==================== block 1
$ cat src/rtl/ysyx_22041207_arb_pkg.sv
// Shared types for the N-master read arbiter: FSM encoding, size field type,
// and the one-hot to index helper.
package ysyx_22041207_arb_pkg;

  typedef enum logic [1:0] {
    ARB_IDLE = 2'b00,
    ARB_ADDR = 2'b01,
    ARB_DATA = 2'b10
  } arb_state_e;

  typedef logic [7:0] arb_size_t;

  localparam int ARB_MAX_M = 32;

  // OR-reduction of set positions; exact for one-hot and zero inputs.
  function automatic logic [4:0] onehot2idx(input logic [ARB_MAX_M-1:0] oh);
    logic [4:0] idx;
    idx = '0;
    for (int i = 0; i < ARB_MAX_M; i++) begin
      if (oh[i]) idx = idx | 5'(i);
    end
    return idx;
  endfunction

endpackage

$ cat src/rtl/ysyx_22041207_rr_pick.sv
// Combinational priority picker: scans requests upward from i_start, wrapping,
// and returns a one-hot grant for the first set request (zero if none).
module ysyx_22041207_rr_pick #(
  parameter int NUM_M = 2,
  parameter int IDX_W = $clog2(NUM_M)
) (
  input  logic [NUM_M-1:0] i_req,
  input  logic [IDX_W-1:0] i_start,
  output logic [NUM_M-1:0] o_gnt
);

  always_comb begin
    int   j;
    logic found;
    o_gnt = '0;
    found = 1'b0;
    j     = 0;
    for (int k = 0; k < NUM_M; k++) begin
      j = int'(i_start) + k;
      if (j >= NUM_M) j = j - NUM_M;
      if (!found && i_req[j]) begin
        o_gnt[j] = 1'b1;
        found    = 1'b1;
      end
    end
  end

endmodule

$ cat src/rtl/ysyx_22041207_axi_rd_arbiter_n.sv
// N-master read-channel arbiter with a registered grant held for a whole
// address+data transaction. ARB_ROUND_ROBIN_EN selects round-robin, else fixed highest-index priority.
module ysyx_22041207_axi_rd_arbiter_n
  import ysyx_22041207_arb_pkg::*;
#(
  parameter int NUM_M         = 2,
  parameter int RW_DATA_WIDTH = 64,
  parameter int RW_ADDR_WIDTH = 64,
  parameter int IDX_W         = $clog2(NUM_M)
) (
  input  logic                             clk,
  input  logic                             rst,
  input  logic [NUM_M-1:0]                 m_r_valid_i,
  output logic [NUM_M-1:0]                 m_r_ready_o,
  input  logic [NUM_M*RW_ADDR_WIDTH-1:0]   m_r_addr_i,
  input  logic [NUM_M*8-1:0]               m_r_size_i,
  output logic [NUM_M*RW_DATA_WIDTH-1:0]   m_data_read_o,
  output logic [NUM_M-1:0]                 m_r_data_valid_o,
  input  logic [NUM_M-1:0]                 m_r_data_ready_i,
  output logic                             s_r_valid_o,
  input  logic                             s_r_ready_i,
  output logic [RW_ADDR_WIDTH-1:0]         s_r_addr_o,
  output logic [7:0]                       s_r_size_o,
  input  logic [RW_DATA_WIDTH-1:0]         s_data_read_i,
  input  logic                             s_r_data_valid_i,
  output logic                             s_r_data_ready_o,
  output logic [NUM_M-1:0]                 grant_o,
  output logic                             busy_o
);

  // Handshakes: address beat when s_r_valid_o && s_r_ready_i, data beat when
  // s_r_data_valid_i && s_r_data_ready_o; both only for the granted master.
  arb_state_e       r_state;
  arb_state_e       w_next;
  logic [NUM_M-1:0] r_grant;
  logic [NUM_M-1:0] w_pick;
  logic [IDX_W-1:0] w_idx;
  logic             w_st_idle, w_st_addr, w_st_data;
  logic             w_any, w_gv, w_gdr, w_d_hs;
  arb_size_t        w_size;

  assign w_st_idle = (r_state == ARB_IDLE);
  assign w_st_addr = (r_state == ARB_ADDR);
  assign w_st_data = (r_state == ARB_DATA);
  assign w_any     = |m_r_valid_i;
  assign w_idx     = IDX_W'(onehot2idx(ARB_MAX_M'(r_grant)));
  assign w_gv      = m_r_valid_i[w_idx];
  assign w_gdr     = m_r_data_ready_i[w_idx];
  assign w_d_hs    = w_st_data & s_r_data_valid_i & w_gdr;
  assign w_size    = m_r_size_i[int'(w_idx)*8 +: 8];

`ifdef ARB_ROUND_ROBIN_EN
  logic [IDX_W-1:0] r_rr_ptr;

  ysyx_22041207_rr_pick #(.NUM_M(NUM_M), .IDX_W(IDX_W)) u_pick (
    .i_req   (m_r_valid_i),
    .i_start (r_rr_ptr),
    .o_gnt   (w_pick)
  );

  // Pointer advances only on data completion, so aborted requests keep their turn.
  always_ff @(posedge clk or posedge rst) begin
    if (rst) begin
      r_rr_ptr <= '0;
    end else if (w_d_hs) begin
      r_rr_ptr <= (w_idx == IDX_W'(NUM_M-1)) ? '0 : w_idx + 1'b1;
    end
  end
`else
  logic [NUM_M-1:0] w_req_rev;
  logic [NUM_M-1:0] w_pick_rev;

  // Bit-reversing around the picker with start 0 makes the highest index win.
  always_comb begin
    w_req_rev = '0;
    w_pick    = '0;
    for (int i = 0; i < NUM_M; i++) begin
      w_req_rev[i] = m_r_valid_i[NUM_M-1-i];
      w_pick[i]    = w_pick_rev[NUM_M-1-i];
    end
  end

  ysyx_22041207_rr_pick #(.NUM_M(NUM_M), .IDX_W(IDX_W)) u_pick (
    .i_req   (w_req_rev),
    .i_start ({IDX_W{1'b0}}),
    .o_gnt   (w_pick_rev)
  );
`endif

  always_ff @(posedge clk or posedge rst) begin
    if (rst) begin
      r_state <= ARB_IDLE;
    end else begin
      r_state <= w_next;
    end
  end

  always_comb begin
    w_next = ARB_IDLE;
    case (r_state)
      ARB_IDLE: w_next = w_any ? ARB_ADDR : ARB_IDLE;
      ARB_ADDR: begin
        if (!w_gv)            w_next = ARB_IDLE;
        else if (s_r_ready_i) w_next = ARB_DATA;
        else                  w_next = ARB_ADDR;
      end
      ARB_DATA: w_next = w_d_hs ? ARB_IDLE : ARB_DATA;
      default:  w_next = ARB_IDLE;
    endcase
  end

  always_ff @(posedge clk or posedge rst) begin
    if (rst) begin
      r_grant <= '0;
    end else if (w_st_idle) begin
      r_grant <= w_pick;
    end else if (w_next == ARB_IDLE) begin
      r_grant <= '0;
    end
  end

  always_comb begin
    busy_o           = w_st_addr | w_st_data;
    grant_o          = (w_st_addr | w_st_data) ? r_grant : '0;
    s_r_valid_o      = w_st_addr & w_gv;
    s_r_addr_o       = w_st_addr ? m_r_addr_i[int'(w_idx)*RW_ADDR_WIDTH +: RW_ADDR_WIDTH] : '0;
    s_r_size_o       = w_st_addr ? w_size : '0;
    m_r_ready_o      = w_st_addr ? (r_grant & {NUM_M{s_r_ready_i}}) : '0;
    s_r_data_ready_o = w_st_data & w_gdr;
    m_r_data_valid_o = w_st_data ? (r_grant & {NUM_M{s_r_data_valid_i}}) : '0;
    m_data_read_o    = '0;
    for (int i = 0; i < NUM_M; i++) begin
      if (w_st_data && r_grant[i]) begin
        m_data_read_o[i*RW_DATA_WIDTH +: RW_DATA_WIDTH] = s_data_read_i;
      end
    end
  end

endmodule

$ cat config.mk
export PLATFORM = sky130hd
export DESIGN_NAME = ysyx_22041207_axi_rd_arbiter_n
export DESIGN_NICKNAME = d
export VERILOG_FILES = /design/src/rtl/ysyx_22041207_arb_pkg.sv /design/src/rtl/ysyx_22041207_rr_pick.sv /design/src/rtl/ysyx_22041207_axi_rd_arbiter_n.sv
export SDC_FILE = /design/constraint.sdc
export NUM_CORES = 1
export LEC_CHECK = 0
export ABC_AREA = 1
export CAP_MARGIN = 10
export CORE_AREA = 2 2 164 166
export CTS_BUF_LIST = sky130_fd_sc_hd__clkbuf_16
export CTS_CLUSTER_SIZE = 40
export DETAILED_ROUTE_END_ITERATION = 8
export DIE_AREA = 0 0 166 168
export PLACE_DENSITY = 0.49
export SETUP_SLACK_MARGIN = 0.2
export SYNTH_ARGS = -nofsm -noshare
export SYNTH_HDL_FRONTEND = slang
export SYNTH_SLANG_ARGS = --single-unit
$ cat constraint.sdc
create_clock -name clk -period 3.48 [get_ports clk]
set_clock_uncertainty 0.1 [all_clocks]
set_input_delay 0.696 -clock clk [delete_from_list [all_inputs] [get_ports clk]]
set_output_delay 0.696 -clock clk [all_outputs]
set_load 0.05 [all_outputs]
Fig. 1: block 1, routed metal, one colour a layer
The bar under the picture is 50 µm long.
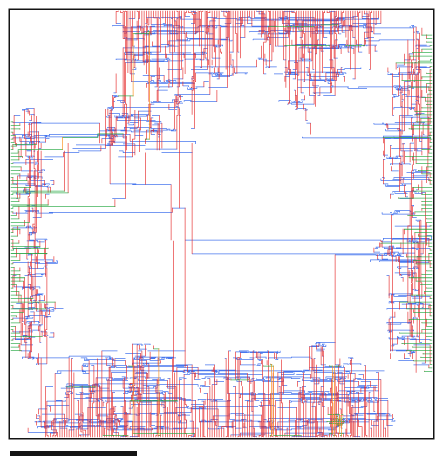
red -> M2  # wire length 8070 µm
green -> M3  # wire length 1070 µm
orange -> M4  # wire length 260 µm
blue -> M1  # wire length 6370 µm
GRT Total Usage: 10.4%
DR vias: 4332

Fig. 2: block 1, ports around the boundary
Pins as bars across the die edge, other pins in grey.
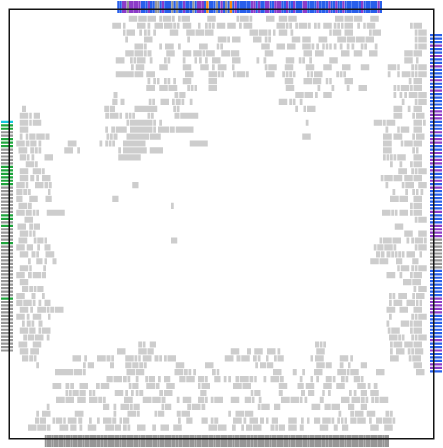
orange -> `m_r_data_valid_o`  # pins 2, direction output, edge top
blue -> `m_data_read_o`  # pins 128, direction output, edge 70 top, 58 right
green -> `m_r_size_i`  # pins 16, direction input, edge left
cyan -> `busy_o`  # pins 1, direction output, edge left
purple -> `s_data_read_i`  # pins 64, direction input, edge 33 top, 31 right
all pins by edge = 147 bottom, 113 top, 98 right, 67 left
PortBufs: 424
Die X: 166 µm
DIE HEIGHT: 168 µm

==> flow_summary.json <==
{
  "timing.fmax_mhz": 323,
  "clockBufferDepth": 2,
  "avgSynthCellArea_um2": 4.40,
  "synth_cells": 502,
  "clock-sinks": 4,
  "ys_sh_aoi_pct": 16.8,
  "initCoreUtil_pct": 8.38,
  "cts_hold_buf": 0,
  "tool_warnings": 29,
  "largest_class": "non-clock buffers",
  "synthAdderAreaFrac_pct": 2.27,
  "outcome": "finished clean",
  "path_clk_slew_ps": 30,
  "cts_buffers": 3,
  "power_density_nw_per_um2": 670,
  "sh_seq_area_pct": 1.52,
  "wl_met3_mm": 1.07,
  "ys_chip_area_um2": 2210,
  "yosys_cells": 502
}
==> sequential cells by signal (all words and copies together) (netlist names) <==
signal	count
r_grant	2
r_state	2
==> metrics by stage <==
step	power [mW]	instances	hold slack (ps)	instance area, µm²	utilization, %
CTS	4.53	1241	543	6680	25.4
global placement	4.36	1237	543	6600	25.1
finish	4.48	1241	550	6680	25.4
detailed placement	4.33	1237	535	6600	25.1
floorplan	2.89	502	362	2210	-
global route	4.74	1241	590	6680	25.4
==> report_power, final <==
group,internal [mW],switching (mW),total (mW)
Sequential,0.0686,0.0281,0.0967
Combinational,1.25,2.95,4.20
Clock,0.148,0.0316,0.180

==================== block 2
Fig. 3: block 2, cell outlines without signal wires
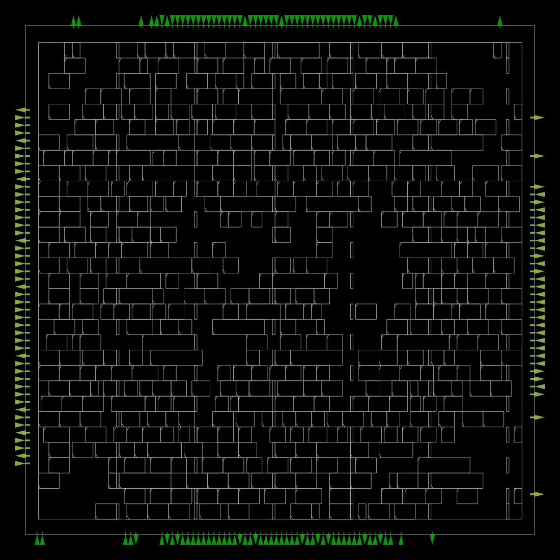
## src/rtl/int_bus_mux_reg_if.sv

```systemverilog
// Internal bus mux signal bundle: sources, one-hot select and capture strobe in;
// combinational/registered bus value and conflict status out.
interface int_bus_mux_reg_if #(
  parameter int unsigned DATA_WIDTH = 16,
  parameter int unsigned NUM_SRC    = 8
);
  logic [NUM_SRC*DATA_WIDTH-1:0] src_data;
  logic [NUM_SRC-1:0]            src_sel;
  logic                          sel_valid;
  logic                          conflict_clr;
  logic [DATA_WIDTH-1:0]         bus_comb;
  logic [DATA_WIDTH-1:0]         bus_out;
  logic                          bus_valid;
  logic                          conflict;
  logic                          conflict_flag;
  logic [7:0]                    conflict_cnt;

  modport master (
    output src_data, src_sel, sel_valid, conflict_clr,
    input  bus_comb, bus_out, bus_valid, conflict, conflict_flag, conflict_cnt
  );

  modport slave (
    input  src_data, src_sel, sel_valid, conflict_clr,
    output bus_comb, bus_out, bus_valid, conflict, conflict_flag, conflict_cnt
  );
endinterface

```

## src/rtl/int_bus_mux_reg.sv

```systemverilog
// Priority bus mux (highest set select wins, source 0 by default) with a registered bus keeper.
// Multi-select conflict detection is built only when INT_BUS_CONFLICT_DET_EN is defined.
module int_bus_mux_reg #(
  parameter int unsigned        DATA_WIDTH  = 16,
  parameter int unsigned        NUM_SRC     = 8,
  parameter logic [NUM_SRC-1:0] NARROW_MASK = '0
) (
  input logic              clk,
  input logic              reset_n,
  int_bus_mux_reg_if.slave bus
);

  // Narrow sources keep only their low byte; DATA_WIDTH must be at least 8.
  localparam logic [DATA_WIDTH-1:0] NarrowKeep = DATA_WIDTH'(8'hFF);

  logic [DATA_WIDTH-1:0] words [NUM_SRC];
  logic [DATA_WIDTH-1:0] sel_word;
  logic [DATA_WIDTH-1:0] bus_out_q;
  logic                  bus_valid_q;

  for (genvar g = 0; g < NUM_SRC; g++) begin : g_src
    assign words[g] = NARROW_MASK[g] ? (bus.src_data[g*DATA_WIDTH +: DATA_WIDTH] & NarrowKeep)
                                     : bus.src_data[g*DATA_WIDTH +: DATA_WIDTH];
  end

  // Later iterations overwrite earlier ones, so the highest set bit wins.
  always_comb begin
    sel_word = words[0];
    for (int i = 1; i < NUM_SRC; i++) begin
      if (bus.src_sel[i]) begin
        sel_word = words[i];
      end
    end
  end

  always_ff @(posedge clk or negedge reset_n) begin
    if (!reset_n) begin
      bus_out_q   <= '0;
      bus_valid_q <= 1'b0;
    end else begin
      bus_valid_q <= bus.sel_valid;
      if (bus.sel_valid) begin
        bus_out_q <= sel_word;
      end
    end
  end

  assign bus.bus_comb  = sel_word;
  assign bus.bus_out   = bus_out_q;
  assign bus.bus_valid = bus_valid_q;

`ifdef INT_BUS_CONFLICT_DET_EN
  logic       multi_sel;
  logic       conflict_q;
  logic       conflict_flag_q;
  logic [7:0] conflict_cnt_q;

  // x & (x-1) is non-zero exactly when two or more bits are set.
  assign multi_sel = bus.sel_valid &&
                     ((bus.src_sel & (bus.src_sel - NUM_SRC'(1))) != '0);

  always_ff @(posedge clk or negedge reset_n) begin
    if (!reset_n) begin
      conflict_q      <= 1'b0;
      conflict_flag_q <= 1'b0;
      conflict_cnt_q  <= 8'h00;
    end else begin
      conflict_q <= multi_sel;
      if (bus.conflict_clr) begin
        conflict_flag_q <= 1'b0;
        conflict_cnt_q  <= 8'h00;
      end else if (multi_sel) begin
        conflict_flag_q <= 1'b1;
        if (conflict_cnt_q != 8'hFF) begin
          conflict_cnt_q <= conflict_cnt_q + 8'd1;
        end
      end
    end
  end

  assign bus.conflict      = conflict_q;
  assign bus.conflict_flag = conflict_flag_q;
  assign bus.conflict_cnt  = conflict_cnt_q;
`else
  logic unused_conflict_clr;
  assign unused_conflict_clr = bus.conflict_clr;

  assign bus.conflict      = 1'b0;
  assign bus.conflict_flag = 1'b0;
  assign bus.conflict_cnt  = 8'h00;
`endif

endmodule
```

## src/flat_wrapper.sv

```systemverilog
// flat-port wrapper written by rule: the top's interface ports become plain ports
module int_bus_mux_reg_flat 
#(
  parameter int unsigned        DATA_WIDTH  = 16,
  parameter int unsigned        NUM_SRC     = 8,
  parameter logic [NUM_SRC-1:0] NARROW_MASK = '0
)
  (clk, reset_n, bus_src_data, bus_src_sel, bus_sel_valid, bus_conflict_clr, bus_bus_comb, bus_bus_out, bus_bus_valid, bus_conflict, bus_conflict_flag, bus_conflict_cnt);
  int_bus_mux_reg_if #(.DATA_WIDTH(DATA_WIDTH), .NUM_SRC(NUM_SRC)) bus_i ();
  input logic clk;
  input logic reset_n;
  input wire logic [$bits(bus_i.src_data)-1:0] bus_src_data;
  input wire logic [$bits(bus_i.src_sel)-1:0] bus_src_sel;
  input wire logic [$bits(bus_i.sel_valid)-1:0] bus_sel_valid;
  input wire logic [$bits(bus_i.conflict_clr)-1:0] bus_conflict_clr;
  output wire logic [$bits(bus_i.bus_comb)-1:0] bus_bus_comb;
  output wire logic [$bits(bus_i.bus_out)-1:0] bus_bus_out;
  output wire logic [$bits(bus_i.bus_valid)-1:0] bus_bus_valid;
  output wire logic [$bits(bus_i.conflict)-1:0] bus_conflict;
  output wire logic [$bits(bus_i.conflict_flag)-1:0] bus_conflict_flag;
  output wire logic [$bits(bus_i.conflict_cnt)-1:0] bus_conflict_cnt;
  assign bus_i.src_data = bus_src_data;
  assign bus_i.src_sel = bus_src_sel;
  assign bus_i.sel_valid = bus_sel_valid;
  assign bus_i.conflict_clr = bus_conflict_clr;
  assign bus_bus_comb = bus_i.bus_comb;
  assign bus_bus_out = bus_i.bus_out;
  assign bus_bus_valid = bus_i.bus_valid;
  assign bus_conflict = bus_i.conflict;
  assign bus_conflict_flag = bus_i.conflict_flag;
  assign bus_conflict_cnt = bus_i.conflict_cnt;
  int_bus_mux_reg #(.DATA_WIDTH(DATA_WIDTH), .NUM_SRC(NUM_SRC), .NARROW_MASK(NARROW_MASK)) u_core (.clk(clk), .reset_n(reset_n), .bus(bus_i));
endmodule
```

## config.mk

```make
export PLATFORM = sky130hd
export DESIGN_NAME = int_bus_mux_reg_flat
export DESIGN_NICKNAME = d
export VERILOG_FILES = /design/src/rtl/int_bus_mux_reg_if.sv /design/src/rtl/int_bus_mux_reg.sv /design/src/flat_wrapper.sv
export SDC_FILE = /design/constraint.sdc
export NUM_CORES = 1
export LEC_CHECK = 0
export CORE_MARGIN = 2
export CORE_UTILIZATION = 40
export CTS_BUF_LIST = sky130_fd_sc_hd__clkbuf_4
export CTS_CLUSTER_DIAMETER = 150
export DETAILED_ROUTE_END_ITERATION = 8
export HOLD_SLACK_MARGIN = 0.05
export PLACE_DENSITY = 0.86
export SKIP_LAST_GASP = 1
export SLEW_MARGIN = 20
export SYNTH_ARGS = -nofsm -noshare
export SYNTH_HDL_FRONTEND = slang
export SYNTH_SLANG_ARGS = --single-unit
```

## constraint.sdc

```tcl
create_clock -name clk -period 4.8 [get_ports clk]
set_clock_uncertainty 0.2 [all_clocks]
set_input_delay 1.2 -clock clk [delete_from_list [all_inputs] [get_ports clk]]
set_output_delay 1.2 -clock clk [all_outputs]
set_load 0.02 [all_outputs]
```

==> flow_summary.json <==
{
  "edf_count": 0,
  "min_from": "u_core.bus.bus_out[7]$_DFFE_PN0P_",
  "io_buffers": 170,
  "outcome": "finished clean",
  "lay_top_cells": "clkdlybuf4s50_1 (160), nor3b_1 (31), and2_1 (27)",
  "largest_reg_flops": 16,
  "busiest_layer": "met2",
  "avgSynthCellArea_um2": 8.26,
  "routedWlPerCell_um": 18.5,
  "ff2ff_path_depth": 3,
  "power_density_nw_per_um2": 149,
  "fin_ws_ps": 55.5,
  "drv_slew": 0,
  "initCoreUtil_pct": 41.1,
  "first_iter_violations": 192,
  "grtUsageMet3_pct": 4.53,
  "dieArea_um2": 8110,
  "yosysWarnings": 0,
  "signal_buffers": 187,
  "num_antenna_cells": 0,
  "top_cells_by_count": "nor3b_1 (31), and2_1 (27), clkbuf_1 (21)",
  "max_slew.worst_pin.slew_ps": 982,
  "whs_path_depth": 3,
  "path_max_fanout": 8,
  "maxSlewHeadroom_pct": 34.3,
  "placed_area_um2": 4680,
  "reg2reg_from": "u_core.bus.bus_out[14]$_DFFE_PN0P_",
  "fin_setup_tns_ps": 0,
  "logic_area_um2": 2250,
  "period_used_pct": 98.8,
  "grtUsageMet2_pct": 49.2,
  "grt_pass1_wl_mm": 18.1,
  "ys_sh_simple_pct": 30.4,
  "nWellTaps": 99,
  "die_y_um": 90.1,
  "finalHoldViolCount": 0,
  "wl_met3_um": 768,
  "p_leak_nw": 2.00,
  "drt-vias-per-instance": 5.89,
  "crit_type": "primary input to primary output",
  "placedCellCount": 605,
  "ys_seq_share_pct": 14.4,
  "wl_met1_mm": 4.48,
  "clock-sinks": 17,
  "power_mw": 0.708
}
## Picture notes: Fig. 3
Seq area share: 8.94%
# rows: 31
fillcell total: 635

-- critical path, stage by stage --
cell and delay (ps):
clkdlybuf4s50_1 560, nor3_4 80, buf_12 140, a221o_1 340
o41ai_2 340, clkdlybuf4s50_1 690
-- cell families (layout without fill, tap and decap cells) --
logic type | Yosys count | after routing
and+or+nand+nor | 132 | 132
muxes | 16 | 16
AOI/OAI and AO/OA | 127 | 127
buffers and inverters | 66 | 210
other | 1 | 10
DFF | 17 | 17
-- where the power goes --
group	internal [mW]	switching (mW)	total [mW]
clock network	0.0380	0.0565	0.0946
registers	0.160	0.00997	0.170
logic	0.242	0.202	0.443
total	0.440	0.268	0.708

==================== block 3
Fig. 4: block 3, ports around the boundary
Pins as bars across the die edge, other pins in grey.
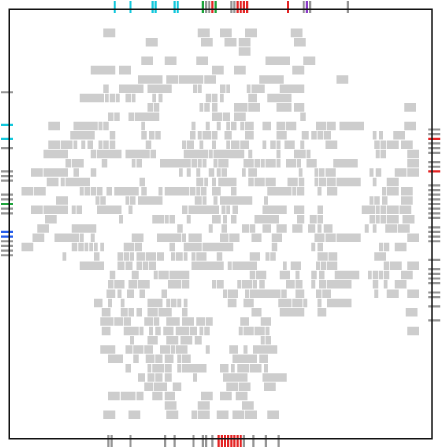
Fig. 5: block 3, cell outlines without signal wires
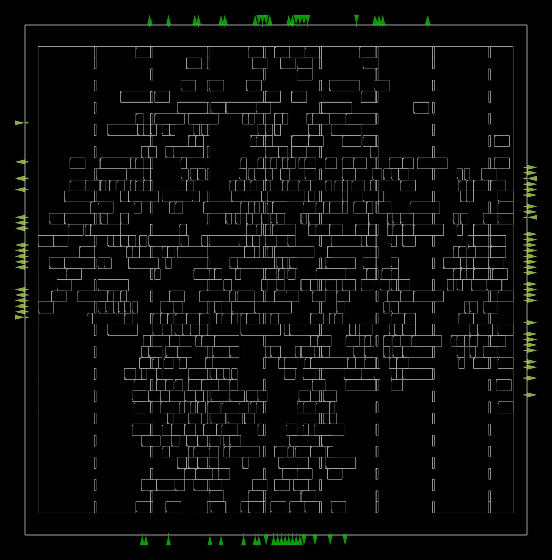
$ cat config.mk
export PLATFORM = sky130hd
export DESIGN_NAME = fetch_unit
export DESIGN_NICKNAME = d
export VERILOG_FILES = /design/src/rtl/cpu_pkg.sv /design/src/rtl/opcode_len_rom.sv /design/src/rtl/fetch_unit.sv
export SDC_FILE = /design/constraint.sdc
export NUM_CORES = 1
export LEC_CHECK = 0
export CORE_AREA = 3 3 120 122
export DETAILED_ROUTE_END_ITERATION = 10
export DIE_AREA = 0 0 123 125
export GPL_ROUTABILITY_DRIVEN = 0
export GPL_TIMING_DRIVEN = 0
export PLACE_DENSITY = 0.52
export SLEW_MARGIN = 20
export SYNTH_ARGS = -nofsm -noshare
export SYNTH_HDL_FRONTEND = slang
export SYNTH_SLANG_ARGS = --single-unit
$ cat constraint.sdc
create_clock -name clk -period 9.2 [get_ports clk]
set_clock_uncertainty 0.2 [all_clocks]
set_input_delay 1.84 -clock clk [delete_from_list [all_inputs] [get_ports clk]]
set_output_delay 1.84 -clock clk [all_outputs]
set_load 0.005 [all_outputs]
$ cat src/rtl/cpu_pkg.sv
// Shared 2A03 front-end definitions: fetch FSM states, reset vector address,
// and the documented-6502 opcode length table and legality mask.
package cpu_pkg;

    localparam logic [15:0] RESET_VEC = 16'hFFFC;

    typedef enum logic [2:0] {
        VEC_LO, VEC_HI, VEC_CAP, FETCH_OP, DEC, OPL, OPH, VALID
    } fetch_state_t;

    // {legal, len}; BRK, RTI and RTS are treated as single-byte instructions.
    function automatic logic [2:0] op_info(input logic [7:0] op);
        case (op)
            8'h0D, 8'h0E, 8'h19, 8'h1D, 8'h1E, 8'h20, 8'h2C, 8'h2D, 8'h2E, 8'h39,
            8'h3D, 8'h3E, 8'h4C, 8'h4D, 8'h4E, 8'h59, 8'h5D, 8'h5E, 8'h6C, 8'h6D,
            8'h6E, 8'h79, 8'h7D, 8'h7E, 8'h8C, 8'h8D, 8'h8E, 8'h99, 8'h9D, 8'hAC,
            8'hAD, 8'hAE, 8'hB9, 8'hBC, 8'hBD, 8'hBE, 8'hCC, 8'hCD, 8'hCE, 8'hD9,
            8'hDD, 8'hDE, 8'hEC, 8'hED, 8'hEE, 8'hF9, 8'hFD, 8'hFE:
                op_info = {1'b1, 2'd3};
            8'h01, 8'h05, 8'h06, 8'h09, 8'h10, 8'h11, 8'h15, 8'h16, 8'h21, 8'h24,
            8'h25, 8'h26, 8'h29, 8'h30, 8'h31, 8'h35, 8'h36, 8'h41, 8'h45, 8'h46,
            8'h49, 8'h50, 8'h51, 8'h55, 8'h56, 8'h61, 8'h65, 8'h66, 8'h69, 8'h70,
            8'h71, 8'h75, 8'h76, 8'h81, 8'h84, 8'h85, 8'h86, 8'h90, 8'h91, 8'h94,
            8'h95, 8'h96, 8'hA0, 8'hA1, 8'hA2, 8'hA4, 8'hA5, 8'hA6, 8'hA9, 8'hB0,
            8'hB1, 8'hB4, 8'hB5, 8'hB6, 8'hC0, 8'hC1, 8'hC4, 8'hC5, 8'hC6, 8'hC9,
            8'hD0, 8'hD1, 8'hD5, 8'hD6, 8'hE0, 8'hE1, 8'hE4, 8'hE5, 8'hE6, 8'hE9,
            8'hF0, 8'hF1, 8'hF5, 8'hF6:
                op_info = {1'b1, 2'd2};
            8'h00, 8'h08, 8'h0A, 8'h18, 8'h28, 8'h2A, 8'h38, 8'h40, 8'h48, 8'h4A,
            8'h58, 8'h60, 8'h68, 8'h6A, 8'h78, 8'h88, 8'h8A, 8'h98, 8'h9A, 8'hA8,
            8'hAA, 8'hB8, 8'hBA, 8'hC8, 8'hCA, 8'hD8, 8'hE8, 8'hEA, 8'hF8:
                op_info = {1'b1, 2'd1};
            default:
                op_info = {1'b0, 2'd1};
        endcase
    endfunction

    function automatic logic [511:0] build_len_table();
        logic [511:0] t;
        logic [2:0]   e;
        t = '0;
        for (int i = 0; i < 256; i++) begin
            e = op_info(8'(i));
            t[2*i +: 2] = e[1:0];
        end
        return t;
    endfunction

    function automatic logic [255:0] build_legal_mask();
        logic [255:0] m;
        logic [2:0]   e;
        m = '0;
        for (int i = 0; i < 256; i++) begin
            e = op_info(8'(i));
            m[i] = e[2];
        end
        return m;
    endfunction

    localparam logic [511:0] OP_LEN_TABLE  = build_len_table();
    localparam logic [255:0] OP_LEGAL_MASK = build_legal_mask();

endpackage

$ cat src/rtl/opcode_len_rom.sv
// Combinational opcode lookup returning instruction length and documented flag.
module opcode_len_rom
    import cpu_pkg::*;
(
    input  logic [7:0] i_opcode,
    output logic [1:0] o_len,
    output logic       o_legal
);

    assign o_len   = OP_LEN_TABLE[{i_opcode, 1'b0} +: 2];
    assign o_legal = OP_LEGAL_MASK[i_opcode];

endmodule

$ cat src/rtl/fetch_unit.sv
// Instruction fetch stage: loads the reset vector, fetches opcode plus operands, and
// hands a complete bundle to the control FSM. FETCH_ILLEGAL_TRAP_EN adds the illegal flag.
module fetch_unit
    import cpu_pkg::*;
#(
    parameter logic [15:0] RESET_VEC = cpu_pkg::RESET_VEC
) (
    input  logic         clk,
    input  logic         rst,
    output logic [15:0]  mem_addr,
    output logic         mem_rd,
    input  logic [7:0]   mem_rdata,
    output logic [7:0]   ir,
    output logic [7:0]   opr_lo,
    output logic [7:0]   opr_hi,
    output logic [1:0]   len,
    output logic [15:0]  pc_next,
    output logic         instr_valid,
    input  logic         instr_ready,
    input  logic         pc_load,
    input  logic [15:0]  pc_in,
`ifdef FETCH_ILLEGAL_TRAP_EN
    output logic         illegal,
`endif
    output fetch_state_t dbg_state
);

    fetch_state_t r_state, w_state_nxt;
    logic [15:0]  r_pc, w_pc_nxt, w_pc_inc;
    logic [7:0]   r_ir, w_ir_nxt, r_opr_lo, w_opr_lo_nxt, r_opr_hi, w_opr_hi_nxt;
    logic [1:0]   r_len, w_len_nxt, w_rom_len, w_dec_len;
    logic         w_rom_legal;
`ifdef FETCH_ILLEGAL_TRAP_EN
    logic         r_illegal, w_illegal_nxt;
`endif

    opcode_len_rom u_len_rom (
        .i_opcode (mem_rdata),
        .o_len    (w_rom_len),
        .o_legal  (w_rom_legal)
    );

    assign w_dec_len = w_rom_legal ? w_rom_len : 2'd1;
    assign w_pc_inc  = r_pc + 16'd1;

    // Handshake: the bundle is held stable while instr_valid=1; it transfers on the
    // rising edge where instr_ready=1, which is also the only edge pc_load is honoured.
    always_comb begin
        w_state_nxt  = r_state;
        w_pc_nxt     = r_pc;
        w_ir_nxt     = r_ir;
        w_opr_lo_nxt = r_opr_lo;
        w_opr_hi_nxt = r_opr_hi;
        w_len_nxt    = r_len;
`ifdef FETCH_ILLEGAL_TRAP_EN
        w_illegal_nxt = r_illegal;
`endif
        mem_addr     = 16'h0000;
        mem_rd       = 1'b0;
        case (r_state)
            VEC_LO: begin
                mem_addr    = RESET_VEC;
                mem_rd      = 1'b1;
                w_state_nxt = VEC_HI;
            end
            VEC_HI: begin
                mem_addr    = RESET_VEC + 16'd1;
                mem_rd      = 1'b1;
                w_pc_nxt    = {r_pc[15:8], mem_rdata};
                w_state_nxt = VEC_CAP;
            end
            VEC_CAP: begin
                w_pc_nxt    = {mem_rdata, r_pc[7:0]};
                w_state_nxt = FETCH_OP;
            end
            FETCH_OP: begin
                mem_addr    = r_pc;
                mem_rd      = 1'b1;
                w_pc_nxt    = w_pc_inc;
                w_state_nxt = DEC;
            end
            DEC: begin
                w_ir_nxt     = mem_rdata;
                w_len_nxt    = w_dec_len;
                w_opr_lo_nxt = 8'h00;
                w_opr_hi_nxt = 8'h00;
`ifdef FETCH_ILLEGAL_TRAP_EN
                w_illegal_nxt = ~w_rom_legal;
`endif
                if (w_dec_len == 2'd1) begin
                    w_state_nxt = VALID;
                end else begin
                    mem_addr    = r_pc;
                    mem_rd      = 1'b1;
                    w_pc_nxt    = w_pc_inc;
                    w_state_nxt = OPL;
                end
            end
            OPL: begin
                w_opr_lo_nxt = mem_rdata;
                if (r_len == 2'd3) begin
                    mem_addr    = r_pc;
                    mem_rd      = 1'b1;
                    w_pc_nxt    = w_pc_inc;
                    w_state_nxt = OPH;
                end else begin
                    w_state_nxt = VALID;
                end
            end
            OPH: begin
                w_opr_hi_nxt = mem_rdata;
                w_state_nxt  = VALID;
            end
            VALID: begin
                if (instr_ready) begin
                    w_pc_nxt    = pc_load ? pc_in : r_pc;
                    w_state_nxt = FETCH_OP;
`ifdef FETCH_ILLEGAL_TRAP_EN
                    w_illegal_nxt = 1'b0;
`endif
                end
            end
            default: w_state_nxt = VEC_LO;
        endcase
        // No memory traffic while reset is held, so in-flight reads are simply dropped.
        if (rst) begin
            mem_addr = 16'h0000;
            mem_rd   = 1'b0;
        end
    end

    always_ff @(posedge clk) begin
        if (rst) begin
            r_state  <= VEC_LO;
            r_pc     <= 16'h0000;
            r_ir     <= 8'hEA;
            r_opr_lo <= 8'h00;
            r_opr_hi <= 8'h00;
            r_len    <= 2'd1;
`ifdef FETCH_ILLEGAL_TRAP_EN
            r_illegal <= 1'b0;
`endif
        end else begin
            r_state  <= w_state_nxt;
            r_pc     <= w_pc_nxt;
            r_ir     <= w_ir_nxt;
            r_opr_lo <= w_opr_lo_nxt;
            r_opr_hi <= w_opr_hi_nxt;
            r_len    <= w_len_nxt;
`ifdef FETCH_ILLEGAL_TRAP_EN
            r_illegal <= w_illegal_nxt;
`endif
        end
    end

    assign ir          = r_ir;
    assign opr_lo      = r_opr_lo;
    assign opr_hi      = r_opr_hi;
    assign len         = r_len;
    assign pc_next     = r_pc;
    assign instr_valid = (r_state == VALID);
    assign dbg_state   = r_state;
`ifdef FETCH_ILLEGAL_TRAP_EN
    assign illegal     = r_illegal;
`endif

endmodule

==> flow_summary.json <==
{
  "drive_gt1_share_pct": 6.58,
  "ff2ff_path_depth": 8,
  "required_ps": 7160,
  "rsz0062_at_grt": "no",
  "post-place-ws_ps": 814,
  "whs_path_depth": 2,
  "num_antenna_cells": 0,
  "row_count": 42,
  "dr_total_vias": 3974,
  "grt_util_all_layers_pct": 16.6,
  "signal_buffers": 128,
  "cts-root-buf": "clkbuf_16",
  "clock-sinks": 45,
  "synth_cells": 451,
  "timing.rr.end": "pc_next[10]$_SDFFE_PP0P_",
  "reg2reg_slack_ps": 6300,
  "timing.fmax_mhz": 119,
  "busiest_layer": "met2",
  "whs_ps": 257,
  "cts_buffers": 5,
  "max_slew.worst_pin.slew_ps": 747,
  "fin_ws_ps": 773,
  "ant_nets": 0,
  "drv_slew": 0,
  "hpwlAfterDp_mm": 9.87,
  "edf_count": 0,
  "largest_class": "combinational gates",
  "xor_share_pct": 1.32,
  "worstHoldPathType": "flip-flop to flip-flop",
  "avgSynthCellArea_um2": 7.37,
  "comb_cells": 353,
  "fin_setup_tns_ps": 0,
  "post-route-drc-count": 0,
  "startpoint": "mem_rdata[1]",
  "path_clk_slew_ps": 80,
  "cp_slowest_cell": "clkdlybuf4s50_1",
  "yosys_cells": 451,
  "gr-usage-met1_pct": 22.3,
  "ys_types": 65,
  "path_cells": "clkdlybuf4s50_1 > clkbuf_1 > inv_1 > ha_1 > mux2_1 > a221oi_1 > o21ai_0 > o2bb2ai_1 > a2bb2oi_4 > a22oi_1 > o41ai_1 > clkdlybuf4s50_1",
  "cap_violations": 0,
  "cpMostUsedCell": "clkdlybuf4s50_1",
  "placedCellCount": 715,
  "tritoncts": "done",
  "crit_type": "primary input to primary output",
  "wirelength_mm": 13.3,
  "clkbuf_count": 5,
  "nets": 579,
  "dr_wl_met2_mm": 6.28,
  "min_from": "opr_hi[0]$_SDFFE_PP0P_",
  "path_delay_family": "buffers and inverters",
  "ys_chip_area_um2": 3320,
  "cts_hold_buf": 0,
  "logic_area_um2": 2190,
  "routedWlPerCell_um": 18.5,
  "synthMuxAreaShare_pct": 1.99,
  "grt_pass1_wl_mm": 20.3,
  "grtUsageMet3_pct": 3.43,
  "power_density_nw_per_um2": 133,
  "seqCellArea_um2": 901,
  "fin_cells": 723,
  "crit_cells": 12,
  "endpoint": "mem_addr[0]",
  "vdd_drop_max_v": 0.0000684,
  "wl_met1_mm": 5.69,
  "outcome": "finished clean",
  "reg2reg_from": "dbg_state[2]$_SDFFE_PP0N_",
  "grt_max_degree": 18,
  "drt-vias-per-instance": 5.50,
  "comb_area_share_pct": 47.8
}
Notes on Fig. 4 above:
red -> `pc_in`  # pins 16, direction input, edge 8 bottom, 6 top, 2 right
blue -> `len`  # pins 2, direction output, edge left
purple -> `instr_valid`  # pins 1, direction output, edge top
green -> `dbg_state`  # pins 3, direction output, edge 2 top, 1 left
cyan -> `opr_hi`  # pins 8, direction output, edge 6 top, 2 left
all pins by edge = 30 right, 22 top, 21 bottom, 18 left
Die X: 123 µm
PortBufs: 88
DIE HEIGHT: 125 µm

Notes on Fig. 5 above:
Well Taps: 176
final core occ: 34.4%
fillcell total: 1399

cell usage after synthesis (8+ instances only):
library cell	number	share of area, %
a21oi_1	36	5.4
o21ai_0	17	2.6
dfxtp_1	45	27
nor2_1	48	5.4
clkbuf_1	25	2.8
nand3_1	27	4.1
o311ai_1	11	2.9
inv_1	11	1.2
nor3_1	21	3.2
nor2b_1	8	1.5
nand2b_1	10	1.9
buf_2	8	1.2
nand2_1	48	5.4
o31ai_1	10	2.3
power breakdown:
group          total (mW)  switching, mW  internal, mW
sequential          0.213         0.0105         0.203
clock               0.200         0.0953         0.105
combinational       0.195          0.109        0.0857
total               0.609          0.215         0.393

==================== block 4
--- src/rtl/fetch_unit_pkg.sv ---
// -----------------------------------------------------------------------------
// fetch_unit_pkg
// Shared definitions for the instruction fetch stage. Holds the MIPS
// opcode/funct codes the fetch stage decodes, the fetch FSM state encodings
// and the default reset PC.
// -----------------------------------------------------------------------------
package fetch_unit_pkg;

   localparam logic [5:0]  OP_SPECIAL       = 6'h00;
   localparam logic [5:0]  FUNCT_SYSCALL    = 6'h0C;
   localparam logic [31:0] RESET_PC_DEFAULT = 32'h0000_0000;

   typedef enum logic [1:0] {
      FETCH_S = 2'd0,
      ISSUE_S = 2'd1,
      HALT_S  = 2'd2
   } fetch_state_e;

   // SYSCALL lives in the SPECIAL opcode space, so the funct field decides it.
   function automatic logic is_syscall(input logic [31:0] word);
      return (word[31:26] == OP_SPECIAL) && (word[5:0] == FUNCT_SYSCALL);
   endfunction

endpackage

--- src/rtl/fetch_unit_if.sv ---
// -----------------------------------------------------------------------------
// fetch_unit_if
// Instruction memory request/ready bus between the fetch stage and memory.
//   imem_req   : fetch request (fetch -> memory)
//   imem_addr  : fetch address (fetch -> memory)
//   imem_ready : rdata is valid this cycle (memory -> fetch)
//   imem_rdata : instruction word (memory -> fetch)
// -----------------------------------------------------------------------------
interface fetch_unit_if;

   logic        imem_req;
   logic [31:0] imem_addr;
   logic        imem_ready;
   logic [31:0] imem_rdata;

   modport master (
      output imem_req,
      output imem_addr,
      input  imem_ready,
      input  imem_rdata
   );

   modport slave (
      input  imem_req,
      input  imem_addr,
      output imem_ready,
      output imem_rdata
   );

endinterface

--- src/rtl/fetch_unit_pc_next_logic.sv ---
// -----------------------------------------------------------------------------
// pc_next_logic
// Purely combinational next-PC selection for the fetch stage.
//   instr        : held instruction (jump index and branch offset fields)
//   pc_plus4     : address of the held instruction plus 4
//   branch/branch_taken, jump/jump_reg : resolved control from execute
//   jr_target    : register value for JR
//   next_pc      : selected next PC
//   misaligned   : next_pc is not word aligned
// -----------------------------------------------------------------------------
module pc_next_logic (
   input  logic [31:0] instr,
   input  logic [31:0] pc_plus4,
   input  logic        branch,
   input  logic        branch_taken,
   input  logic        jump,
   input  logic        jump_reg,
   input  logic [31:0] jr_target,
   output logic [31:0] next_pc,
   output logic        misaligned
);

   logic [31:0] branch_offset;
   logic        unused_opcode;

   // Opcode bits are decoded upstream; only the index/offset fields matter here.
   assign unused_opcode = ^instr[31:26];

   assign branch_offset = {{14{instr[15]}}, instr[15:0], 2'b00};

   // JR beats J/JAL beats a taken branch; everything else falls through.
   always_comb begin
      next_pc = pc_plus4;
      if (jump && jump_reg) begin
         next_pc = jr_target;
      end else if (jump) begin
         next_pc = {pc_plus4[31:28], instr[25:0], 2'b00};
      end else if (branch && branch_taken) begin
         next_pc = pc_plus4 + branch_offset;
      end
   end

   assign misaligned = (next_pc[1:0] != 2'b00);

endmodule

--- src/rtl/fetch_unit.sv ---
// -----------------------------------------------------------------------------
// fetch_unit
// Instruction fetch stage. Holds the PC, fetches a word over the imem bus,
// presents it stable to control/datapath until execute reports done, then
// moves to the next PC. Stops on SYSCALL or a misaligned next PC.
//   clk, reset        : clock, synchronous active-high reset
//   imem              : instruction memory request/ready bus (master side)
//   instr/instr_valid : held instruction and its valid flag
//   pc/pc_plus4       : address of instr and the JAL link value
//   done              : execute finished instr; next-PC inputs valid
//   branch, branch_taken, jump, jump_reg, jr_target : next-PC resolution
//   halt/fault        : fetch stopped / stopped on misaligned target
// -----------------------------------------------------------------------------
module fetch_unit
   import fetch_unit_pkg::*;
#(
   parameter logic [31:0] RESET_PC = RESET_PC_DEFAULT
) (
   input  logic         clk,
   input  logic         reset,
   fetch_unit_if.master imem,
   output logic [31:0]  instr,
   output logic         instr_valid,
   output logic [31:0]  pc,
   output logic [31:0]  pc_plus4,
   input  logic         done,
   input  logic         branch,
   input  logic         branch_taken,
   input  logic         jump,
   input  logic         jump_reg,
   input  logic [31:0]  jr_target,
   output logic         halt,
   output logic         fault
);

   fetch_state_e state_q, state_d;
   logic [31:0]  pc_q, pc_d;
   logic [31:0]  instr_q, instr_d;
   logic         fault_q, fault_d;
   logic [31:0]  next_pc;
   logic         next_misaligned;

   assign pc_plus4 = pc_q + 32'd4;

   pc_next_logic u_pc_next (
      .instr        (instr_q),
      .pc_plus4     (pc_plus4),
      .branch       (branch),
      .branch_taken (branch_taken),
      .jump         (jump),
      .jump_reg     (jump_reg),
      .jr_target    (jr_target),
      .next_pc      (next_pc),
      .misaligned   (next_misaligned)
   );

   // State, PC, instruction and fault registers; reset abandons any
   // in-flight request or instruction.
   always_ff @(posedge clk) begin
      if (reset) begin
         state_q <= FETCH_S;
         pc_q    <= RESET_PC;
         instr_q <= 32'h0000_0000;
         fault_q <= 1'b0;
      end else begin
         state_q <= state_d;
         pc_q    <= pc_d;
         instr_q <= instr_d;
         fault_q <= fault_d;
      end
   end

   // instr only loads on the edge leaving FETCH and pc only on a clean done,
   // so a SYSCALL or misaligned target leaves pc pointing at the culprit.
   always_comb begin
      state_d = state_q;
      pc_d    = pc_q;
      instr_d = instr_q;
      fault_d = fault_q;
      case (state_q)
         FETCH_S: begin
            if (imem.imem_ready) begin
               instr_d = imem.imem_rdata;
               state_d = ISSUE_S;
            end
         end
         ISSUE_S: begin
            if (done) begin
               if (is_syscall(instr_q)) begin
                  state_d = HALT_S;
               end else if (next_misaligned) begin
                  state_d = HALT_S;
                  fault_d = 1'b1;
               end else begin
                  pc_d    = next_pc;
                  state_d = FETCH_S;
               end
            end
         end
         HALT_S: begin
            state_d = HALT_S;
         end
         default: begin
            state_d = FETCH_S;
         end
      endcase
   end

   assign imem.imem_req  = (state_q == FETCH_S);
   assign imem.imem_addr = pc_q;
   assign instr_valid    = (state_q == ISSUE_S);
   assign halt           = (state_q == HALT_S);
   assign instr          = instr_q;
   assign pc             = pc_q;
   assign fault          = fault_q;

endmodule

--- src/flat_wrapper.sv ---
// flat-port wrapper written by rule: the top's interface ports become plain ports
module fetch_unit_flat import fetch_unit_pkg::*;
#(
   parameter logic [31:0] RESET_PC = RESET_PC_DEFAULT
)
  (clk, reset, instr, instr_valid, pc, pc_plus4, done, branch, branch_taken, jump, jump_reg, jr_target, halt, fault, imem_imem_req, imem_imem_addr, imem_imem_ready, imem_imem_rdata);
  fetch_unit_if imem_i ();
  input  logic clk;
  input  logic reset;
  output logic [31:0] instr;
  output logic instr_valid;
  output logic [31:0] pc;
  output logic [31:0] pc_plus4;
  input  logic done;
  input  logic branch;
  input  logic branch_taken;
  input  logic jump;
  input  logic jump_reg;
  input  logic [31:0] jr_target;
  output logic halt;
  output logic fault;
  output wire logic [$bits(imem_i.imem_req)-1:0] imem_imem_req;
  output wire logic [$bits(imem_i.imem_addr)-1:0] imem_imem_addr;
  input wire logic [$bits(imem_i.imem_ready)-1:0] imem_imem_ready;
  input wire logic [$bits(imem_i.imem_rdata)-1:0] imem_imem_rdata;
  assign imem_imem_req = imem_i.imem_req;
  assign imem_imem_addr = imem_i.imem_addr;
  assign imem_i.imem_ready = imem_imem_ready;
  assign imem_i.imem_rdata = imem_imem_rdata;
  fetch_unit #(.RESET_PC(RESET_PC)) u_core (.clk(clk), .reset(reset), .imem(imem_i), .instr(instr), .instr_valid(instr_valid), .pc(pc), .pc_plus4(pc_plus4), .done(done), .branch(branch), .branch_taken(branch_taken), .jump(jump), .jump_reg(jump_reg), .jr_target(jr_target), .halt(halt), .fault(fault));
endmodule
--- config.mk ---
export PLATFORM = sky130hd
export DESIGN_NAME = fetch_unit_flat
export DESIGN_NICKNAME = d
export VERILOG_FILES = /design/src/rtl/fetch_unit_pkg.sv /design/src/rtl/fetch_unit_if.sv /design/src/rtl/fetch_unit_pc_next_logic.sv /design/src/rtl/fetch_unit.sv /design/src/flat_wrapper.sv
export SDC_FILE = /design/constraint.sdc
export NUM_CORES = 1
export LEC_CHECK = 0
export ABC_CLOCK_PERIOD_IN_PS = 4230
export CAP_MARGIN = 5
export CORE_UTILIZATION = 30
export CTS_CLUSTER_DIAMETER = 30
export CTS_CLUSTER_SIZE = 30
export DETAILED_ROUTE_END_ITERATION = 16
export PLACE_DENSITY = 0.53
export SYNTH_ARGS = -nofsm -noshare
export SYNTH_HDL_FRONTEND = slang
export SYNTH_SLANG_ARGS = --single-unit
--- constraint.sdc ---
create_clock -name clk -period 4.23 [get_ports clk]
set_clock_uncertainty 0.1 [all_clocks]
set_input_delay 0.6345 -clock clk [delete_from_list [all_inputs] [get_ports clk]]
set_output_delay 0.6345 -clock clk [all_outputs]
set_load 0.03 [all_outputs]
Fig. 6: block 4, port wiring
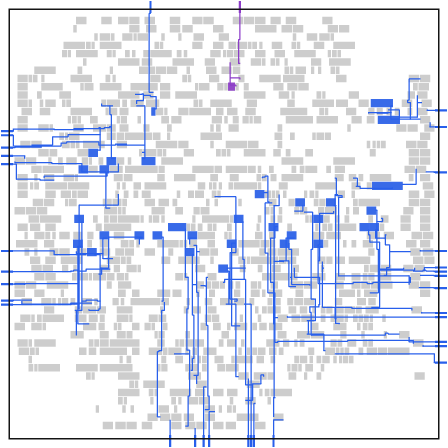
blue -> `pc_plus4`  # bits 32, direction output, end cells 32, wire 2260 µm
purple -> `instr_valid`  # bits 1, direction output, end cells 1, wire 31.3 µm
PortBufs: 203
Top Ports: 204

==> flow_summary.json <==
{
  "rsz0062_at_grt": "no",
  "grtUsageMet3_pct": 4.14,
  "p_leak_nw": 3.37,
  "p_comb_share_pct": 26.3,
  "top_layer": "met4",
  "crit_type": "flip-flop to flip-flop",
  "fin_cells": 1203,
  "reg2reg_slack_ps": 280,
  "yosysTopAreaCellShare_pct": 23.2,
  "nWellTaps": 260,
  "tool_warnings": 33,
  "syn_nets": 874,
  "row_count": 50,
  "yosys.cell_count.top_type": "nand2_1",
  "timing.rr.end": "u_core.imem.imem_addr[30]$_SDFFE_PP0P_",
  "fin_setup_tns_ps": 0,
  "outcome": "finished clean",
  "reg2reg_from": "u_core.imem.imem_addr[8]$_SDFFE_PP0P_",
  "logic_area_um2": 3960,
  "max_slew.worst_pin.slew_ps": 775,
  "path_max_fanout": 8
}
Fig. 7: block 4, ports around the boundary
Pins as bars across the die edge, other pins in grey.
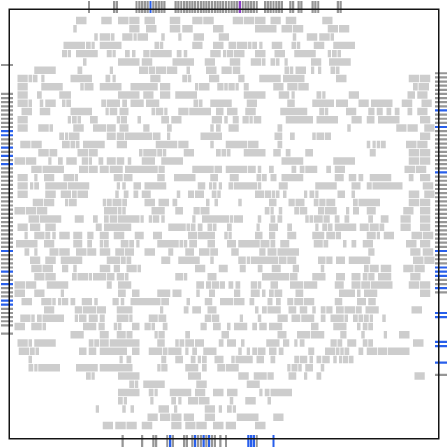
blue -> `pc_plus4`  # pins 32, direction output, edge 13 right, 10 left, 8 bottom, 1 top
purple -> `instr_valid`  # pins 1, direction output, edge top
all pins by edge = 60 top, 60 right, 59 left, 25 bottom
Die X: 141 µm
DIE HEIGHT: 141 µm

## power groups by stage
stage	registers (mW)	clock network, mW	logic, mW
2_1_floorplan	0.758	0	0.264
3_3_place_gp	0.715	0	0.550
3_5_place_dp	0.716	0	0.548
4_1_cts	0.702	0.856	0.551
5_1_grt	0.706	0.877	0.590
6_report	0.701	0.837	0.549
## worst max-delay path, cell delays in order (launching register included)
cell and delay (ps):
dfxtp_1 480, and4_1 350, nand4_2 230, nor2_1 230, xor2_2 260, ha_1 380, a21o_1 220, a21oi_1 200
inv_1 100, a2111oi_4 380, o41ai_2 210, and4_1 220, o311a_1 280, a22o_1 190

==================== block 5
Fig. 8: block 5, port wiring
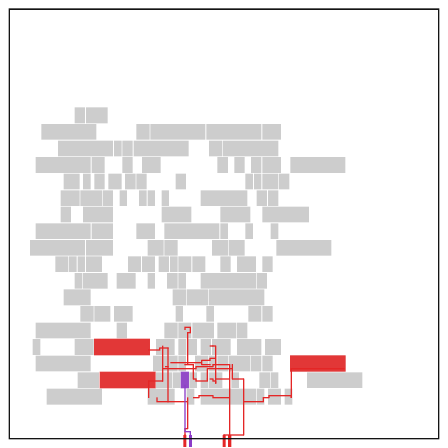
Fig. 9: block 5, clock distribution
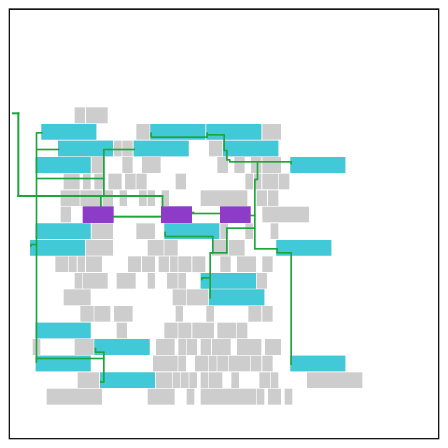
### src/rtl/layer_sequencer.sv
// Layer sequencer: runs enc1 -> enc2 -> lambda -> enc3 -> enc4 one layer at a time and strobes the capture registers.
// Optional feature: define SEQ_TIMEOUT_EN to enable the enc1 done watchdog and the ERR state.
//
// state  | meaning
// IDLE   | waiting for start
// ENC1   | first layer running until enc1_done
// ENC2   | z_mean/z_var layers running for ENC2_CYCLES
// LAMBDA | sampling layer running for LAMBDA_CYCLES
// ENC3   | hidden classifier running for ENC3_CYCLES
// ENC4   | classifier output running for ENC4_CYCLES
// DONE   | one-cycle completion pulse
// ERR    | enc1 watchdog expired; held until abort or reset
module layer_sequencer #(
    parameter int ENC2_CYCLES    = 40,
    parameter int LAMBDA_CYCLES  = 12,
    parameter int ENC3_CYCLES    = 8,
    parameter int ENC4_CYCLES    = 40,
    parameter int TIMEOUT_CYCLES = 1024
) (
    input  logic       clk,
    input  logic       reset,
    input  logic       start,
    input  logic       abort,
    input  logic       enc1_done,
    output logic       enc1_start,
    output logic       enc2_start,
    output logic       lambda_start,
    output logic       enc3_start,
    output logic       enc4_start,
    output logic       cap1_en,
    output logic       cap3_en,
    output logic       busy,
    output logic       done_flag,
    output logic       error,
    output logic [2:0] stage
);

    localparam logic [2:0] S_IDLE   = 3'd0;
    localparam logic [2:0] S_ENC1   = 3'd1;
    localparam logic [2:0] S_ENC2   = 3'd2;
    localparam logic [2:0] S_LAMBDA = 3'd3;
    localparam logic [2:0] S_ENC3   = 3'd4;
    localparam logic [2:0] S_ENC4   = 3'd5;
    localparam logic [2:0] S_DONE   = 3'd6;
    localparam logic [2:0] S_ERR    = 3'd7;

    localparam logic [15:0] ENC2_LD   = 16'(ENC2_CYCLES);
    localparam logic [15:0] LAMBDA_LD = 16'(LAMBDA_CYCLES);
    localparam logic [15:0] ENC3_LD   = 16'(ENC3_CYCLES);
    localparam logic [15:0] ENC4_LD   = 16'(ENC4_CYCLES);
    localparam logic [15:0] TO_LD     = 16'(TIMEOUT_CYCLES);

    logic [2:0]  state, state_nxt;
    logic [15:0] cnt, cnt_nxt;
    logic        cnt_last;

    assign cnt_last = (cnt == 16'd1);

    always_ff @(posedge clk or negedge reset) begin
        if (!reset) begin
            state <= S_IDLE;
            cnt   <= '0;
        end else begin
            state <= state_nxt;
            cnt   <= cnt_nxt;
        end
    end

`ifdef SEQ_TIMEOUT_EN
    logic error_q;

    // Sticky until reset; abort out of ERR deliberately leaves it set.
    always_ff @(posedge clk or negedge reset) begin
        if (!reset)
            error_q <= 1'b0;
        else if (state_nxt == S_ERR)
            error_q <= 1'b1;
    end

    assign error = error_q;
`else
    assign error = 1'b0;
`endif

    always_comb begin
        state_nxt = state;
        cnt_nxt   = cnt;
        if (abort) begin
            state_nxt = S_IDLE;
            cnt_nxt   = '0;
        end else begin
            case (state)
                S_IDLE: begin
                    if (start) begin
                        state_nxt = S_ENC1;
                        cnt_nxt   = TO_LD;
                    end
                end
                S_ENC1: begin
                    if (enc1_done) begin
                        state_nxt = S_ENC2;
                        cnt_nxt   = ENC2_LD;
                    end
`ifdef SEQ_TIMEOUT_EN
                    else if (cnt_last) begin
                        state_nxt = S_ERR;
                        cnt_nxt   = '0;
                    end else begin
                        cnt_nxt = cnt - 16'd1;
                    end
`endif
                end
                S_ENC2: begin
                    if (cnt_last) begin
                        state_nxt = S_LAMBDA;
                        cnt_nxt   = LAMBDA_LD;
                    end else begin
                        cnt_nxt = cnt - 16'd1;
                    end
                end
                S_LAMBDA: begin
                    if (cnt_last) begin
                        state_nxt = S_ENC3;
                        cnt_nxt   = ENC3_LD;
                    end else begin
                        cnt_nxt = cnt - 16'd1;
                    end
                end
                S_ENC3: begin
                    if (cnt_last) begin
                        state_nxt = S_ENC4;
                        cnt_nxt   = ENC4_LD;
                    end else begin
                        cnt_nxt = cnt - 16'd1;
                    end
                end
                S_ENC4: begin
                    if (cnt_last) begin
                        state_nxt = S_DONE;
                        cnt_nxt   = '0;
                    end else begin
                        cnt_nxt = cnt - 16'd1;
                    end
                end
                S_DONE: state_nxt = S_IDLE;
                S_ERR: begin
`ifdef SEQ_TIMEOUT_EN
                    state_nxt = S_ERR;
`else
                    state_nxt = S_IDLE;
`endif
                end
            endcase
        end
    end

    // Strobes are gated by abort so an aborted cycle never captures or completes.
    always_comb begin
        enc1_start   = 1'b1;
        enc2_start   = 1'b1;
        lambda_start = 1'b1;
        enc3_start   = 1'b1;
        enc4_start   = 1'b1;
        cap1_en      = 1'b0;
        cap3_en      = 1'b0;
        busy         = 1'b0;
        done_flag    = 1'b0;
        stage        = state;
        case (state)
            S_ENC1: begin
                enc1_start = 1'b0;
                busy       = 1'b1;
                cap1_en    = enc1_done & ~abort;
            end
            S_ENC2: begin
                enc2_start = 1'b0;
                busy       = 1'b1;
            end
            S_LAMBDA: begin
                lambda_start = 1'b0;
                busy         = 1'b1;
            end
            S_ENC3: begin
                enc3_start = 1'b0;
                busy       = 1'b1;
                cap3_en    = cnt_last & ~abort;
            end
            S_ENC4: begin
                enc4_start = 1'b0;
                busy       = 1'b1;
            end
            S_DONE: done_flag = ~abort;
            default: ;
        endcase
    end

endmodule

### config.mk
export PLATFORM = sky130hd
export DESIGN_NAME = layer_sequencer
export DESIGN_NICKNAME = d
export VERILOG_FILES = /design/src/rtl/layer_sequencer.sv
export SDC_FILE = /design/constraint.sdc
export NUM_CORES = 1
export LEC_CHECK = 0
export CORE_MARGIN = 3
export CORE_UTILIZATION = 30
export DETAILED_ROUTE_END_ITERATION = 12
export DONT_BUFFER_PORTS = 1
export REMOVE_ABC_BUFFERS = 1
export SYNTH_ARGS = -nofsm -noshare
export SYNTH_HDL_FRONTEND = slang
export SYNTH_SLANG_ARGS = --single-unit
### constraint.sdc
create_clock -name clk -period 6.3 [get_ports clk]
set_input_delay 0.63 -clock clk [delete_from_list [all_inputs] [get_ports clk]]
set_output_delay 0.63 -clock clk [all_outputs]
set_load 0.1 [all_outputs]
==> flow_summary.json <==
{
  "cp_slowest_cell": "dfrtp_1",
  "buf_share_pct": 5.96,
  "clock_cell_area_share_pct": 3.25,
  "comb_area_share_pct": 50.8,
  "seqCellArea_um2": 475,
  "ff2ff_path_depth": 4,
  "drt-vias-per-instance": 5.72,
  "power_mw": 0.419,
  "outcome": "finished clean",
  "ys_types": 45,
  "async_flop_share_pct": 100,
  "synth_top_flop_cell": "dfrtp_1",
  "postCtsSetupBuffers": 0,
  "ys_sh_simple_pct": 27.0,
  "hpwlAfterDp_mm": 2.08,
  "post-place-ws_ps": 2950,
  "avgSynthCellArea_um2": 8.81,
  "placed_area_um2": 1340,
  "inverters_excl_clock": 5
}
About Fig. 8:
red -> `stage`  # bits 3, direction output, end cells 3, wire 147 µm
purple -> `enc2_start`  # bits 1, direction output, end cells 1, wire 9.20 µm
Top Ports: 18
PortBufs: 0

About Fig. 9:
cyan -> flip-flops  # count 19
green -> clock wires  # length 258 µm
purple -> clock-net drivers  # count 3
routed clock nets = 4
Clk network pwr share: 20.2%
Clock net power: 0.0848 mW
Final Skew: 5.16 ps
clk latency late pin: 250 ps

==> worst reg2reg max path: cells and delay by family (launching register included) <==
| family | cells | cell delay, ps |
|---|---|---|
| flops | 1 | 1100 |
| buf+inv | 1 | 370 |
| simple gates | 1 | 830 |
| compound gates | 2 | 560 |
==> per-layer routing <==
metal / part of all wire (%) / vias up
met5: 0 / -
met4: 1.5 / 0
met3: 2.3 / 6
met2: 47 / 14
met1: 49 / 533
li1: - / 522
==> power breakdown <==
part           switching (mW)  internal, mW
combinational           0.100        0.0586
sequential             0.0375         0.138
clock                  0.0399        0.0449
total                   0.178         0.241

==================== block 6
Fig. 10: block 6, ports around the boundary
Pins as bars across the die edge, other pins in grey.
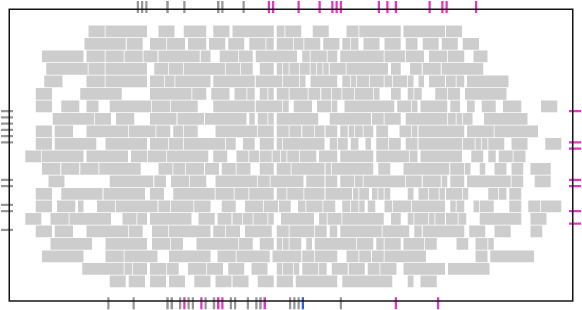
Fig. 11: block 6, routed metal, one colour a layer
The bar under the picture is 20 µm long.
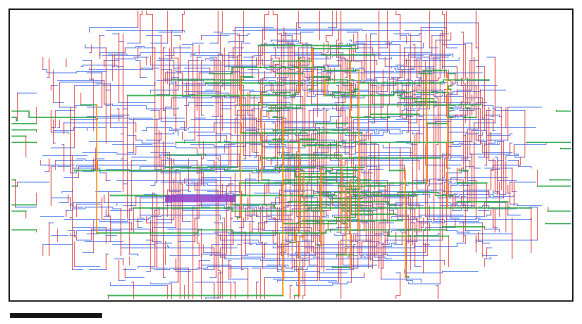
**config.mk**
```make
export PLATFORM = sky130hd
export DESIGN_NAME = beat_timer
export DESIGN_NICKNAME = d
export VERILOG_FILES = /design/src/rtl/beat_timer.sv
export SDC_FILE = /design/constraint.sdc
export NUM_CORES = 1
export LEC_CHECK = 0
export ABC_AREA = 0
export CAP_MARGIN = 20
export CORE_ASPECT_RATIO = 0.5
export CORE_MARGIN = 2
export CORE_UTILIZATION = 46
export DETAILED_ROUTE_END_ITERATION = 10
export GPL_ROUTABILITY_DRIVEN = 1
export PLACE_DENSITY = 0.75
export SLEW_MARGIN = 25
export SYNTH_ARGS = -nofsm -noshare
export SYNTH_HDL_FRONTEND = slang
export SYNTH_SLANG_ARGS = --single-unit
export TNS_END_PERCENT = 30
```
**constraint.sdc**
```tcl
create_clock -name clk -period 1.95 [get_ports clk]
set_clock_uncertainty 0.1 [all_clocks]
set_input_delay 0.2925 -clock clk [delete_from_list [all_inputs] [get_ports clk]]
set_output_delay 0.2925 -clock clk [all_outputs]
set_load 0.01 [all_outputs]
```
**src/rtl/beat_timer.sv**
```systemverilog
// rtl/beat_timer.sv - programmable beat timer, one-shot or periodic, counting enabled cycles to a terminal value
// Optional prescaler and prescale port compiled in with BEAT_TIMER_PRESCALE_EN.

module beat_timer #(
   parameter int WIDTH     = 28,
   parameter int PRE_WIDTH = 8
) (
   input  logic                 clk,
   input  logic                 rstn,
   input  logic                 en,
   input  logic                 start,
   input  logic                 stop,
   input  logic                 clr,
   input  logic                 mode,
   input  logic [WIDTH-1:0]     period,
`ifdef BEAT_TIMER_PRESCALE_EN
   input  logic [PRE_WIDTH-1:0] prescale,
`endif
   output logic [WIDTH-1:0]     cnt,
   output logic                 busy,
   output logic                 beat_tick,
   output logic                 beat_finish
);

   typedef enum logic [1:0] {
      S_IDLE = 2'd0,
      S_RUN  = 2'd1,
      S_DONE = 2'd2
   } state_t;

   state_t           r_state;
   logic [WIDTH-1:0] r_cnt;
   logic [WIDTH-1:0] r_period;
   logic             r_mode;
   logic             r_tick;
   logic             w_pre_tick;
   logic             w_cmd;
   logic             w_adv;

   assign w_cmd = start | stop | clr;
   assign w_adv = (r_state == S_RUN) & en & w_pre_tick & ~w_cmd;

`ifdef BEAT_TIMER_PRESCALE_EN
   logic [PRE_WIDTH-1:0] r_pre;

   assign w_pre_tick = (r_pre == prescale);

   // Prescaler only moves on enabled RUN cycles; a stop cycle leaves it frozen.
   always_ff @(posedge clk or negedge rstn) begin
      if (!rstn) begin
         r_pre <= '0;
      end else if (clr || start) begin
         r_pre <= '0;
      end else if ((r_state == S_RUN) && en && !stop) begin
         r_pre <= w_pre_tick ? '0 : r_pre + 1'b1;
      end
   end
`else
   // No prescaler: every enabled RUN cycle is an advance.
   assign w_pre_tick = (PRE_WIDTH > 0);
`endif

   always_ff @(posedge clk or negedge rstn) begin
      if (!rstn) begin
         r_state  <= S_IDLE;
         r_cnt    <= '0;
         r_period <= '0;
         r_mode   <= 1'b0;
         r_tick   <= 1'b0;
      end else begin
         r_tick <= 1'b0;
         if (clr) begin
            r_state <= S_IDLE;
            r_cnt   <= '0;
         end else if (start) begin
            r_state  <= S_RUN;
            r_cnt    <= '0;
            r_period <= period;
            r_mode   <= mode;
         end else if (stop) begin
            if (r_state == S_RUN) begin
               r_state <= S_IDLE;
            end
         end else if (w_adv) begin
            if (r_cnt == r_period) begin
               r_tick <= 1'b1;
               if (r_mode) begin
                  r_cnt <= '0;
               end else begin
                  r_state <= S_DONE;
               end
            end else begin
               r_cnt <= r_cnt + 1'b1;
            end
         end
      end
   end

   assign cnt         = r_cnt;
   assign busy        = (r_state == S_RUN);
   assign beat_tick   = r_tick;
   assign beat_finish = (r_state == S_DONE);

endmodule

```
==> flow_summary.json <==
{
  "yosys_cells": 309,
  "comb_cell_power_mw": 0.434,
  "inverters_excl_clock": 8,
  "initCoreUtil_pct": 47.8,
  "crit_cells": 8,
  "max_slew.worst_pin.slew_ps": 331,
  "htree_levels": 3,
  "row_count": 21,
  "seqPwrFrac_pct": 39.1,
  "signal_buffers": 137,
  "pg_seq_mw": 1.42,
  "p_comb_share_pct": 12.0,
  "globalplace.congestion": 0.915,
  "placed_area_um2": 4400,
  "largest_class": "combinational gates",
  "synthAdderAreaFrac_pct": 0.389,
  "maxSlewHeadroom_pct": 77.9,
  "nets": 474,
  "tool_warnings": 29,
  "clk_latency_ps": 340,
  "min_period_ps": 2180,
  "whs_ps": 393,
  "fin_ws_ps": -234,
  "edf_count": 0,
  "placedCellCount": 506,
  "crit_type": "flip-flop to flip-flop",
  "fin_util_pct": 76.3,
  "cts_resized": 37,
  "synth_cells": 309,
  "p_int_mw": 2.79,
  "cts_hold_buf": 1,
  "ys_seq_share_pct": 46.7,
  "drt-vias-per-instance": 5.89,
  "wl_met3_mm": 1.28,
  "ant_nets": 0,
  "seqCellArea_um2": 1510,
  "grtUsageMet3_pct": 11.0,
  "hpwlAfterDp_mm": 7.02,
  "clock_cell_area_share_pct": 6.41,
  "violations": "negative setup slack",
  "cpPeakStageDelay_ps": 430,
  "path_cells": "xnor2_1 > nand4_1 > nor4_4 > buf_4 > a21oi_4 > buf_12 > buf_8 > a22o_1",
  "synthMuxAreaShare_pct": 10.1,
  "grtUsageMet2_pct": 40.1,
  "endpoint_kind": "flip-flop",
  "setup_viol": 32,
  "xor_share_pct": 7.62,
  "design_area_um2": 5130,
  "lay_top_count": "clkdlybuf4s50_1",
  "endpoint": "cnt[8]$_DFFE_PN0P_",
  "comb_area_share_pct": 34.3,
  "ys_sh_simple_pct": 20.1,
  "areaGrowthSynthToFinish_pct": 59.5,
  "grt_pass1_wl_mm": 16.4,
  "yosysWarnings": 0,
  "sh_seq_area_pct": 29.4,
  "clock-sinks": 60,
  "flop-count": 60,
  "top_layer": "met5",
  "timing.rr.end": "cnt[8]$_DFFE_PN0P_",
  "fin_setup_tns_ps": -5000,
  "p_leak_nw": 2.15,
  "postCtsSetupBuffers": 6,
  "power_mw": 3.62,
  "power.group.top": "clock",
  "worstHoldPathType": "primary input to async pin",
  "outcome": "complete, but fails checks",
  "timing.fmax_mhz": 458
}
## Picture notes: Fig. 10
blue -> `beat_finish`  # pins 1, direction output, edge bottom
magenta -> `cnt`  # pins 28, direction output, edge 14 top, 7 bottom, 7 right
all pins by edge = 26 bottom, 22 top, 11 left, 7 right
DIE HEIGHT: 63.1 µm
PortBufs: 65
Die X: 122 µm

## Picture notes: Fig. 11
purple -> M5  # wire length 13.8 µm
green -> M3  # wire length 1280 µm
blue -> M1  # wire length 4720 µm
red -> M2  # wire length 4690 µm
orange -> M4  # wire length 377 µm
GRT Total Usage: 29.0%
DR vias: 3153
Wirelength per Cell: 20.7 µm
Routed WL: 11.1 mm

## flip-flops by register name, indices dropped and copies added, names as in the netlist
| register | flops |
|---|---|
| beat_tick | 1 |
| cnt | 28 |
| r_mode | 1 |
| r_period | 28 |
| r_state | 2 |
## synth_stat cells (6+ instances only)
master     n  share of area [%]
inv_1      8               0.93
nand2_1   33                3.8
mux2_2    29                 10
nand4_1   15                2.9
or3_1      8                1.6
xor2_1    12                3.3
xnor2_1   16                4.4
o21ai_0    6               0.93
nand3_1   34                5.3
o311ai_1  18                4.9
dfrtp_1   60                 47
nor2_1    11                1.3

==================== block 7
--- config.mk ---
export PLATFORM = sky130hd
export DESIGN_NAME = programmable_counter_bank
export DESIGN_NICKNAME = d
export VERILOG_FILES = /design/src/rtl/programmable_counter_bank_pkg.sv /design/src/rtl/programmable_counter_bank_channel.sv /design/src/rtl/programmable_counter_bank.sv
export SDC_FILE = /design/constraint.sdc
export NUM_CORES = 1
export LEC_CHECK = 0
export CORE_ASPECT_RATIO = 0.7
export CORE_UTILIZATION = 36
export CTS_CLUSTER_SIZE = 10
export DETAILED_ROUTE_END_ITERATION = 6
export HOLD_SLACK_MARGIN = 0.02
export PLACE_DENSITY = 0.74
export SLEW_MARGIN = 20
export SYNTH_ARGS = -nofsm -noshare
export SYNTH_HDL_FRONTEND = slang
export SYNTH_HIERARCHICAL = 1
export SYNTH_SLANG_ARGS = --single-unit
export TNS_END_PERCENT = 10
--- constraint.sdc ---
create_clock -name clk -period 6.8 [get_ports clk]
set_clock_uncertainty 0.05 [all_clocks]
set_input_delay 2.04 -clock clk [delete_from_list [all_inputs] [get_ports clk]]
set_output_delay 2.04 -clock clk [all_outputs]
set_load 0.02 [all_outputs]
--- src/rtl/programmable_counter_bank_pkg.sv ---
// rtl/programmable_counter_bank_pkg.sv - shared constants and mode encodings for the counter bank
package counter_pkg;

  localparam int DEFAULT_WIDTH = 8;
  localparam int DEFAULT_NCH   = 4;

  typedef enum logic {
    DIR_UP   = 1'b0,
    DIR_DOWN = 1'b1
  } dir_e;

  typedef enum logic {
    MODE_PERIODIC = 1'b0,
    MODE_ONESHOT  = 1'b1
  } mode_e;

endpackage

--- src/rtl/programmable_counter_bank_channel.sv ---
// rtl/programmable_counter_bank_channel.sv - one programmable up/down periodic/one-shot counter
module counter_channel
  import counter_pkg::*;
#(
  parameter int WIDTH = DEFAULT_WIDTH
) (
  input  logic             clk,
  input  logic             reset_n,
  input  logic             clr,
  input  logic             en,
  input  logic             dir,
  input  logic             oneshot,
  input  logic             load,
  input  logic [WIDTH-1:0] load_val,
  input  logic [WIDTH-1:0] limit,
  output logic [WIDTH-1:0] q,
  output logic             tc,
  output logic             done,
  output logic             tc_next
);

  localparam logic [WIDTH-1:0] ONE = WIDTH'(1);

  logic [WIDTH-1:0] q_d;
  logic             done_d;
  logic             tc_d;

  // Next state: clr beats load beats en; a finished one-shot ignores en.
  always_comb begin
    q_d    = q;
    done_d = done;
    tc_d   = 1'b0;
    if (clr) begin
      q_d    = '0;
      done_d = 1'b0;
    end else if (load) begin
      q_d    = load_val;
      done_d = 1'b0;
    end else if (en && !done) begin
      if (dir_e'(dir) == DIR_UP) begin
        // >= so a limit lowered below the current count still wraps.
        if (q >= limit) begin
          tc_d = 1'b1;
          if (mode_e'(oneshot) == MODE_ONESHOT) begin
            done_d = 1'b1;
          end else begin
            q_d = '0;
          end
        end else begin
          q_d = q + ONE;
        end
      end else begin
        if (q == '0) begin
          tc_d = 1'b1;
          if (mode_e'(oneshot) == MODE_ONESHOT) begin
            done_d = 1'b1;
          end else begin
            q_d = limit;
          end
        end else begin
          q_d = q - ONE;
        end
      end
    end
  end

  // tc_next lets the top register any_tc on the same edge as tc.
  assign tc_next = tc_d;

  // Channel state register with asynchronous clear.
  always_ff @(posedge clk or negedge reset_n) begin
    if (!reset_n) begin
      q    <= '0;
      tc   <= 1'b0;
      done <= 1'b0;
    end else begin
      q    <= q_d;
      tc   <= tc_d;
      done <= done_d;
    end
  end

endmodule

--- src/rtl/programmable_counter_bank.sv ---
// rtl/programmable_counter_bank.sv - bank of NCH independent programmable counters
module programmable_counter_bank
  import counter_pkg::*;
#(
  parameter int WIDTH = DEFAULT_WIDTH,
  parameter int NCH   = DEFAULT_NCH
) (
  input  logic                 clk,
  input  logic                 reset_n,
  input  logic [NCH-1:0]       clr,
  input  logic [NCH-1:0]       en,
  input  logic [NCH-1:0]       dir,
  input  logic [NCH-1:0]       oneshot,
  input  logic [NCH-1:0]       load,
  input  logic [NCH*WIDTH-1:0] load_val,
  input  logic [NCH*WIDTH-1:0] limit,
  output logic [NCH*WIDTH-1:0] q,
  output logic [NCH-1:0]       tc,
  output logic [NCH-1:0]       done,
  output logic                 any_tc
);

  logic [NCH-1:0] tc_next;

  for (genvar i = 0; i < NCH; i++) begin : g_ch
    counter_channel #(.WIDTH(WIDTH)) u_ch (
      .clk      (clk),
      .reset_n  (reset_n),
      .clr      (clr[i]),
      .en       (en[i]),
      .dir      (dir[i]),
      .oneshot  (oneshot[i]),
      .load     (load[i]),
      .load_val (load_val[i*WIDTH +: WIDTH]),
      .limit    (limit[i*WIDTH +: WIDTH]),
      .q        (q[i*WIDTH +: WIDTH]),
      .tc       (tc[i]),
      .done     (done[i]),
      .tc_next  (tc_next[i])
    );
  end

  // any_tc built from next-state strobes so it lands with the tc pulses.
  always_ff @(posedge clk or negedge reset_n) begin
    if (!reset_n) begin
      any_tc <= 1'b0;
    end else begin
      any_tc <= |tc_next;
    end
  end

endmodule

Fig. 12: block 7, port wiring
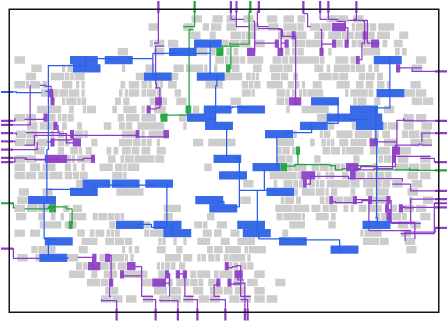
green -> `oneshot`  # bits 4, direction input, end cells 8, wire 175 µm
purple -> `limit`  # bits 32, direction input, end cells 59, wire 921 µm
blue -> `reset_n`  # bits 1, direction input, end cells 41, wire 432 µm
PortBufs: 126
Top Ports: 127

Fig. 13: block 7, routed metal, one colour a layer
The bar under the picture is 50 µm long.
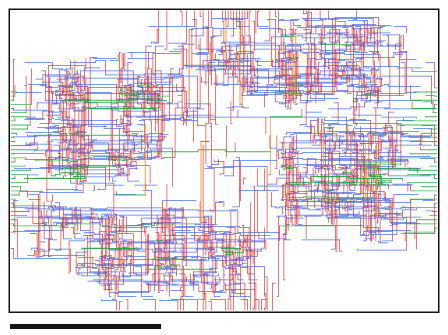
green -> M3  # wire length 1140 µm
red -> M2  # wire length 6400 µm
blue -> M1  # wire length 6750 µm
orange -> M4  # wire length 208 µm
Wirelength per Cell: 16.8 µm
Routed WL: 14.5 mm

sequential cells by signal, summed over array words and instances, names as in the netlist:
register        flops
any_tc              1
g_ch.u_ch/tc        4
g_ch.u_ch/done      4
g_ch.u_ch/q        32
layout make-up:
cell class	count	area (µm²)	area share, %
Multi-Input combinational cell	455	3430	54.7
Timing Repair Buffer	127	1270	20.2
Sequential cell	41	1030	16.3
Tap cell	185	231	3.69
Inverter	48	180	2.87
Clock buffer	7	143	2.27
==> flow_summary.json <==
{
  "ant_nets": 0,
  "cts_buffers": 5,
  "busiest_layer": "met2",
  "timing.rr.end": "any_tc$_DFF_PN0_",
  "timing.fmax_mhz": 219,
  "path_max_fanout": 12,
  "grt_pass1_vias": 4663,
  "gr-usage-met1_pct": 30.8,
  "reg2reg_from": "g_ch[0].u_ch/q[2]$_DFFE_PN0P_",
  "cts_resized": 0,
  "die_y_um": 99.5,
  "pwr-share-clk_pct": 20.6,
  "edf_count": 0,
  "setup_viol": 0,
  "wl_met1_mm": 6.75,
  "gr-total-overflow": 0,
  "outcome": "finished clean",
  "p_switching_mw": 0.464
}

==================== block 8
Fig. 14: block 8, ports around the boundary
Pins as bars across the die edge, other pins in grey.
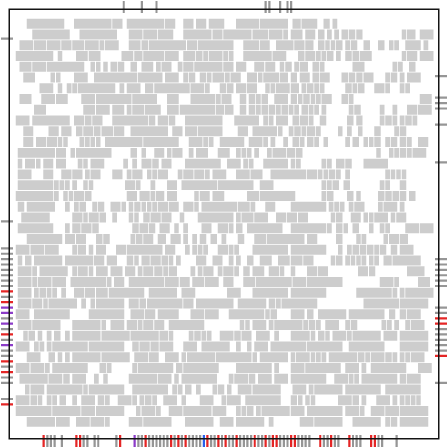
Fig. 15: block 8, port wiring
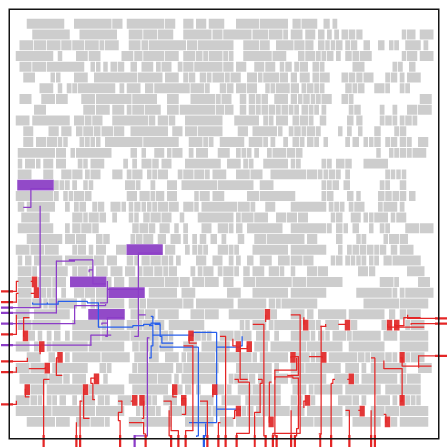
## src/rtl/gpr_ctrl.sv

```systemverilog
// gpr_ctrl: GPR writeback arbiter with a busy scoreboard for RAW/WAW issue stalls.
// Define GPR_CTRL_RR_EN for round-robin arbitration; otherwise load (req1) has fixed priority.
module gpr_ctrl #(
  parameter int REG_NUM = 32,
  parameter int ADDR_W  = 5,
  parameter int DATA_W  = 32
) (
  input  logic              clk,
  input  logic              reset,
  input  logic              req0_valid,
  input  logic [ADDR_W-1:0] req0_addr,
  input  logic [DATA_W-1:0] req0_data,
  input  logic              req1_valid,
  input  logic [ADDR_W-1:0] req1_addr,
  input  logic [DATA_W-1:0] req1_data,
  output logic              req0_ready,
  output logic              req1_ready,
  input  logic              iss_valid,
  input  logic [ADDR_W-1:0] iss_addr,
  input  logic              rd_en_0,
  input  logic [ADDR_W-1:0] rd_addr_0,
  input  logic              rd_en_1,
  input  logic [ADDR_W-1:0] rd_addr_1,
  input  logic              flush,
  output logic              stall,
  output logic              gpr_we_,
  output logic [ADDR_W-1:0] gpr_wr_addr,
  output logic [DATA_W-1:0] gpr_wr_data
);
  localparam logic [REG_NUM-1:0] ONE = {{(REG_NUM-1){1'b0}}, 1'b1};
  logic [REG_NUM-1:0] r_busy;
  logic [REG_NUM-1:0] w_set;
  logic [REG_NUM-1:0] w_clr;
  logic               w_gnt0;
  logic               w_gnt1;
  logic               r_we_n;
  logic [ADDR_W-1:0]  r_addr;
  logic [DATA_W-1:0]  r_data;
`ifdef GPR_CTRL_RR_EN
  logic r_ptr;
  always_comb begin
    w_gnt1 = req1_valid && (!req0_valid || r_ptr);
    w_gnt0 = req0_valid && !w_gnt1;
  end
  // any grant hands priority to the other requester
  always_ff @(posedge clk or negedge reset)
    if (!reset) r_ptr <= 1'b0;
    else if (w_gnt0 || w_gnt1) r_ptr <= w_gnt0;
`else
  always_comb begin
    w_gnt1 = req1_valid;
    w_gnt0 = req0_valid && !req1_valid;
  end
`endif
  assign req0_ready = w_gnt0;
  assign req1_ready = w_gnt1;
  // same-cycle writebacks do not unblock the hazard; forwarding covers it next cycle
  assign stall = !flush && iss_valid &&
                 ((rd_en_0 && r_busy[rd_addr_0]) || (rd_en_1 && r_busy[rd_addr_1]) || r_busy[iss_addr]);
  always_comb begin
    w_set = (iss_valid && !stall && !flush) ? (ONE << iss_addr) : '0;
    w_clr = (w_gnt0 ? (ONE << req0_addr) : '0) | (w_gnt1 ? (ONE << req1_addr) : '0);
  end
  always_ff @(posedge clk or negedge reset)
    if (!reset) r_busy <= '0;
    else if (flush) r_busy <= '0;
    else r_busy <= (r_busy & ~w_clr) | w_set;
  always_ff @(posedge clk or negedge reset)
    if (!reset) begin
      r_we_n <= 1'b1;
      r_addr <= '0;
      r_data <= '0;
    end else begin
      r_we_n <= !(w_gnt0 || w_gnt1);
      if (w_gnt0 || w_gnt1) begin
        r_addr <= w_gnt1 ? req1_addr : req0_addr;
        r_data <= w_gnt1 ? req1_data : req0_data;
      end
    end
  assign gpr_we_     = r_we_n;
  assign gpr_wr_addr = r_addr;
  assign gpr_wr_data = r_data;
endmodule

```

## config.mk

```make
export PLATFORM = sky130hd
export DESIGN_NAME = gpr_ctrl
export DESIGN_NICKNAME = d
export VERILOG_FILES = /design/src/rtl/gpr_ctrl.sv
export SDC_FILE = /design/constraint.sdc
export NUM_CORES = 1
export LEC_CHECK = 0
export ABC_AREA = 1
export CAP_MARGIN = 10
export CORE_MARGIN = 1
export CORE_UTILIZATION = 45
export DETAILED_ROUTE_END_ITERATION = 12
export PLACE_DENSITY_LB_ADDON = 0.12
export SYNTH_ARGS = -nofsm -noshare
export SYNTH_HDL_FRONTEND = slang
export SYNTH_SLANG_ARGS = --single-unit
```

## constraint.sdc

```tcl
create_clock -name clk -period 1.53 [get_ports clk]
set_input_delay 0.153 -clock clk [delete_from_list [all_inputs] [get_ports clk]]
set_output_delay 0.153 -clock clk [all_outputs]
set_load 0.1 [all_outputs]
```

==> flow_summary.json <==
{
  "postCtsSetupBuffers": 9,
  "crit_type": "flip-flop to primary output",
  "async_flop_share_pct": 100,
  "fin_util_pct": 75.4,
  "setup_viol": 33,
  "min_from": "req0_data[19]",
  "firstDrtPassIters": 6,
  "worstHoldPathType": "primary input to flip-flop",
  "cts_hold_buf": 1,
  "outcome": "complete, but fails checks",
  "yosys.cell_count.top_type": "nand2_1",
  "synth_top_cell_by_area": "dfrtp_1",
  "timing.fmax_mhz": 475,
  "lay_top_cells": "nand2_1 (231), nand3_1 (120), buf_4 (103)",
  "cts_buffers": 9,
  "clockBufferDepth": 2,
  "fin_ws_ps": -573,
  "placed_area_um2": 7630,
  "violations": "negative setup slack",
  "pg_clk_mw": 2.18,
  "whs_path_depth": 3,
  "globalplace.congestion": 0.978
}
## Picture notes: Fig. 14
blue -> `req1_ready`  # pins 1, direction output, edge bottom
red -> `req1_data`  # pins 32, direction input, edge 23 bottom, 6 left, 3 right
purple -> `gpr_wr_addr`  # pins 5, direction output, edge 4 left, 1 bottom
all pins by edge = 77 bottom, 30 left, 23 right, 8 top
Die X: 108 µm
PortBufs: 137
DIE HEIGHT: 108 µm

## Picture notes: Fig. 15
blue -> `req1_ready`  # bits 1, direction output, end cells 0, wire 162 µm
red -> `req1_data`  # bits 32, direction input, end cells 32, wire 584 µm
purple -> `gpr_wr_addr`  # bits 5, direction output, end cells 5, wire 233 µm
Top Ports: 138

## worst register-to-register path: cells and delay by family, from the launching register on
kind	cells	cell delay, ps
buffers and inverters	3	380
flip-flops	1	490
AND/OR/NAND/NOR	5	560
AND-OR/OR-AND	4	530
## cells by family (layout without fill, tap and decap cells)
group                  count (synthesis)  count (layout)  synth area share (%)
AND-OR/OR-AND                         88              88                  12.3
buffers and inverters                 99             321                  9.22
flip-flops                            70              70                  34.5
AND/OR/NAND/NOR                      480             480                  43.9
## registers in the layout, summed over array words and instances (netlist names)
register     cells
gpr_wr_data     32
gpr_wr_addr      5
r_busy          32
gpr_we_          1

==================== block 9
File: config.mk
export PLATFORM = sky130hd
export DESIGN_NAME = uart_rx
export DESIGN_NICKNAME = d
export VERILOG_FILES = /design/src/rtl/uart_pkg.sv /design/src/rtl/uart_rx_bitclk.sv /design/src/rtl/uart_rx.sv
export SDC_FILE = /design/constraint.sdc
export NUM_CORES = 1
export LEC_CHECK = 0
export ABC_AREA = 0
export CAP_MARGIN = 30
export CORE_MARGIN = 5
export CORE_UTILIZATION = 35
export DETAILED_ROUTE_END_ITERATION = 10
export PLACE_DENSITY = 0.63
export SETUP_SLACK_MARGIN = 0.3
export SYNTH_ARGS = -nofsm -noshare
export SYNTH_HDL_FRONTEND = slang
export SYNTH_HIERARCHICAL = 1
export SYNTH_SLANG_ARGS = --single-unit
File: constraint.sdc
create_clock -name clock -period 5.74 [get_ports clock]
set_input_delay 0.574 -clock clock [delete_from_list [all_inputs] [get_ports clock]]
set_output_delay 0.574 -clock clock [all_outputs]
set_load 0.005 [all_outputs]
File: src/rtl/uart_pkg.sv
// Shared UART definitions: line-setting encodings, receiver state enum and parity helpers.
package uart_pkg;

  localparam logic [1:0] PARITY_NONE = 2'b00;
  localparam logic [1:0] PARITY_ODD  = 2'b01;
  localparam logic [1:0] PARITY_EVEN = 2'b10;

  localparam logic DATA_LEN_7 = 1'b0;
  localparam logic DATA_LEN_8 = 1'b1;

  typedef enum logic [2:0] {
    RX_IDLE      = 3'd0,
    RX_START     = 3'd1,
    RX_DATA      = 3'd2,
    RX_PARITY    = 3'd3,
    RX_STOP      = 3'd4,
    RX_WAIT_HIGH = 3'd5
  } rx_state_t;

  function automatic logic parity_enabled(input logic [1:0] ptype);
    return (ptype == PARITY_ODD) || (ptype == PARITY_EVEN);
  endfunction

  // Unused high data bits must already be zero so they do not disturb the count.
  function automatic logic parity_mismatch(input logic [7:0] data, input logic pbit,
                                           input logic [1:0] ptype);
    logic ones_odd;
    logic result;
    ones_odd = (^data) ^ pbit;
    case (ptype)
      PARITY_ODD:  result = ~ones_odd;
      PARITY_EVEN: result = ones_odd;
      default:     result = 1'b0;
    endcase
    return result;
  endfunction

endpackage

File: src/rtl/uart_rx_bitclk.sv
// Mid-bit sampling counter: first tick half a bit after the load, then one tick per bit period.
module uart_rx_bitclk #(
  parameter int CLKS_PER_BIT = 868
) (
  input  logic i_clk,
  input  logic i_rst,
  input  logic i_load_half,
  output logic o_sample_tick
);

  localparam int CW = $clog2(CLKS_PER_BIT);
  localparam logic [CW-1:0] HALF_LAST = CW'(CLKS_PER_BIT / 2 - 1);
  localparam logic [CW-1:0] FULL_LAST = CW'(CLKS_PER_BIT - 1);

  logic [CW-1:0] r_cnt;
  logic          r_half;
  logic          w_at_last;

  assign w_at_last     = (r_cnt == (r_half ? HALF_LAST : FULL_LAST));
  assign o_sample_tick = w_at_last & ~i_load_half;

  // Cycle counter: held at zero in half mode while loading, wraps to zero on every sample.
  always_ff @(posedge i_clk) begin
    if (i_rst) begin
      r_cnt  <= '0;
      r_half <= 1'b1;
    end else if (i_load_half) begin
      r_cnt  <= '0;
      r_half <= 1'b1;
    end else if (w_at_last) begin
      r_cnt  <= '0;
      r_half <= 1'b0;
    end else begin
      r_cnt  <= r_cnt + CW'(1);
      r_half <= r_half;
    end
  end

endmodule

File: src/rtl/uart_rx.sv
// UART receiver: 7/8 data bits, optional odd/even parity, one stop bit, mid-bit sampling.
// Define UART_RX_INSYNC_EN to put a 2-flop synchronizer on serial_in (adds 2 cycles of latency).
module uart_rx
  import uart_pkg::*;
#(
  parameter int CLKS_PER_BIT = 868
) (
  input  logic       clock,
  input  logic       rst,
  input  logic       serial_in,
  input  logic       data_length,
  input  logic [1:0] parity_type,
  output logic [7:0] data_out,
  output logic       data_valid,
  output logic       parity_error,
  output logic       frame_error,
  output logic       rx_busy
);

  logic w_rx;
  logic w_tick;
  logic w_load_half;

`ifdef UART_RX_INSYNC_EN
  logic [1:0] r_sync;

  // Two-flop synchronizer, reset to the idle-high line level.
  always_ff @(posedge clock) begin
    if (rst) begin
      r_sync <= 2'b11;
    end else begin
      r_sync <= {r_sync[0], serial_in};
    end
  end

  assign w_rx = r_sync[1];
`else
  assign w_rx = serial_in;
`endif

  rx_state_t  r_state;
  logic [2:0] r_bitcnt;
  logic [7:0] r_shift;
  logic       r_len8;
  logic [1:0] r_ptype;
  logic       r_perr_pend;
  logic       r_ferr_pend;
  logic       r_pend;
  logic [2:0] w_last_idx;

  assign w_load_half = (r_state == RX_IDLE);
  assign w_last_idx  = r_len8 ? 3'd7 : 3'd6;
  assign rx_busy     = (r_state != RX_IDLE);

  uart_rx_bitclk #(
    .CLKS_PER_BIT(CLKS_PER_BIT)
  ) u_bitclk (
    .i_clk        (clock),
    .i_rst        (rst),
    .i_load_half  (w_load_half),
    .o_sample_tick(w_tick)
  );

  // Frame FSM; the result is published one cycle after the stop-bit sample via r_pend.
  always_ff @(posedge clock) begin
    if (rst) begin
      r_state      <= RX_IDLE;
      r_bitcnt     <= 3'd0;
      r_shift      <= 8'h00;
      r_len8       <= DATA_LEN_8;
      r_ptype      <= PARITY_NONE;
      r_perr_pend  <= 1'b0;
      r_ferr_pend  <= 1'b0;
      r_pend       <= 1'b0;
      data_out     <= 8'h00;
      data_valid   <= 1'b0;
      parity_error <= 1'b0;
      frame_error  <= 1'b0;
    end else begin
      data_valid <= r_pend;
      r_pend     <= 1'b0;
      if (r_pend) begin
        data_out     <= r_shift;
        parity_error <= r_perr_pend;
        frame_error  <= r_ferr_pend;
      end

      case (r_state)
        RX_IDLE: begin
          if (!w_rx) begin
            r_state     <= RX_START;
            r_bitcnt    <= 3'd0;
            r_shift     <= 8'h00;
            r_perr_pend <= 1'b0;
            r_len8      <= (data_length == DATA_LEN_8);
            r_ptype     <= parity_type;
          end
        end
        RX_START: begin
          if (w_tick) begin
            r_state <= w_rx ? RX_IDLE : RX_DATA;
          end
        end
        RX_DATA: begin
          if (w_tick) begin
            r_shift[r_bitcnt] <= w_rx;
            if (r_bitcnt == w_last_idx) begin
              r_state <= parity_enabled(r_ptype) ? RX_PARITY : RX_STOP;
            end else begin
              r_bitcnt <= r_bitcnt + 3'd1;
            end
          end
        end
        RX_PARITY: begin
          if (w_tick) begin
            r_perr_pend <= parity_mismatch(r_shift, w_rx, r_ptype);
            r_state     <= RX_STOP;
          end
        end
        RX_STOP: begin
          if (w_tick) begin
            r_pend      <= 1'b1;
            r_ferr_pend <= ~w_rx;
            r_state     <= w_rx ? RX_IDLE : RX_WAIT_HIGH;
          end
        end
        // A break or stuck-low line parks here so it cannot start new frames.
        RX_WAIT_HIGH: begin
          if (w_rx) begin
            r_state <= RX_IDLE;
          end
        end
        default: begin
          r_state <= RX_IDLE;
        end
      endcase
    end
  end

endmodule

Fig. 16: block 9, port wiring
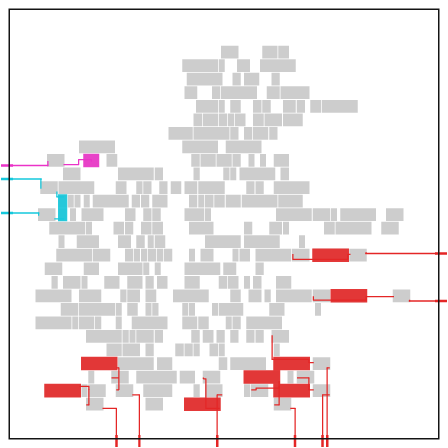
red -> `data_out`  # bits 8, direction output, end cells 8, wire 162 µm
cyan -> `parity_type`  # bits 2, direction input, end cells 2, wire 17.7 µm
magenta -> `data_length`  # bits 1, direction input, end cells 1, wire 14.9 µm
Top Ports: 18
PortBufs: 17

==> flow_summary.json <==
{
  "areaGrowthSynthToFinish_pct": 14.9,
  "critical_path.startpoint_type": "flip-flop",
  "grt_max_degree": 29,
  "outcome": "finished clean",
  "grtUsageMet2_pct": 17.6,
  "largest_class": "combinational gates",
  "dr_wl_met2_mm": 1.79,
  "ys_ff": 42,
  "wirelength_mm": 4.03,
  "reg2reg_slack_ps": 3060,
  "ant_nets": 0,
  "drt-vias-per-instance": 5.10,
  "busiest_layer": "met2",
  "timing.rr.end": "r_shift[7]$_SDFFE_PP0P_",
  "pwr-share-clk_pct": 23.0,
  "min_period_ps": 2680,
  "seqPwrFrac_pct": 48.2,
  "path_clk_slew_ps": 80,
  "ys_types": 48
}
## kinds of logic (layout without fill, tap and decap cells)
family          count (synthesis)  in the layout  synth area share [%]
xor+xnor                       18             18                  8.85
flops                          42             42                  41.6
fa+ha+maj                       4              4                  2.48
buf+inv                        19             33                  3.65
mux                            15             15                  7.49
simple gates                   95             95                  23.2
compound gates                 40             40                  12.7
## registers in the layout, indices dropped and copies added (netlist names), 2 cells and up
register	cells
data_out	8
r_bitcnt	3
r_ptype	2
r_shift	8
r_state	3
u_bitclk/r_cnt	10

==================== block 10
$ cat src/rtl/tensor_dma_resp.sv
// Tensor-side DMA responder: loads operand banks A/B/W, drains result FIFO X.
// Define TDR_LEN_CHECK_EN to require received words == depth*width before marking a bank loaded.
module tensor_dma_resp #(
    parameter int DATAWIDTH  = 8,
    parameter int BANK_DEPTH = 16,
    parameter int RES_DEPTH  = 16
) (
    input  logic                          clk,
    input  logic                          rst,
    input  logic [1:0]                    set,
    input  logic [DATAWIDTH-1:0]          depth_in,
    input  logic [DATAWIDTH-1:0]          width_in,
    input  logic                          busy,
    input  logic                          tensor_wen,
    input  logic                          tensor_ren,
    input  logic                          finished_transfer,
    input  logic [DATAWIDTH-1:0]          mem_data_in,
    output logic [DATAWIDTH-1:0]          mem_data_out,
    input  logic [1:0]                    rd_bank,
    input  logic [$clog2(BANK_DEPTH)-1:0] rd_addr,
    output logic [DATAWIDTH-1:0]          rd_data,
    input  logic                          res_push,
    input  logic [DATAWIDTH-1:0]          res_data,
    output logic                          res_full,
    output logic [$clog2(RES_DEPTH):0]    res_count,
    output logic [2:0]                    loaded,
    output logic                          err
);
    localparam int AW = $clog2(BANK_DEPTH);
    localparam int RW = $clog2(RES_DEPTH);
    localparam int CW = 2 * DATAWIDTH;
    localparam logic [AW:0] PTR_END = (AW+1)'(BANK_DEPTH);
    localparam logic [AW:0] PTR_ONE = (AW+1)'(1);
    localparam logic [RW:0] RES_END = (RW+1)'(RES_DEPTH);
    localparam logic [RW:0] CNT_ONE = (RW+1)'(1);
    localparam logic [RW-1:0] RP_ONE = RW'(1);
    localparam logic [CW-1:0] RCV_ONE = CW'(1);

    typedef enum logic [1:0] {S_IDLE, S_LOAD, S_DRAIN, S_DONE} state_t;

    state_t r_state;
    state_t w_next;

    logic                 r_busy_q;
    logic [1:0]           r_set;
    logic [CW-1:0]        r_expected;
    logic [CW-1:0]        r_rcv_cnt;
    logic [AW:0]          r_wr_ptr;
    logic [2:0]           r_loaded;
    logic                 r_err;
    logic [DATAWIDTH-1:0] r_rd_data;
    logic [DATAWIDTH-1:0] r_mem_out;
    logic [DATAWIDTH-1:0] r_bank [3][BANK_DEPTH];

    logic [DATAWIDTH-1:0] r_res_mem [RES_DEPTH];
    logic [RW-1:0]        r_res_wp;
    logic [RW-1:0]        r_res_rp;
    logic [RW:0]          r_res_cnt;

    logic w_busy_rise;
    logic w_busy_fall;
    logic w_start;
    logic w_wr_en;
    logic w_rcv;
    logic w_pop_req;
    logic w_err_set;
    logic w_ld_set;
    logic w_ld_clr;
    logic w_res_empty;
    logic w_res_full;
    logic w_pop_ok;
    logic w_pop_err;
    logic w_push_ok;
    logic w_push_err;

    // Banks A, B, W map to physical slots 0, 1, 2; set 2 (X) has no bank.
    function automatic logic [1:0] bank_idx(input logic [1:0] s);
        return (s == 2'd3) ? 2'd2 : s;
    endfunction

    assign w_busy_rise = busy & ~r_busy_q;
    assign w_busy_fall = ~busy & r_busy_q;

`ifndef TDR_LEN_CHECK_EN
    logic w_unused_len;
    assign w_unused_len = ^{r_rcv_cnt, r_expected};
`endif

    always_comb begin
        w_next    = r_state;
        w_start   = 1'b0;
        w_wr_en   = 1'b0;
        w_rcv     = 1'b0;
        w_pop_req = 1'b0;
        w_err_set = 1'b0;
        w_ld_set  = 1'b0;
        w_ld_clr  = 1'b0;
        unique case (r_state)
            S_IDLE: begin
                w_err_set = tensor_wen;
                if (w_busy_rise) begin
                    w_start = 1'b1;
                    if (set == 2'd2) begin
                        w_next = S_DRAIN;
                    end else begin
                        w_next   = S_LOAD;
                        w_ld_clr = 1'b1;
                    end
                end
            end
            S_LOAD, S_DRAIN: begin
                if (r_state == S_LOAD && tensor_wen) begin
                    w_rcv = 1'b1;
                    if (r_wr_ptr == PTR_END) begin
                        w_err_set = 1'b1;
                    end else begin
                        w_wr_en = 1'b1;
                    end
                end
                w_pop_req = (r_state == S_DRAIN) & tensor_ren;
                if (finished_transfer) begin
                    w_next = S_DONE;
                end else if (w_busy_fall) begin
                    w_next    = S_IDLE;
                    w_err_set = 1'b1;
                end
            end
            S_DONE: begin
                w_next    = S_IDLE;
                w_err_set = tensor_wen;
                if (r_set != 2'd2) begin
`ifdef TDR_LEN_CHECK_EN
                    if (r_rcv_cnt != r_expected) begin
                        w_err_set = 1'b1;
                    end else begin
                        w_ld_set = 1'b1;
                    end
`else
                    w_ld_set = 1'b1;
`endif
                end
            end
        endcase
    end

    // A pop frees a slot this cycle, so a push into a full FIFO still lands.
    assign w_res_empty = (r_res_cnt == '0);
    assign w_res_full  = (r_res_cnt == RES_END);
    assign w_pop_ok    = w_pop_req & ~w_res_empty;
    assign w_pop_err   = w_pop_req & w_res_empty;
    assign w_push_ok   = res_push & (~w_res_full | w_pop_ok);
    assign w_push_err  = res_push & ~w_push_ok;

    always_ff @(posedge clk or posedge rst) begin
        if (rst) begin
            r_state <= S_IDLE;
        end else begin
            r_state <= w_next;
        end
    end

    always_ff @(posedge clk or posedge rst) begin
        if (rst) begin
            r_busy_q   <= 1'b0;
            r_set      <= '0;
            r_expected <= '0;
            r_rcv_cnt  <= '0;
            r_wr_ptr   <= '0;
            r_loaded   <= '0;
            r_err      <= 1'b0;
            r_rd_data  <= '0;
        end else begin
            r_busy_q <= busy;
            r_err    <= r_err | w_err_set | w_pop_err | w_push_err;
            if (w_start) begin
                r_set      <= set;
                r_expected <= CW'(depth_in) * CW'(width_in);
                r_rcv_cnt  <= '0;
                r_wr_ptr   <= '0;
            end else begin
                if (w_rcv) begin
                    r_rcv_cnt <= r_rcv_cnt + RCV_ONE;
                end
                if (w_wr_en) begin
                    r_wr_ptr <= r_wr_ptr + PTR_ONE;
                end
            end
            if (w_ld_clr) begin
                r_loaded[bank_idx(set)] <= 1'b0;
            end
            if (w_ld_set) begin
                r_loaded[bank_idx(r_set)] <= 1'b1;
            end
            if (rd_bank == 2'd2) begin
                r_rd_data <= '0;
            end else begin
                r_rd_data <= r_bank[bank_idx(rd_bank)][rd_addr];
            end
        end
    end

    always_ff @(posedge clk) begin
        if (w_wr_en) begin
            r_bank[bank_idx(r_set)][r_wr_ptr[AW-1:0]] <= mem_data_in;
        end
    end

    always_ff @(posedge clk) begin
        if (w_push_ok) begin
            r_res_mem[r_res_wp] <= res_data;
        end
    end

    always_ff @(posedge clk or posedge rst) begin
        if (rst) begin
            r_res_wp  <= '0;
            r_res_rp  <= '0;
            r_res_cnt <= '0;
            r_mem_out <= '0;
        end else begin
            if (w_push_ok) begin
                r_res_wp <= r_res_wp + RP_ONE;
            end
            if (w_pop_ok) begin
                r_res_rp  <= r_res_rp + RP_ONE;
                r_mem_out <= r_res_mem[r_res_rp];
            end
            case ({w_push_ok, w_pop_ok})
                2'b10:   r_res_cnt <= r_res_cnt + CNT_ONE;
                2'b01:   r_res_cnt <= r_res_cnt - CNT_ONE;
                default: r_res_cnt <= r_res_cnt;
            endcase
        end
    end

    assign mem_data_out = r_mem_out;
    assign rd_data      = r_rd_data;
    assign res_count    = r_res_cnt;
    assign res_full     = w_res_full;
    assign loaded       = r_loaded;
    assign err          = r_err;
endmodule

$ cat config.mk
export PLATFORM = sky130hd
export DESIGN_NAME = tensor_dma_resp
export DESIGN_NICKNAME = d
export VERILOG_FILES = /design/src/rtl/tensor_dma_resp.sv
export SDC_FILE = /design/constraint.sdc
export NUM_CORES = 1
export LEC_CHECK = 0
export ABC_CLOCK_PERIOD_IN_PS = 3240
export CAP_MARGIN = 10
export CORE_ASPECT_RATIO = 1.5
export CORE_MARGIN = 3
export CORE_UTILIZATION = 40
export CTS_BUF_LIST = sky130_fd_sc_hd__clkbuf_2
export DETAILED_ROUTE_END_ITERATION = 8
export PLACE_DENSITY = 0.65
export SLEW_MARGIN = 30
export SYNTH_ARGS = -nofsm -noshare
export SYNTH_HDL_FRONTEND = slang
export SYNTH_SLANG_ARGS = --single-unit
export TNS_END_PERCENT = 20
$ cat constraint.sdc
create_clock -name clk -period 3.24 [get_ports clk]
set_clock_uncertainty 0.1 [all_clocks]
set_input_delay 0.972 -clock clk [delete_from_list [all_inputs] [get_ports clk]]
set_output_delay 0.972 -clock clk [all_outputs]
set_load 0.01 [all_outputs]
Fig. 17: block 10, routed metal, one colour a layer
The bar under the picture is 50 µm long.
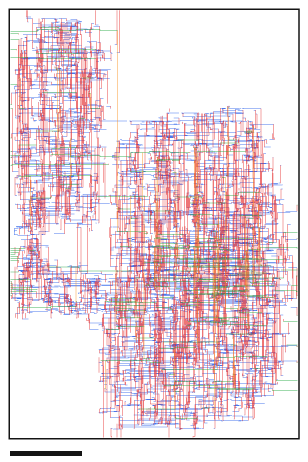
red -> M2  # wire length 26.2 mm
orange -> M4  # wire length 2070 µm
blue -> M1  # wire length 18600 µm
green -> M3  # wire length 3080 µm
DR vias: 11900
Wirelength per Cell: 22.4 µm
Routed WL: 49.9 mm
GRT Total Usage: 17.2%

Fig. 18: block 10, cell outlines without signal wires
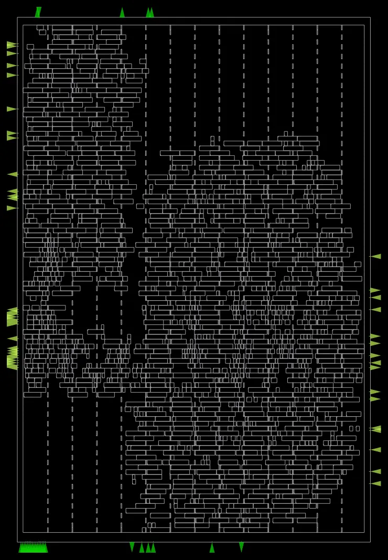
Core ar.: 54900 µm²
final core occ: 46.9%
Well Taps: 695
Post-Layout Cell Count: 2232
# rows: 105

Fig. 19: block 10, port wiring
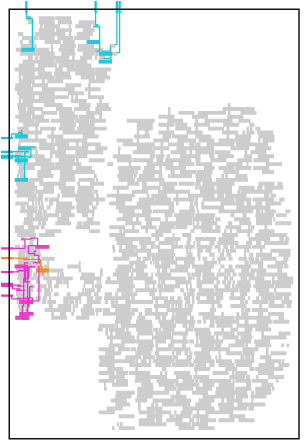
cyan -> `mem_data_out`  # bits 8, direction output, end cells 8, wire 254 µm
orange -> `err`  # bits 1, direction output, end cells 1, wire 40.3 µm
magenta -> `res_count`  # bits 5, direction output, end cells 5, wire 307 µm
PortBufs: 56
Top Ports: 73

[power by group through the flow]
stage / logic (mW) / clock network, mW / registers (mW)
final: 2.87 / 4.55 / 8.50
after CTS: 2.89 / 4.74 / 8.50
after detailed placement: 2.86 / 0 / 8.66
after global routing: 3.12 / 5.07 / 8.54
after floorplan: 1.82 / 0 / 8.59
after global placement: 2.82 / 0 / 8.64
[state kept, by name (all words and copies together), names as in the netlist]
signal / count
mem_data_out: 8
r_wr_ptr: 5
r_bank: 384
r_res_wp: 4
loaded: 3
r_busy_q: 1
rd_data: 8
r_set: 2
r_state: 2
res_count: 5
r_res_rp: 4
r_res_mem: 128
err: 1
==> flow_summary.json <==
{
  "power_mw": 15.9,
  "whs_ps": 169,
  "min_period_ps": 3190,
  "buf_share_pct": 6.60,
  "placedCellCount": 1995,
  "nets": 1495,
  "outcome": "finished clean",
  "max_slew.worst_pin.slew_ps": 965,
  "clockBufferDepth": 3,
  "endpoint": "res_full",
  "avgSynthCellArea_um2": 19.0,
  "p_leak_nw": 9.11,
  "dieArea_um2": 58800,
  "path_buffers": 1,
  "grt_max_degree": 49,
  "grt_pass1_wl_mm": 74.9,
  "antenna_found_initial": 2,
  "period_used_pct": 98.6,
  "lay_top_cells": "edfxtp_1 (512), clkbuf_2 (187), buf_4 (118)",
  "startpoint": "res_count[0]$_DFFE_PP0P_",
  "synth_top_flop_cell": "edfxtp_1",
  "drt-vias-per-instance": 5.32,
  "postCtsSetupBuffers": 4,
  "syn_nets": 1242,
  "gr-usage-met1_pct": 19.6,
  "ys_sh_simple_pct": 4.32,
  "placed_area_um2": 24500,
  "flop-count": 555,
  "p_int_mw": 11.6,
  "endpoint_kind": "primary output",
  "clock_cell_area_share_pct": 4.80,
  "ys_top_logic_family": "multiplexers",
  "xor_share_pct": 0.510,
  "synth_top_cell_by_area": "edfxtp_1",
  "grtUsageMet2_pct": 30.4,
  "areaGrowthSynthToFinish_pct": 15.4,
  "logic_area_um2": 5440,
  "critical_path.startpoint_type": "flip-flop",
  "whs_path_depth": 1,
  "hpwlAfterDp_mm": 32.6,
  "crit_cells": 3,
  "comb_cells": 544,
  "power_density_nw_per_um2": 618,
  "comb_area_share_pct": 21.1,
  "synth_cells": 1178,
  "path_delay_family": "simple AND/OR/NAND/NOR gates",
  "timing.rr.end": "res_count[4]$_DFFE_PP0P_",
  "path_max_fanout": 4,
  "reg2reg_from": "res_count[0]$_DFFE_PP0P_",
  "ant_nets": 0,
  "fin_setup_tns_ps": 0,
  "sh_seq_area_pct": 63.8,
  "post-place-ws_ps": -98.4,
  "pwr-share-clk_pct": 28.6,
  "p_switching_mw": 4.36,
  "vdd_drop_max_v": 0.000454,
  "clkbuf_count": 187,
  "drv_slew": 0,
  "post-route-drc-count": 0,
  "yosys.cell_count.top_type": "edfxtp_1",
  "path_cells": "nor4_4 > and2_4 > buf_6",
  "grt_pass1_vias": 12500,
  "min_from": "mem_data_in[3]",
  "top_layer": "met4",
  "synthMuxAreaShare_pct": 14.9,
  "dr_wl_met2_mm": 26.2,
  "ys_seq_share_pct": 73.7,
  "cpPeakStageDelay_ps": 460
}

==================== block 11
### config.mk
export PLATFORM = sky130hd
export DESIGN_NAME = fifo_stream_reader
export DESIGN_NICKNAME = d
export VERILOG_FILES = /design/src/rtl/fifo_stream_reader.sv
export SDC_FILE = /design/constraint.sdc
export NUM_CORES = 1
export LEC_CHECK = 0
export ABC_AREA = 1
export CORE_UTILIZATION = 50
export CTS_BUF_LIST = sky130_fd_sc_hd__clkbuf_8 sky130_fd_sc_hd__clkbuf_16
export CTS_CLUSTER_SIZE = 8
export DETAILED_ROUTE_END_ITERATION = 8
export GPL_TIMING_DRIVEN = 0
export PLACE_DENSITY = 0.78
export SYNTH_ARGS = -nofsm -noshare
export SYNTH_HDL_FRONTEND = slang
export SYNTH_SLANG_ARGS = --single-unit
### constraint.sdc
create_clock -name clk -period 1.5 [get_ports clk]
set_input_delay 0.15 -clock clk [delete_from_list [all_inputs] [get_ports clk]]
set_output_delay 0.15 -clock clk [all_outputs]
set_load 0.03 [all_outputs]
### src/rtl/fifo_stream_reader.sv
// Drain stage for a show-ahead FIFO: pops words and presents them as a valid/ready
// stream through a 2-entry skid buffer, sustaining one word per cycle.
//
// state | meaning
// EMPTY | no buffered word, m_valid_o low
// ONE   | head holds the word on m_data_o
// TWO   | head on m_data_o, tail holds the next word; pops stall
module fifo_stream_reader #(
    parameter int DATA_WIDTH = 8,
    parameter int CNT_WIDTH  = 16
) (
    input  logic                  clk,
    input  logic                  rst_n,
    input  logic                  fifo_empty_i,
    input  logic [DATA_WIDTH-1:0] fifo_rdata_i,
    output logic                  fifo_rden_o,
    output logic                  m_valid_o,
    input  logic                  m_ready_i,
    output logic [DATA_WIDTH-1:0] m_data_o,
    input  logic                  flush_i,
    output logic [CNT_WIDTH-1:0]  pop_cnt_o
);

    typedef enum logic [1:0] {
        EMPTY = 2'd0,
        ONE   = 2'd1,
        TWO   = 2'd2
    } state_t;

    state_t                state;
    logic [DATA_WIDTH-1:0] head;
    logic [DATA_WIDTH-1:0] tail;
    logic                  take;

    // The pop decision looks only at registered state, never at m_ready_i, so the
    // downstream ready does not reach the FIFO combinationally.
    assign fifo_rden_o = rst_n & ~fifo_empty_i & ~flush_i & (state != TWO);
    assign m_valid_o   = (state != EMPTY);
    assign m_data_o    = head;
    assign take        = m_valid_o & m_ready_i;

    always_ff @(posedge clk or negedge rst_n) begin
        if (!rst_n) begin
            state     <= EMPTY;
            head      <= '0;
            tail      <= '0;
            pop_cnt_o <= '0;
        end else begin
            if (fifo_rden_o) begin
                pop_cnt_o <= pop_cnt_o + 1'b1;
            end
            if (flush_i) begin
                state <= EMPTY;
            end else begin
                case (state)
                    EMPTY: begin
                        if (fifo_rden_o) begin
                            state <= ONE;
                            head  <= fifo_rdata_i;
                        end
                    end
                    ONE: begin
                        if (fifo_rden_o && take) begin
                            head <= fifo_rdata_i;
                        end else if (fifo_rden_o) begin
                            state <= TWO;
                            tail  <= fifo_rdata_i;
                        end else if (take) begin
                            state <= EMPTY;
                        end
                    end
                    TWO: begin
                        if (take) begin
                            state <= ONE;
                            head  <= tail;
                        end
                    end
                    default: state <= EMPTY;
                endcase
            end
        end
    end

endmodule

Fig. 20: block 11, clock distribution
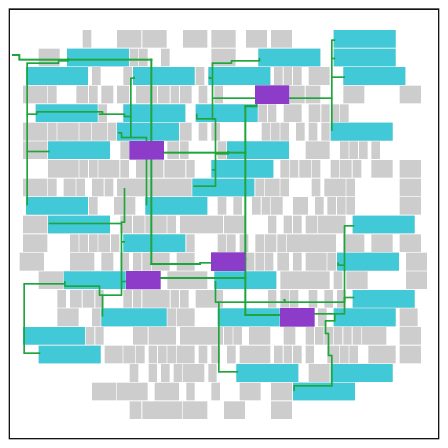
cyan -> flip-flops  # count 34
purple -> clock-net drivers  # count 5
green -> clock wires  # length 418 µm
routed clock nets = 6
Clk network pwr share: 25.9%
clk latency late pin: 280 ps
Clock net power: 0.794 mW
Final Skew: 4.97 ps

Fig. 21: block 11, routed metal, one colour a layer
The bar under the picture is 20 µm long.
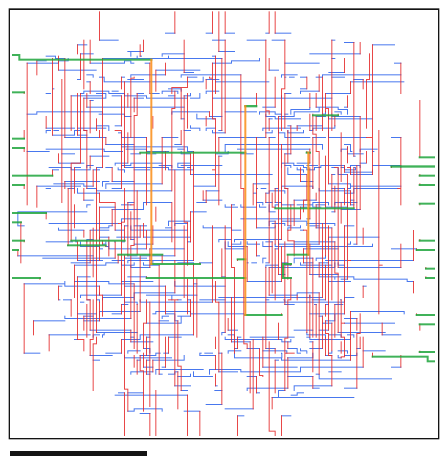
red -> M2  # wire length 1890 µm
blue -> M1  # wire length 1680 µm
orange -> M4  # wire length 75.5 µm
green -> M3  # wire length 171 µm
Wirelength per Cell: 11.7 µm
GRT Total Usage: 22.0%
DR vias: 1596

==> flow_summary.json <==
{
  "drive_gt1_share_pct": 15.4,
  "grt_max_degree": 37,
  "cts-root-buf": "clkbuf_8",
  "firstDrtPassIters": 4,
  "hpwlAfterDp_mm": 2.62,
  "power.group.top": "registers",
  "outcome": "finished clean",
  "synth.area.top_cells": "dfrtp_1 (46%), nand2_1 (18%), inv_1 (4.3%)",
  "max_slew.worst_pin.slew_ps": 321,
  "drt-vias-per-instance": 4.90,
  "lay_top_count": "nand2_1",
  "placed_area_um2": 2280,
  "fin_ws_ps": 43.1,
  "io_buffers": 38,
  "p_leak_nw": 1.26,
  "tool_warnings": 28,
  "async_flop_share_pct": 100,
  "crit_arrival_ps": 1310,
  "yosys.cell_count.top_type": "nand2_1",
  "cpPeakStageDelay_ps": 680,
  "path_clk_slew_ps": 60,
  "critical_path.startpoint_type": "flip-flop",
  "reg2reg_from": "state[1]$_DFFE_PN0P_",
  "drv_slew": 0,
  "lay_top_cells": "nand2_1 (86), dfrtp_1 (33), inv_1 (23)",
  "nets": 293,
  "endpoint": "m_data_o[0]",
  "fin_setup_tns_ps": 0,
  "ff2ff_path_depth": 7,
  "die_y_um": 62.7,
  "path_cells": "clkdlybuf4s50_1",
  "crit_type": "flip-flop to primary output",
  "cts_buffers": 5,
  "ys_sh_aoi_pct": 8.55,
  "whs_path_depth": 4,
  "comb_cell_power_mw": 0.980,
  "clkbuf_count": 5,
  "xor_share_pct": 4.75,
  "htree_levels": 2,
  "flop-count": 34,
  "finalHoldViolCount": 0,
  "first_iter_violations": 122,
  "core_um2": 3440,
  "die_w_um": 62.7,
  "ys_sh_simple_pct": 33.0,
  "path_buffers": 1,
  "post-route-drc-count": 0,
  "timing.fmax_mhz": 686,
  "fill_cells": 281,
  "post-place-ws_ps": -663,
  "hold_end": "state[1]$_DFFE_PN0P_"
}
[routing by layer]
layer | vias to the layer above | GRT usage (%) | wire [µm]
li1 | 813 | - | -
met4 | 0 | 9.01 | 75
met5 | - | 0 | 0
met2 | 46 | 37.6 | 1890
met1 | 728 | 26.0 | 1680
met3 | 9 | 5.66 | 170
[timing repair]
action / 4_1_cts / 5_1_grt
endpoints found under the hold margin: 34 / 34
resized: 26 / 6
setup buffers: 0 / 4
endpoints found under the setup margin: 40 / 13
pin swaps: 0 / 1
[state kept, by name, indices dropped and copies added (netlist names)]
register / cells
pop_cnt_o: 16
state: 2
tail: 8
m_data_o: 8

==================== block 12
Fig. 22: block 12, port wiring
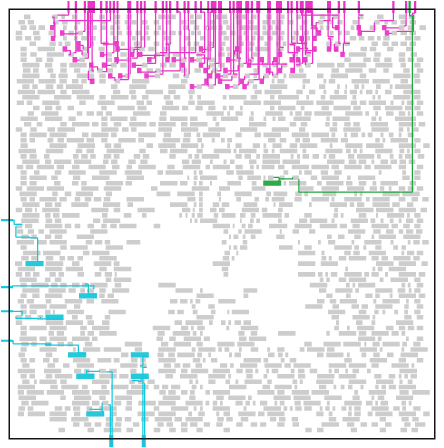
[config.mk]
export PLATFORM = sky130hd
export DESIGN_NAME = mem_arb
export DESIGN_NICKNAME = d
export VERILOG_FILES = /design/src/rtl/mem_arb.sv
export SDC_FILE = /design/constraint.sdc
export NUM_CORES = 1
export LEC_CHECK = 0
export CAP_MARGIN = 20
export CELL_PAD_IN_SITES_DETAIL_PLACEMENT = 1
export CELL_PAD_IN_SITES_GLOBAL_PLACEMENT = 1
export CORE_AREA = 2 2 213 215
export DETAILED_ROUTE_END_ITERATION = 8
export DIE_AREA = 0 0 215 217
export GPL_ROUTABILITY_DRIVEN = 0
export PLACE_DENSITY_LB_ADDON = 0.15
export SYNTH_ARGS = -nofsm -noshare
export SYNTH_HDL_FRONTEND = slang
export SYNTH_SLANG_ARGS = --single-unit
[constraint.sdc]
create_clock -name clk -period 2.65 [get_ports clk]
set_input_delay 0.53 -clock clk [delete_from_list [all_inputs] [get_ports clk]]
set_output_delay 0.53 -clock clk [all_outputs]
set_load 0.01 [all_outputs]
[src/rtl/mem_arb.sv]
// Arbiter sharing one 64-bit memory port between instruction fetch (I) and load/store (D).
// Optional MEM_ARB_RR_EN selects round-robin arbitration instead of D priority with starve limit.
module mem_arb #(
  parameter int unsigned STARVE_LIMIT = 4
) (
  input  logic        clk,
  input  logic        rst,
  input  logic [63:0] im_req_addr,
  input  logic        im_req_valid,
  output logic        im_req_ready,
  output logic [63:0] im_resp_rdata,
  output logic        im_resp_valid,
  input  logic [63:0] dm_req_addr,
  input  logic [63:0] dm_req_wdata,
  input  logic [7:0]  dm_req_wmask,
  input  logic        dm_req_wen,
  input  logic        dm_req_valid,
  output logic        dm_req_ready,
  output logic [63:0] dm_resp_rdata,
  output logic        dm_resp_valid,
  output logic [63:0] mem_req_addr,
  output logic [63:0] mem_req_wdata,
  output logic [7:0]  mem_req_wmask,
  output logic        mem_req_wen,
  output logic        mem_req_valid,
  input  logic        mem_req_ready,
  input  logic [63:0] mem_resp_rdata,
  input  logic        mem_resp_valid,
  output logic        arb_err
);
  localparam int unsigned AW = 64;
  localparam int unsigned DW = 64;
  localparam int unsigned MW = 8;
  localparam int unsigned CW = 4;

  typedef enum logic [1:0] {IDLE, REQ, RESP} state_e;

  state_e        state_q;
  logic          owner_d_q;
  logic          i_pend_q;
  logic [AW-1:0] i_addr_q;
  logic          d_pend_q;
  logic [AW-1:0] d_addr_q;
  logic [DW-1:0] d_wdata_q;
  logic [MW-1:0] d_wmask_q;
  logic          d_wen_q;
  logic [AW-1:0] mem_addr_q;
  logic [DW-1:0] mem_wdata_q;
  logic [MW-1:0] mem_wmask_q;
  logic          mem_wen_q;
  logic          mem_valid_q;
  logic          arb_err_q;

  logic resp_c, i_resp_c, d_resp_c;
  logic i_cap_c, i_drop_c, d_cap_c;
  logic grant_c, grant_d_c;

  // A slot frees on the edge its response returns, so ready includes that cycle.
  assign resp_c   = (state_q == RESP) && mem_resp_valid;
  assign i_resp_c = resp_c && !owner_d_q;
  assign d_resp_c = resp_c && owner_d_q;

  assign im_req_ready = !i_pend_q || i_resp_c;
  assign dm_req_ready = !d_pend_q || d_resp_c;
  assign i_cap_c      = im_req_valid && im_req_ready;
  assign i_drop_c     = im_req_valid && !im_req_ready;
  assign d_cap_c      = dm_req_valid && dm_req_ready;
  assign grant_c      = (state_q == IDLE) && (i_pend_q || d_pend_q);

`ifdef MEM_ARB_RR_EN
  logic last_d_q;

  // Contested grant goes to whoever did not win last time.
  assign grant_d_c = d_pend_q && !(i_pend_q && last_d_q);

  always_ff @(posedge clk or negedge rst) begin
    if (!rst) begin
      last_d_q <= 1'b1;
    end else if (grant_c) begin
      last_d_q <= grant_d_c;
    end
  end
`else
  logic [CW-1:0] starve_q;

  // D wins unless I has been passed over STARVE_LIMIT times in a row.
  assign grant_d_c = d_pend_q && !(i_pend_q && (starve_q == CW'(STARVE_LIMIT)));

  always_ff @(posedge clk or negedge rst) begin
    if (!rst) begin
      starve_q <= '0;
    end else if (grant_c) begin
      if (!grant_d_c) begin
        starve_q <= '0;
      end else if (i_pend_q) begin
        starve_q <= starve_q + CW'(1);
      end
    end
  end
`endif

  always_ff @(posedge clk or negedge rst) begin
    if (!rst) begin
      state_q     <= IDLE;
      owner_d_q   <= 1'b0;
      i_pend_q    <= 1'b0;
      i_addr_q    <= '0;
      d_pend_q    <= 1'b0;
      d_addr_q    <= '0;
      d_wdata_q   <= '0;
      d_wmask_q   <= '0;
      d_wen_q     <= 1'b0;
      mem_addr_q  <= '0;
      mem_wdata_q <= '0;
      mem_wmask_q <= '0;
      mem_wen_q   <= 1'b0;
      mem_valid_q <= 1'b0;
      arb_err_q   <= 1'b0;
    end else begin
      if (i_cap_c) begin
        i_pend_q <= 1'b1;
        i_addr_q <= im_req_addr;
      end else if (i_resp_c) begin
        i_pend_q <= 1'b0;
      end
      if (i_drop_c) begin
        arb_err_q <= 1'b1;
      end
      if (d_cap_c) begin
        d_pend_q  <= 1'b1;
        d_addr_q  <= dm_req_addr;
        d_wdata_q <= dm_req_wdata;
        d_wmask_q <= dm_req_wmask;
        d_wen_q   <= dm_req_wen;
      end else if (d_resp_c) begin
        d_pend_q <= 1'b0;
      end

      case (state_q)
        IDLE: begin
          if (grant_c) begin
            owner_d_q   <= grant_d_c;
            mem_valid_q <= 1'b1;
            state_q     <= REQ;
            if (grant_d_c) begin
              mem_addr_q  <= d_addr_q;
              mem_wdata_q <= d_wdata_q;
              mem_wmask_q <= d_wmask_q;
              mem_wen_q   <= d_wen_q;
            end else begin
              mem_addr_q  <= i_addr_q;
              mem_wdata_q <= '0;
              mem_wmask_q <= '0;
              mem_wen_q   <= 1'b0;
            end
          end
        end
        REQ: begin
          if (mem_req_ready) begin
            mem_valid_q <= 1'b0;
            state_q     <= RESP;
          end
        end
        RESP: begin
          if (mem_resp_valid) begin
            state_q <= IDLE;
          end
        end
        default: state_q <= IDLE;
      endcase
    end
  end

  assign mem_req_addr  = mem_addr_q;
  assign mem_req_wdata = mem_wdata_q;
  assign mem_req_wmask = mem_wmask_q;
  assign mem_req_wen   = mem_wen_q;
  assign mem_req_valid = mem_valid_q;
  assign arb_err       = arb_err_q;

  // Responses route straight through to the owner in the cycle they arrive.
  assign im_resp_valid = i_resp_c;
  assign im_resp_rdata = i_resp_c ? mem_resp_rdata : '0;
  assign dm_resp_valid = d_resp_c;
  assign dm_resp_rdata = d_resp_c ? mem_resp_rdata : '0;

endmodule

==> flow_summary.json <==
{
  "outcome": "finished clean",
  "areaGrowthSynthToFinish_pct": 49.3,
  "swShare_pct": 34.0,
  "signal_buffers": 589,
  "cts-root-buf": "clkbuf_16",
  "pg_seq_mw": 9.29,
  "clock-sinks": 349,
  "ys_types": 37,
  "cp_slowest_cell": "dfrtp_1",
  "seqPwrFrac_pct": 38.0,
  "drt-vias-per-instance": 5.13,
  "path_buffers": 4,
  "ff2ff_path_depth": 4,
  "fin_setup_tns_ps": 0,
  "min_period_ps": 2550,
  "hold_end": "state_q[1]$_DFFE_PN0P_",
  "busiest_layer": "met2",
  "top_cells_by_count": "dfrtp_1 (349), mux2_2 (175), and2_1 (128)",
  "comb_cell_power_mw": 9.76,
  "ys_chip_area_um2": 14900,
  "fin_util_pct": 49.7,
  "clockBufferDepth": 3,
  "endpoint_kind": "primary output",
  "yosys.cell_count.top_type": "dfrtp_1",
  "dr_total_vias": 11900,
  "async_flop_share_pct": 100,
  "wl_met3_mm": 4.88,
  "grtUsageMet2_pct": 37.9
}
## Picture notes: Fig. 22
magenta -> `dm_resp_rdata`  # bits 64, direction output, end cells 64, wire 1940 µm
cyan -> `mem_req_wmask`  # bits 8, direction output, end cells 8, wire 339 µm
green -> `arb_err`  # bits 1, direction output, end cells 1, wire 171 µm
PortBufs: 541
Top Ports: 542

==> kinds of logic (layout without fill, tap and decap cells) <==
group | after synthesis | count (layout) | synth area share [%]
AOI/OAI and AO/OA | 214 | 214 | 10.3
muxes | 201 | 201 | 15.2
adders and majority gates | 2 | 2 | 0.168
and+or+nand+nor | 287 | 287 | 11.5
buffers and inverters | 117 | 659 | 4.23
other | 0 | 5 | 0
DFF | 349 | 349 | 58.7
==> worst register-to-register path: stages, from the launching register on <==
cell,delay [ps]
dfrtp_1,520
or2_2,380
nand2_2,100
buf_4,700
a22o_1,340

==================== block 13
`config.mk`:
```
export PLATFORM = sky130hd
export DESIGN_NAME = ofs_fim_emif_axi_mm_throttle_flat
export DESIGN_NICKNAME = d
export VERILOG_FILES = /design/src/rtl/ofs_fim_mem_if_pkg.sv /design/src/rtl/ofs_fim_emif_axi_mm_if.sv /design/src/rtl/ofs_fim_emif_axi_mm_txn_counter.sv /design/src/rtl/ofs_fim_emif_axi_mm_throttle.sv /design/src/flat_wrapper.sv
export SDC_FILE = /design/constraint.sdc
export NUM_CORES = 1
export LEC_CHECK = 0
export ABC_CLOCK_PERIOD_IN_PS = 2600
export CORE_AREA = 10 10 199 201
export CTS_CLUSTER_DIAMETER = 150
export CTS_CLUSTER_SIZE = 10
export DETAILED_ROUTE_END_ITERATION = 12
export DIE_AREA = 0 0 209 211
export HOLD_SLACK_MARGIN = 0.02
export PLACE_DENSITY_LB_ADDON = 0.1
export REMOVE_ABC_BUFFERS = 1
export SETUP_SLACK_MARGIN = 0.02
export SYNTH_ARGS = -nofsm -noshare
export SYNTH_HDL_FRONTEND = slang
export SYNTH_SLANG_ARGS = --single-unit
```
`constraint.sdc`:
```
create_clock -name clk -period 2.6 [get_ports clk]
set_clock_uncertainty 0.2 [all_clocks]
set_input_delay 0.26 -clock clk [delete_from_list [all_inputs] [get_ports clk]]
set_output_delay 0.26 -clock clk [all_outputs]
set_load 0.02 [all_outputs]
```
`src/rtl/ofs_fim_mem_if_pkg.sv`:
```
// Shared constants for the EMIF-facing AXI-MM memory port: bus widths and
// default throttle/watchdog settings.
package ofs_fim_mem_if_pkg;

  localparam int AXI_MEM_ID_W   = 4;
  localparam int AXI_MEM_ADDR_W = 32;
  localparam int AXI_MEM_DATA_W = 64;
  localparam int AXI_MEM_LEN_W  = 8;

  // Outstanding limits sized so the EMIF controller command queue never overflows.
  localparam int AXI_MEM_MAX_WR_OUTSTANDING = 64;
  localparam int AXI_MEM_MAX_RD_OUTSTANDING = 64;
  // Cycles without any response progress before the watchdog fires.
  localparam int AXI_MEM_RESP_TIMEOUT       = 65535;

endpackage : ofs_fim_mem_if_pkg

```
`src/rtl/ofs_fim_emif_axi_mm_if.sv`:
```
// AXI-MM memory port bundle. The "emif" modport is the responder side
// (accepts AW/W/AR, returns B/R); the "user" modport is the requester side.
interface ofs_fim_emif_axi_mm_if;
  import ofs_fim_mem_if_pkg::*;

  logic                        clk;
  logic                        rst_n;

  // Write address
  logic [AXI_MEM_ID_W-1:0]     awid;
  logic [AXI_MEM_ADDR_W-1:0]   awaddr;
  logic [AXI_MEM_LEN_W-1:0]    awlen;
  logic [2:0]                  awsize;
  logic [1:0]                  awburst;
  logic                        awvalid;
  logic                        awready;
  // Write data
  logic [AXI_MEM_DATA_W-1:0]   wdata;
  logic [AXI_MEM_DATA_W/8-1:0] wstrb;
  logic                        wlast;
  logic                        wvalid;
  logic                        wready;
  // Write response
  logic [AXI_MEM_ID_W-1:0]     bid;
  logic [1:0]                  bresp;
  logic                        bvalid;
  logic                        bready;
  // Read address
  logic [AXI_MEM_ID_W-1:0]     arid;
  logic [AXI_MEM_ADDR_W-1:0]   araddr;
  logic [AXI_MEM_LEN_W-1:0]    arlen;
  logic [2:0]                  arsize;
  logic [1:0]                  arburst;
  logic                        arvalid;
  logic                        arready;
  // Read data
  logic [AXI_MEM_ID_W-1:0]     rid;
  logic [AXI_MEM_DATA_W-1:0]   rdata;
  logic [1:0]                  rresp;
  logic                        rlast;
  logic                        rvalid;
  logic                        rready;

  modport emif (
    output clk, rst_n,
    input  awid, awaddr, awlen, awsize, awburst, awvalid, output awready,
    input  wdata, wstrb, wlast, wvalid, output wready,
    output bid, bresp, bvalid, input bready,
    input  arid, araddr, arlen, arsize, arburst, arvalid, output arready,
    output rid, rdata, rresp, rlast, rvalid, input rready
  );

  modport user (
    input  clk, rst_n,
    output awid, awaddr, awlen, awsize, awburst, awvalid, input awready,
    output wdata, wstrb, wlast, wvalid, input wready,
    input  bid, bresp, bvalid, output bready,
    output arid, araddr, arlen, arsize, arburst, arvalid, input arready,
    input  rid, rdata, rresp, rlast, rvalid, output rready
  );

endinterface : ofs_fim_emif_axi_mm_if

```
`src/rtl/ofs_fim_emif_axi_mm_txn_counter.sv`:
```
// Outstanding-transaction counter: +1 on request handshake, -1 on closing
// response, holds on both. A close with nothing outstanding is reported as
// underflow and the count stays at zero.
module ofs_fim_emif_axi_mm_txn_counter #(
  parameter int MAX       = 64,
  parameter int CNT_WIDTH = 8
) (
  input  logic                 clk,
  input  logic                 rst,
  input  logic                 i_inc,
  input  logic                 i_dec,
  output logic [CNT_WIDTH-1:0] o_cnt,
  output logic                 o_ok,
  output logic                 o_underflow
);

  localparam logic [CNT_WIDTH-1:0] MAX_C = CNT_WIDTH'(MAX);
  localparam logic [CNT_WIDTH-1:0] ONE_C = CNT_WIDTH'(1);

  logic [CNT_WIDTH-1:0] r_cnt;
  logic [CNT_WIDTH-1:0] w_cnt_next;

  // Next count and underflow detection
  always_comb begin
    // NOTE: every output of this block gets a default first, so no path can infer a latch.
    w_cnt_next  = r_cnt;
    o_underflow = 1'b0;
    case ({i_inc, i_dec})
      2'b10: w_cnt_next = r_cnt + ONE_C;
      2'b01: begin
        if (r_cnt == '0) o_underflow = 1'b1;
        else             w_cnt_next  = r_cnt - ONE_C;
      end
      default: w_cnt_next = r_cnt;
    endcase
  end

  // Count register
  always_ff @(posedge clk) begin
    // NOTE: clocked state uses <= so every register samples pre-edge values.
    if (rst) r_cnt <= '0;
    else     r_cnt <= w_cnt_next;
  end

  assign o_cnt = r_cnt;
  assign o_ok  = (r_cnt < MAX_C);

endmodule : ofs_fim_emif_axi_mm_txn_counter

```
`src/rtl/ofs_fim_emif_axi_mm_throttle.sv`:
```
// AXI-MM throttle in front of the EMIF controller: gates AW/AR once the
// outstanding limit is hit, watches for stalled responses and flags
// responses that have no matching request. All payloads pass through.
module ofs_fim_emif_axi_mm_throttle
  import ofs_fim_mem_if_pkg::*;
#(
  parameter int MAX_WR_OUTSTANDING = AXI_MEM_MAX_WR_OUTSTANDING,
  parameter int MAX_RD_OUTSTANDING = AXI_MEM_MAX_RD_OUTSTANDING,
  parameter int CNT_WIDTH          = 8,
  parameter int TIMEOUT_CYCLES     = AXI_MEM_RESP_TIMEOUT,
  parameter int TMO_WIDTH          = 16
) (
  input  logic                  clk,
  input  logic                  rst,
  ofs_fim_emif_axi_mm_if.emif   afu_mem,
  ofs_fim_emif_axi_mm_if.user   emif_mem,
  input  logic                  err_clr,
  output logic [CNT_WIDTH-1:0]  wr_outstanding,
  output logic [CNT_WIDTH-1:0]  rd_outstanding,
  output logic                  timeout_err,
  output logic                  proto_err
);

  localparam logic [TMO_WIDTH-1:0] TMO_MAX_C = TMO_WIDTH'(TIMEOUT_CYCLES);
  localparam logic [TMO_WIDTH-1:0] TMO_ONE_C = TMO_WIDTH'(1);

  logic                 w_wr_ok, w_rd_ok;
  logic                 w_aw_hs, w_b_hs, w_ar_hs, w_r_hs, w_r_last_hs;
  logic                 w_wr_underflow, w_rd_underflow;
  logic [CNT_WIDTH-1:0] w_wr_cnt, w_rd_cnt;
  logic [TMO_WIDTH-1:0] r_tmo_cnt, w_tmo_next;
  logic                 w_tmo_hit;
  logic                 r_timeout_err, r_proto_err;

  assign afu_mem.clk   = clk;
  assign afu_mem.rst_n = ~rst;

  // AW: payload straight through, valid/ready gated by the write limit
  assign emif_mem.awid    = afu_mem.awid;
  assign emif_mem.awaddr  = afu_mem.awaddr;
  assign emif_mem.awlen   = afu_mem.awlen;
  assign emif_mem.awsize  = afu_mem.awsize;
  assign emif_mem.awburst = afu_mem.awburst;
  assign emif_mem.awvalid = afu_mem.awvalid & w_wr_ok;
  assign afu_mem.awready  = emif_mem.awready & w_wr_ok;

  // W: never gated, data may legally lead its address
  assign emif_mem.wdata  = afu_mem.wdata;
  assign emif_mem.wstrb  = afu_mem.wstrb;
  assign emif_mem.wlast  = afu_mem.wlast;
  assign emif_mem.wvalid = afu_mem.wvalid;
  assign afu_mem.wready  = emif_mem.wready;

  // B
  assign afu_mem.bid     = emif_mem.bid;
  assign afu_mem.bresp   = emif_mem.bresp;
  assign afu_mem.bvalid  = emif_mem.bvalid;
  assign emif_mem.bready = afu_mem.bready;

  // AR: payload straight through, valid/ready gated by the read limit
  assign emif_mem.arid    = afu_mem.arid;
  assign emif_mem.araddr  = afu_mem.araddr;
  assign emif_mem.arlen   = afu_mem.arlen;
  assign emif_mem.arsize  = afu_mem.arsize;
  assign emif_mem.arburst = afu_mem.arburst;
  assign emif_mem.arvalid = afu_mem.arvalid & w_rd_ok;
  assign afu_mem.arready  = emif_mem.arready & w_rd_ok;

  // R
  assign afu_mem.rid     = emif_mem.rid;
  assign afu_mem.rdata   = emif_mem.rdata;
  assign afu_mem.rresp   = emif_mem.rresp;
  assign afu_mem.rlast   = emif_mem.rlast;
  assign afu_mem.rvalid  = emif_mem.rvalid;
  assign emif_mem.rready = afu_mem.rready;

  // Handshakes observed on the EMIF side
  assign w_aw_hs     = emif_mem.awvalid & emif_mem.awready;
  assign w_b_hs      = emif_mem.bvalid  & emif_mem.bready;
  assign w_ar_hs     = emif_mem.arvalid & emif_mem.arready;
  assign w_r_hs      = emif_mem.rvalid  & emif_mem.rready;
  assign w_r_last_hs = w_r_hs & emif_mem.rlast;

  ofs_fim_emif_axi_mm_txn_counter #(
    .MAX       (MAX_WR_OUTSTANDING),
    .CNT_WIDTH (CNT_WIDTH)
  ) u_wr_cnt (
    .clk         (clk),
    .rst         (rst),
    .i_inc       (w_aw_hs),
    .i_dec       (w_b_hs),
    .o_cnt       (w_wr_cnt),
    .o_ok        (w_wr_ok),
    .o_underflow (w_wr_underflow)
  );

  ofs_fim_emif_axi_mm_txn_counter #(
    .MAX       (MAX_RD_OUTSTANDING),
    .CNT_WIDTH (CNT_WIDTH)
  ) u_rd_cnt (
    .clk         (clk),
    .rst         (rst),
    .i_inc       (w_ar_hs),
    .i_dec       (w_r_last_hs),
    .o_cnt       (w_rd_cnt),
    .o_ok        (w_rd_ok),
    .o_underflow (w_rd_underflow)
  );

  // Watchdog: restart on idle or any response progress, else count up and saturate
  always_comb begin
    w_tmo_next = r_tmo_cnt;
    w_tmo_hit  = 1'b0;
    if (((w_wr_cnt == '0) && (w_rd_cnt == '0)) || w_b_hs || w_r_hs) begin
      w_tmo_next = '0;
    end else if (r_tmo_cnt != TMO_MAX_C) begin
      w_tmo_next = r_tmo_cnt + TMO_ONE_C;
      w_tmo_hit  = (r_tmo_cnt == TMO_MAX_C - TMO_ONE_C);
    end
  end

  // Watchdog counter and sticky error flags; a set wins over a same-cycle clear
  always_ff @(posedge clk) begin
    if (rst) begin
      r_tmo_cnt     <= '0;
      r_timeout_err <= 1'b0;
      r_proto_err   <= 1'b0;
    end else begin
      r_tmo_cnt     <= w_tmo_next;
      r_timeout_err <= (r_timeout_err & ~err_clr) | w_tmo_hit;
      r_proto_err   <= (r_proto_err & ~err_clr) | w_wr_underflow | w_rd_underflow;
    end
  end

  assign wr_outstanding = w_wr_cnt;
  assign rd_outstanding = w_rd_cnt;
  assign timeout_err    = r_timeout_err;
  assign proto_err      = r_proto_err;

endmodule : ofs_fim_emif_axi_mm_throttle

```
`src/flat_wrapper.sv`:
```
// flat-port wrapper written by rule: the top's interface ports become plain ports
module ofs_fim_emif_axi_mm_throttle_flat import ofs_fim_mem_if_pkg::*;
#(
  parameter int MAX_WR_OUTSTANDING = AXI_MEM_MAX_WR_OUTSTANDING,
  parameter int MAX_RD_OUTSTANDING = AXI_MEM_MAX_RD_OUTSTANDING,
  parameter int CNT_WIDTH          = 8,
  parameter int TIMEOUT_CYCLES     = AXI_MEM_RESP_TIMEOUT,
  parameter int TMO_WIDTH          = 16
)
  (clk, rst, err_clr, wr_outstanding, rd_outstanding, timeout_err, proto_err, afu_mem_clk, afu_mem_rst_n, afu_mem_awid, afu_mem_awaddr, afu_mem_awlen, afu_mem_awsize, afu_mem_awburst, afu_mem_awvalid, afu_mem_awready, afu_mem_wdata, afu_mem_wstrb, afu_mem_wlast, afu_mem_wvalid, afu_mem_wready, afu_mem_bid, afu_mem_bresp, afu_mem_bvalid, afu_mem_bready, afu_mem_arid, afu_mem_araddr, afu_mem_arlen, afu_mem_arsize, afu_mem_arburst, afu_mem_arvalid, afu_mem_arready, afu_mem_rid, afu_mem_rdata, afu_mem_rresp, afu_mem_rlast, afu_mem_rvalid, afu_mem_rready, emif_mem_clk, emif_mem_rst_n, emif_mem_awid, emif_mem_awaddr, emif_mem_awlen, emif_mem_awsize, emif_mem_awburst, emif_mem_awvalid, emif_mem_awready, emif_mem_wdata, emif_mem_wstrb, emif_mem_wlast, emif_mem_wvalid, emif_mem_wready, emif_mem_bid, emif_mem_bresp, emif_mem_bvalid, emif_mem_bready, emif_mem_arid, emif_mem_araddr, emif_mem_arlen, emif_mem_arsize, emif_mem_arburst, emif_mem_arvalid, emif_mem_arready, emif_mem_rid, emif_mem_rdata, emif_mem_rresp, emif_mem_rlast, emif_mem_rvalid, emif_mem_rready);
  ofs_fim_emif_axi_mm_if afu_mem_i ();
  ofs_fim_emif_axi_mm_if emif_mem_i ();
  input  logic clk;
  input  logic rst;
  input  logic err_clr;
  output logic [CNT_WIDTH-1:0] wr_outstanding;
  output logic [CNT_WIDTH-1:0] rd_outstanding;
  output logic timeout_err;
  output logic proto_err;
  output wire logic [$bits(afu_mem_i.clk)-1:0] afu_mem_clk;
  output wire logic [$bits(afu_mem_i.rst_n)-1:0] afu_mem_rst_n;
  input wire logic [$bits(afu_mem_i.awid)-1:0] afu_mem_awid;
  input wire logic [$bits(afu_mem_i.awaddr)-1:0] afu_mem_awaddr;
  input wire logic [$bits(afu_mem_i.awlen)-1:0] afu_mem_awlen;
  input wire logic [$bits(afu_mem_i.awsize)-1:0] afu_mem_awsize;
  input wire logic [$bits(afu_mem_i.awburst)-1:0] afu_mem_awburst;
  input wire logic [$bits(afu_mem_i.awvalid)-1:0] afu_mem_awvalid;
  output wire logic [$bits(afu_mem_i.awready)-1:0] afu_mem_awready;
  input wire logic [$bits(afu_mem_i.wdata)-1:0] afu_mem_wdata;
  input wire logic [$bits(afu_mem_i.wstrb)-1:0] afu_mem_wstrb;
  input wire logic [$bits(afu_mem_i.wlast)-1:0] afu_mem_wlast;
  input wire logic [$bits(afu_mem_i.wvalid)-1:0] afu_mem_wvalid;
  output wire logic [$bits(afu_mem_i.wready)-1:0] afu_mem_wready;
  output wire logic [$bits(afu_mem_i.bid)-1:0] afu_mem_bid;
  output wire logic [$bits(afu_mem_i.bresp)-1:0] afu_mem_bresp;
  output wire logic [$bits(afu_mem_i.bvalid)-1:0] afu_mem_bvalid;
  input wire logic [$bits(afu_mem_i.bready)-1:0] afu_mem_bready;
  input wire logic [$bits(afu_mem_i.arid)-1:0] afu_mem_arid;
  input wire logic [$bits(afu_mem_i.araddr)-1:0] afu_mem_araddr;
  input wire logic [$bits(afu_mem_i.arlen)-1:0] afu_mem_arlen;
  input wire logic [$bits(afu_mem_i.arsize)-1:0] afu_mem_arsize;
  input wire logic [$bits(afu_mem_i.arburst)-1:0] afu_mem_arburst;
  input wire logic [$bits(afu_mem_i.arvalid)-1:0] afu_mem_arvalid;
  output wire logic [$bits(afu_mem_i.arready)-1:0] afu_mem_arready;
  output wire logic [$bits(afu_mem_i.rid)-1:0] afu_mem_rid;
  output wire logic [$bits(afu_mem_i.rdata)-1:0] afu_mem_rdata;
  output wire logic [$bits(afu_mem_i.rresp)-1:0] afu_mem_rresp;
  output wire logic [$bits(afu_mem_i.rlast)-1:0] afu_mem_rlast;
  output wire logic [$bits(afu_mem_i.rvalid)-1:0] afu_mem_rvalid;
  input wire logic [$bits(afu_mem_i.rready)-1:0] afu_mem_rready;
  input wire logic [$bits(emif_mem_i.clk)-1:0] emif_mem_clk;
  input wire logic [$bits(emif_mem_i.rst_n)-1:0] emif_mem_rst_n;
  output wire logic [$bits(emif_mem_i.awid)-1:0] emif_mem_awid;
  output wire logic [$bits(emif_mem_i.awaddr)-1:0] emif_mem_awaddr;
  output wire logic [$bits(emif_mem_i.awlen)-1:0] emif_mem_awlen;
  output wire logic [$bits(emif_mem_i.awsize)-1:0] emif_mem_awsize;
  output wire logic [$bits(emif_mem_i.awburst)-1:0] emif_mem_awburst;
  output wire logic [$bits(emif_mem_i.awvalid)-1:0] emif_mem_awvalid;
  input wire logic [$bits(emif_mem_i.awready)-1:0] emif_mem_awready;
  output wire logic [$bits(emif_mem_i.wdata)-1:0] emif_mem_wdata;
  output wire logic [$bits(emif_mem_i.wstrb)-1:0] emif_mem_wstrb;
  output wire logic [$bits(emif_mem_i.wlast)-1:0] emif_mem_wlast;
  output wire logic [$bits(emif_mem_i.wvalid)-1:0] emif_mem_wvalid;
  input wire logic [$bits(emif_mem_i.wready)-1:0] emif_mem_wready;
  input wire logic [$bits(emif_mem_i.bid)-1:0] emif_mem_bid;
  input wire logic [$bits(emif_mem_i.bresp)-1:0] emif_mem_bresp;
  input wire logic [$bits(emif_mem_i.bvalid)-1:0] emif_mem_bvalid;
  output wire logic [$bits(emif_mem_i.bready)-1:0] emif_mem_bready;
  output wire logic [$bits(emif_mem_i.arid)-1:0] emif_mem_arid;
  output wire logic [$bits(emif_mem_i.araddr)-1:0] emif_mem_araddr;
  output wire logic [$bits(emif_mem_i.arlen)-1:0] emif_mem_arlen;
  output wire logic [$bits(emif_mem_i.arsize)-1:0] emif_mem_arsize;
  output wire logic [$bits(emif_mem_i.arburst)-1:0] emif_mem_arburst;
  output wire logic [$bits(emif_mem_i.arvalid)-1:0] emif_mem_arvalid;
  input wire logic [$bits(emif_mem_i.arready)-1:0] emif_mem_arready;
  input wire logic [$bits(emif_mem_i.rid)-1:0] emif_mem_rid;
  input wire logic [$bits(emif_mem_i.rdata)-1:0] emif_mem_rdata;
  input wire logic [$bits(emif_mem_i.rresp)-1:0] emif_mem_rresp;
  input wire logic [$bits(emif_mem_i.rlast)-1:0] emif_mem_rlast;
  input wire logic [$bits(emif_mem_i.rvalid)-1:0] emif_mem_rvalid;
  output wire logic [$bits(emif_mem_i.rready)-1:0] emif_mem_rready;
  assign afu_mem_clk = afu_mem_i.clk;
  assign afu_mem_rst_n = afu_mem_i.rst_n;
  assign afu_mem_i.awid = afu_mem_awid;
  assign afu_mem_i.awaddr = afu_mem_awaddr;
  assign afu_mem_i.awlen = afu_mem_awlen;
  assign afu_mem_i.awsize = afu_mem_awsize;
  assign afu_mem_i.awburst = afu_mem_awburst;
  assign afu_mem_i.awvalid = afu_mem_awvalid;
  assign afu_mem_awready = afu_mem_i.awready;
  assign afu_mem_i.wdata = afu_mem_wdata;
  assign afu_mem_i.wstrb = afu_mem_wstrb;
  assign afu_mem_i.wlast = afu_mem_wlast;
  assign afu_mem_i.wvalid = afu_mem_wvalid;
  assign afu_mem_wready = afu_mem_i.wready;
  assign afu_mem_bid = afu_mem_i.bid;
  assign afu_mem_bresp = afu_mem_i.bresp;
  assign afu_mem_bvalid = afu_mem_i.bvalid;
  assign afu_mem_i.bready = afu_mem_bready;
  assign afu_mem_i.arid = afu_mem_arid;
  assign afu_mem_i.araddr = afu_mem_araddr;
  assign afu_mem_i.arlen = afu_mem_arlen;
  assign afu_mem_i.arsize = afu_mem_arsize;
  assign afu_mem_i.arburst = afu_mem_arburst;
  assign afu_mem_i.arvalid = afu_mem_arvalid;
  assign afu_mem_arready = afu_mem_i.arready;
  assign afu_mem_rid = afu_mem_i.rid;
  assign afu_mem_rdata = afu_mem_i.rdata;
  assign afu_mem_rresp = afu_mem_i.rresp;
  assign afu_mem_rlast = afu_mem_i.rlast;
  assign afu_mem_rvalid = afu_mem_i.rvalid;
  assign afu_mem_i.rready = afu_mem_rready;
  assign emif_mem_i.clk = emif_mem_clk;
  assign emif_mem_i.rst_n = emif_mem_rst_n;
  assign emif_mem_awid = emif_mem_i.awid;
  assign emif_mem_awaddr = emif_mem_i.awaddr;
  assign emif_mem_awlen = emif_mem_i.awlen;
  assign emif_mem_awsize = emif_mem_i.awsize;
  assign emif_mem_awburst = emif_mem_i.awburst;
  assign emif_mem_awvalid = emif_mem_i.awvalid;
  assign emif_mem_i.awready = emif_mem_awready;
  assign emif_mem_wdata = emif_mem_i.wdata;
  assign emif_mem_wstrb = emif_mem_i.wstrb;
  assign emif_mem_wlast = emif_mem_i.wlast;
  assign emif_mem_wvalid = emif_mem_i.wvalid;
  assign emif_mem_i.wready = emif_mem_wready;
  assign emif_mem_i.bid = emif_mem_bid;
  assign emif_mem_i.bresp = emif_mem_bresp;
  assign emif_mem_i.bvalid = emif_mem_bvalid;
  assign emif_mem_bready = emif_mem_i.bready;
  assign emif_mem_arid = emif_mem_i.arid;
  assign emif_mem_araddr = emif_mem_i.araddr;
  assign emif_mem_arlen = emif_mem_i.arlen;
  assign emif_mem_arsize = emif_mem_i.arsize;
  assign emif_mem_arburst = emif_mem_i.arburst;
  assign emif_mem_arvalid = emif_mem_i.arvalid;
  assign emif_mem_i.arready = emif_mem_arready;
  assign emif_mem_i.rid = emif_mem_rid;
  assign emif_mem_i.rdata = emif_mem_rdata;
  assign emif_mem_i.rresp = emif_mem_rresp;
  assign emif_mem_i.rlast = emif_mem_rlast;
  assign emif_mem_i.rvalid = emif_mem_rvalid;
  assign emif_mem_rready = emif_mem_i.rready;
  ofs_fim_emif_axi_mm_throttle #(.MAX_WR_OUTSTANDING(MAX_WR_OUTSTANDING), .MAX_RD_OUTSTANDING(MAX_RD_OUTSTANDING), .CNT_WIDTH(CNT_WIDTH), .TIMEOUT_CYCLES(TIMEOUT_CYCLES), .TMO_WIDTH(TMO_WIDTH)) u_core (.clk(clk), .rst(rst), .afu_mem(afu_mem_i), .emif_mem(emif_mem_i), .err_clr(err_clr), .wr_outstanding(wr_outstanding), .rd_outstanding(rd_outstanding), .timeout_err(timeout_err), .proto_err(proto_err));
endmodule
```
Fig. 23: block 13, clock distribution
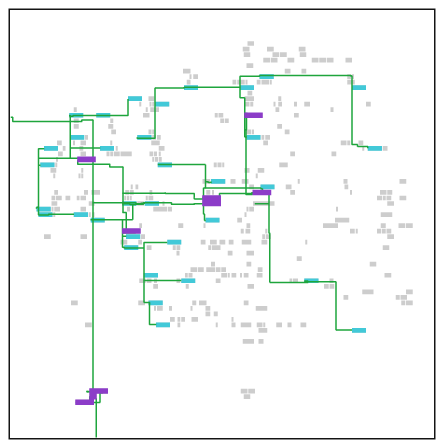
cyan -> flip-flops  # count 34
purple -> clock-net drivers  # count 9
green -> clock wires  # length 1190 µm
routed clock nets = 10
clk latency late pin: 420 ps
Clk network pwr share: 49.4%

Fig. 24: block 13, port wiring
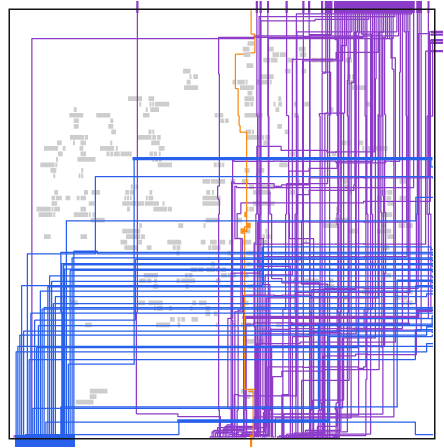
blue -> `afu_mem_araddr`  # bits 32, direction input, end cells 0, wire 8510 µm
purple -> `emif_mem_rdata`  # bits 64, direction input, end cells 0, wire 16800 µm
orange -> `afu_mem_rready`  # bits 1, direction input, end cells 3, wire 237 µm
PortBufs: 40
Top Ports: 541

-- critical path: cells and delay by family --
kind / cells / cell delay [ps]
buf+inv: 3 / 770
-- per-layer routing --
layer  wire [µm]  share of wire, %  track usage [%]  vias up
li1            -                 -                -     1069
met1        9340                11             9.91     1383
met2       37300                46             57.1      704
met3       22600                28             49.1      197
met4       10800                13             39.6       26
met5        1100               1.4             20.5        -
-- power breakdown --
part	internal, mW	switching, mW
logic	0.229	0.278
clock network	0.697	0.356
registers	0.543	0.0279
total	1.47	0.661
-- repair_timing --
item	CTS	global route
gates resized	0	5
hold endpoints to repair	0	0
endpoints found under the setup margin	0	5
==> flow_summary.json <==
{
  "routedWlPerCell_um": 103,
  "largest_class": "combinational gates",
  "drt-vias-per-instance": 4.27,
  "max_flop_register": "u_core.r_tmo_cnt",
  "async_flop_share_pct": 0,
  "dr_total_vias": 3379,
  "drv_slew": 0,
  "yosys_cells": 497,
  "core_um2": 35400,
  "fin_ws_ps": 62.4,
  "maxSlewHeadroom_pct": 67.3,
  "synth_top_cell_by_area": "buf_4",
  "globalplace.congestion": 1.17,
  "yosysWarnings": 0,
  "ys_chip_area_um2": 4000,
  "largest_reg_flops": 16,
  "reg2reg_from": "u_core.u_wr_cnt.o_cnt[6]$_SDFFE_PP0P_",
  "startpoint": "clk",
  "seqCellArea_um2": 681,
  "sh_seq_area_pct": 18.8,
  "initCoreUtil_pct": 11.3,
  "setup_viol": 0,
  "clkbuf_count": 10,
  "critical_path.startpoint_type": "clock port",
  "logic_area_um2": 1330,
  "min_from": "u_core.r_tmo_cnt[7]$_SDFFE_PP0N_",
  "post-place-ws_ps": -209,
  "fin_cells": 791,
  "comb_cells": 195,
  "cts_hold_buf": 0,
  "lay_top_cells": "buf_4 (42), clkdlybuf4s50_1 (40), dfxtp_1 (34)",
  "outcome": "finished clean",
  "grt_pass1_wl_mm": 89.0,
  "die_w_um": 209,
  "gr-total-overflow": 0,
  "placed_area_um2": 3360,
  "fin_util_pct": 10.2,
  "num_antenna_cells": 0,
  "crit_arrival_ps": 2080,
  "cpMostUsedCell": "clkbuf_16",
  "antenna_found_initial": 0,
  "tritoncts": "done",
  "ant_nets": 0
}

==================== block 14
Fig. 25: block 14, routed metal, one colour a layer
The bar under the picture is 20 µm long.
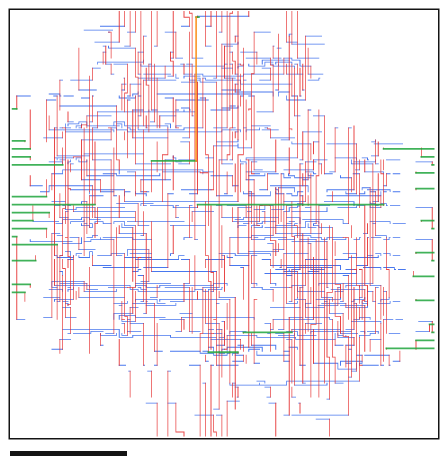
Fig. 26: block 14, port wiring
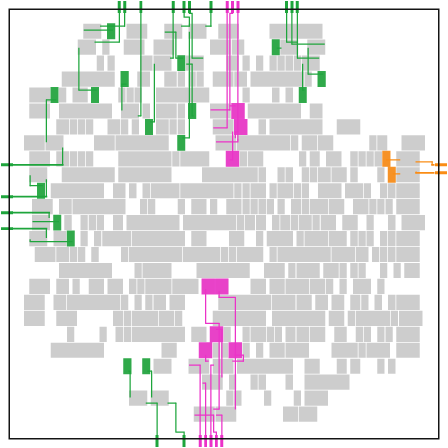
===== src/rtl/instr_decoder_pkg.sv =====
// Shared widths, write-enable bit indices and opp/addr_mode encodings for the 6502 opcode decoder.
// Used by instr_decoder, opcode_lut and instr_decoder_if.
package instr_decoder_pkg;

    localparam int unsigned ADDR_WIDTH = 16;
    localparam int unsigned REG_WIDTH  = 8;
    localparam int unsigned WE_WIDTH   = 7;

    localparam int unsigned WE_PC   = 0;
    localparam int unsigned WE_SP   = 1;
    localparam int unsigned WE_ADD  = 2;
    localparam int unsigned WE_X    = 3;
    localparam int unsigned WE_Y    = 4;
    localparam int unsigned WE_STAT = 5;
    localparam int unsigned WE_DOUT = 6;

    typedef logic [3:0] opp_t;
    typedef logic [3:0] am_t;

    // ORA..SBC are contiguous so the cc=01 group maps as OPP_ORA + aaa.
    localparam opp_t OPP_NOP = 4'd0;
    localparam opp_t OPP_ORA = 4'd1;
    localparam opp_t OPP_AND = 4'd2;
    localparam opp_t OPP_EOR = 4'd3;
    localparam opp_t OPP_ADC = 4'd4;
    localparam opp_t OPP_STA = 4'd5;
    localparam opp_t OPP_LDA = 4'd6;
    localparam opp_t OPP_CMP = 4'd7;
    localparam opp_t OPP_SBC = 4'd8;
    localparam opp_t OPP_STX = 4'd9;
    localparam opp_t OPP_LDX = 4'd10;
    localparam opp_t OPP_STY = 4'd11;
    localparam opp_t OPP_LDY = 4'd12;

    localparam am_t AM_IMPL = 4'd0;
    localparam am_t AM_IMM  = 4'd1;
    localparam am_t AM_ZP   = 4'd2;
    localparam am_t AM_ZPX  = 4'd3;
    localparam am_t AM_ZPY  = 4'd4;
    localparam am_t AM_ABS  = 4'd5;
    localparam am_t AM_ABSX = 4'd6;
    localparam am_t AM_ABSY = 4'd7;
    localparam am_t AM_INDX = 4'd8;
    localparam am_t AM_INDY = 4'd9;

    typedef struct packed {
        opp_t                opp;
        am_t                 addr_mode;
        logic [1:0]          operand_bytes;
        logic [WE_WIDTH-1:0] we_mask;
        logic                illegal;
    } decode_t;

    function automatic logic [1:0] mode_bytes(am_t mode);
        return (mode == AM_ABS || mode == AM_ABSX || mode == AM_ABSY) ? 2'd2 : 2'd1;
    endfunction

endpackage


===== src/rtl/instr_decoder_if.sv =====
// Fetcher-side and register-file-side signals of the opcode decoder.
// master: fetcher / environment; slave: instr_decoder.
interface instr_decoder_if import instr_decoder_pkg::*; ();

    logic [ADDR_WIDTH-1:0] addr_in;
    logic [REG_WIDTH-1:0]  instruction_in;
    logic                  instruction_ready;
    opp_t                  opp;
    am_t                   addr_mode;
    logic [1:0]            operand_bytes;
    logic [ADDR_WIDTH-1:0] inst_addr;
    logic                  illegal;
    logic [WE_WIDTH-1:0]   we;
    logic                  instruction_done;

    modport master (
        output addr_in, instruction_in, instruction_ready,
        input  opp, addr_mode, operand_bytes, inst_addr, illegal, we, instruction_done
    );

    modport slave (
        input  addr_in, instruction_in, instruction_ready,
        output opp, addr_mode, operand_bytes, inst_addr, illegal, we, instruction_done
    );

endinterface


===== src/rtl/opcode_lut.sv =====
// Combinational opcode -> {opp, addr_mode, operand_bytes, we_mask, illegal} lookup.
// DECODER_LOAD_FLAGS_EN: loads (LDA/LDX/LDY) also write STAT.
module opcode_lut
    import instr_decoder_pkg::*;
(
    input  logic [REG_WIDTH-1:0] opcode,
    output decode_t              dec
);

`ifdef DECODER_LOAD_FLAGS_EN
    localparam bit LoadFlags = 1'b1;
`else
    localparam bit LoadFlags = 1'b0;
`endif

    logic [2:0]          aaa, bbb;
    logic [1:0]          cc;
    logic                legal, is_load, idx_y;
    opp_t                opp;
    am_t                 mode;
    logic [WE_WIDTH-1:0] mask;

    assign aaa = opcode[7:5];
    assign bbb = opcode[4:2];
    assign cc  = opcode[1:0];

    always_comb begin
        legal   = 1'b0;
        is_load = aaa[0];
        idx_y   = cc[1];
        opp     = OPP_NOP;
        mode    = AM_IMPL;
        mask    = '0;
        case (cc)
            2'b01: begin
                legal = !(aaa == 3'b100 && bbb == 3'b010);
                opp   = OPP_ORA + opp_t'(aaa);
                case (bbb)
                    3'b000:  mode = AM_INDX;
                    3'b001:  mode = AM_ZP;
                    3'b010:  mode = AM_IMM;
                    3'b011:  mode = AM_ABS;
                    3'b100:  mode = AM_INDY;
                    3'b101:  mode = AM_ZPX;
                    3'b110:  mode = AM_ABSY;
                    default: mode = AM_ABSX;
                endcase
                case (aaa)
                    3'b100: mask[WE_DOUT] = 1'b1;
                    3'b101: begin
                        mask[WE_ADD]  = 1'b1;
                        mask[WE_STAT] = LoadFlags;
                    end
                    3'b110: mask[WE_STAT] = 1'b1;
                    default: begin
                        mask[WE_ADD]  = 1'b1;
                        mask[WE_STAT] = 1'b1;
                    end
                endcase
            end
            2'b00, 2'b10: begin
                if (aaa == 3'b100 || aaa == 3'b101) begin
                    legal = 1'b1;
                    // LDX/STX index with Y, LDY/STY index with X.
                    case (bbb)
                        3'b000:  begin mode = AM_IMM; legal = is_load; end
                        3'b001:  mode = AM_ZP;
                        3'b011:  mode = AM_ABS;
                        3'b101:  mode = idx_y ? AM_ZPY : AM_ZPX;
                        3'b111:  mode = idx_y ? AM_ABSY : AM_ABSX;
                        default: legal = 1'b0;
                    endcase
                    if (idx_y) opp = is_load ? OPP_LDX : OPP_STX;
                    else       opp = is_load ? OPP_LDY : OPP_STY;
                    if (!is_load) begin
                        mask[WE_DOUT] = 1'b1;
                    end else begin
                        mask[WE_X]    = idx_y;
                        mask[WE_Y]    = !idx_y;
                        mask[WE_STAT] = LoadFlags;
                    end
                end
            end
            default: legal = 1'b0;
        endcase

        if (legal) begin
            dec = '{opp: opp, addr_mode: mode, operand_bytes: mode_bytes(mode),
                    we_mask: mask, illegal: 1'b0};
        end else begin
            dec = '{opp: OPP_NOP, addr_mode: AM_IMPL, operand_bytes: 2'd0,
                    we_mask: '0, illegal: 1'b1};
        end
    end

endmodule


===== src/rtl/instr_decoder.sv =====
// 6502 opcode decoder: ready edge detect, opcode/address latch and IDLE->DECODE->EXECUTE->DONE FSM.
// Build option DECODER_LOAD_FLAGS_EN (see opcode_lut) adds STAT to load write-enables.
module instr_decoder
    import instr_decoder_pkg::*;
(
    input logic            clk,
    input logic            reset,
    instr_decoder_if.slave bus
);

    typedef enum logic [1:0] {StIdle, StDecode, StExecute, StDone} state_e;

    state_e                state_q, state_d;
    logic                  ready_q;
    logic                  valid_q;
    logic [REG_WIDTH-1:0]  op_q;
    logic [ADDR_WIDTH-1:0] addr_q;
    logic                  accept;
    decode_t               dec;

    assign accept = bus.instruction_ready && !ready_q && (state_q == StIdle);

    always_ff @(posedge clk or posedge reset) begin
        if (reset) begin
            state_q <= StIdle;
            ready_q <= 1'b0;
            valid_q <= 1'b0;
            op_q    <= '0;
            addr_q  <= '0;
        end else begin
            state_q <= state_d;
            ready_q <= bus.instruction_ready;
            if (accept) begin
                valid_q <= 1'b1;
                op_q    <= bus.instruction_in;
                addr_q  <= bus.addr_in;
            end
        end
    end

    always_comb begin
        state_d = state_q;
        case (state_q)
            StIdle:    if (accept) state_d = StDecode;
            StDecode:  state_d = StExecute;
            StExecute: state_d = StDone;
            default:   state_d = StIdle;
        endcase
    end

    opcode_lut u_opcode_lut (
        .opcode (op_q),
        .dec    (dec)
    );

    // Decoded fields stay zero until the first accepted opcode after reset.
    always_comb begin
        bus.opp              = OPP_NOP;
        bus.addr_mode        = AM_IMPL;
        bus.operand_bytes    = 2'd0;
        bus.illegal          = 1'b0;
        bus.inst_addr        = '0;
        bus.we               = '0;
        bus.instruction_done = 1'b0;
        if (valid_q) begin
            bus.opp           = dec.opp;
            bus.addr_mode     = dec.addr_mode;
            bus.operand_bytes = dec.operand_bytes;
            bus.illegal       = dec.illegal;
            bus.inst_addr     = addr_q;
        end
        if (state_q == StExecute) bus.we = dec.we_mask;
        bus.instruction_done = (state_q == StDone);
    end

endmodule


===== src/flat_wrapper.sv =====
// flat-port wrapper written by rule: the top's interface ports become plain ports
module instr_decoder_flat import instr_decoder_pkg::*;
  (clk, reset, bus_addr_in, bus_instruction_in, bus_instruction_ready, bus_opp, bus_addr_mode, bus_operand_bytes, bus_inst_addr, bus_illegal, bus_we, bus_instruction_done);
  instr_decoder_if bus_i ();
  input logic clk;
  input logic reset;
  input wire logic [$bits(bus_i.addr_in)-1:0] bus_addr_in;
  input wire logic [$bits(bus_i.instruction_in)-1:0] bus_instruction_in;
  input wire logic [$bits(bus_i.instruction_ready)-1:0] bus_instruction_ready;
  output wire logic [$bits(bus_i.opp)-1:0] bus_opp;
  output wire logic [$bits(bus_i.addr_mode)-1:0] bus_addr_mode;
  output wire logic [$bits(bus_i.operand_bytes)-1:0] bus_operand_bytes;
  output wire logic [$bits(bus_i.inst_addr)-1:0] bus_inst_addr;
  output wire logic [$bits(bus_i.illegal)-1:0] bus_illegal;
  output wire logic [$bits(bus_i.we)-1:0] bus_we;
  output wire logic [$bits(bus_i.instruction_done)-1:0] bus_instruction_done;
  assign bus_i.addr_in = bus_addr_in;
  assign bus_i.instruction_in = bus_instruction_in;
  assign bus_i.instruction_ready = bus_instruction_ready;
  assign bus_opp = bus_i.opp;
  assign bus_addr_mode = bus_i.addr_mode;
  assign bus_operand_bytes = bus_i.operand_bytes;
  assign bus_inst_addr = bus_i.inst_addr;
  assign bus_illegal = bus_i.illegal;
  assign bus_we = bus_i.we;
  assign bus_instruction_done = bus_i.instruction_done;
  instr_decoder u_core (.clk(clk), .reset(reset), .bus(bus_i));
endmodule

===== config.mk =====
export PLATFORM = sky130hd
export DESIGN_NAME = instr_decoder_flat
export DESIGN_NICKNAME = d
export VERILOG_FILES = /design/src/rtl/instr_decoder_pkg.sv /design/src/rtl/instr_decoder_if.sv /design/src/rtl/opcode_lut.sv /design/src/rtl/instr_decoder.sv /design/src/flat_wrapper.sv
export SDC_FILE = /design/constraint.sdc
export NUM_CORES = 1
export LEC_CHECK = 0
export ABC_AREA = 1
export ABC_CLOCK_PERIOD_IN_PS = 1900
export CORE_MARGIN = 2
export CORE_UTILIZATION = 42
export DETAILED_ROUTE_END_ITERATION = 6
export HOLD_SLACK_MARGIN = 0.08
export PLACE_DENSITY = 0.76
export SLEW_MARGIN = 30
export SYNTH_ARGS = -nofsm -noshare
export SYNTH_HDL_FRONTEND = slang
export SYNTH_HIERARCHICAL = 1
export SYNTH_SLANG_ARGS = --single-unit
export TNS_END_PERCENT = 1

===== constraint.sdc =====
create_clock -name clk -period 1.9 [get_ports clk]
set_input_delay 0.38 -clock clk [delete_from_list [all_inputs] [get_ports clk]]
set_output_delay 0.38 -clock clk [all_outputs]
set_load 0.02 [all_outputs]

==> flow_summary.json <==
{
  "period_used_pct": 120,
  "lay_top_count": "nand2_1",
  "fin_util_pct": 61.6,
  "fin_ws_ps": -376,
  "signal_buffers": 93,
  "grt_pass1_vias": 1831,
  "placedCellCount": 409,
  "outcome": "complete, but fails checks",
  "ys_sh_aoi_pct": 4.51,
  "violations": "negative setup slack",
  "setup_viol": 16,
  "fin_cells": 416,
  "comb_area_share_pct": 35.0,
  "cpPeakStageDelay_ps": 420,
  "nets": 398
}
## Picture notes: Fig. 25
orange -> M4  # wire length 24.5 µm
green -> M3  # wire length 163 µm
red -> M2  # wire length 2670 µm
blue -> M1  # wire length 1920 µm
Wirelength per Cell: 11.5 µm
DR vias: 1943
Routed WL: 4.78 mm
GRT Total Usage: 18.3%

## Picture notes: Fig. 26
magenta -> `bus_instruction_in`  # bits 8, direction input, end cells 8, wire 185 µm
green -> `bus_inst_addr`  # bits 16, direction output, end cells 16, wire 255 µm
orange -> `bus_operand_bytes`  # bits 2, direction output, end cells 2, wire 10.1 µm
PortBufs: 59
Top Ports: 62

## tightest hold or removal path: stages
cell and delay, ps:
clkdlybuf4s50_1 390, inv_1 50, buf_4 320
## kinds of logic (layout without fill, tap and decap cells)
logic type                 after synthesis  in the layout
DFF                                     28             28
buffers and inverters                   71            151
and+or+nand+nor                        160            160
adders and majority gates                8              8
AOI/OAI and AO/OA                       13             13
other                                    1              2
## power breakdown
group          switching (mW)  internal [mW]  total [mW]
clock                   0.179          0.185       0.364
combinational            1.63           1.25        2.89
sequential              0.200          0.860        1.06

==================== block 15
Fig. 27: block 15, clock distribution
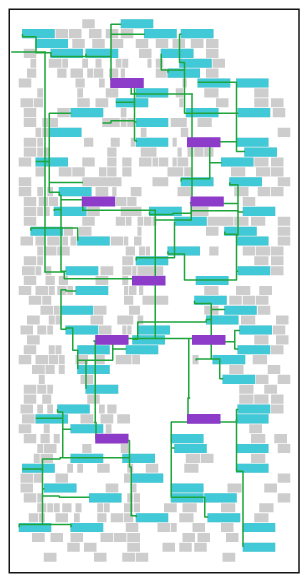
Fig. 28: block 15, ports around the boundary
Pins as bars across the die edge, other pins in grey.
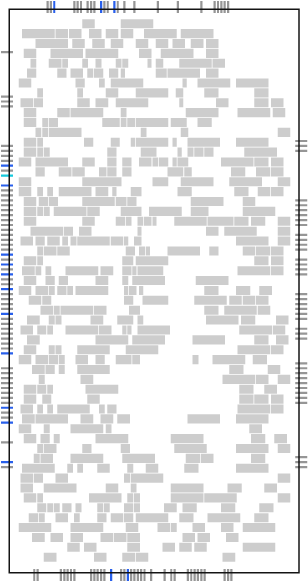
--- config.mk ---
export PLATFORM = sky130hd
export DESIGN_NAME = mem_arbiter
export DESIGN_NICKNAME = d
export VERILOG_FILES = /design/src/rtl/mem_arbiter.sv
export SDC_FILE = /design/constraint.sdc
export NUM_CORES = 1
export LEC_CHECK = 0
export CAP_MARGIN = 0
export CORE_ASPECT_RATIO = 2
export CORE_MARGIN = 2
export CORE_UTILIZATION = 30
export DETAILED_ROUTE_END_ITERATION = 8
export PLACE_DENSITY_LB_ADDON = 0.1
export REMOVE_ABC_BUFFERS = 1
export SLEW_MARGIN = 10
export SYNTH_ARGS = -nofsm -noshare
export SYNTH_HDL_FRONTEND = slang
export SYNTH_SLANG_ARGS = --single-unit
--- constraint.sdc ---
create_clock -name clk -period 3.1 [get_ports clk]
set_clock_uncertainty 0.2 [all_clocks]
set_input_delay 0.93 -clock clk [delete_from_list [all_inputs] [get_ports clk]]
set_output_delay 0.93 -clock clk [all_outputs]
set_load 0.005 [all_outputs]
--- src/rtl/mem_arbiter.sv ---
// mem_arbiter: serialises CPU and DMA accesses onto one single-port memory.
// The CPU wins by default. DMA is guaranteed a grant once MAX_BURST
// consecutive CPU grants have gone out while it was waiting. Only one
// transaction is ever in flight, and every output comes from a register.
module mem_arbiter #(
  parameter int AW        = 16,
  parameter int DW        = 16,
  parameter int RD_LAT    = 1,
  parameter int MAX_BURST = 4
) (
  input  logic          clk,
  input  logic          rst,
  input  logic          cpu_req,
  input  logic          cpu_we,
  input  logic [AW-1:0] cpu_addr,
  input  logic [DW-1:0] cpu_wdata,
  output logic          cpu_gnt,
  output logic          cpu_done,
  output logic [DW-1:0] cpu_rdata,
  input  logic          dma_req,
  input  logic          dma_we,
  input  logic [AW-1:0] dma_addr,
  input  logic [DW-1:0] dma_wdata,
  output logic          dma_gnt,
  output logic          dma_done,
  output logic [DW-1:0] dma_rdata,
  output logic          mem_en,
  output logic          mem_we,
  output logic [AW-1:0] mem_addr,
  output logic [DW-1:0] mem_wdata,
  input  logic [DW-1:0] mem_rdata,
  output logic          busy
);

  localparam int             CW        = $clog2(RD_LAT + 1);
  localparam logic [3:0]     BURST_LIM = 4'(MAX_BURST);
  localparam logic [CW-1:0]  LAT_LOAD  = CW'(RD_LAT);
  localparam logic [CW-1:0]  CNT_ONE   = CW'(1);

  typedef enum logic [1:0] {IDLE, ISSUE, WAIT} state_e;
  typedef enum logic       {OWN_CPU, OWN_DMA}  owner_e;

  state_e          state_q, state_d;
  owner_e          owner_q, owner_d;
  logic            we_q, we_d;
  logic [AW-1:0]   addr_q, addr_d;
  logic [DW-1:0]   wdata_q, wdata_d;
  logic [CW-1:0]   cnt_q, cnt_d;
  logic [3:0]      streak_q, streak_d;
  logic            dma_wins;

  logic            cpu_gnt_q, cpu_gnt_d, cpu_done_q, cpu_done_d;
  logic            dma_gnt_q, dma_gnt_d, dma_done_q, dma_done_d;
  logic [DW-1:0]   cpu_rdata_q, cpu_rdata_d, dma_rdata_q, dma_rdata_d;
  logic            mem_en_q, mem_en_d, mem_we_q, mem_we_d;
  logic [AW-1:0]   mem_addr_q, mem_addr_d;
  logic [DW-1:0]   mem_wdata_q, mem_wdata_d;
  logic            busy_q, busy_d;

  // Next-state logic: arbitration in IDLE, memory strobe for ISSUE, latency countdown in WAIT.
  always_comb begin
    // NOTE: every signal driven here gets a default first, so no path through the case infers a latch.
    state_d     = state_q;
    owner_d     = owner_q;
    we_d        = we_q;
    addr_d      = addr_q;
    wdata_d     = wdata_q;
    cnt_d       = cnt_q;
    streak_d    = streak_q;
    cpu_rdata_d = cpu_rdata_q;
    dma_rdata_d = dma_rdata_q;
    cpu_gnt_d   = 1'b0;
    cpu_done_d  = 1'b0;
    dma_gnt_d   = 1'b0;
    dma_done_d  = 1'b0;
    mem_en_d    = 1'b0;
    mem_we_d    = 1'b0;
    mem_addr_d  = '0;
    mem_wdata_d = '0;
    dma_wins    = 1'b0;

    case (state_q)
      IDLE: begin
        if (cpu_req || dma_req) begin
          // DMA takes the slot when it is alone, or when the CPU has used up its burst.
          dma_wins = dma_req && (!cpu_req || streak_q == BURST_LIM);
          if (dma_wins) begin
            owner_d   = OWN_DMA;
            we_d      = dma_we;
            addr_d    = dma_addr;
            wdata_d   = dma_wdata;
            streak_d  = '0;
            dma_gnt_d = 1'b1;
          end else begin
            owner_d   = OWN_CPU;
            we_d      = cpu_we;
            addr_d    = cpu_addr;
            wdata_d   = cpu_wdata;
            streak_d  = dma_req ? streak_q + 4'd1 : 4'd0;
            cpu_gnt_d = 1'b1;
          end
          // Strobe values are set one edge early so they appear registered in the ISSUE cycle.
          mem_en_d    = 1'b1;
          mem_we_d    = we_d;
          mem_addr_d  = addr_d;
          mem_wdata_d = wdata_d;
          state_d     = ISSUE;
        end
      end

      ISSUE: begin
        if (we_q) begin
          state_d    = IDLE;
          cpu_done_d = (owner_q == OWN_CPU);
          dma_done_d = (owner_q == OWN_DMA);
        end else begin
          state_d = WAIT;
          cnt_d   = LAT_LOAD;
        end
      end

      WAIT: begin
        if (cnt_q == CNT_ONE) begin
          // mem_rdata is valid in this cycle; only the owner's read register is updated.
          state_d = IDLE;
          if (owner_q == OWN_CPU) begin
            cpu_rdata_d = mem_rdata;
            cpu_done_d  = 1'b1;
          end else begin
            dma_rdata_d = mem_rdata;
            dma_done_d  = 1'b1;
          end
        end else begin
          cnt_d = cnt_q - CNT_ONE;
        end
      end

      default: state_d = IDLE;
    endcase

    busy_d = (state_d != IDLE);
  end

  // State, command latch and registered outputs; reset aborts any transaction in flight.
  always_ff @(posedge clk or posedge rst) begin
    if (rst) begin
      state_q     <= IDLE;
      owner_q     <= OWN_CPU;
      we_q        <= 1'b0;
      addr_q      <= '0;
      wdata_q     <= '0;
      cnt_q       <= '0;
      streak_q    <= '0;
      cpu_gnt_q   <= 1'b0;
      cpu_done_q  <= 1'b0;
      cpu_rdata_q <= '0;
      dma_gnt_q   <= 1'b0;
      dma_done_q  <= 1'b0;
      dma_rdata_q <= '0;
      mem_en_q    <= 1'b0;
      mem_we_q    <= 1'b0;
      mem_addr_q  <= '0;
      mem_wdata_q <= '0;
      busy_q      <= 1'b0;
    end else begin
      // NOTE: non-blocking so every register takes its value from the pre-edge state.
      state_q     <= state_d;
      owner_q     <= owner_d;
      we_q        <= we_d;
      addr_q      <= addr_d;
      wdata_q     <= wdata_d;
      cnt_q       <= cnt_d;
      streak_q    <= streak_d;
      cpu_gnt_q   <= cpu_gnt_d;
      cpu_done_q  <= cpu_done_d;
      cpu_rdata_q <= cpu_rdata_d;
      dma_gnt_q   <= dma_gnt_d;
      dma_done_q  <= dma_done_d;
      dma_rdata_q <= dma_rdata_d;
      mem_en_q    <= mem_en_d;
      mem_we_q    <= mem_we_d;
      mem_addr_q  <= mem_addr_d;
      mem_wdata_q <= mem_wdata_d;
      busy_q      <= busy_d;
    end
  end

  assign cpu_gnt   = cpu_gnt_q;
  assign cpu_done  = cpu_done_q;
  assign cpu_rdata = cpu_rdata_q;
  assign dma_gnt   = dma_gnt_q;
  assign dma_done  = dma_done_q;
  assign dma_rdata = dma_rdata_q;
  assign mem_en    = mem_en_q;
  assign mem_we    = mem_we_q;
  assign mem_addr  = mem_addr_q;
  assign mem_wdata = mem_wdata_q;
  assign busy      = busy_q;

endmodule

==> flow_summary.json <==
{
  "fin_setup_tns_ps": 0,
  "clock-sinks": 80,
  "fin_ws_ps": 752,
  "path_max_fanout": 28,
  "postCtsSetupBuffers": 0,
  "outcome": "finished clean",
  "swShare_pct": 27.2,
  "hold_end": "dma_rdata[6]$_DFFE_PP0P_",
  "yosysTopAreaCellShare_pct": 58.7,
  "path_buffers": 2,
  "htree_levels": 3,
  "rsz0062_at_grt": "no",
  "row_count": 55,
  "startpoint": "dma_req",
  "fin_cells": 591,
  "ff2ff_path_depth": 4,
  "tritoncts": "done",
  "logic_area_um2": 1270,
  "dr_total_vias": 2870,
  "drv_slew": 0,
  "sh_seq_area_pct": 36.5,
  "comb_cells": 178,
  "min_period_ps": 2350,
  "whs_ps": 301
}
## Picture notes: Fig. 27
cyan -> flip-flops  # count 80
purple -> clock-net drivers  # count 9
green -> clock wires  # length 1080 µm
flops lie = widely spread
routed clock nets = 10
clk latency late pin: 330 ps
Clk network pwr share: 24.5%
Clock net power: 1.05 mW

## Picture notes: Fig. 28
cyan -> `cpu_req`  # pins 1, direction input, edge left
blue -> `cpu_addr`  # pins 16, direction input, edge 11 left, 3 top, 2 bottom
PortBufs: 156
Die X: 79.4 µm
DIE HEIGHT: 155 µm

[cells in the final DEF (no fill, tap or decap), drive strengths merged, types with 2 or more instances in the layout]
cell / n
clkdlybuf4s50: 156
dfrtp: 80
nand3: 36
a21oi: 34
mux2: 33
o211ai: 33
buf: 13
clkbuf: 11
inv: 7
nand2: 7
ha: 6
nor2: 4
o21ai: 3
nand4b: 2
nor2b: 2
nand2b: 2
a31oi: 2
clkinv: 2
o31ai: 2
[worst register-to-register path: stages, from the launching register on]
cell and delay (ps):
dfrtp_1 410, inv_1 90, ha_1 230, nand3_1 650, mux2_2 540

==================== block 16
Fig. 29: block 16, port wiring
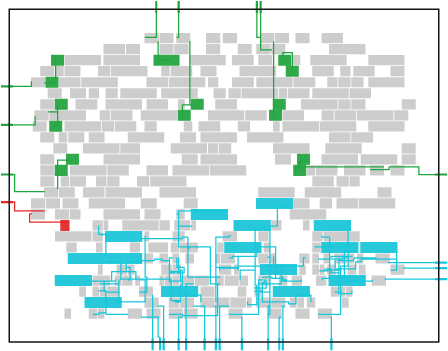
Fig. 30: block 16, routed metal, one colour a layer
The bar under the picture is 20 µm long.
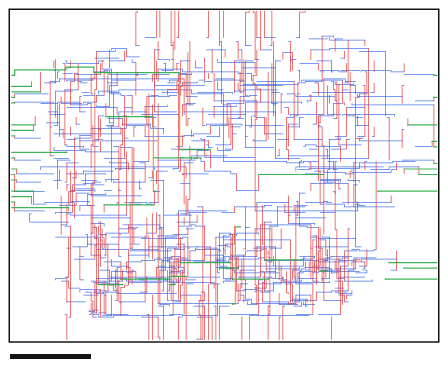
Fig. 31: block 16, ports around the boundary
Pins as bars across the die edge, other pins in grey.
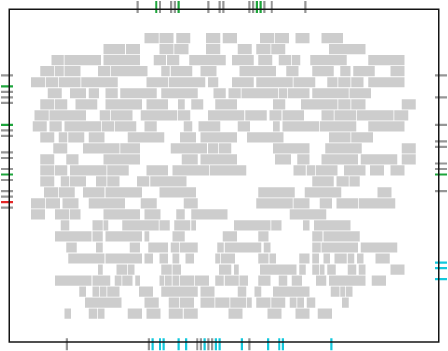
$ cat src/rtl/comp_pkg.sv
// Shared constants for the handshaked bitwise compute pipeline.
package comp_pkg;

    // Function select values carried with each input beat.
    localparam logic MODE_BORROW = 1'b0;
    localparam logic MODE_CARRY  = 1'b1;

    // Default datapath and beat-counter widths.
    localparam int unsigned DEF_WIDTH = 8;
    localparam int unsigned DEF_CNT_W = 16;

endpackage

$ cat src/rtl/comp_pipe_stage.sv
// Generic valid/ready register slice: one payload register plus its valid flag.
// Accepts a new beat whenever it is empty or its current beat leaves this cycle.
module comp_pipe_stage #(
    parameter int unsigned W = 8
) (
    input  logic         clk,
    input  logic         rst_n,
    input  logic         in_valid,
    output logic         in_ready,
    input  logic [W-1:0] in_data,
    output logic         out_valid,
    input  logic         out_ready,
    output logic [W-1:0] out_data
);

    logic         v;
    logic [W-1:0] q;

    assign in_ready  = ~v | out_ready;
    assign out_valid = v;
    assign out_data  = q;

    // Load on input handshake, otherwise drain when downstream takes the beat.
    always_ff @(posedge clk or negedge rst_n) begin
        if (!rst_n) begin
            v <= 1'b0;
            q <= '0;
        end else if (in_valid && in_ready) begin
            v <= 1'b1;
            q <= in_data;
        end else if (out_ready) begin
            v <= 1'b0;
        end
    end

endmodule

$ cat src/rtl/comp_pipe_hs.sv
// Two-stage handshaked bitwise compute block: difference/borrow (mode 0) or
// full-adder sum/carry (mode 1), with busy flag and saturating beat counter.
module comp_pipe_hs
    import comp_pkg::*;
#(
    parameter int unsigned WIDTH = DEF_WIDTH,
    parameter int unsigned CNT_W = DEF_CNT_W
) (
    input  logic             clk,
    input  logic             rst_n,
    input  logic             in_valid,
    output logic             in_ready,
    input  logic             mode,
    input  logic [WIDTH-1:0] a,
    input  logic [WIDTH-1:0] b,
    input  logic [WIDTH-1:0] c,
    output logic             out_valid,
    input  logic             out_ready,
    output logic [WIDTH-1:0] d,
    output logic [WIDTH-1:0] f,
    output logic             busy,
    input  logic             cnt_clr,
    output logic [CNT_W-1:0] beat_cnt
);

    localparam int unsigned P1_W = 3 * WIDTH + 1;
    localparam int unsigned P2_W = 2 * WIDTH;

    logic             s1_ready;
    logic             v1;
    logic [P1_W-1:0]  p1_in;
    logic [P1_W-1:0]  p1_q;
    logic             s2_ready;
    logic             v2;
    logic [P2_W-1:0]  p2_in;
    logic [P2_W-1:0]  p2_q;

    logic [WIDTH-1:0] g0;
    logic             m1;
    logic [WIDTH-1:0] g1;
    logic [WIDTH-1:0] x1;
    logic [WIDTH-1:0] a1;
    logic [WIDTH-1:0] d_nxt;
    logic [WIDTH-1:0] f_nxt;

    // Stage 1 payload: generate term and propagate term precomputed from b, c.
    always_comb begin
        g0    = (mode == MODE_CARRY) ? (b & c) : (~b & c);
        p1_in = {mode, g0, b ^ c, a};
    end

    comp_pipe_stage #(.W(P1_W)) u_s1 (
        .clk       (clk),
        .rst_n     (rst_n),
        .in_valid  (in_valid),
        .in_ready  (s1_ready),
        .in_data   (p1_in),
        .out_valid (v1),
        .out_ready (s2_ready),
        .out_data  (p1_q)
    );

    // Stage 2 payload: final d/f from the stage 1 terms.
    always_comb begin
        {m1, g1, x1, a1} = p1_q;
        d_nxt = a1 ^ x1;
        f_nxt = g1 | (a1 & (m1 ? x1 : ~x1));
        p2_in = {f_nxt, d_nxt};
    end

    comp_pipe_stage #(.W(P2_W)) u_s2 (
        .clk       (clk),
        .rst_n     (rst_n),
        .in_valid  (v1),
        .in_ready  (s2_ready),
        .in_data   (p2_in),
        .out_valid (v2),
        .out_ready (out_ready),
        .out_data  (p2_q)
    );

    assign in_ready  = rst_n & s1_ready;
    assign out_valid = v2;
    assign {f, d}    = p2_q;
    assign busy      = v1 | v2;

    // Saturating count of output handshakes; clear takes priority.
    always_ff @(posedge clk or negedge rst_n) begin
        if (!rst_n) begin
            beat_cnt <= '0;
        end else if (cnt_clr) begin
            beat_cnt <= '0;
        end else if (v2 && out_ready && (beat_cnt != '1)) begin
            beat_cnt <= beat_cnt + 1'b1;
        end
    end

endmodule
$ cat config.mk
export PLATFORM = sky130hd
export DESIGN_NAME = comp_pipe_hs
export DESIGN_NICKNAME = d
export VERILOG_FILES = /design/src/rtl/comp_pkg.sv /design/src/rtl/comp_pipe_stage.sv /design/src/rtl/comp_pipe_hs.sv
export SDC_FILE = /design/constraint.sdc
export NUM_CORES = 1
export LEC_CHECK = 0
export CORE_ASPECT_RATIO = 0.75
export CORE_MARGIN = 5
export CORE_UTILIZATION = 45
export CTS_BUF_LIST = sky130_fd_sc_hd__clkbuf_16
export DETAILED_ROUTE_END_ITERATION = 10
export PLACE_DENSITY = 0.74
export SLEW_MARGIN = 25
export SYNTH_ARGS = -nofsm -noshare
export SYNTH_HDL_FRONTEND = slang
export SYNTH_HIERARCHICAL = 1
export SYNTH_SLANG_ARGS = --single-unit
$ cat constraint.sdc
create_clock -name clk -period 2.9 [get_ports clk]
set_input_delay 0.58 -clock clk [delete_from_list [all_inputs] [get_ports clk]]
set_output_delay 0.58 -clock clk [all_outputs]
set_load 0.01 [all_outputs]
==> flow_summary.json <==
{
  "outcome": "finished clean",
  "clock-sinks": 59,
  "yosysWarnings": 6,
  "cap_violations": 0,
  "design_area_um2": 4010,
  "vdd_drop_max_v": 0.000345,
  "yosys_cells": 242,
  "path_clk_slew_ps": 50,
  "reg2reg_from": "beat_cnt[0]$_DFFE_PN0P_",
  "clock_skew_ps": 6.17,
  "min_period_ps": 2700,
  "swShare_pct": 25.9,
  "maxSlewHeadroom_pct": 50.4,
  "ys_types": 37,
  "period_used_pct": 92.9,
  "seqPwrFrac_pct": 40.7,
  "grt_max_degree": 60,
  "gr-total-overflow": 0,
  "path_max_fanout": 3,
  "placedCellCount": 380,
  "required_ps": 2320,
  "async_flop_share_pct": 100,
  "ant_nets": 0,
  "cts_resized": 0,
  "path_cells": "clkdlybuf4s50_1 > nand2b_4 > nand2b_4 > and2_1 > clkdlybuf4s50_1",
  "finalHoldViolCount": 0,
  "drv_slew": 0,
  "hpwlAfterDp_mm": 4.14,
  "cpPeakStageDelay_ps": 540,
  "ff2ff_path_depth": 5,
  "areaGrowthSynthToFinish_pct": 29.6,
  "placed_area_um2": 3750,
  "firstDrtPassIters": 5,
  "antenna_found_initial": 0,
  "p_switching_mw": 0.706,
  "avgSynthCellArea_um2": 12.8,
  "drt-vias-per-instance": 5.40,
  "crit_arrival_ps": 2120,
  "crit_type": "primary input to primary output",
  "cts_hold_buf": 0,
  "syn_nets": 273,
  "synth_cells": 242,
  "ys_sh_simple_pct": 12.8,
  "synth_top_cell_by_area": "dfrtp_1",
  "pg_seq_mw": 1.11,
  "lay_top_cells": "clkdlybuf4s50_1 (63), dfrtp_1 (59), mux2_4 (30)",
  "globalplace.congestion": 0.805,
  "timing.fmax_mhz": 371
}
Notes on Fig. 29 above:
cyan -> `beat_cnt`  # bits 16, direction output, end cells 16, wire 789 µm
green -> `b`  # bits 8, direction input, end cells 16, wire 189 µm
red -> `in_ready`  # bits 1, direction output, end cells 1, wire 22.4 µm
PortBufs: 64
Top Ports: 65

Notes on Fig. 30 above:
blue -> M1  # wire length 2850 µm
red -> M2  # wire length 2970 µm
green -> M3  # wire length 304 µm
orange -> M4  # wire length 56.4 µm
Routed WL: 6.18 mm
DR vias: 2133
GRT Total Usage: 15.4%
Wirelength per Cell: 15.7 µm

Notes on Fig. 31 above:
red -> `in_ready`  # pins 1, direction output, edge left
green -> `b`  # pins 8, direction input, edge 4 top, 3 left, 1 right
cyan -> `beat_cnt`  # pins 16, direction output, edge 13 bottom, 3 right
DIE HEIGHT: 81.8 µm
Die X: 106 µm

layout make-up:
cell class	count	area (µm²)
inverters	2	7.51
repair buffers	65	643
well taps	84	105
clock inverters	6	33.8
multi-input cells	170	1510
flip-flops and latches	59	1480
clock buffers	9	225
fillers	550	2730
flip-flops by register name (all words and copies together) (netlist names):
signal / count
u_s2/out_data: 16
u_s1/out_data: 25
u_s2/out_valid: 1
beat_cnt: 16
u_s1/out_valid: 1
routing by layer:
layer / track usage, % / part of all wire (%)
met5: 0 / 0
met4: 5.43 / 0.91
met1: 19.7 / 46
met2: 24.4 / 48
met3: 5.66 / 4.9

==================== block 17
==> src/rtl/cpu_types_pkg.sv <==
// cpu_types_pkg: shared CPU memory-system types
package cpu_types_pkg;
  typedef logic [31:0] word_t;
  typedef enum logic [1:0] {FREE, BUSY, ACCESS, ERROR} ramstate_t;
  typedef enum logic {IDLE, FETCH} imc_state_t;
endpackage

==> src/rtl/rr_arb2.sv <==
// rr_arb2: two-way round-robin pick; the favoured requester wins when active
module rr_arb2 (
  input  logic [1:0] req,
  input  logic       prio,
  output logic       grant
);
  always_comb grant = req[prio] ? prio : !prio;
endmodule

==> src/rtl/imem_ctrl.sv <==
// imem_ctrl: round-robin instruction fetch arbiter between two cores and one RAM port
module imem_ctrl
  import cpu_types_pkg::*;
#(
  parameter int NCPU    = 2,
  parameter int IADDR_W = 32
) (
  input  logic                          CLK,
  input  logic                          nRST,
  input  logic [NCPU-1:0]               iREN,
  input  logic [NCPU-1:0][IADDR_W-1:0]  iaddr,
  output logic [NCPU-1:0]               iwait,
  output logic [NCPU-1:0][31:0]         iload,
  input  logic                          dmem_req,
  output logic                          ramREN,
  output logic [IADDR_W-1:0]            ramaddr,
  input  word_t                         ramload,
  input  ramstate_t                     ramstate
);
  imc_state_t state, next_state;
  logic prio, owner, grant, go, hit, done;
  logic [IADDR_W-1:0] addr;
  rr_arb2 u_arb (.req(iREN[1:0]), .prio(prio), .grant(grant));
  // hit drops when the owner withdraws or moves its address, which aborts the fetch
  always_comb begin
    go = state == IDLE && !dmem_req && |iREN;
    hit = iREN[owner] && iaddr[owner] == addr;
    done = state == FETCH && ramstate == ACCESS && hit;
    next_state = state == IDLE ? (go ? FETCH : IDLE) : (hit && !done ? FETCH : IDLE);
    ramREN = state == FETCH;
    ramaddr = addr;
  end
  for (genvar i = 0; i < NCPU; i++) begin : g_core
    always_comb begin
      iwait[i] = !(done && owner == 1'(i));
      iload[i] = (done && owner == 1'(i)) ? ramload : '0;
    end
  end
  always_ff @(posedge CLK)
    if (!nRST) begin
      state <= IDLE;
      prio <= 1'b0;
      owner <= 1'b0;
      addr <= '0;
    end else begin
      state <= next_state;
      if (go) begin
        owner <= grant;
        addr <= iaddr[grant];
      end
      if (done) prio <= !owner;
    end
endmodule

==> config.mk <==
export PLATFORM = sky130hd
export DESIGN_NAME = imem_ctrl
export DESIGN_NICKNAME = d
export VERILOG_FILES = /design/src/rtl/cpu_types_pkg.sv /design/src/rtl/rr_arb2.sv /design/src/rtl/imem_ctrl.sv
export SDC_FILE = /design/constraint.sdc
export NUM_CORES = 1
export LEC_CHECK = 0
export CORE_MARGIN = 5
export CORE_UTILIZATION = 39
export CTS_CLUSTER_SIZE = 30
export DETAILED_ROUTE_END_ITERATION = 12
export GPL_TIMING_DRIVEN = 0
export PLACE_DENSITY = 0.85
export SYNTH_ARGS = -nofsm -noshare
export SYNTH_HDL_FRONTEND = slang
export SYNTH_SLANG_ARGS = --single-unit
export TNS_END_PERCENT = 10
==> constraint.sdc <==
create_clock -name CLK -period 5.43 [get_ports CLK]
set_input_delay 0.543 -clock CLK [delete_from_list [all_inputs] [get_ports CLK]]
set_output_delay 0.543 -clock CLK [all_outputs]
set_load 0.1 [all_outputs]
Fig. 32: block 17, cell outlines without signal wires
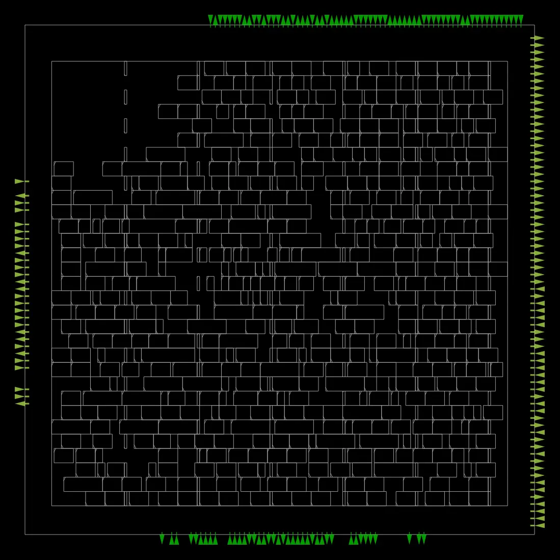
final core occ: 70.5%
Post-Layout Cell Count: 624
flip-flops: 35

Fig. 33: block 17, clock distribution
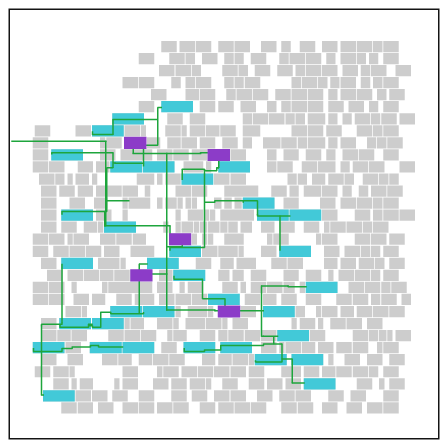
purple -> clock-net drivers  # count 5
green -> clock wires  # length 503 µm
cyan -> flip-flops  # count 35
routed clock nets = 6
Final Skew: 7.15 ps
clk latency late pin: 290 ps

==> flow_summary.json <==
{
  "outcome": "finished clean",
  "lay_top_count": "clkdlybuf4s50_1",
  "required_ps": 4890,
  "ys_ff": 35,
  "cts_hold_buf": 0,
  "grt_util_all_layers_pct": 24.9,
  "tritoncts": "done",
  "design_area_um2": 5140,
  "async_flop_share_pct": 0,
  "ys_sh_simple_pct": 24.9,
  "areaGrowthSynthToFinish_pct": 75.6,
  "comb_area_share_pct": 39.6,
  "tool_warnings": 26,
  "inverters_excl_clock": 5,
  "placed_area_um2": 5050,
  "io_buffers": 200,
  "hpwlAfterDp_mm": 10.0,
  "clock_cell_area_share_pct": 1.70,
  "post-route-drc-count": 0,
  "ioPinCount": 202,
  "wirelength_mm": 12.1,
  "die_w_um": 96.6,
  "buf_share_pct": 42.3,
  "rsz0062_at_grt": "no",
  "p_comb_share_pct": 47.3,
  "yosys_cells": 318,
  "synthMuxAreaShare_pct": 22.0,
  "max_slew.worst_pin.slew_ps": 1060,
  "yosysWarnings": 0,
  "initCoreUtil_pct": 40.2,
  "endpoint_kind": "primary output",
  "gr-total-overflow": 0,
  "antenna_found_initial": 0,
  "maxSlewHeadroom_pct": 29.4,
  "clkbuf_count": 6,
  "crit_arrival_ps": 4010,
  "fin_ws_ps": 879,
  "avgSynthCellArea_um2": 9.21,
  "drt-vias-per-instance": 5.23,
  "htree_levels": 2,
  "crit_type": "flip-flop to primary output",
  "path_max_fanout": 10,
  "edf_count": 0,
  "nWellTaps": 99,
  "path_cells": "buf_6 > buf_12 > mux2i_1 > xnor2_1 > nor4_2 > nand4_2 > nor4_4 > buf_6 > and2_1 > clkdlybuf4s50_1",
  "yosysTopAreaCellShare_pct": 23.9,
  "reg2reg_from": "prio$_SDFFE_PN0N_",
  "p_int_mw": 0.553,
  "p_leak_nw": 2.22,
  "p_switching_mw": 0.389,
  "cp_slowest_cell": "clkdlybuf4s50_1",
  "ys_sh_aoi_pct": 14.8,
  "ys_seq_share_pct": 23.9,
  "seqPwrFrac_pct": 31.8,
  "synth_cells": 318,
  "sh_seq_area_pct": 13.6,
  "ys_top_logic_family": "simple AND/OR/NAND/NOR gates",
  "yosys.cell_count.top_type": "and2_1",
  "pg_clk_mw": 0.197,
  "fill_cells": 596,
  "postCtsSetupBuffers": 0,
  "num_antenna_cells": 0,
  "cpMostUsedCell": "buf_6",
  "worstHoldPathType": "flip-flop to flip-flop",
  "xor_share_pct": 7.78,
  "path_clk_slew_ps": 70,
  "placedCellCount": 617,
  "whs_path_depth": 2,
  "clock-sinks": 35
}
## metal layers
metal  GRT usage (%)  wire [µm]  part of all wire, %
met5               0          0                    0
met2            45.3       6110                   51
met3            6.47        900                  7.5
met1            28.5       4750                   39
met4            6.70        304                  2.5
## sequential cells by signal, summed over array words and instances, names as in the netlist
name	count
owner	1
prio	1
ramREN	1
ramaddr	32

==================== block 18
$ cat src/rtl/fb_scaler_display.sv
// fb_scaler_display: video timing generator with per-line framebuffer fetch,
// integer pixel upscaling, optional cell grid and double-buffered bank swap.
module fb_scaler_display #(
  parameter int unsigned BUF_W = 32,
  parameter int unsigned BUF_H = 32,
  parameter int unsigned SCALE = 22,
  parameter int unsigned GRID  = 1,
  localparam int unsigned TW   = 12,
  localparam int unsigned AW   = (BUF_H > 1) ? $clog2(BUF_H) : 1
) (
  input  logic             I_pxl_clk,
  input  logic             I_rst,
  input  logic [TW-1:0]    I_h_total,
  input  logic [TW-1:0]    I_h_sync,
  input  logic [TW-1:0]    I_h_bporch,
  input  logic [TW-1:0]    I_h_res,
  input  logic [TW-1:0]    I_v_total,
  input  logic [TW-1:0]    I_v_sync,
  input  logic [TW-1:0]    I_v_bporch,
  input  logic [TW-1:0]    I_v_res,
  input  logic             I_hs_pol,
  input  logic             I_vs_pol,
  input  logic [23:0]      I_on_rgb,
  input  logic [23:0]      I_off_rgb,
  input  logic [23:0]      I_bg_rgb,
  input  logic             I_swap_req,
  output logic             O_swap_ack,
  output logic             O_front_bank,
  output logic             O_fb_rd,
  output logic             O_fb_bank,
  output logic [AW-1:0]    O_fb_addr,
  input  logic [BUF_W-1:0] I_fb_row,
  output logic             O_de,
  output logic             O_hs,
  output logic             O_vs,
  output logic [7:0]       O_data_r,
  output logic [7:0]       O_data_g,
  output logic [7:0]       O_data_b
);

  localparam logic [TW-1:0] IMG_W  = TW'(BUF_W * SCALE);
  localparam logic [TW-1:0] IMG_H  = TW'(BUF_H * SCALE);
  localparam logic [7:0]    SC_MAX = 8'(SCALE - 1);

  logic [TW-1:0]    r_h, r_v, r_col, r_row;
  logic [7:0]       r_sub_h, r_sub_v;
  logic [BUF_W-1:0] r_line;
  logic             r_pend, r_rd_q;
  logic             r_de1, r_hs1, r_vs1;
  logic [23:0]      r_rgb1;

  logic [TW-1:0]    w_h_start, w_v_start, w_hx, w_vy, w_h_next, w_v_next, w_vy_next;
  logic             w_h_last, w_v_last, w_h_act, w_v_act, w_h_img, w_v_img;
  logic             w_fetch, w_swap;
  logic [TW-1:0]    w_col_n, w_row_n;
  logic [7:0]       w_sub_h_n, w_sub_v_n;
  logic [BUF_W-1:0] w_shift;
  logic [23:0]      w_rgb;

  // Raster position, active/image windows, next-line fetch and swap decision
  always_comb begin
    w_h_start = I_h_sync + I_h_bporch;
    w_v_start = I_v_sync + I_v_bporch;
    w_h_last  = (r_h == I_h_total - TW'(1));
    w_v_last  = (r_v == I_v_total - TW'(1));
    w_h_next  = w_h_last ? '0 : r_h + TW'(1);
    w_v_next  = !w_h_last ? r_v : (w_v_last ? '0 : r_v + TW'(1));
    w_hx      = r_h - w_h_start;
    w_vy      = r_v - w_v_start;
    w_vy_next = w_v_next - w_v_start;
    w_h_act   = (r_h >= w_h_start) && (w_hx < I_h_res);
    w_v_act   = (r_v >= w_v_start) && (w_vy < I_v_res);
    w_h_img   = w_h_act && (w_hx < IMG_W);
    w_v_img   = w_v_act && (w_vy < IMG_H);
    // Strobe is registered, so it is decided on the last pixel of the previous line
    w_fetch   = w_h_last && (w_v_next >= w_v_start) &&
                (w_vy_next < I_v_res) && (w_vy_next < IMG_H);
    w_swap    = (r_h == '0) && (r_v == '0) && (r_pend || I_swap_req);
  end

  // Cell position tracking without a divider
  always_comb begin
    w_sub_h_n = r_sub_h;
    w_col_n   = r_col;
    if (w_h_next == w_h_start) begin
      w_sub_h_n = '0;
      w_col_n   = '0;
    end else if (w_h_act) begin
      if (r_sub_h == SC_MAX) begin
        w_sub_h_n = '0;
        w_col_n   = r_col + TW'(1);
      end else begin
        w_sub_h_n = r_sub_h + 8'd1;
      end
    end
    w_sub_v_n = r_sub_v;
    w_row_n   = r_row;
    if (w_h_last) begin
      if (w_v_next == w_v_start) begin
        w_sub_v_n = '0;
        w_row_n   = '0;
      end else if (w_v_act) begin
        if (r_sub_v == SC_MAX) begin
          w_sub_v_n = '0;
          w_row_n   = r_row + TW'(1);
        end else begin
          w_sub_v_n = r_sub_v + 8'd1;
        end
      end
    end
  end

  // Pixel colour selection; leftmost pixel lives in the MSB of the line register
  always_comb begin
    w_shift = r_line << r_col;
    w_rgb   = '0;
    if (w_h_act && w_v_act) begin
      if (!(w_h_img && w_v_img))                           w_rgb = I_bg_rgb;
      else if ((GRID != 0) && (r_sub_h == '0 || r_sub_v == '0)) w_rgb = '0;
      else if (w_shift[BUF_W-1])                           w_rgb = I_on_rgb;
      else                                                 w_rgb = I_off_rgb;
    end
  end

  // Counters, line fetch/capture and bank swap handshake
  always_ff @(posedge I_pxl_clk) begin
    if (I_rst) begin
      r_h          <= '0;
      r_v          <= '0;
      r_sub_h      <= '0;
      r_sub_v      <= '0;
      r_col        <= '0;
      r_row        <= '0;
      r_line       <= '0;
      r_rd_q       <= 1'b0;
      r_pend       <= 1'b0;
      O_fb_rd      <= 1'b0;
      O_fb_addr    <= '0;
      O_fb_bank    <= 1'b0;
      O_front_bank <= 1'b0;
      O_swap_ack   <= 1'b0;
    end else begin
      r_h     <= w_h_next;
      r_v     <= w_v_next;
      r_sub_h <= w_sub_h_n;
      r_sub_v <= w_sub_v_n;
      r_col   <= w_col_n;
      r_row   <= w_row_n;
      O_fb_rd <= w_fetch;
      if (w_fetch) begin
        O_fb_addr <= AW'(w_row_n);
        O_fb_bank <= O_front_bank;
      end
      r_rd_q <= O_fb_rd;
      if (r_rd_q) r_line <= I_fb_row;
      r_pend       <= !w_swap && (r_pend || I_swap_req);
      O_front_bank <= O_front_bank ^ w_swap;
      O_swap_ack   <= w_swap;
    end
  end

  // Two-stage output pipeline
  always_ff @(posedge I_pxl_clk) begin
    if (I_rst) begin
      r_de1    <= 1'b0;
      r_hs1    <= ~I_hs_pol;
      r_vs1    <= ~I_vs_pol;
      r_rgb1   <= '0;
      O_de     <= 1'b0;
      O_hs     <= ~I_hs_pol;
      O_vs     <= ~I_vs_pol;
      O_data_r <= '0;
      O_data_g <= '0;
      O_data_b <= '0;
    end else begin
      r_de1    <= w_h_act && w_v_act;
      r_hs1    <= (r_h < I_h_sync) ? I_hs_pol : ~I_hs_pol;
      r_vs1    <= (r_v < I_v_sync) ? I_vs_pol : ~I_vs_pol;
      r_rgb1   <= w_rgb;
      O_de     <= r_de1;
      O_hs     <= r_hs1;
      O_vs     <= r_vs1;
      O_data_r <= r_rgb1[7:0];
      O_data_g <= r_rgb1[15:8];
      O_data_b <= r_rgb1[23:16];
    end
  end

endmodule
$ cat config.mk
export PLATFORM = sky130hd
export DESIGN_NAME = fb_scaler_display
export DESIGN_NICKNAME = d
export VERILOG_FILES = /design/src/rtl/fb_scaler_display.sv
export SDC_FILE = /design/constraint.sdc
export NUM_CORES = 1
export LEC_CHECK = 0
export CAP_MARGIN = 40
export CORE_ASPECT_RATIO = 0.9
export CORE_MARGIN = 8
export CORE_UTILIZATION = 30
export DETAILED_ROUTE_END_ITERATION = 10
export GPL_ROUTABILITY_DRIVEN = 1
export GPL_TIMING_DRIVEN = 0
export PLACE_DENSITY = 0.55
export REMOVE_ABC_BUFFERS = 1
export SYNTH_ARGS = -nofsm -noshare
export SYNTH_HDL_FRONTEND = slang
export SYNTH_SLANG_ARGS = --single-unit
$ cat constraint.sdc
create_clock -name I_pxl_clk -period 19.85 [get_ports I_pxl_clk]
set_input_delay 5.955 -clock I_pxl_clk [delete_from_list [all_inputs] [get_ports I_pxl_clk]]
set_output_delay 5.955 -clock I_pxl_clk [all_outputs]
set_load 0.02 [all_outputs]
Fig. 34: block 18, ports around the boundary
Pins as bars across the die edge, other pins in grey.
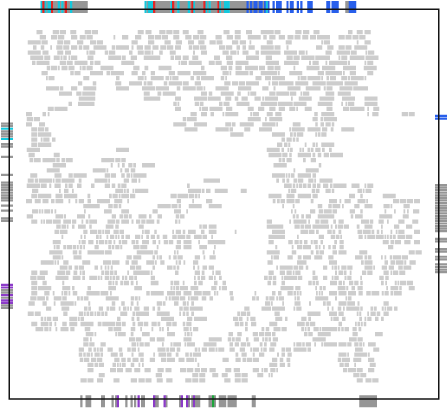
blue -> `I_fb_row`  # pins 32, direction input, edge 30 top, 2 right
green -> `O_vs`  # pins 1, direction output, edge bottom
red -> `O_data_b`  # pins 8, direction output, edge top
cyan -> `I_bg_rgb`  # pins 24, direction input, edge 22 top, 2 left
purple -> `I_v_bporch`  # pins 12, direction input, edge 7 bottom, 5 left
DIE HEIGHT: 206 µm
Die X: 227 µm
PortBufs: 240

==> flow_summary.json <==
{
  "dr_total_vias": 11000,
  "rsz0062_at_grt": "no",
  "top_layer": "met4",
  "ys_seq_share_pct": 25.6,
  "whs_path_depth": 1,
  "clkbuf_count": 18,
  "grtUsageMet2_pct": 25.8,
  "post-place-ws_ps": 6670,
  "seqCellArea_um2": 3080,
  "fin_util_pct": 39.7,
  "path_buffers": 3,
  "endpoint_kind": "flip-flop",
  "flop-count": 154,
  "clockBufferDepth": 2,
  "path_clk_slew_ps": 70,
  "areaGrowthSynthToFinish_pct": 30.2,
  "reg2reg_from": "r_v[3]$_SDFF_PP0_",
  "synth_top_flop_cell": "dfxtp_1",
  "core_um2": 39500,
  "drv_slew": 0,
  "gr-usage-met1_pct": 19.8,
  "lay_top_cells": "clkdlybuf4s50_1 (239), dfxtp_1 (153), nor2_1 (132)",
  "hold_end": "O_de$_SDFF_PP0_",
  "cp_slowest_cell": "a2111oi_1",
  "ys_chip_area_um2": 12100,
  "timing.rr.end": "O_fb_addr[4]$_SDFFE_PP0P_",
  "fin_setup_tns_ps": 0,
  "min_from": "r_de1$_SDFF_PP0_",
  "cts_resized": 0,
  "ioPinCount": 241,
  "initCoreUtil_pct": 30.5,
  "grtUsageMet3_pct": 2.51,
  "comb_area_share_pct": 53.7,
  "outcome": "finished clean",
  "min_period_ps": 12790,
  "busiest_layer": "met2",
  "grt_pass1_vias": 11000,
  "crit_cells": 25,
  "routedWlPerCell_um": 16.5,
  "synth.area.top_cells": "dfxtp_1 (26%), ha_1 (13%), mux2i_1 (7.1%)",
  "clock_skew_ps": 10.2,
  "wirelength_mm": 36.4,
  "cts_hold_buf": 0,
  "startpoint": "I_v_total[2]",
  "dieArea_um2": 46900,
  "cap_violations": 0,
  "dr_wl_met2_mm": 17.5,
  "required_ps": 20180,
  "max_slew.worst_pin.slew_ps": 712,
  "fin_ws_ps": 7060,
  "postCtsSetupBuffers": 0,
  "wl_met3_mm": 1.48,
  "globalplace.congestion": 0.869,
  "p_leak_nw": 6.46,
  "largest_class": "combinational gates",
  "firstDrtPassIters": 5,
  "cts-root-buf": "clkbuf_16",
  "synthAdderAreaFrac_pct": 14.0,
  "yosys_cells": 1450,
  "row_count": 69
}
-- power breakdown --
| part | internal [mW] | switching [mW] | leakage, nW | total [mW] |
|---|---|---|---|---|
| Clock | 0.179 | 0.150 | 0.278 | 0.329 |
| Sequential | 0.311 | 0.00267 | 1.24 | 0.314 |
| Combinational | 0.119 | 0.129 | 4.94 | 0.249 |
| Total | 0.609 | 0.282 | 6.46 | 0.891 |
-- metrics by stage --
step                instances  instance area, µm²
floorplan                1391               11800
global placement         2163               14900
detailed placement       2179               15100
CTS                      2211               15700
global route             2211               15700
finish                   2211               15700

==================== block 19
Fig. 35: block 19, cell outlines without signal wires
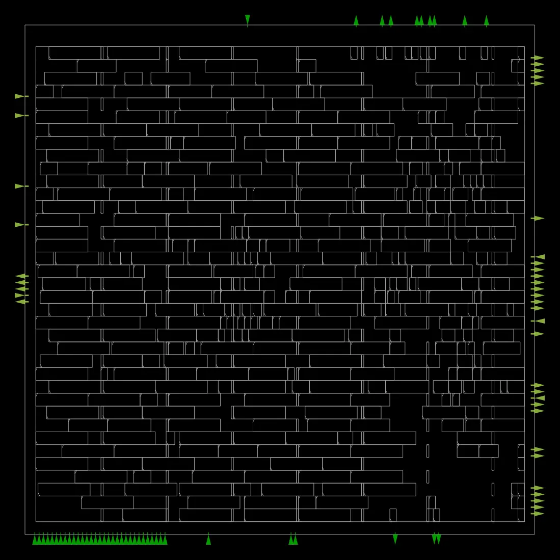
Fig. 36: block 19, ports around the boundary
Pins as bars across the die edge, other pins in grey.
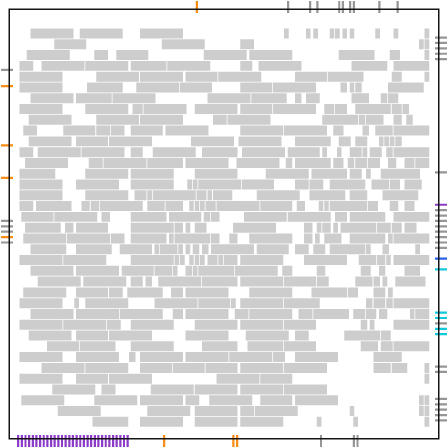
Fig. 37: block 19, clock distribution
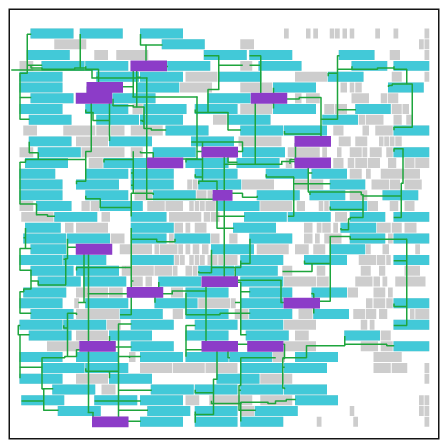
===== src/rtl/uart_tx_queue.sv =====
`default_nettype none
// ============================================================================
//  Module      : uart_tx_queue
//  Description : Transmit byte queue in front of the memory-mapped UART.
//                Producers push bytes into a circular FIFO; a sequencer FSM
//                launches one UART frame per byte by writing the TX register,
//                then waits for the UART TX-busy bit to rise and fall before
//                launching the next byte.
//  Ports       : clk, rst          - clock (rising edge), async active-high reset
//                pushValid/pushData/pushReady - producer push handshake
//                count             - bytes currently queued (0..DEPTH)
//                uartWrtEn/uartAddr/uartTxData - UART bus write port
//                uartReadReg       - UART status read-back, bit 1 = TX busy
//                idle              - FSM idle and queue empty
//                errTimeout        - sticky busy-timeout flag
//                flush             - (UART_TXQ_FLUSH_EN only) empties the queue
//  Config      : `define UART_TXQ_FLUSH_EN to add the synchronous flush input.
//  Revision    : 1.0 - initial release
// ============================================================================
module uart_tx_queue #(
    parameter int DEPTH        = 16,
    parameter int ADDR_W       = 4,
    parameter int BUSY_TIMEOUT = 1024
) (
    input  logic              clk,
    input  logic              rst,
    input  logic              pushValid,
    input  logic [7:0]        pushData,
    output logic              pushReady,
    output logic [ADDR_W:0]   count,
    output logic              uartWrtEn,
    output logic              uartAddr,
    output logic [31:0]       uartTxData,
    input  logic [31:0]       uartReadReg,
    output logic              idle,
`ifdef UART_TXQ_FLUSH_EN
    input  logic              flush,
`endif
    output logic              errTimeout
);

    localparam int              TMO_W      = (BUSY_TIMEOUT > 1) ? $clog2(BUSY_TIMEOUT) : 1;
    localparam logic [TMO_W-1:0] c_tmoLast = TMO_W'(BUSY_TIMEOUT - 1);
    localparam logic [ADDR_W:0] c_full     = (ADDR_W + 1)'(DEPTH);

    typedef enum logic [1:0] {
        S_IDLE      = 2'd0,
        S_LAUNCH    = 2'd1,
        S_WAIT_BUSY = 2'd2,
        S_WAIT_DONE = 2'd3
    } state_t;

    state_t              r_state;
    state_t              w_nextState;
    logic [7:0]          r_mem [DEPTH];
    logic [ADDR_W-1:0]   r_wrPtr;
    logic [ADDR_W-1:0]   r_rdPtr;
    logic [ADDR_W:0]     r_count;
    logic [TMO_W-1:0]    r_tmoCnt;
    logic                r_wrtEn;
    logic [31:0]         r_txData;
    logic                r_errTimeout;
    logic                w_busy;
    logic                w_flush;
    logic                w_push;
    logic                w_pop;
    logic                w_tmoHit;
    logic                w_unused;

`ifdef UART_TXQ_FLUSH_EN
    assign w_flush = flush;
`else
    assign w_flush = 1'b0;
`endif

    // Only the TX-busy bit of the status word matters here.
    assign w_busy   = uartReadReg[1];
    assign w_unused = ^{uartReadReg[31:2], uartReadReg[0]};

    assign pushReady = (r_count != c_full);
    // Flush wins over a simultaneous push: the offered byte is discarded.
    assign w_push    = pushValid && pushReady && !w_flush;
    // LAUNCH is only entered with a non-empty queue and nothing else pops,
    // so the head entry is guaranteed valid here.
    assign w_pop     = (r_state == S_LAUNCH);

    assign count      = r_count;
    assign uartWrtEn  = r_wrtEn;
    assign uartAddr   = 1'b0;
    assign uartTxData = r_txData;
    assign errTimeout = r_errTimeout;
    assign idle       = (r_state == S_IDLE) && (r_count == '0);

    // ------------------------------------------------------------------
    // Next-state logic
    // ------------------------------------------------------------------
    always_comb begin
        w_nextState = r_state;
        w_tmoHit    = 1'b0;
        case (r_state)
            S_IDLE: begin
                if ((r_count != '0) && !w_busy) begin
                    w_nextState = S_LAUNCH;
                end
            end
            S_LAUNCH: begin
                w_nextState = S_WAIT_BUSY;
            end
            S_WAIT_BUSY: begin
                if (w_busy) begin
                    w_nextState = S_WAIT_DONE;
                end else if (r_tmoCnt == c_tmoLast) begin
                    // The launched byte is abandoned, not retried.
                    w_tmoHit    = 1'b1;
                    w_nextState = S_IDLE;
                end
            end
            S_WAIT_DONE: begin
                if (!w_busy) begin
                    w_nextState = S_IDLE;
                end
            end
            default: begin
                w_nextState = S_IDLE;
            end
        endcase
        if (w_flush) begin
            w_nextState = S_IDLE;
        end
    end

    // ------------------------------------------------------------------
    // State, pointers, counters and registered UART outputs
    // ------------------------------------------------------------------
    always_ff @(posedge clk or posedge rst) begin
        if (rst) begin
            r_state      <= S_IDLE;
            r_wrPtr      <= '0;
            r_rdPtr      <= '0;
            r_count      <= '0;
            r_tmoCnt     <= '0;
            r_wrtEn      <= 1'b0;
            r_txData     <= '0;
            r_errTimeout <= 1'b0;
        end else begin
            r_state <= w_nextState;

            if (w_flush) begin
                r_wrPtr <= '0;
                r_rdPtr <= '0;
                r_count <= '0;
            end else begin
                if (w_push) begin
                    r_wrPtr <= r_wrPtr + ADDR_W'(1);
                end
                if (w_pop) begin
                    r_rdPtr <= r_rdPtr + ADDR_W'(1);
                end
                if (w_push && !w_pop) begin
                    r_count <= r_count + (ADDR_W + 1)'(1);
                end else if (w_pop && !w_push) begin
                    r_count <= r_count - (ADDR_W + 1)'(1);
                end
            end

            // Saturating wait counter, restarted for every launch.
            if (r_state == S_LAUNCH) begin
                r_tmoCnt <= '0;
            end else if ((r_state == S_WAIT_BUSY) && !w_busy && (r_tmoCnt != c_tmoLast)) begin
                r_tmoCnt <= r_tmoCnt + TMO_W'(1);
            end

            if (w_tmoHit) begin
                r_errTimeout <= 1'b1;
            end

            // Outputs are registered so they are asserted exactly while the
            // FSM sits in LAUNCH; the head byte is stable until that pop.
            if (w_nextState == S_LAUNCH) begin
                r_wrtEn  <= 1'b1;
                r_txData <= {r_mem[r_rdPtr], 23'b0, 1'b1};
            end else begin
                r_wrtEn  <= 1'b0;
                r_txData <= '0;
            end
        end
    end

    // Storage needs no reset: entries are only read after being written.
    always_ff @(posedge clk) begin
        if (w_push) begin
            r_mem[r_wrPtr] <= pushData;
        end
    end

endmodule
`default_nettype wire


===== config.mk =====
export PLATFORM = sky130hd
export DESIGN_NAME = uart_tx_queue
export DESIGN_NICKNAME = d
export VERILOG_FILES = /design/src/rtl/uart_tx_queue.sv
export SDC_FILE = /design/constraint.sdc
export NUM_CORES = 1
export LEC_CHECK = 0
export ABC_AREA = 0
export CAP_MARGIN = 20
export CORE_MARGIN = 2
export CORE_UTILIZATION = 63
export CTS_CLUSTER_SIZE = 8
export DETAILED_ROUTE_END_ITERATION = 6
export DONT_BUFFER_PORTS = 1
export MAX_ROUTING_LAYER = met4
export PLACE_DENSITY = 0.83
export SYNTH_ARGS = -nofsm -noshare
export SYNTH_HDL_FRONTEND = slang
export SYNTH_SLANG_ARGS = --single-unit

===== constraint.sdc =====
create_clock -name clk -period 3.58 [get_ports clk]
set_input_delay 0.358 -clock clk [delete_from_list [all_inputs] [get_ports clk]]
set_output_delay 0.358 -clock clk [all_outputs]
set_load 0.005 [all_outputs]

==> flow_summary.json <==
{
  "outcome": "finished clean",
  "xor_share_pct": 1.29,
  "cp_slowest_cell": "dfrtp_1",
  "seqCellArea_um2": 4720,
  "post-place-ws_ps": 436,
  "period_used_pct": 88.8,
  "yosys.cell_count.top_type": "edfxtp_1",
  "swShare_pct": 29.4,
  "endpoint_kind": "flip-flop",
  "top_layer": "met4",
  "crit_arrival_ps": 3580,
  "ys_chip_area_um2": 6810,
  "dr_total_vias": 3386,
  "htree_levels": 4,
  "comb_area_share_pct": 24.6,
  "max_slew.worst_pin.slew_ps": 1120,
  "cts_resized": 0,
  "fin_ws_ps": 400,
  "wl_met1_mm": 4.81,
  "cts_buffers": 17,
  "ys_seq_share_pct": 69.4,
  "clock-sinks": 163,
  "timing.rr.end": "count[4]$_DFFE_PP0P_",
  "grt_util_all_layers_pct": 24.3
}
Notes on Fig. 35 above:
Post-Layout Cell Count: 553
# rows: 37
Core ar.: 10400 µm²
flip-flops: 163

Notes on Fig. 36 above:
orange -> `pushData`  # pins 8, direction input, edge 4 left, 3 bottom, 1 top
cyan -> `count`  # pins 5, direction output, edge right
blue -> `pushValid`  # pins 1, direction input, edge right
purple -> `uartReadReg`  # pins 32, direction input, edge 31 bottom, 1 right
Die X: 108 µm
PortBufs: 0

Notes on Fig. 37 above:
green -> clock wires  # length 1640 µm
purple -> clock-net drivers  # count 17
cyan -> flip-flops  # count 163
flops lie = widely spread
routed clock nets = 18
Final Skew: 7.77 ps
Clk network pwr share: 31.2%
clk latency late pin: 510 ps
Clock net power: 1.83 mW

state kept, by name, indices dropped and copies added (netlist names):
register,flops
uartTxData,9
r_state,2
r_mem,128
r_tmoCnt,10
count,5
r_wrPtr,4
errTimeout,1
r_rdPtr,4
routing by layer:
layer  GRT usage [%]  vias up
met4            7.05        0
met1            30.5     1732
met5               -        -
met2            39.4      135
met3            6.87       10
li1                -     1509
kinds of logic after synthesis:
group | after synthesis
flip-flops | 163
AND/OR/NAND/NOR | 59
multiplexers | 49
buffers and inverters | 49
AND-OR/OR-AND | 43
adder cells (fa/ha/maj) | 11
XOR/XNOR | 10
other | 1

==================== block 20
Fig. 38: block 20, cell outlines without signal wires
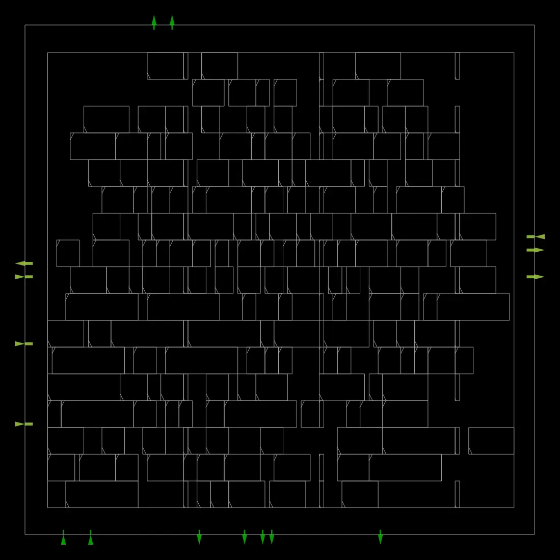
Fig. 39: block 20, clock distribution
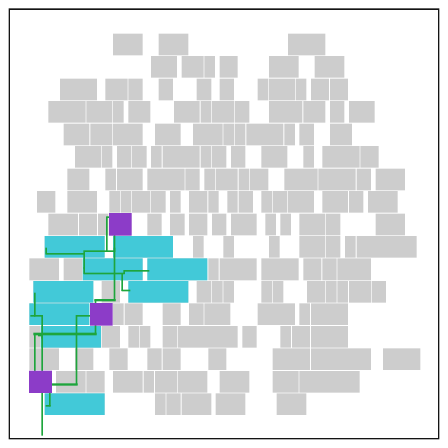
Fig. 40: block 20, routed metal, one colour a layer
The bar under the picture is 20 µm long.
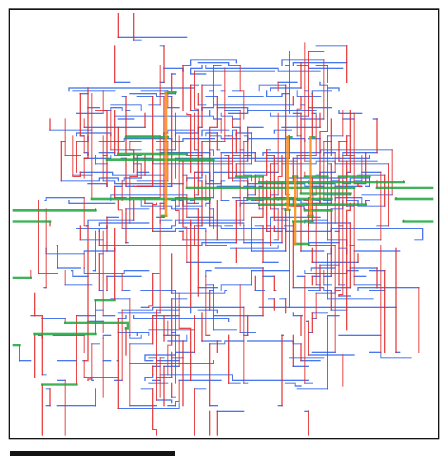
$ cat config.mk
export PLATFORM = sky130hd
export DESIGN_NAME = sbqm_queue_mgr
export DESIGN_NICKNAME = d
export VERILOG_FILES = /design/src/rtl/sbqm_pkg.sv /design/src/rtl/sbqm_edge_det.sv /design/src/rtl/sbqm_queue_mgr.sv
export SDC_FILE = /design/constraint.sdc
export NUM_CORES = 1
export LEC_CHECK = 0
export CORE_MARGIN = 2
export CORE_UTILIZATION = 55
export DETAILED_ROUTE_END_ITERATION = 16
export GPL_ROUTABILITY_DRIVEN = 0
export PLACE_DENSITY = 0.79
export SETUP_SLACK_MARGIN = 0.15
export SLEW_MARGIN = 40
export SYNTH_ARGS = -nofsm -noshare
export SYNTH_HDL_FRONTEND = slang
export SYNTH_SLANG_ARGS = --single-unit
$ cat constraint.sdc
create_clock -name clk -period 17.7 [get_ports clk]
set_clock_uncertainty 0.2 [all_clocks]
set_input_delay 1.77 -clock clk [delete_from_list [all_inputs] [get_ports clk]]
set_output_delay 1.77 -clock clk [all_outputs]
set_load 0.05 [all_outputs]
$ cat src/rtl/sbqm_pkg.sv
// Shared widths, limits and the wait-time estimate for the bank queue manager.
package sbqm_pkg;

   localparam int                  PCOUNT_W     = 3;
   localparam int                  TCOUNT_W     = 2;
   localparam int                  WTIME_W      = 5;
   localparam logic [PCOUNT_W-1:0] PCOUNT_MAX   = 3'd7;
   localparam int                  SVC_TIME_DEF = 3;

   // Wait estimate: floor(svc*(P+T-1)/T), T = max(Tcount,1), 0 when queue empty.
   // T is only ever 1..3, so the divide is a mux of constant divides.
   function automatic logic [WTIME_W-1:0] wtime_calc(
      input logic [PCOUNT_W-1:0] pcount,
      input logic [TCOUNT_W-1:0] tcount,
      input int unsigned         svc
   );
      logic [TCOUNT_W-1:0] t;
      logic [5:0]          num;
      logic [5:0]          quo;
      t   = (tcount == '0) ? 2'd1 : tcount;
      num = 6'(svc) * (6'(pcount) + 6'(t) - 6'd1);
      case (t)
         2'd2:    quo = num >> 1;
         2'd3:    quo = num / 6'd3;
         default: quo = num;
      endcase
      if (pcount == '0) quo = '0;
      return quo[WTIME_W-1:0];
   endfunction

endpackage

$ cat src/rtl/sbqm_edge_det.sv
// Sensor front end: SYNC_STAGES-flop synchronizer plus falling-edge pulse.
// All flops reset to the idle-high level so reset release never fakes an edge.
module sbqm_edge_det #(
   parameter int SYNC_STAGES = 2
) (
   input  logic clk,
   input  logic reset,
   input  logic sensor_n,
   output logic fall_pulse
);

   logic [SYNC_STAGES-1:0] sync_q, sync_d;
   logic                   prev_q, prev_d;

   // Shift the raw pin through the chain; remember the last synchronized level.
   always_comb begin
      sync_d = {sync_q[SYNC_STAGES-2:0], sensor_n};
      prev_d = sync_q[SYNC_STAGES-1];
   end

   // Synchronizer and edge-history flops, idle-high on reset.
   always_ff @(posedge clk) begin
      if (!reset) begin
         sync_q <= '1;
         prev_q <= 1'b1;
      end else begin
         sync_q <= sync_d;
         prev_q <= prev_d;
      end
   end

   assign fall_pulse = prev_q & ~sync_q[SYNC_STAGES-1];

endmodule

$ cat src/rtl/sbqm_queue_mgr.sv
// Single-bank queue manager: saturating customer counter driven by two
// active-low door sensors, full/empty flags and a wait-time estimate.
// Define SBQM_WTIME_REG_EN to register Wtime (one extra clk of latency).
module sbqm_queue_mgr
   import sbqm_pkg::*;
#(
   parameter int SYNC_STAGES = 2,
   parameter int SVC_TIME    = SVC_TIME_DEF
) (
   input  logic                clk,
   input  logic                reset,
   input  logic                upSignal,
   input  logic                downSignal,
   input  logic [TCOUNT_W-1:0] Tcount,
   output logic [PCOUNT_W-1:0] Pcount,
   output logic [WTIME_W-1:0]  Wtime,
   output logic                fullFlag,
   output logic                emptyFlag
);

   logic [1:0]          pulse;   // [0] arrival, [1] departure
   logic                up, dn;
   logic [PCOUNT_W-1:0] pcount_q, pcount_d;
   logic [WTIME_W-1:0]  wtime_d;

   sbqm_edge_det #(.SYNC_STAGES(SYNC_STAGES)) u_det [1:0] (
      .clk        (clk),
      .reset      (reset),
      .sensor_n   ({downSignal, upSignal}),
      .fall_pulse (pulse)
   );

   assign up = pulse[0];
   assign dn = pulse[1];

   // Saturating up/down count; simultaneous arrival and departure cancel.
   always_comb begin
      pcount_d = pcount_q;
      if (up && !dn && pcount_q != PCOUNT_MAX)
         pcount_d = pcount_q + 3'd1;
      else if (dn && !up && pcount_q != '0)
         pcount_d = pcount_q - 3'd1;
   end

   // Queue length register.
   always_ff @(posedge clk) begin
      if (!reset) pcount_q <= '0;
      else        pcount_q <= pcount_d;
   end

   // Wait estimate from the registered count and the live teller count.
   always_comb begin
      wtime_d = wtime_calc(pcount_q, Tcount, SVC_TIME);
   end

`ifdef SBQM_WTIME_REG_EN
   logic [WTIME_W-1:0] wtime_q;

   // Registered wait estimate, one clk behind Pcount/Tcount.
   always_ff @(posedge clk) begin
      if (!reset) wtime_q <= '0;
      else        wtime_q <= wtime_d;
   end

   assign Wtime = wtime_q;
`else
   assign Wtime = wtime_d;
`endif

   assign Pcount    = pcount_q;
   assign fullFlag  = (pcount_q == PCOUNT_MAX);
   assign emptyFlag = (pcount_q == '0);

endmodule

==> flow_summary.json <==
{
  "outcome": "finished clean",
  "rsz0062_at_grt": "no",
  "dieArea_um2": 2680,
  "reg2reg_from": "Pcount[2]$_SDFFE_PN0P_",
  "num_antenna_cells": 0,
  "path_delay_family": "AND-OR/OR-AND gates",
  "worstHoldPathType": "flip-flop to flip-flop",
  "htree_levels": 1,
  "fin_ws_ps": 7280,
  "gr-usage-met1_pct": 27.8,
  "clock-sinks": 9,
  "top_cells_by_count": "nor2_1 (19), a21oi_1 (16), inv_1 (13)",
  "endpoint_kind": "primary output",
  "setup_viol": 0,
  "cpMostUsedCell": "ha_1",
  "post-route-drc-count": 0,
  "grt_max_degree": 12,
  "cts_resized": 0,
  "power_mw": 0.174,
  "endpoint": "Wtime[0]",
  "required_ps": 15730,
  "finalHoldViolCount": 0,
  "maxSlewHeadroom_pct": 60.1,
  "top_layer": "met4",
  "tool_warnings": 31,
  "cts-root-buf": "clkbuf_4",
  "swShare_pct": 50.2,
  "ys_ff": 9,
  "reg2reg_slack_ps": 15520,
  "cp_slowest_cell": "clkdlybuf4s50_1",
  "fin_setup_tns_ps": 0,
  "drt-vias-per-instance": 6.06,
  "grt_pass1_vias": 1139,
  "path_clk_slew_ps": 60,
  "syn_nets": 187,
  "synth_cells": 165,
  "io_buffers": 15,
  "min_period_ps": 10420,
  "row_count": 17,
  "synth_top_cell_by_area": "dfxtp_1",
  "cts_buffers": 3,
  "ys_top_logic_family": "AND-OR/OR-AND gates",
  "yosys_cells": 165,
  "critical_path.startpoint_type": "primary input",
  "crit_cells": 24,
  "comb_cell_power_mw": 0.137,
  "antenna_found_initial": 0,
  "drive_gt1_share_pct": 6.18,
  "seqPwrFrac_pct": 12.8,
  "ys_seq_share_pct": 14.4,
  "tritoncts": "done",
  "min_from": "u_det[0].sync_q[0]$_SDFF_PN1_",
  "avgSynthCellArea_um2": 7.61,
  "initCoreUtil_pct": 57.3,
  "grt_pass1_wl_mm": 4.71,
  "die_y_um": 51.8,
  "max_slew.worst_pin.slew_ps": 594,
  "fin_cells": 206,
  "power.group.top": "combinational logic",
  "ff2ff_path_depth": 8,
  "yosysWarnings": 0,
  "timing.fmax_mhz": 95.9,
  "die_w_um": 51.8,
  "busiest_layer": "met2",
  "placedCellCount": 202,
  "ys_sh_aoi_pct": 28.3,
  "pg_seq_mw": 0.0222,
  "routedWlPerCell_um": 13.9
}
Notes on Fig. 38 above:
flip-flops: 9
final core occ: 65.1%

Notes on Fig. 39 above:
cyan -> flip-flops  # count 9
green -> clock wires  # length 93.6 µm
purple -> clock-net drivers  # count 3
routed clock nets = 4
Clk network pwr share: 8.5%
clk latency late pin: 250 ps
Clock net power: 0.0148 mW

Notes on Fig. 40 above:
blue -> M1  # wire length 1260 µm
red -> M2  # wire length 1370 µm
green -> M3  # wire length 180 µm
orange -> M4  # wire length 41.4 µm
GRT Total Usage: 22.6%
Routed WL: 2.86 mm
DR vias: 1249

## cell usage in the layout, fill, tap and decap left out, types with 7 or more instances in the layout
master	count
o21ai_0	7
nor2_1	19
nand2_1	10
a21oi_1	16
ha_1	12
nand2b_1	10
clkdlybuf4s50_1	15
inv_1	13
dfxtp_1	9
## layout make-up
type	count	area [µm²]
multi-input combinational	137	986
inverter	13	48.8
fill	188	764
clock buffer	4	26.3
timing repair buffer	15	150
tap	28	35.0
sequential	9	180
## state kept, by name (all words and copies together), names as in the netlist
signal / cells
Pcount: 3
u_det.sync_q: 4
u_det.prev_q: 2

==================== block 21
Fig. 41: block 21, ports around the boundary
Pins as bars across the die edge, other pins in grey.
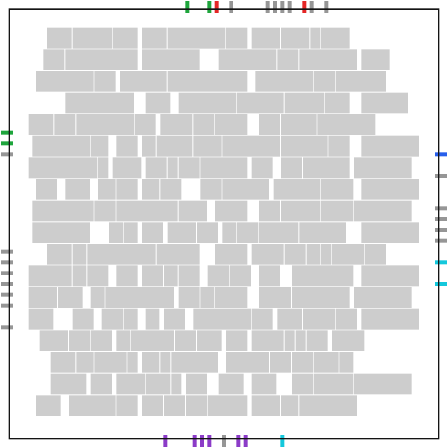
Fig. 42: block 21, routed metal, one colour a layer
The bar under the picture is 20 µm long.
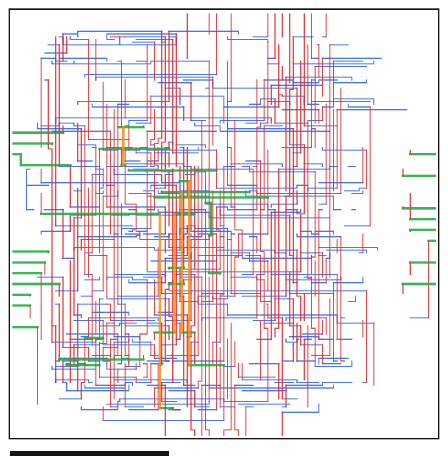
Fig. 43: block 21, cell outlines without signal wires
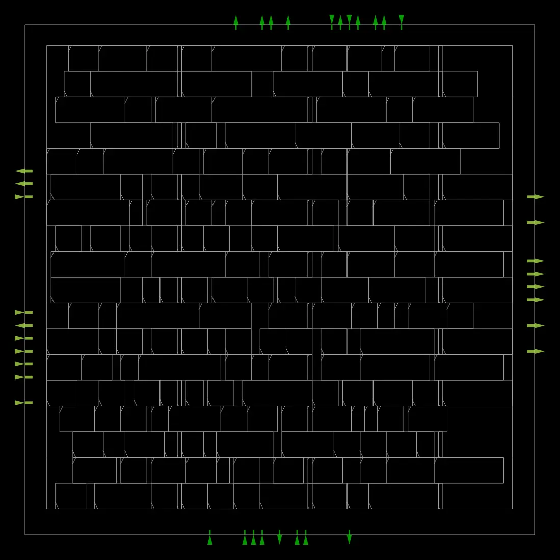
**src/rtl/multicycle_controller_if.sv**
```systemverilog
// -----------------------------------------------------------------------------
// multicycle_controller_if
// Bundles the instruction-register fields, ALU flag and memory handshake with
// every datapath control the multicycle sequencer drives.
//   master : controller side (reads op/funct/zero/memready, drives controls)
//   slave  : datapath/memory side (the mirror image)
// Signals:
//   op[5:0], funct[5:0] instruction fields     zero      ALU zero flag
//   memready            access completes now   memreq    access requested
//   iord                address: 0 PC 1 ALUOut memwrite  memory write strobe
//   irwrite             IR load                regwrite  register file write
//   regdst              1 rd, 0 rt             memtoreg  1 MDR, 0 ALUOut
//   alusrca             0 PC, 1 reg A          alusrcb   00 B,01 4,10 imm,11 imm<<2
//   alucontrol[2:0]     ALU operation          pcsrc     00 ALU,01 ALUOut,10 jump
//   pcen                PC load                illegal   unsupported-instr pulse
//   state[3:0]          debug view of the sequencer state
// -----------------------------------------------------------------------------
interface multicycle_controller_if;
   logic [5:0] op;
   logic [5:0] funct;
   logic       zero;
   logic       memready;
   logic       memreq;
   logic       iord;
   logic       memwrite;
   logic       irwrite;
   logic       regwrite;
   logic       regdst;
   logic       memtoreg;
   logic       alusrca;
   logic [1:0] alusrcb;
   logic [2:0] alucontrol;
   logic [1:0] pcsrc;
   logic       pcen;
   logic       illegal;
   logic [3:0] state;

   modport master (
      input  op, funct, zero, memready,
      output memreq, iord, memwrite, irwrite, regwrite, regdst, memtoreg,
             alusrca, alusrcb, alucontrol, pcsrc, pcen, illegal, state
   );

   modport slave (
      output op, funct, zero, memready,
      input  memreq, iord, memwrite, irwrite, regwrite, regdst, memtoreg,
             alusrca, alusrcb, alucontrol, pcsrc, pcen, illegal, state
   );
endinterface

```
**src/rtl/multicycle_controller.sv**
```systemverilog
// -----------------------------------------------------------------------------
// multicycle_controller
// Control sequencer for the multicycle MIPS core: steps the shared datapath
// through fetch/decode/execute/memory/write-back and owns the memory
// request/ready handshake.
// Ports:
//   clk    rising-edge clock
//   reset  synchronous active-high; returns the sequencer to FETCH
//   bus    multicycle_controller_if.master (instruction fields, flags,
//          memory handshake and all datapath controls)
// -----------------------------------------------------------------------------
module multicycle_controller (
   input  logic                      clk,
   input  logic                      reset,
   multicycle_controller_if.master   bus
);

   typedef enum logic [3:0] {
      S_FETCH   = 4'd0,
      S_DECODE  = 4'd1,
      S_MEMADR  = 4'd2,
      S_MEMRD   = 4'd3,
      S_MEMWB   = 4'd4,
      S_MEMWR   = 4'd5,
      S_RTYPEEX = 4'd6,
      S_ALUWB   = 4'd7,
      S_BRANCH  = 4'd8,
      S_ADDIEX  = 4'd9,
      S_IMMWB   = 4'd10,
      S_JUMP    = 4'd11
   } state_t;

   localparam logic [5:0] OP_RTYPE = 6'b000000;
   localparam logic [5:0] OP_LW    = 6'b100011;
   localparam logic [5:0] OP_SW    = 6'b101011;
   localparam logic [5:0] OP_BEQ   = 6'b000100;
   localparam logic [5:0] OP_ADDI  = 6'b001000;
   localparam logic [5:0] OP_J     = 6'b000010;

   state_t     r_state;
   state_t     w_next;
   logic       w_rtype_ok;
   logic       w_pcwrite;
   logic       w_branch;
   logic       w_memreq;
   logic       w_memwrite;
   logic       w_irwrite;
   logic       w_regwrite;
   logic       w_illegal;

   assign w_rtype_ok = bus.funct inside {6'b100000, 6'b100010, 6'b100100,
                                         6'b100101, 6'b101010};

   always_ff @(posedge clk) begin
      if (reset) r_state <= S_FETCH;
      else       r_state <= w_next;
   end

   // Outputs depend on memready in the same cycle so that a zero-wait memory
   // completes a fetch or access without an extra state.
   always_comb begin
      w_next         = S_FETCH;
      w_pcwrite      = 1'b0;
      w_branch       = 1'b0;
      w_memreq       = 1'b0;
      w_memwrite     = 1'b0;
      w_irwrite      = 1'b0;
      w_regwrite     = 1'b0;
      w_illegal      = 1'b0;
      bus.iord       = 1'b0;
      bus.regdst     = 1'b0;
      bus.memtoreg   = 1'b0;
      bus.alusrca    = 1'b0;
      bus.alusrcb    = 2'b00;
      bus.alucontrol = 3'b000;
      bus.pcsrc      = 2'b00;
      case (r_state)
         S_FETCH: begin
            w_memreq       = 1'b1;
            bus.alusrcb    = 2'b01;
            bus.alucontrol = 3'b101;
            if (bus.memready) begin
               w_irwrite = 1'b1;
               w_pcwrite = 1'b1;
               w_next    = S_DECODE;
            end else begin
               w_next    = S_FETCH;
            end
         end
         S_DECODE: begin
            bus.alusrcb    = 2'b11;
            bus.alucontrol = 3'b101;
            case (bus.op)
               OP_LW, OP_SW: w_next = S_MEMADR;
               OP_BEQ:       w_next = S_BRANCH;
               OP_ADDI:      w_next = S_ADDIEX;
               OP_J:         w_next = S_JUMP;
               OP_RTYPE: begin
                  if (w_rtype_ok) w_next = S_RTYPEEX;
                  else            w_illegal = 1'b1;
               end
               default:      w_illegal = 1'b1;
            endcase
         end
         S_MEMADR: begin
            bus.alusrca    = 1'b1;
            bus.alusrcb    = 2'b10;
            bus.alucontrol = 3'b101;
            w_next         = (bus.op == OP_SW) ? S_MEMWR : S_MEMRD;
         end
         S_MEMRD: begin
            w_memreq = 1'b1;
            bus.iord = 1'b1;
            w_next   = bus.memready ? S_MEMWB : S_MEMRD;
         end
         S_MEMWR: begin
            w_memreq   = 1'b1;
            w_memwrite = 1'b1;
            bus.iord   = 1'b1;
            w_next     = bus.memready ? S_FETCH : S_MEMWR;
         end
         S_MEMWB: begin
            w_regwrite   = 1'b1;
            bus.memtoreg = 1'b1;
         end
         S_RTYPEEX: begin
            bus.alusrca = 1'b1;
            case (bus.funct)
               6'b100000: bus.alucontrol = 3'b101;
               6'b100010: bus.alucontrol = 3'b001;
               6'b100100: bus.alucontrol = 3'b111;
               6'b100101: bus.alucontrol = 3'b110;
               default:   bus.alucontrol = 3'b000;
            endcase
            w_next = S_ALUWB;
         end
         S_ALUWB: begin
            w_regwrite = 1'b1;
            bus.regdst = 1'b1;
         end
         S_ADDIEX: begin
            bus.alusrca    = 1'b1;
            bus.alusrcb    = 2'b10;
            bus.alucontrol = 3'b101;
            w_next         = S_IMMWB;
         end
         S_IMMWB: begin
            w_regwrite = 1'b1;
         end
         S_BRANCH: begin
            bus.alusrca    = 1'b1;
            bus.alucontrol = 3'b001;
            bus.pcsrc      = 2'b01;
            w_branch       = 1'b1;
         end
         S_JUMP: begin
            bus.pcsrc = 2'b10;
            w_pcwrite = 1'b1;
         end
         default: w_next = S_FETCH;
      endcase
   end

   // Reset masks every side-effecting output so an in-flight access aborts
   // without a write in the reset cycle itself.
   assign bus.memreq   = w_memreq   & ~reset;
   assign bus.memwrite = w_memwrite & ~reset;
   assign bus.irwrite  = w_irwrite  & ~reset;
   assign bus.regwrite = w_regwrite & ~reset;
   assign bus.illegal  = w_illegal  & ~reset;
   assign bus.pcen     = (w_pcwrite | (w_branch & bus.zero)) & ~reset;
   assign bus.state    = r_state;

endmodule

```
**src/flat_wrapper.sv**
```systemverilog
// flat-port wrapper written by rule: the top's interface ports become plain ports
module multicycle_controller_flat 
  (clk, reset, bus_op, bus_funct, bus_zero, bus_memready, bus_memreq, bus_iord, bus_memwrite, bus_irwrite, bus_regwrite, bus_regdst, bus_memtoreg, bus_alusrca, bus_alusrcb, bus_alucontrol, bus_pcsrc, bus_pcen, bus_illegal, bus_state);
  multicycle_controller_if bus_i ();
  input  logic clk;
  input  logic reset;
  input wire logic [$bits(bus_i.op)-1:0] bus_op;
  input wire logic [$bits(bus_i.funct)-1:0] bus_funct;
  input wire logic [$bits(bus_i.zero)-1:0] bus_zero;
  input wire logic [$bits(bus_i.memready)-1:0] bus_memready;
  output wire logic [$bits(bus_i.memreq)-1:0] bus_memreq;
  output wire logic [$bits(bus_i.iord)-1:0] bus_iord;
  output wire logic [$bits(bus_i.memwrite)-1:0] bus_memwrite;
  output wire logic [$bits(bus_i.irwrite)-1:0] bus_irwrite;
  output wire logic [$bits(bus_i.regwrite)-1:0] bus_regwrite;
  output wire logic [$bits(bus_i.regdst)-1:0] bus_regdst;
  output wire logic [$bits(bus_i.memtoreg)-1:0] bus_memtoreg;
  output wire logic [$bits(bus_i.alusrca)-1:0] bus_alusrca;
  output wire logic [$bits(bus_i.alusrcb)-1:0] bus_alusrcb;
  output wire logic [$bits(bus_i.alucontrol)-1:0] bus_alucontrol;
  output wire logic [$bits(bus_i.pcsrc)-1:0] bus_pcsrc;
  output wire logic [$bits(bus_i.pcen)-1:0] bus_pcen;
  output wire logic [$bits(bus_i.illegal)-1:0] bus_illegal;
  output wire logic [$bits(bus_i.state)-1:0] bus_state;
  assign bus_i.op = bus_op;
  assign bus_i.funct = bus_funct;
  assign bus_i.zero = bus_zero;
  assign bus_i.memready = bus_memready;
  assign bus_memreq = bus_i.memreq;
  assign bus_iord = bus_i.iord;
  assign bus_memwrite = bus_i.memwrite;
  assign bus_irwrite = bus_i.irwrite;
  assign bus_regwrite = bus_i.regwrite;
  assign bus_regdst = bus_i.regdst;
  assign bus_memtoreg = bus_i.memtoreg;
  assign bus_alusrca = bus_i.alusrca;
  assign bus_alusrcb = bus_i.alusrcb;
  assign bus_alucontrol = bus_i.alucontrol;
  assign bus_pcsrc = bus_i.pcsrc;
  assign bus_pcen = bus_i.pcen;
  assign bus_illegal = bus_i.illegal;
  assign bus_state = bus_i.state;
  multicycle_controller u_core (.clk(clk), .reset(reset), .bus(bus_i));
endmodule
```
**config.mk**
```make
export PLATFORM = sky130hd
export DESIGN_NAME = multicycle_controller_flat
export DESIGN_NICKNAME = d
export VERILOG_FILES = /design/src/rtl/multicycle_controller_if.sv /design/src/rtl/multicycle_controller.sv /design/src/flat_wrapper.sv
export SDC_FILE = /design/constraint.sdc
export NUM_CORES = 1
export LEC_CHECK = 0
export CORE_MARGIN = 2
export CORE_UTILIZATION = 30
export CTS_CLUSTER_SIZE = 8
export DETAILED_ROUTE_END_ITERATION = 8
export MAX_ROUTING_LAYER = met4
export PLACE_DENSITY = 0.7
export SLEW_MARGIN = 20
export SYNTH_ARGS = -nofsm -noshare
export SYNTH_HDL_FRONTEND = slang
export SYNTH_SLANG_ARGS = --single-unit
```
**constraint.sdc**
```tcl
create_clock -name clk -period 1.6 [get_ports clk]
set_input_delay 0.16 -clock clk [delete_from_list [all_inputs] [get_ports clk]]
set_output_delay 0.16 -clock clk [all_outputs]
set_load 0.05 [all_outputs]
```
==> flow_summary.json <==
{
  "outcome": "complete, but fails checks",
  "violations": "negative setup slack",
  "sh_seq_area_pct": 4.45,
  "cts-root-buf": "clkbuf_4",
  "logic_area_um2": 895,
  "first_iter_violations": 32,
  "yosysWarnings": 0,
  "largest_class": "non-clock buffers",
  "clkbuf_count": 4,
  "cap_violations": 0,
  "clock-sinks": 4,
  "cts_hold_buf": 0,
  "pg_clk_mw": 0.152,
  "path_delay_family": "simple AND/OR/NAND/NOR gates",
  "syn_nets": 119,
  "p_int_mw": 0.346,
  "reg2reg_slack_ps": -50,
  "gr-usage-met1_pct": 28.7,
  "top_cells_by_count": "nor3_1 (11), a21oi_1 (7), o21ai_0 (7)",
  "ioPinCount": 37,
  "grtUsageMet2_pct": 45.3,
  "busiest_layer": "met2",
  "whs_ps": 600,
  "endpoint_kind": "primary output",
  "setup_viol": 18,
  "p_leak_nw": 0.813,
  "ys_ff": 4,
  "tritoncts": "done",
  "drv_slew": 0,
  "fin_ws_ps": -276,
  "reg2reg_from": "u_core.bus.state[2]$_SDFF_PP0_",
  "power_density_nw_per_um2": 270,
  "synth_area_um2": 746,
  "wl_met3_um": 173,
  "ys_sh_aoi_pct": 27.0,
  "lay_top_count": "buf_4",
  "path_max_fanout": 2,
  "avgSynthCellArea_um2": 7.24,
  "vdd_drop_max_v": 0.000447,
  "power.group.top": "combinational logic",
  "comb_cell_power_mw": 0.311,
  "synth_top_cell_by_area": "dfxtp_1",
  "min_from": "bus_op[3]",
  "drt-vias-per-instance": 5.63,
  "edf_count": 0,
  "crit_arrival_ps": 1720,
  "synth_cells": 103,
  "nWellTaps": 30,
  "tool_warnings": 29,
  "path_clk_slew_ps": 50,
  "seqCellArea_um2": 92.6,
  "wl_met1_mm": 1.56,
  "synth.area.top_cells": "dfxtp_1 (11%), nor3_1 (7.4%), a21oi_1 (4.7%)",
  "finalHoldViolCount": 0,
  "ant_nets": 0,
  "grtUsageMet3_pct": 3.06,
  "min_period_ps": 1880
}
About Fig. 41:
green -> `bus_state`  # pins 4, direction output, edge 2 left, 2 top
cyan -> `bus_alucontrol`  # pins 3, direction output, edge 2 right, 1 bottom
red -> `bus_alusrcb`  # pins 2, direction output, edge top
blue -> `bus_iord`  # pins 1, direction output, edge right
purple -> `bus_funct`  # pins 6, direction input, edge bottom
all pins by edge = 11 top, 10 left, 8 right, 8 bottom
Die X: 53.9 µm
PortBufs: 36
DIE HEIGHT: 53.9 µm

About Fig. 42:
green -> M3  # wire length 173 µm
orange -> M4  # wire length 85.0 µm
blue -> M1  # wire length 1560 µm
red -> M2  # wire length 2060 µm
GRT Total Usage: 25.6%
DR vias: 1204
Routed WL: 3.88 mm
Wirelength per Cell: 18.1 µm

About Fig. 43:
fillcell total: 104
# rows: 18

## stage by stage
stage	power, mW	setup slack (ps)	TNS (ps)	cells	cell area (µm²)
after global routing	0.583	-307	-3130	214	2080
after global placement	0.351	-344	-1160	186	1630
final	0.563	-276	-2260	214	2080
after floorplan	0.221	-221	-801	103	890
after CTS	0.525	-280	-1080	205	1890
after detailed placement	0.358	-347	-1380	186	1630
## kinds of logic after synthesis
group / count (synthesis)
buffers and inverters: 13
muxes: 3
and+or+nand+nor: 50
xor gates and xnor gates: 3
DFF: 4
AOI/OAI and AO/OA: 30

==================== block 22
Fig. 44: block 22, clock distribution
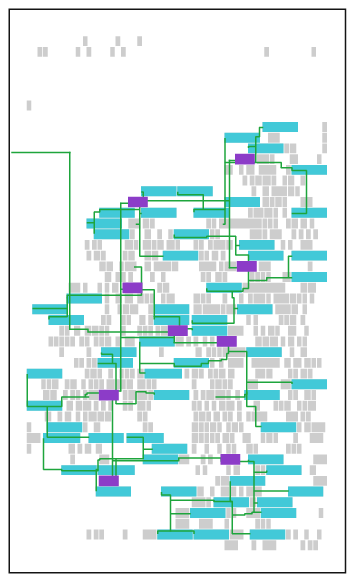
Fig. 45: block 22, port wiring
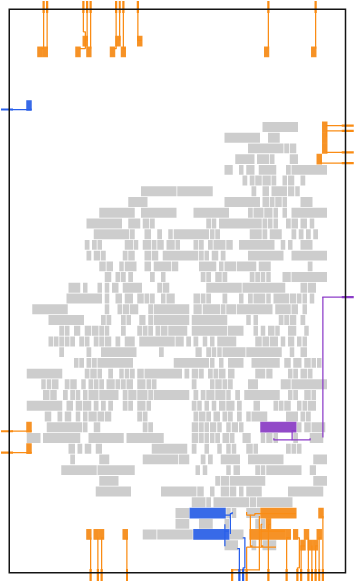
Fig. 46: block 22, routed metal, one colour a layer
The bar under the picture is 20 µm long.
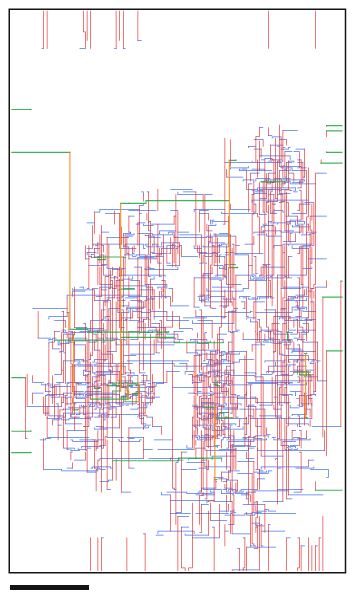
<file path="src/rtl/dual_boot_reconfig_ctrl_pkg.sv">
// Register map, field positions and FSM states
// for the MAX10 dual-boot remote-update master.
package dual_boot_reconfig_ctrl_pkg;

  localparam logic [2:0] DBR_TRIG = 3'd0;
  localparam logic [2:0] DBR_SEL  = 3'd1;
  localparam logic [2:0] DBR_BUSY = 3'd3;

  localparam int SEL_OVR  = 0;
  localparam int SEL_IMG  = 1;
  localparam int BUSY_BIT = 0;

  typedef enum logic [2:0] {
    S_IDLE,
    S_RD_BUSY,
    S_CHK,
    S_GAP,
    S_WR_SEL,
    S_WR_TRIG,
    S_DONE,
    S_ERROR
  } state_t;

  function automatic logic [31:0] sel_word(
    input logic sel
  );
    sel_word = '0;
    sel_word[SEL_OVR] = 1'b1;
    sel_word[SEL_IMG] = sel;
  endfunction

endpackage

</file>
<file path="src/rtl/dual_boot_reconfig_ctrl_if.sv">
// Avalon-MM link between the remote-update
// master and the dual-config IP slave.
interface dual_boot_reconfig_ctrl_if;

  logic [2:0]  avm_address;
  logic        avm_read;
  logic        avm_write;
  logic [31:0] avm_writedata;
  logic [31:0] avm_readdata;
  logic        avm_waitrequest;

  modport master (
    output avm_address,
    output avm_read,
    output avm_write,
    output avm_writedata,
    input  avm_readdata,
    input  avm_waitrequest
  );

  modport slave (
    input  avm_address,
    input  avm_read,
    input  avm_write,
    input  avm_writedata,
    output avm_readdata,
    output avm_waitrequest
  );

endinterface

</file>
<file path="src/rtl/dual_boot_reconfig_ctrl_key_debounce.sv">
// Push-button synchroniser and debouncer that
// emits a one-cycle pulse on a stable press.
module key_debounce #(
  parameter int DEBOUNCE_CYCLES = 1000000
) (
  input  logic CLOCK_50,
  input  logic RESET_n,
  input  logic key_n,
  output logic press
);

  localparam int CW = $clog2(DEBOUNCE_CYCLES);
  localparam logic [CW-1:0] CMAX =
    CW'(DEBOUNCE_CYCLES - 1);

  logic [1:0]    sync;
  logic          key_prev;
  logic          key_stable;
  logic [CW-1:0] cnt;

  always_ff @(posedge CLOCK_50 or negedge RESET_n) begin
    if (!RESET_n) begin
      sync       <= 2'b11;
      key_prev   <= 1'b1;
      key_stable <= 1'b1;
      cnt        <= '0;
      press      <= 1'b0;
    end else begin
      sync     <= {sync[0], key_n};
      key_prev <= sync[1];
      press    <= 1'b0;
      if (sync[1] != key_prev) begin
        cnt <= '0;
      end else if (cnt == CMAX) begin
        // counter parks here until the next edge
        key_stable <= sync[1];
        press      <= key_stable & ~sync[1];
      end else begin
        cnt <= cnt + 1'b1;
      end
    end
  end

endmodule

</file>
<file path="src/rtl/dual_boot_reconfig_ctrl.sv">
// Operator-triggered image select and reconfig
// trigger sequencer for the MAX10 dual-config IP.
module dual_boot_reconfig_ctrl
  import dual_boot_reconfig_ctrl_pkg::*;
#(
  parameter int DEBOUNCE_CYCLES = 1000000,
  parameter int POLL_LIMIT      = 65535,
  parameter int POLL_GAP        = 15
) (
  input  logic CLOCK_50,
  input  logic RESET_n,
  input  logic KEY_n,
  input  logic IMAGE_SEL,
  dual_boot_reconfig_ctrl_if.master avm,
  output logic BUSY,
  output logic DONE,
  output logic ERROR
);

  localparam int GW =
    (POLL_GAP > 1) ? $clog2(POLL_GAP + 1) : 1;
  localparam logic [GW-1:0] GMAX = GW'(POLL_GAP - 1);
  localparam logic [15:0]   PLIM = 16'(POLL_LIMIT);

  state_t        state;
  logic          press;
  logic [1:0]    sel_sync;
  logic          sel_q;
  logic          busy_q;
  logic [15:0]   poll_cnt;
  logic [GW-1:0] gap_cnt;
  logic          unused_rd;

  assign unused_rd = ^avm.avm_readdata[31:1];

  key_debounce #(
    .DEBOUNCE_CYCLES(DEBOUNCE_CYCLES)
  ) u_key (
    .CLOCK_50(CLOCK_50),
    .RESET_n (RESET_n),
    .key_n   (KEY_n),
    .press   (press)
  );

  always_ff @(posedge CLOCK_50 or negedge RESET_n) begin
    if (!RESET_n) sel_sync <= 2'b00;
    else          sel_sync <= {sel_sync[0], IMAGE_SEL};
  end

  always_ff @(posedge CLOCK_50 or negedge RESET_n) begin
    if (!RESET_n) begin
      state             <= S_IDLE;
      sel_q             <= 1'b0;
      busy_q            <= 1'b0;
      poll_cnt          <= '0;
      gap_cnt           <= '0;
      avm.avm_read      <= 1'b0;
      avm.avm_write     <= 1'b0;
      avm.avm_address   <= '0;
      avm.avm_writedata <= '0;
      BUSY              <= 1'b0;
      DONE              <= 1'b0;
      ERROR             <= 1'b0;
    end else begin
      unique case (state)
        S_IDLE, S_ERROR: begin
          if (press) begin
            sel_q           <= sel_sync[1];
            poll_cnt        <= '0;
            ERROR           <= 1'b0;
            BUSY            <= 1'b1;
            avm.avm_read    <= 1'b1;
            avm.avm_address <= DBR_BUSY;
            state           <= S_RD_BUSY;
          end
        end
        S_RD_BUSY: begin
          if (!avm.avm_waitrequest) begin
            busy_q       <= avm.avm_readdata[BUSY_BIT];
            avm.avm_read <= 1'b0;
            state        <= S_CHK;
          end
        end
        S_CHK: begin
          if (!busy_q) begin
            avm.avm_write     <= 1'b1;
            avm.avm_address   <= DBR_SEL;
            avm.avm_writedata <= sel_word(sel_q);
            state             <= S_WR_SEL;
          end else if (poll_cnt == PLIM) begin
            ERROR <= 1'b1;
            BUSY  <= 1'b0;
            state <= S_ERROR;
          end else begin
            if (poll_cnt != 16'hFFFF)
              poll_cnt <= poll_cnt + 16'd1;
            gap_cnt <= '0;
            state   <= S_GAP;
          end
        end
        S_GAP: begin
          if (gap_cnt == GMAX) begin
            avm.avm_read    <= 1'b1;
            avm.avm_address <= DBR_BUSY;
            state           <= S_RD_BUSY;
          end else begin
            gap_cnt <= gap_cnt + 1'b1;
          end
        end
        S_WR_SEL: begin
          if (!avm.avm_waitrequest) begin
            avm.avm_write <= 1'b0;
            state         <= S_WR_TRIG;
          end
        end
        S_WR_TRIG: begin
          // first cycle here is the mandatory idle gap
          if (!avm.avm_write) begin
            avm.avm_write     <= 1'b1;
            avm.avm_address   <= DBR_TRIG;
            avm.avm_writedata <= 32'h1;
          end else if (!avm.avm_waitrequest) begin
            avm.avm_write <= 1'b0;
            DONE          <= 1'b1;
            BUSY          <= 1'b0;
            state         <= S_DONE;
          end
        end
        S_DONE: ;
        default: state <= S_IDLE;
      endcase
    end
  end

endmodule

</file>
<file path="src/flat_wrapper.sv">
// flat-port wrapper written by rule: the top's interface ports become plain ports
module dual_boot_reconfig_ctrl_flat import dual_boot_reconfig_ctrl_pkg::*;
#(
  parameter int DEBOUNCE_CYCLES = 1000000,
  parameter int POLL_LIMIT      = 65535,
  parameter int POLL_GAP        = 15
)
  (CLOCK_50, RESET_n, KEY_n, IMAGE_SEL, BUSY, DONE, ERROR, avm_avm_address, avm_avm_read, avm_avm_write, avm_avm_writedata, avm_avm_readdata, avm_avm_waitrequest);
  dual_boot_reconfig_ctrl_if avm_i ();
  input  logic CLOCK_50;
  input  logic RESET_n;
  input  logic KEY_n;
  input  logic IMAGE_SEL;
  output logic BUSY;
  output logic DONE;
  output logic ERROR;
  output wire logic [$bits(avm_i.avm_address)-1:0] avm_avm_address;
  output wire logic [$bits(avm_i.avm_read)-1:0] avm_avm_read;
  output wire logic [$bits(avm_i.avm_write)-1:0] avm_avm_write;
  output wire logic [$bits(avm_i.avm_writedata)-1:0] avm_avm_writedata;
  input wire logic [$bits(avm_i.avm_readdata)-1:0] avm_avm_readdata;
  input wire logic [$bits(avm_i.avm_waitrequest)-1:0] avm_avm_waitrequest;
  assign avm_avm_address = avm_i.avm_address;
  assign avm_avm_read = avm_i.avm_read;
  assign avm_avm_write = avm_i.avm_write;
  assign avm_avm_writedata = avm_i.avm_writedata;
  assign avm_i.avm_readdata = avm_avm_readdata;
  assign avm_i.avm_waitrequest = avm_avm_waitrequest;
  dual_boot_reconfig_ctrl #(.DEBOUNCE_CYCLES(DEBOUNCE_CYCLES), .POLL_LIMIT(POLL_LIMIT), .POLL_GAP(POLL_GAP)) u_core (.CLOCK_50(CLOCK_50), .RESET_n(RESET_n), .KEY_n(KEY_n), .IMAGE_SEL(IMAGE_SEL), .avm(avm_i), .BUSY(BUSY), .DONE(DONE), .ERROR(ERROR));
endmodule
</file>
<file path="config.mk">
export PLATFORM = sky130hd
export DESIGN_NAME = dual_boot_reconfig_ctrl_flat
export DESIGN_NICKNAME = d
export VERILOG_FILES = /design/src/rtl/dual_boot_reconfig_ctrl_pkg.sv /design/src/rtl/dual_boot_reconfig_ctrl_if.sv /design/src/rtl/dual_boot_reconfig_ctrl_key_debounce.sv /design/src/rtl/dual_boot_reconfig_ctrl.sv /design/src/flat_wrapper.sv
export SDC_FILE = /design/constraint.sdc
export NUM_CORES = 1
export LEC_CHECK = 0
export ABC_AREA = 1
export CAP_MARGIN = 10
export CORE_ASPECT_RATIO = 1.75
export CORE_MARGIN = 4
export CORE_UTILIZATION = 36
export CTS_BUF_LIST = sky130_fd_sc_hd__clkbuf_8
export DETAILED_ROUTE_END_ITERATION = 8
export PLACE_DENSITY = 0.71
export SLEW_MARGIN = 20
export SYNTH_ARGS = -nofsm -noshare
export SYNTH_HDL_FRONTEND = slang
export SYNTH_SLANG_ARGS = --single-unit
</file>
<file path="constraint.sdc">
create_clock -name CLOCK_50 -period 2.2 [get_ports CLOCK_50]
set_clock_uncertainty 0.05 [all_clocks]
set_input_delay 0.44 -clock CLOCK_50 [delete_from_list [all_inputs] [get_ports CLOCK_50]]
set_output_delay 0.44 -clock CLOCK_50 [all_outputs]
set_load 0.01 [all_outputs]
</file>
==> flow_summary.json <==
{
  "outcome": "finished clean",
  "ff2ff_path_depth": 9,
  "p_switching_mw": 0.571,
  "period_used_pct": 86.1,
  "cpPeakStageDelay_ps": 450,
  "ys_types": 33,
  "top_cells_by_count": "nand2_1 (150), nor2_1 (59), dfrtp_1 (57)",
  "synthAdderAreaFrac_pct": 1.34,
  "top_layer": "met4",
  "yosys_cells": 505,
  "hpwlAfterDp_mm": 6.07,
  "p_comb_share_pct": 3.8,
  "path_max_fanout": 23,
  "crit_cells": 9,
  "yosysTopAreaCellShare_pct": 38.3,
  "grtUsageMet2_pct": 26.6,
  "die_w_um": 84.9,
  "worstHoldPathType": "flip-flop to flip-flop",
  "dr_wl_met2_mm": 4.54,
  "p_int_mw": 1.79,
  "power_mw": 2.36,
  "hold_end": "u_core.u_key.sync[1]$_DFF_PN1_",
  "wl_met3_um": 269,
  "grt_max_degree": 27,
  "postCtsSetupBuffers": 0,
  "synth_top_flop_cell": "dfrtp_1",
  "gr-total-overflow": 0,
  "ys_top_logic_family": "simple AND/OR/NAND/NOR gates",
  "xor_share_pct": 1.65,
  "path_buffers": 1,
  "setup_viol": 0,
  "dieArea_um2": 12100,
  "ys_sh_aoi_pct": 5.81,
  "critical_path.startpoint_type": "flip-flop",
  "synth.area.top_cells": "dfrtp_1 (38%), nand2_1 (15%), nand3_1 (6.7%)",
  "synth_area_um2": 3720,
  "core_um2": 9970,
  "row_count": 48,
  "initCoreUtil_pct": 37.3,
  "clockBufferDepth": 2,
  "startpoint": "u_core.poll_cnt[0]$_DFFE_PN0P_",
  "fin_ws_ps": 306,
  "lay_top_cells": "nand2_1 (150), nor2_1 (59), dfrtp_1 (57)",
  "endpoint": "u_core.poll_cnt[14]$_DFFE_PN0P_",
  "drv_slew": 0,
  "num_antenna_cells": 0,
  "tritoncts": "done",
  "dr_total_vias": 3167
}
Notes on Fig. 44 above:
purple -> clock-net drivers  # count 9
green -> clock wires  # length 922 µm
cyan -> flip-flops  # count 61
routed clock nets = 10
Clock net power: 1.14 mW
clk latency late pin: 350 ps
Clk network pwr share: 48.0%

Notes on Fig. 45 above:
blue -> `avm_avm_address`  # bits 3, direction output, end cells 3, wire 34.0 µm
purple -> `ERROR`  # bits 1, direction output, end cells 1, wire 53.5 µm
orange -> `avm_avm_writedata`  # bits 32, direction output, end cells 32, wire 316 µm
PortBufs: 14
Top Ports: 77

Notes on Fig. 46 above:
green -> M3  # wire length 270 µm
red -> M2  # wire length 4540 µm
blue -> M1  # wire length 3030 µm
orange -> M4  # wire length 182 µm
Wirelength per Cell: 12.2 µm
Routed WL: 8.02 mm
GRT Total Usage: 13.9%

[registers in the layout, indices dropped and copies added, names as in the netlist, 2 cells and up]
name	flops
u_core.u_key.sync	2
u_core.avm.avm_writedata	2
u_core.poll_cnt	16
u_core.state	3
u_core.avm.avm_address	2
u_core.sel_sync	2
u_core.u_key.cnt	20
u_core.gap_cnt	4
[final cells by class]
class	instances	area (µm²)
Multi-Input combinational cell	388	1830
Inverter	48	180
Clock buffer	9	124
Clock inverter	7	100
Tap cell	125	156
Fill cell	1021	5870
Sequential cell	61	1530
Timing Repair Buffer	19	175


==> gallery <==
Routed metal, one colour a layer.
Plate I
The bar under the picture is 50 µm long.
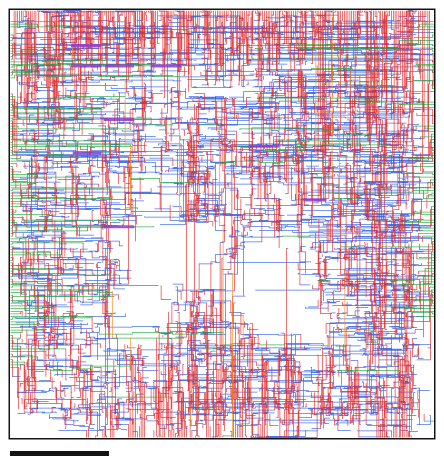
Plate II
The bar under the picture is 20 µm long.
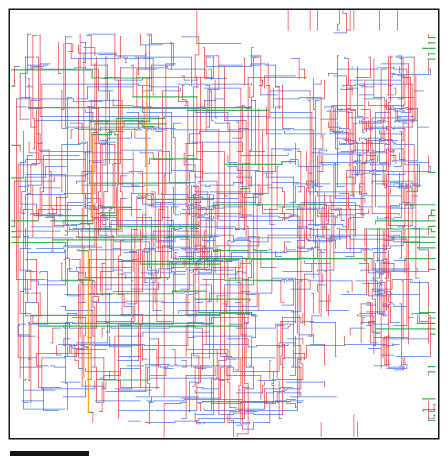
Plate III
The bar under the picture is 20 µm long.
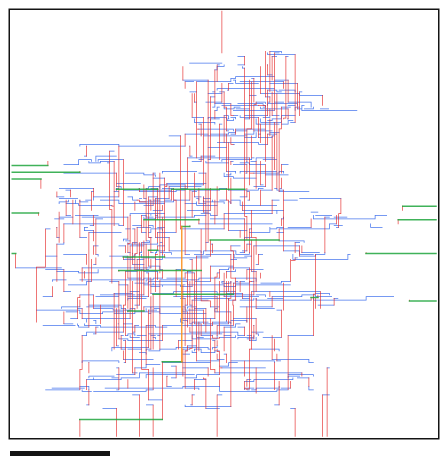
Plate IV
The bar under the picture is 20 µm long.
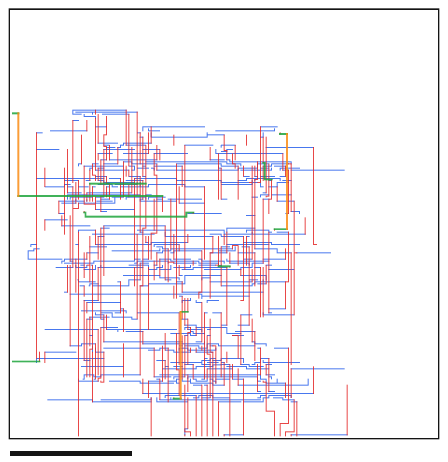
Plate V
The bar under the picture is 20 µm long.
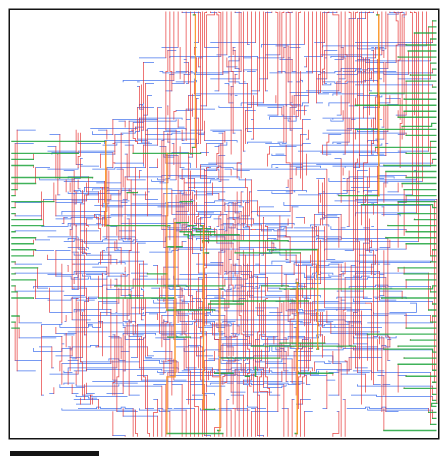
Plate VI
The bar under the picture is 50 µm long.
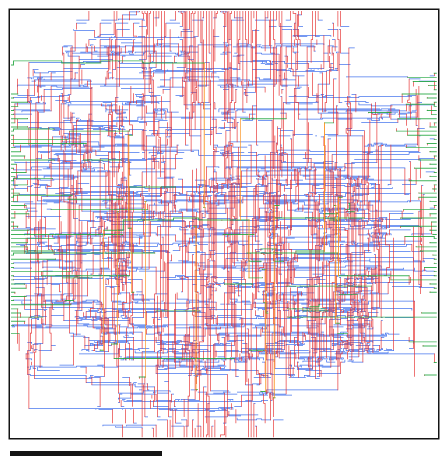
block 9 -> Plate III
block 4 -> Plate VI
block 5 -> Plate IV
block 19 -> Plate II
block 17 -> Plate V
block 12 -> Plate I


==> notes/layouts.md <==
Pictures saved along the way, in no particular order.

Cell outlines without signal wires.
(a)
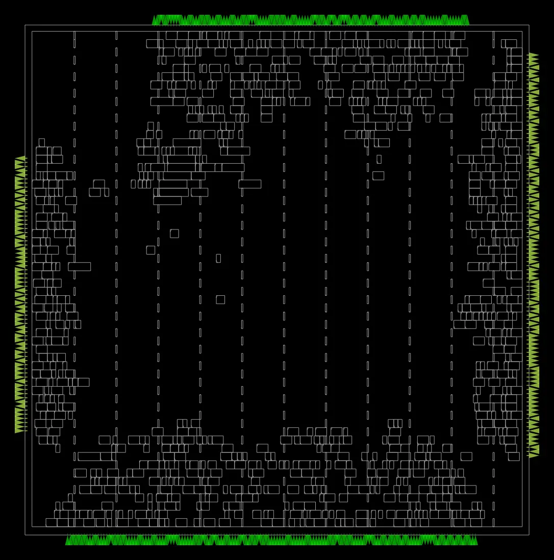
(b)
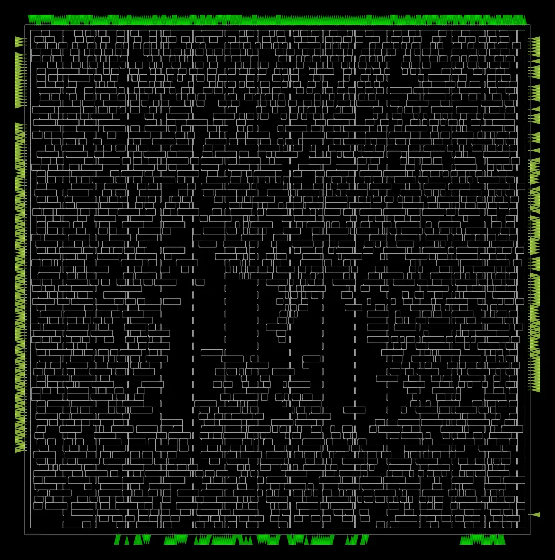
(c)
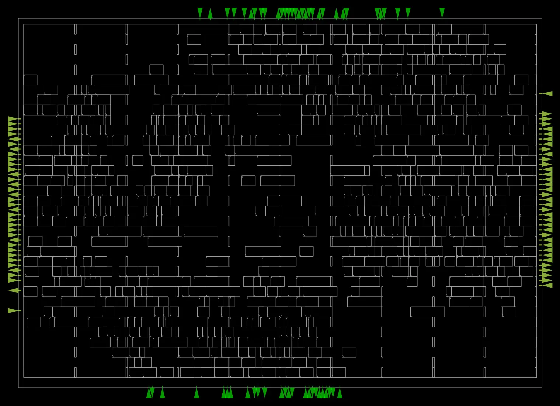
(d)
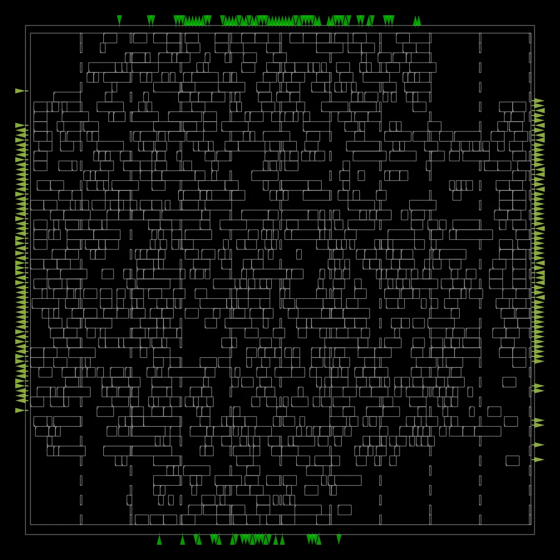
(e)
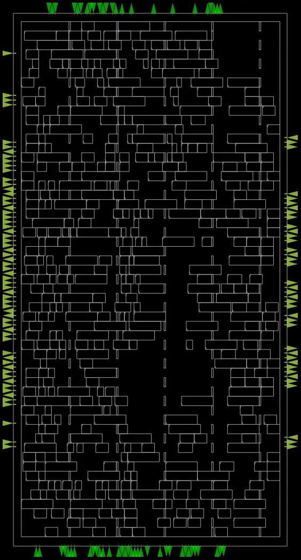
(f)
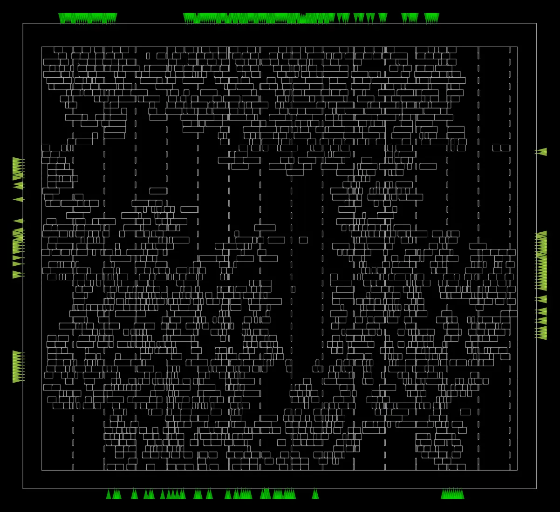
Block 4 is (d).
Block 12 is (b).
Block 18 is (f).
Block 7 is (c).
Block 15 is (e).
Block 1 is (a).
- most sequential cells: (b)
- fewest cells: (e)

Power is estimated from default activity; no workload was simulated.
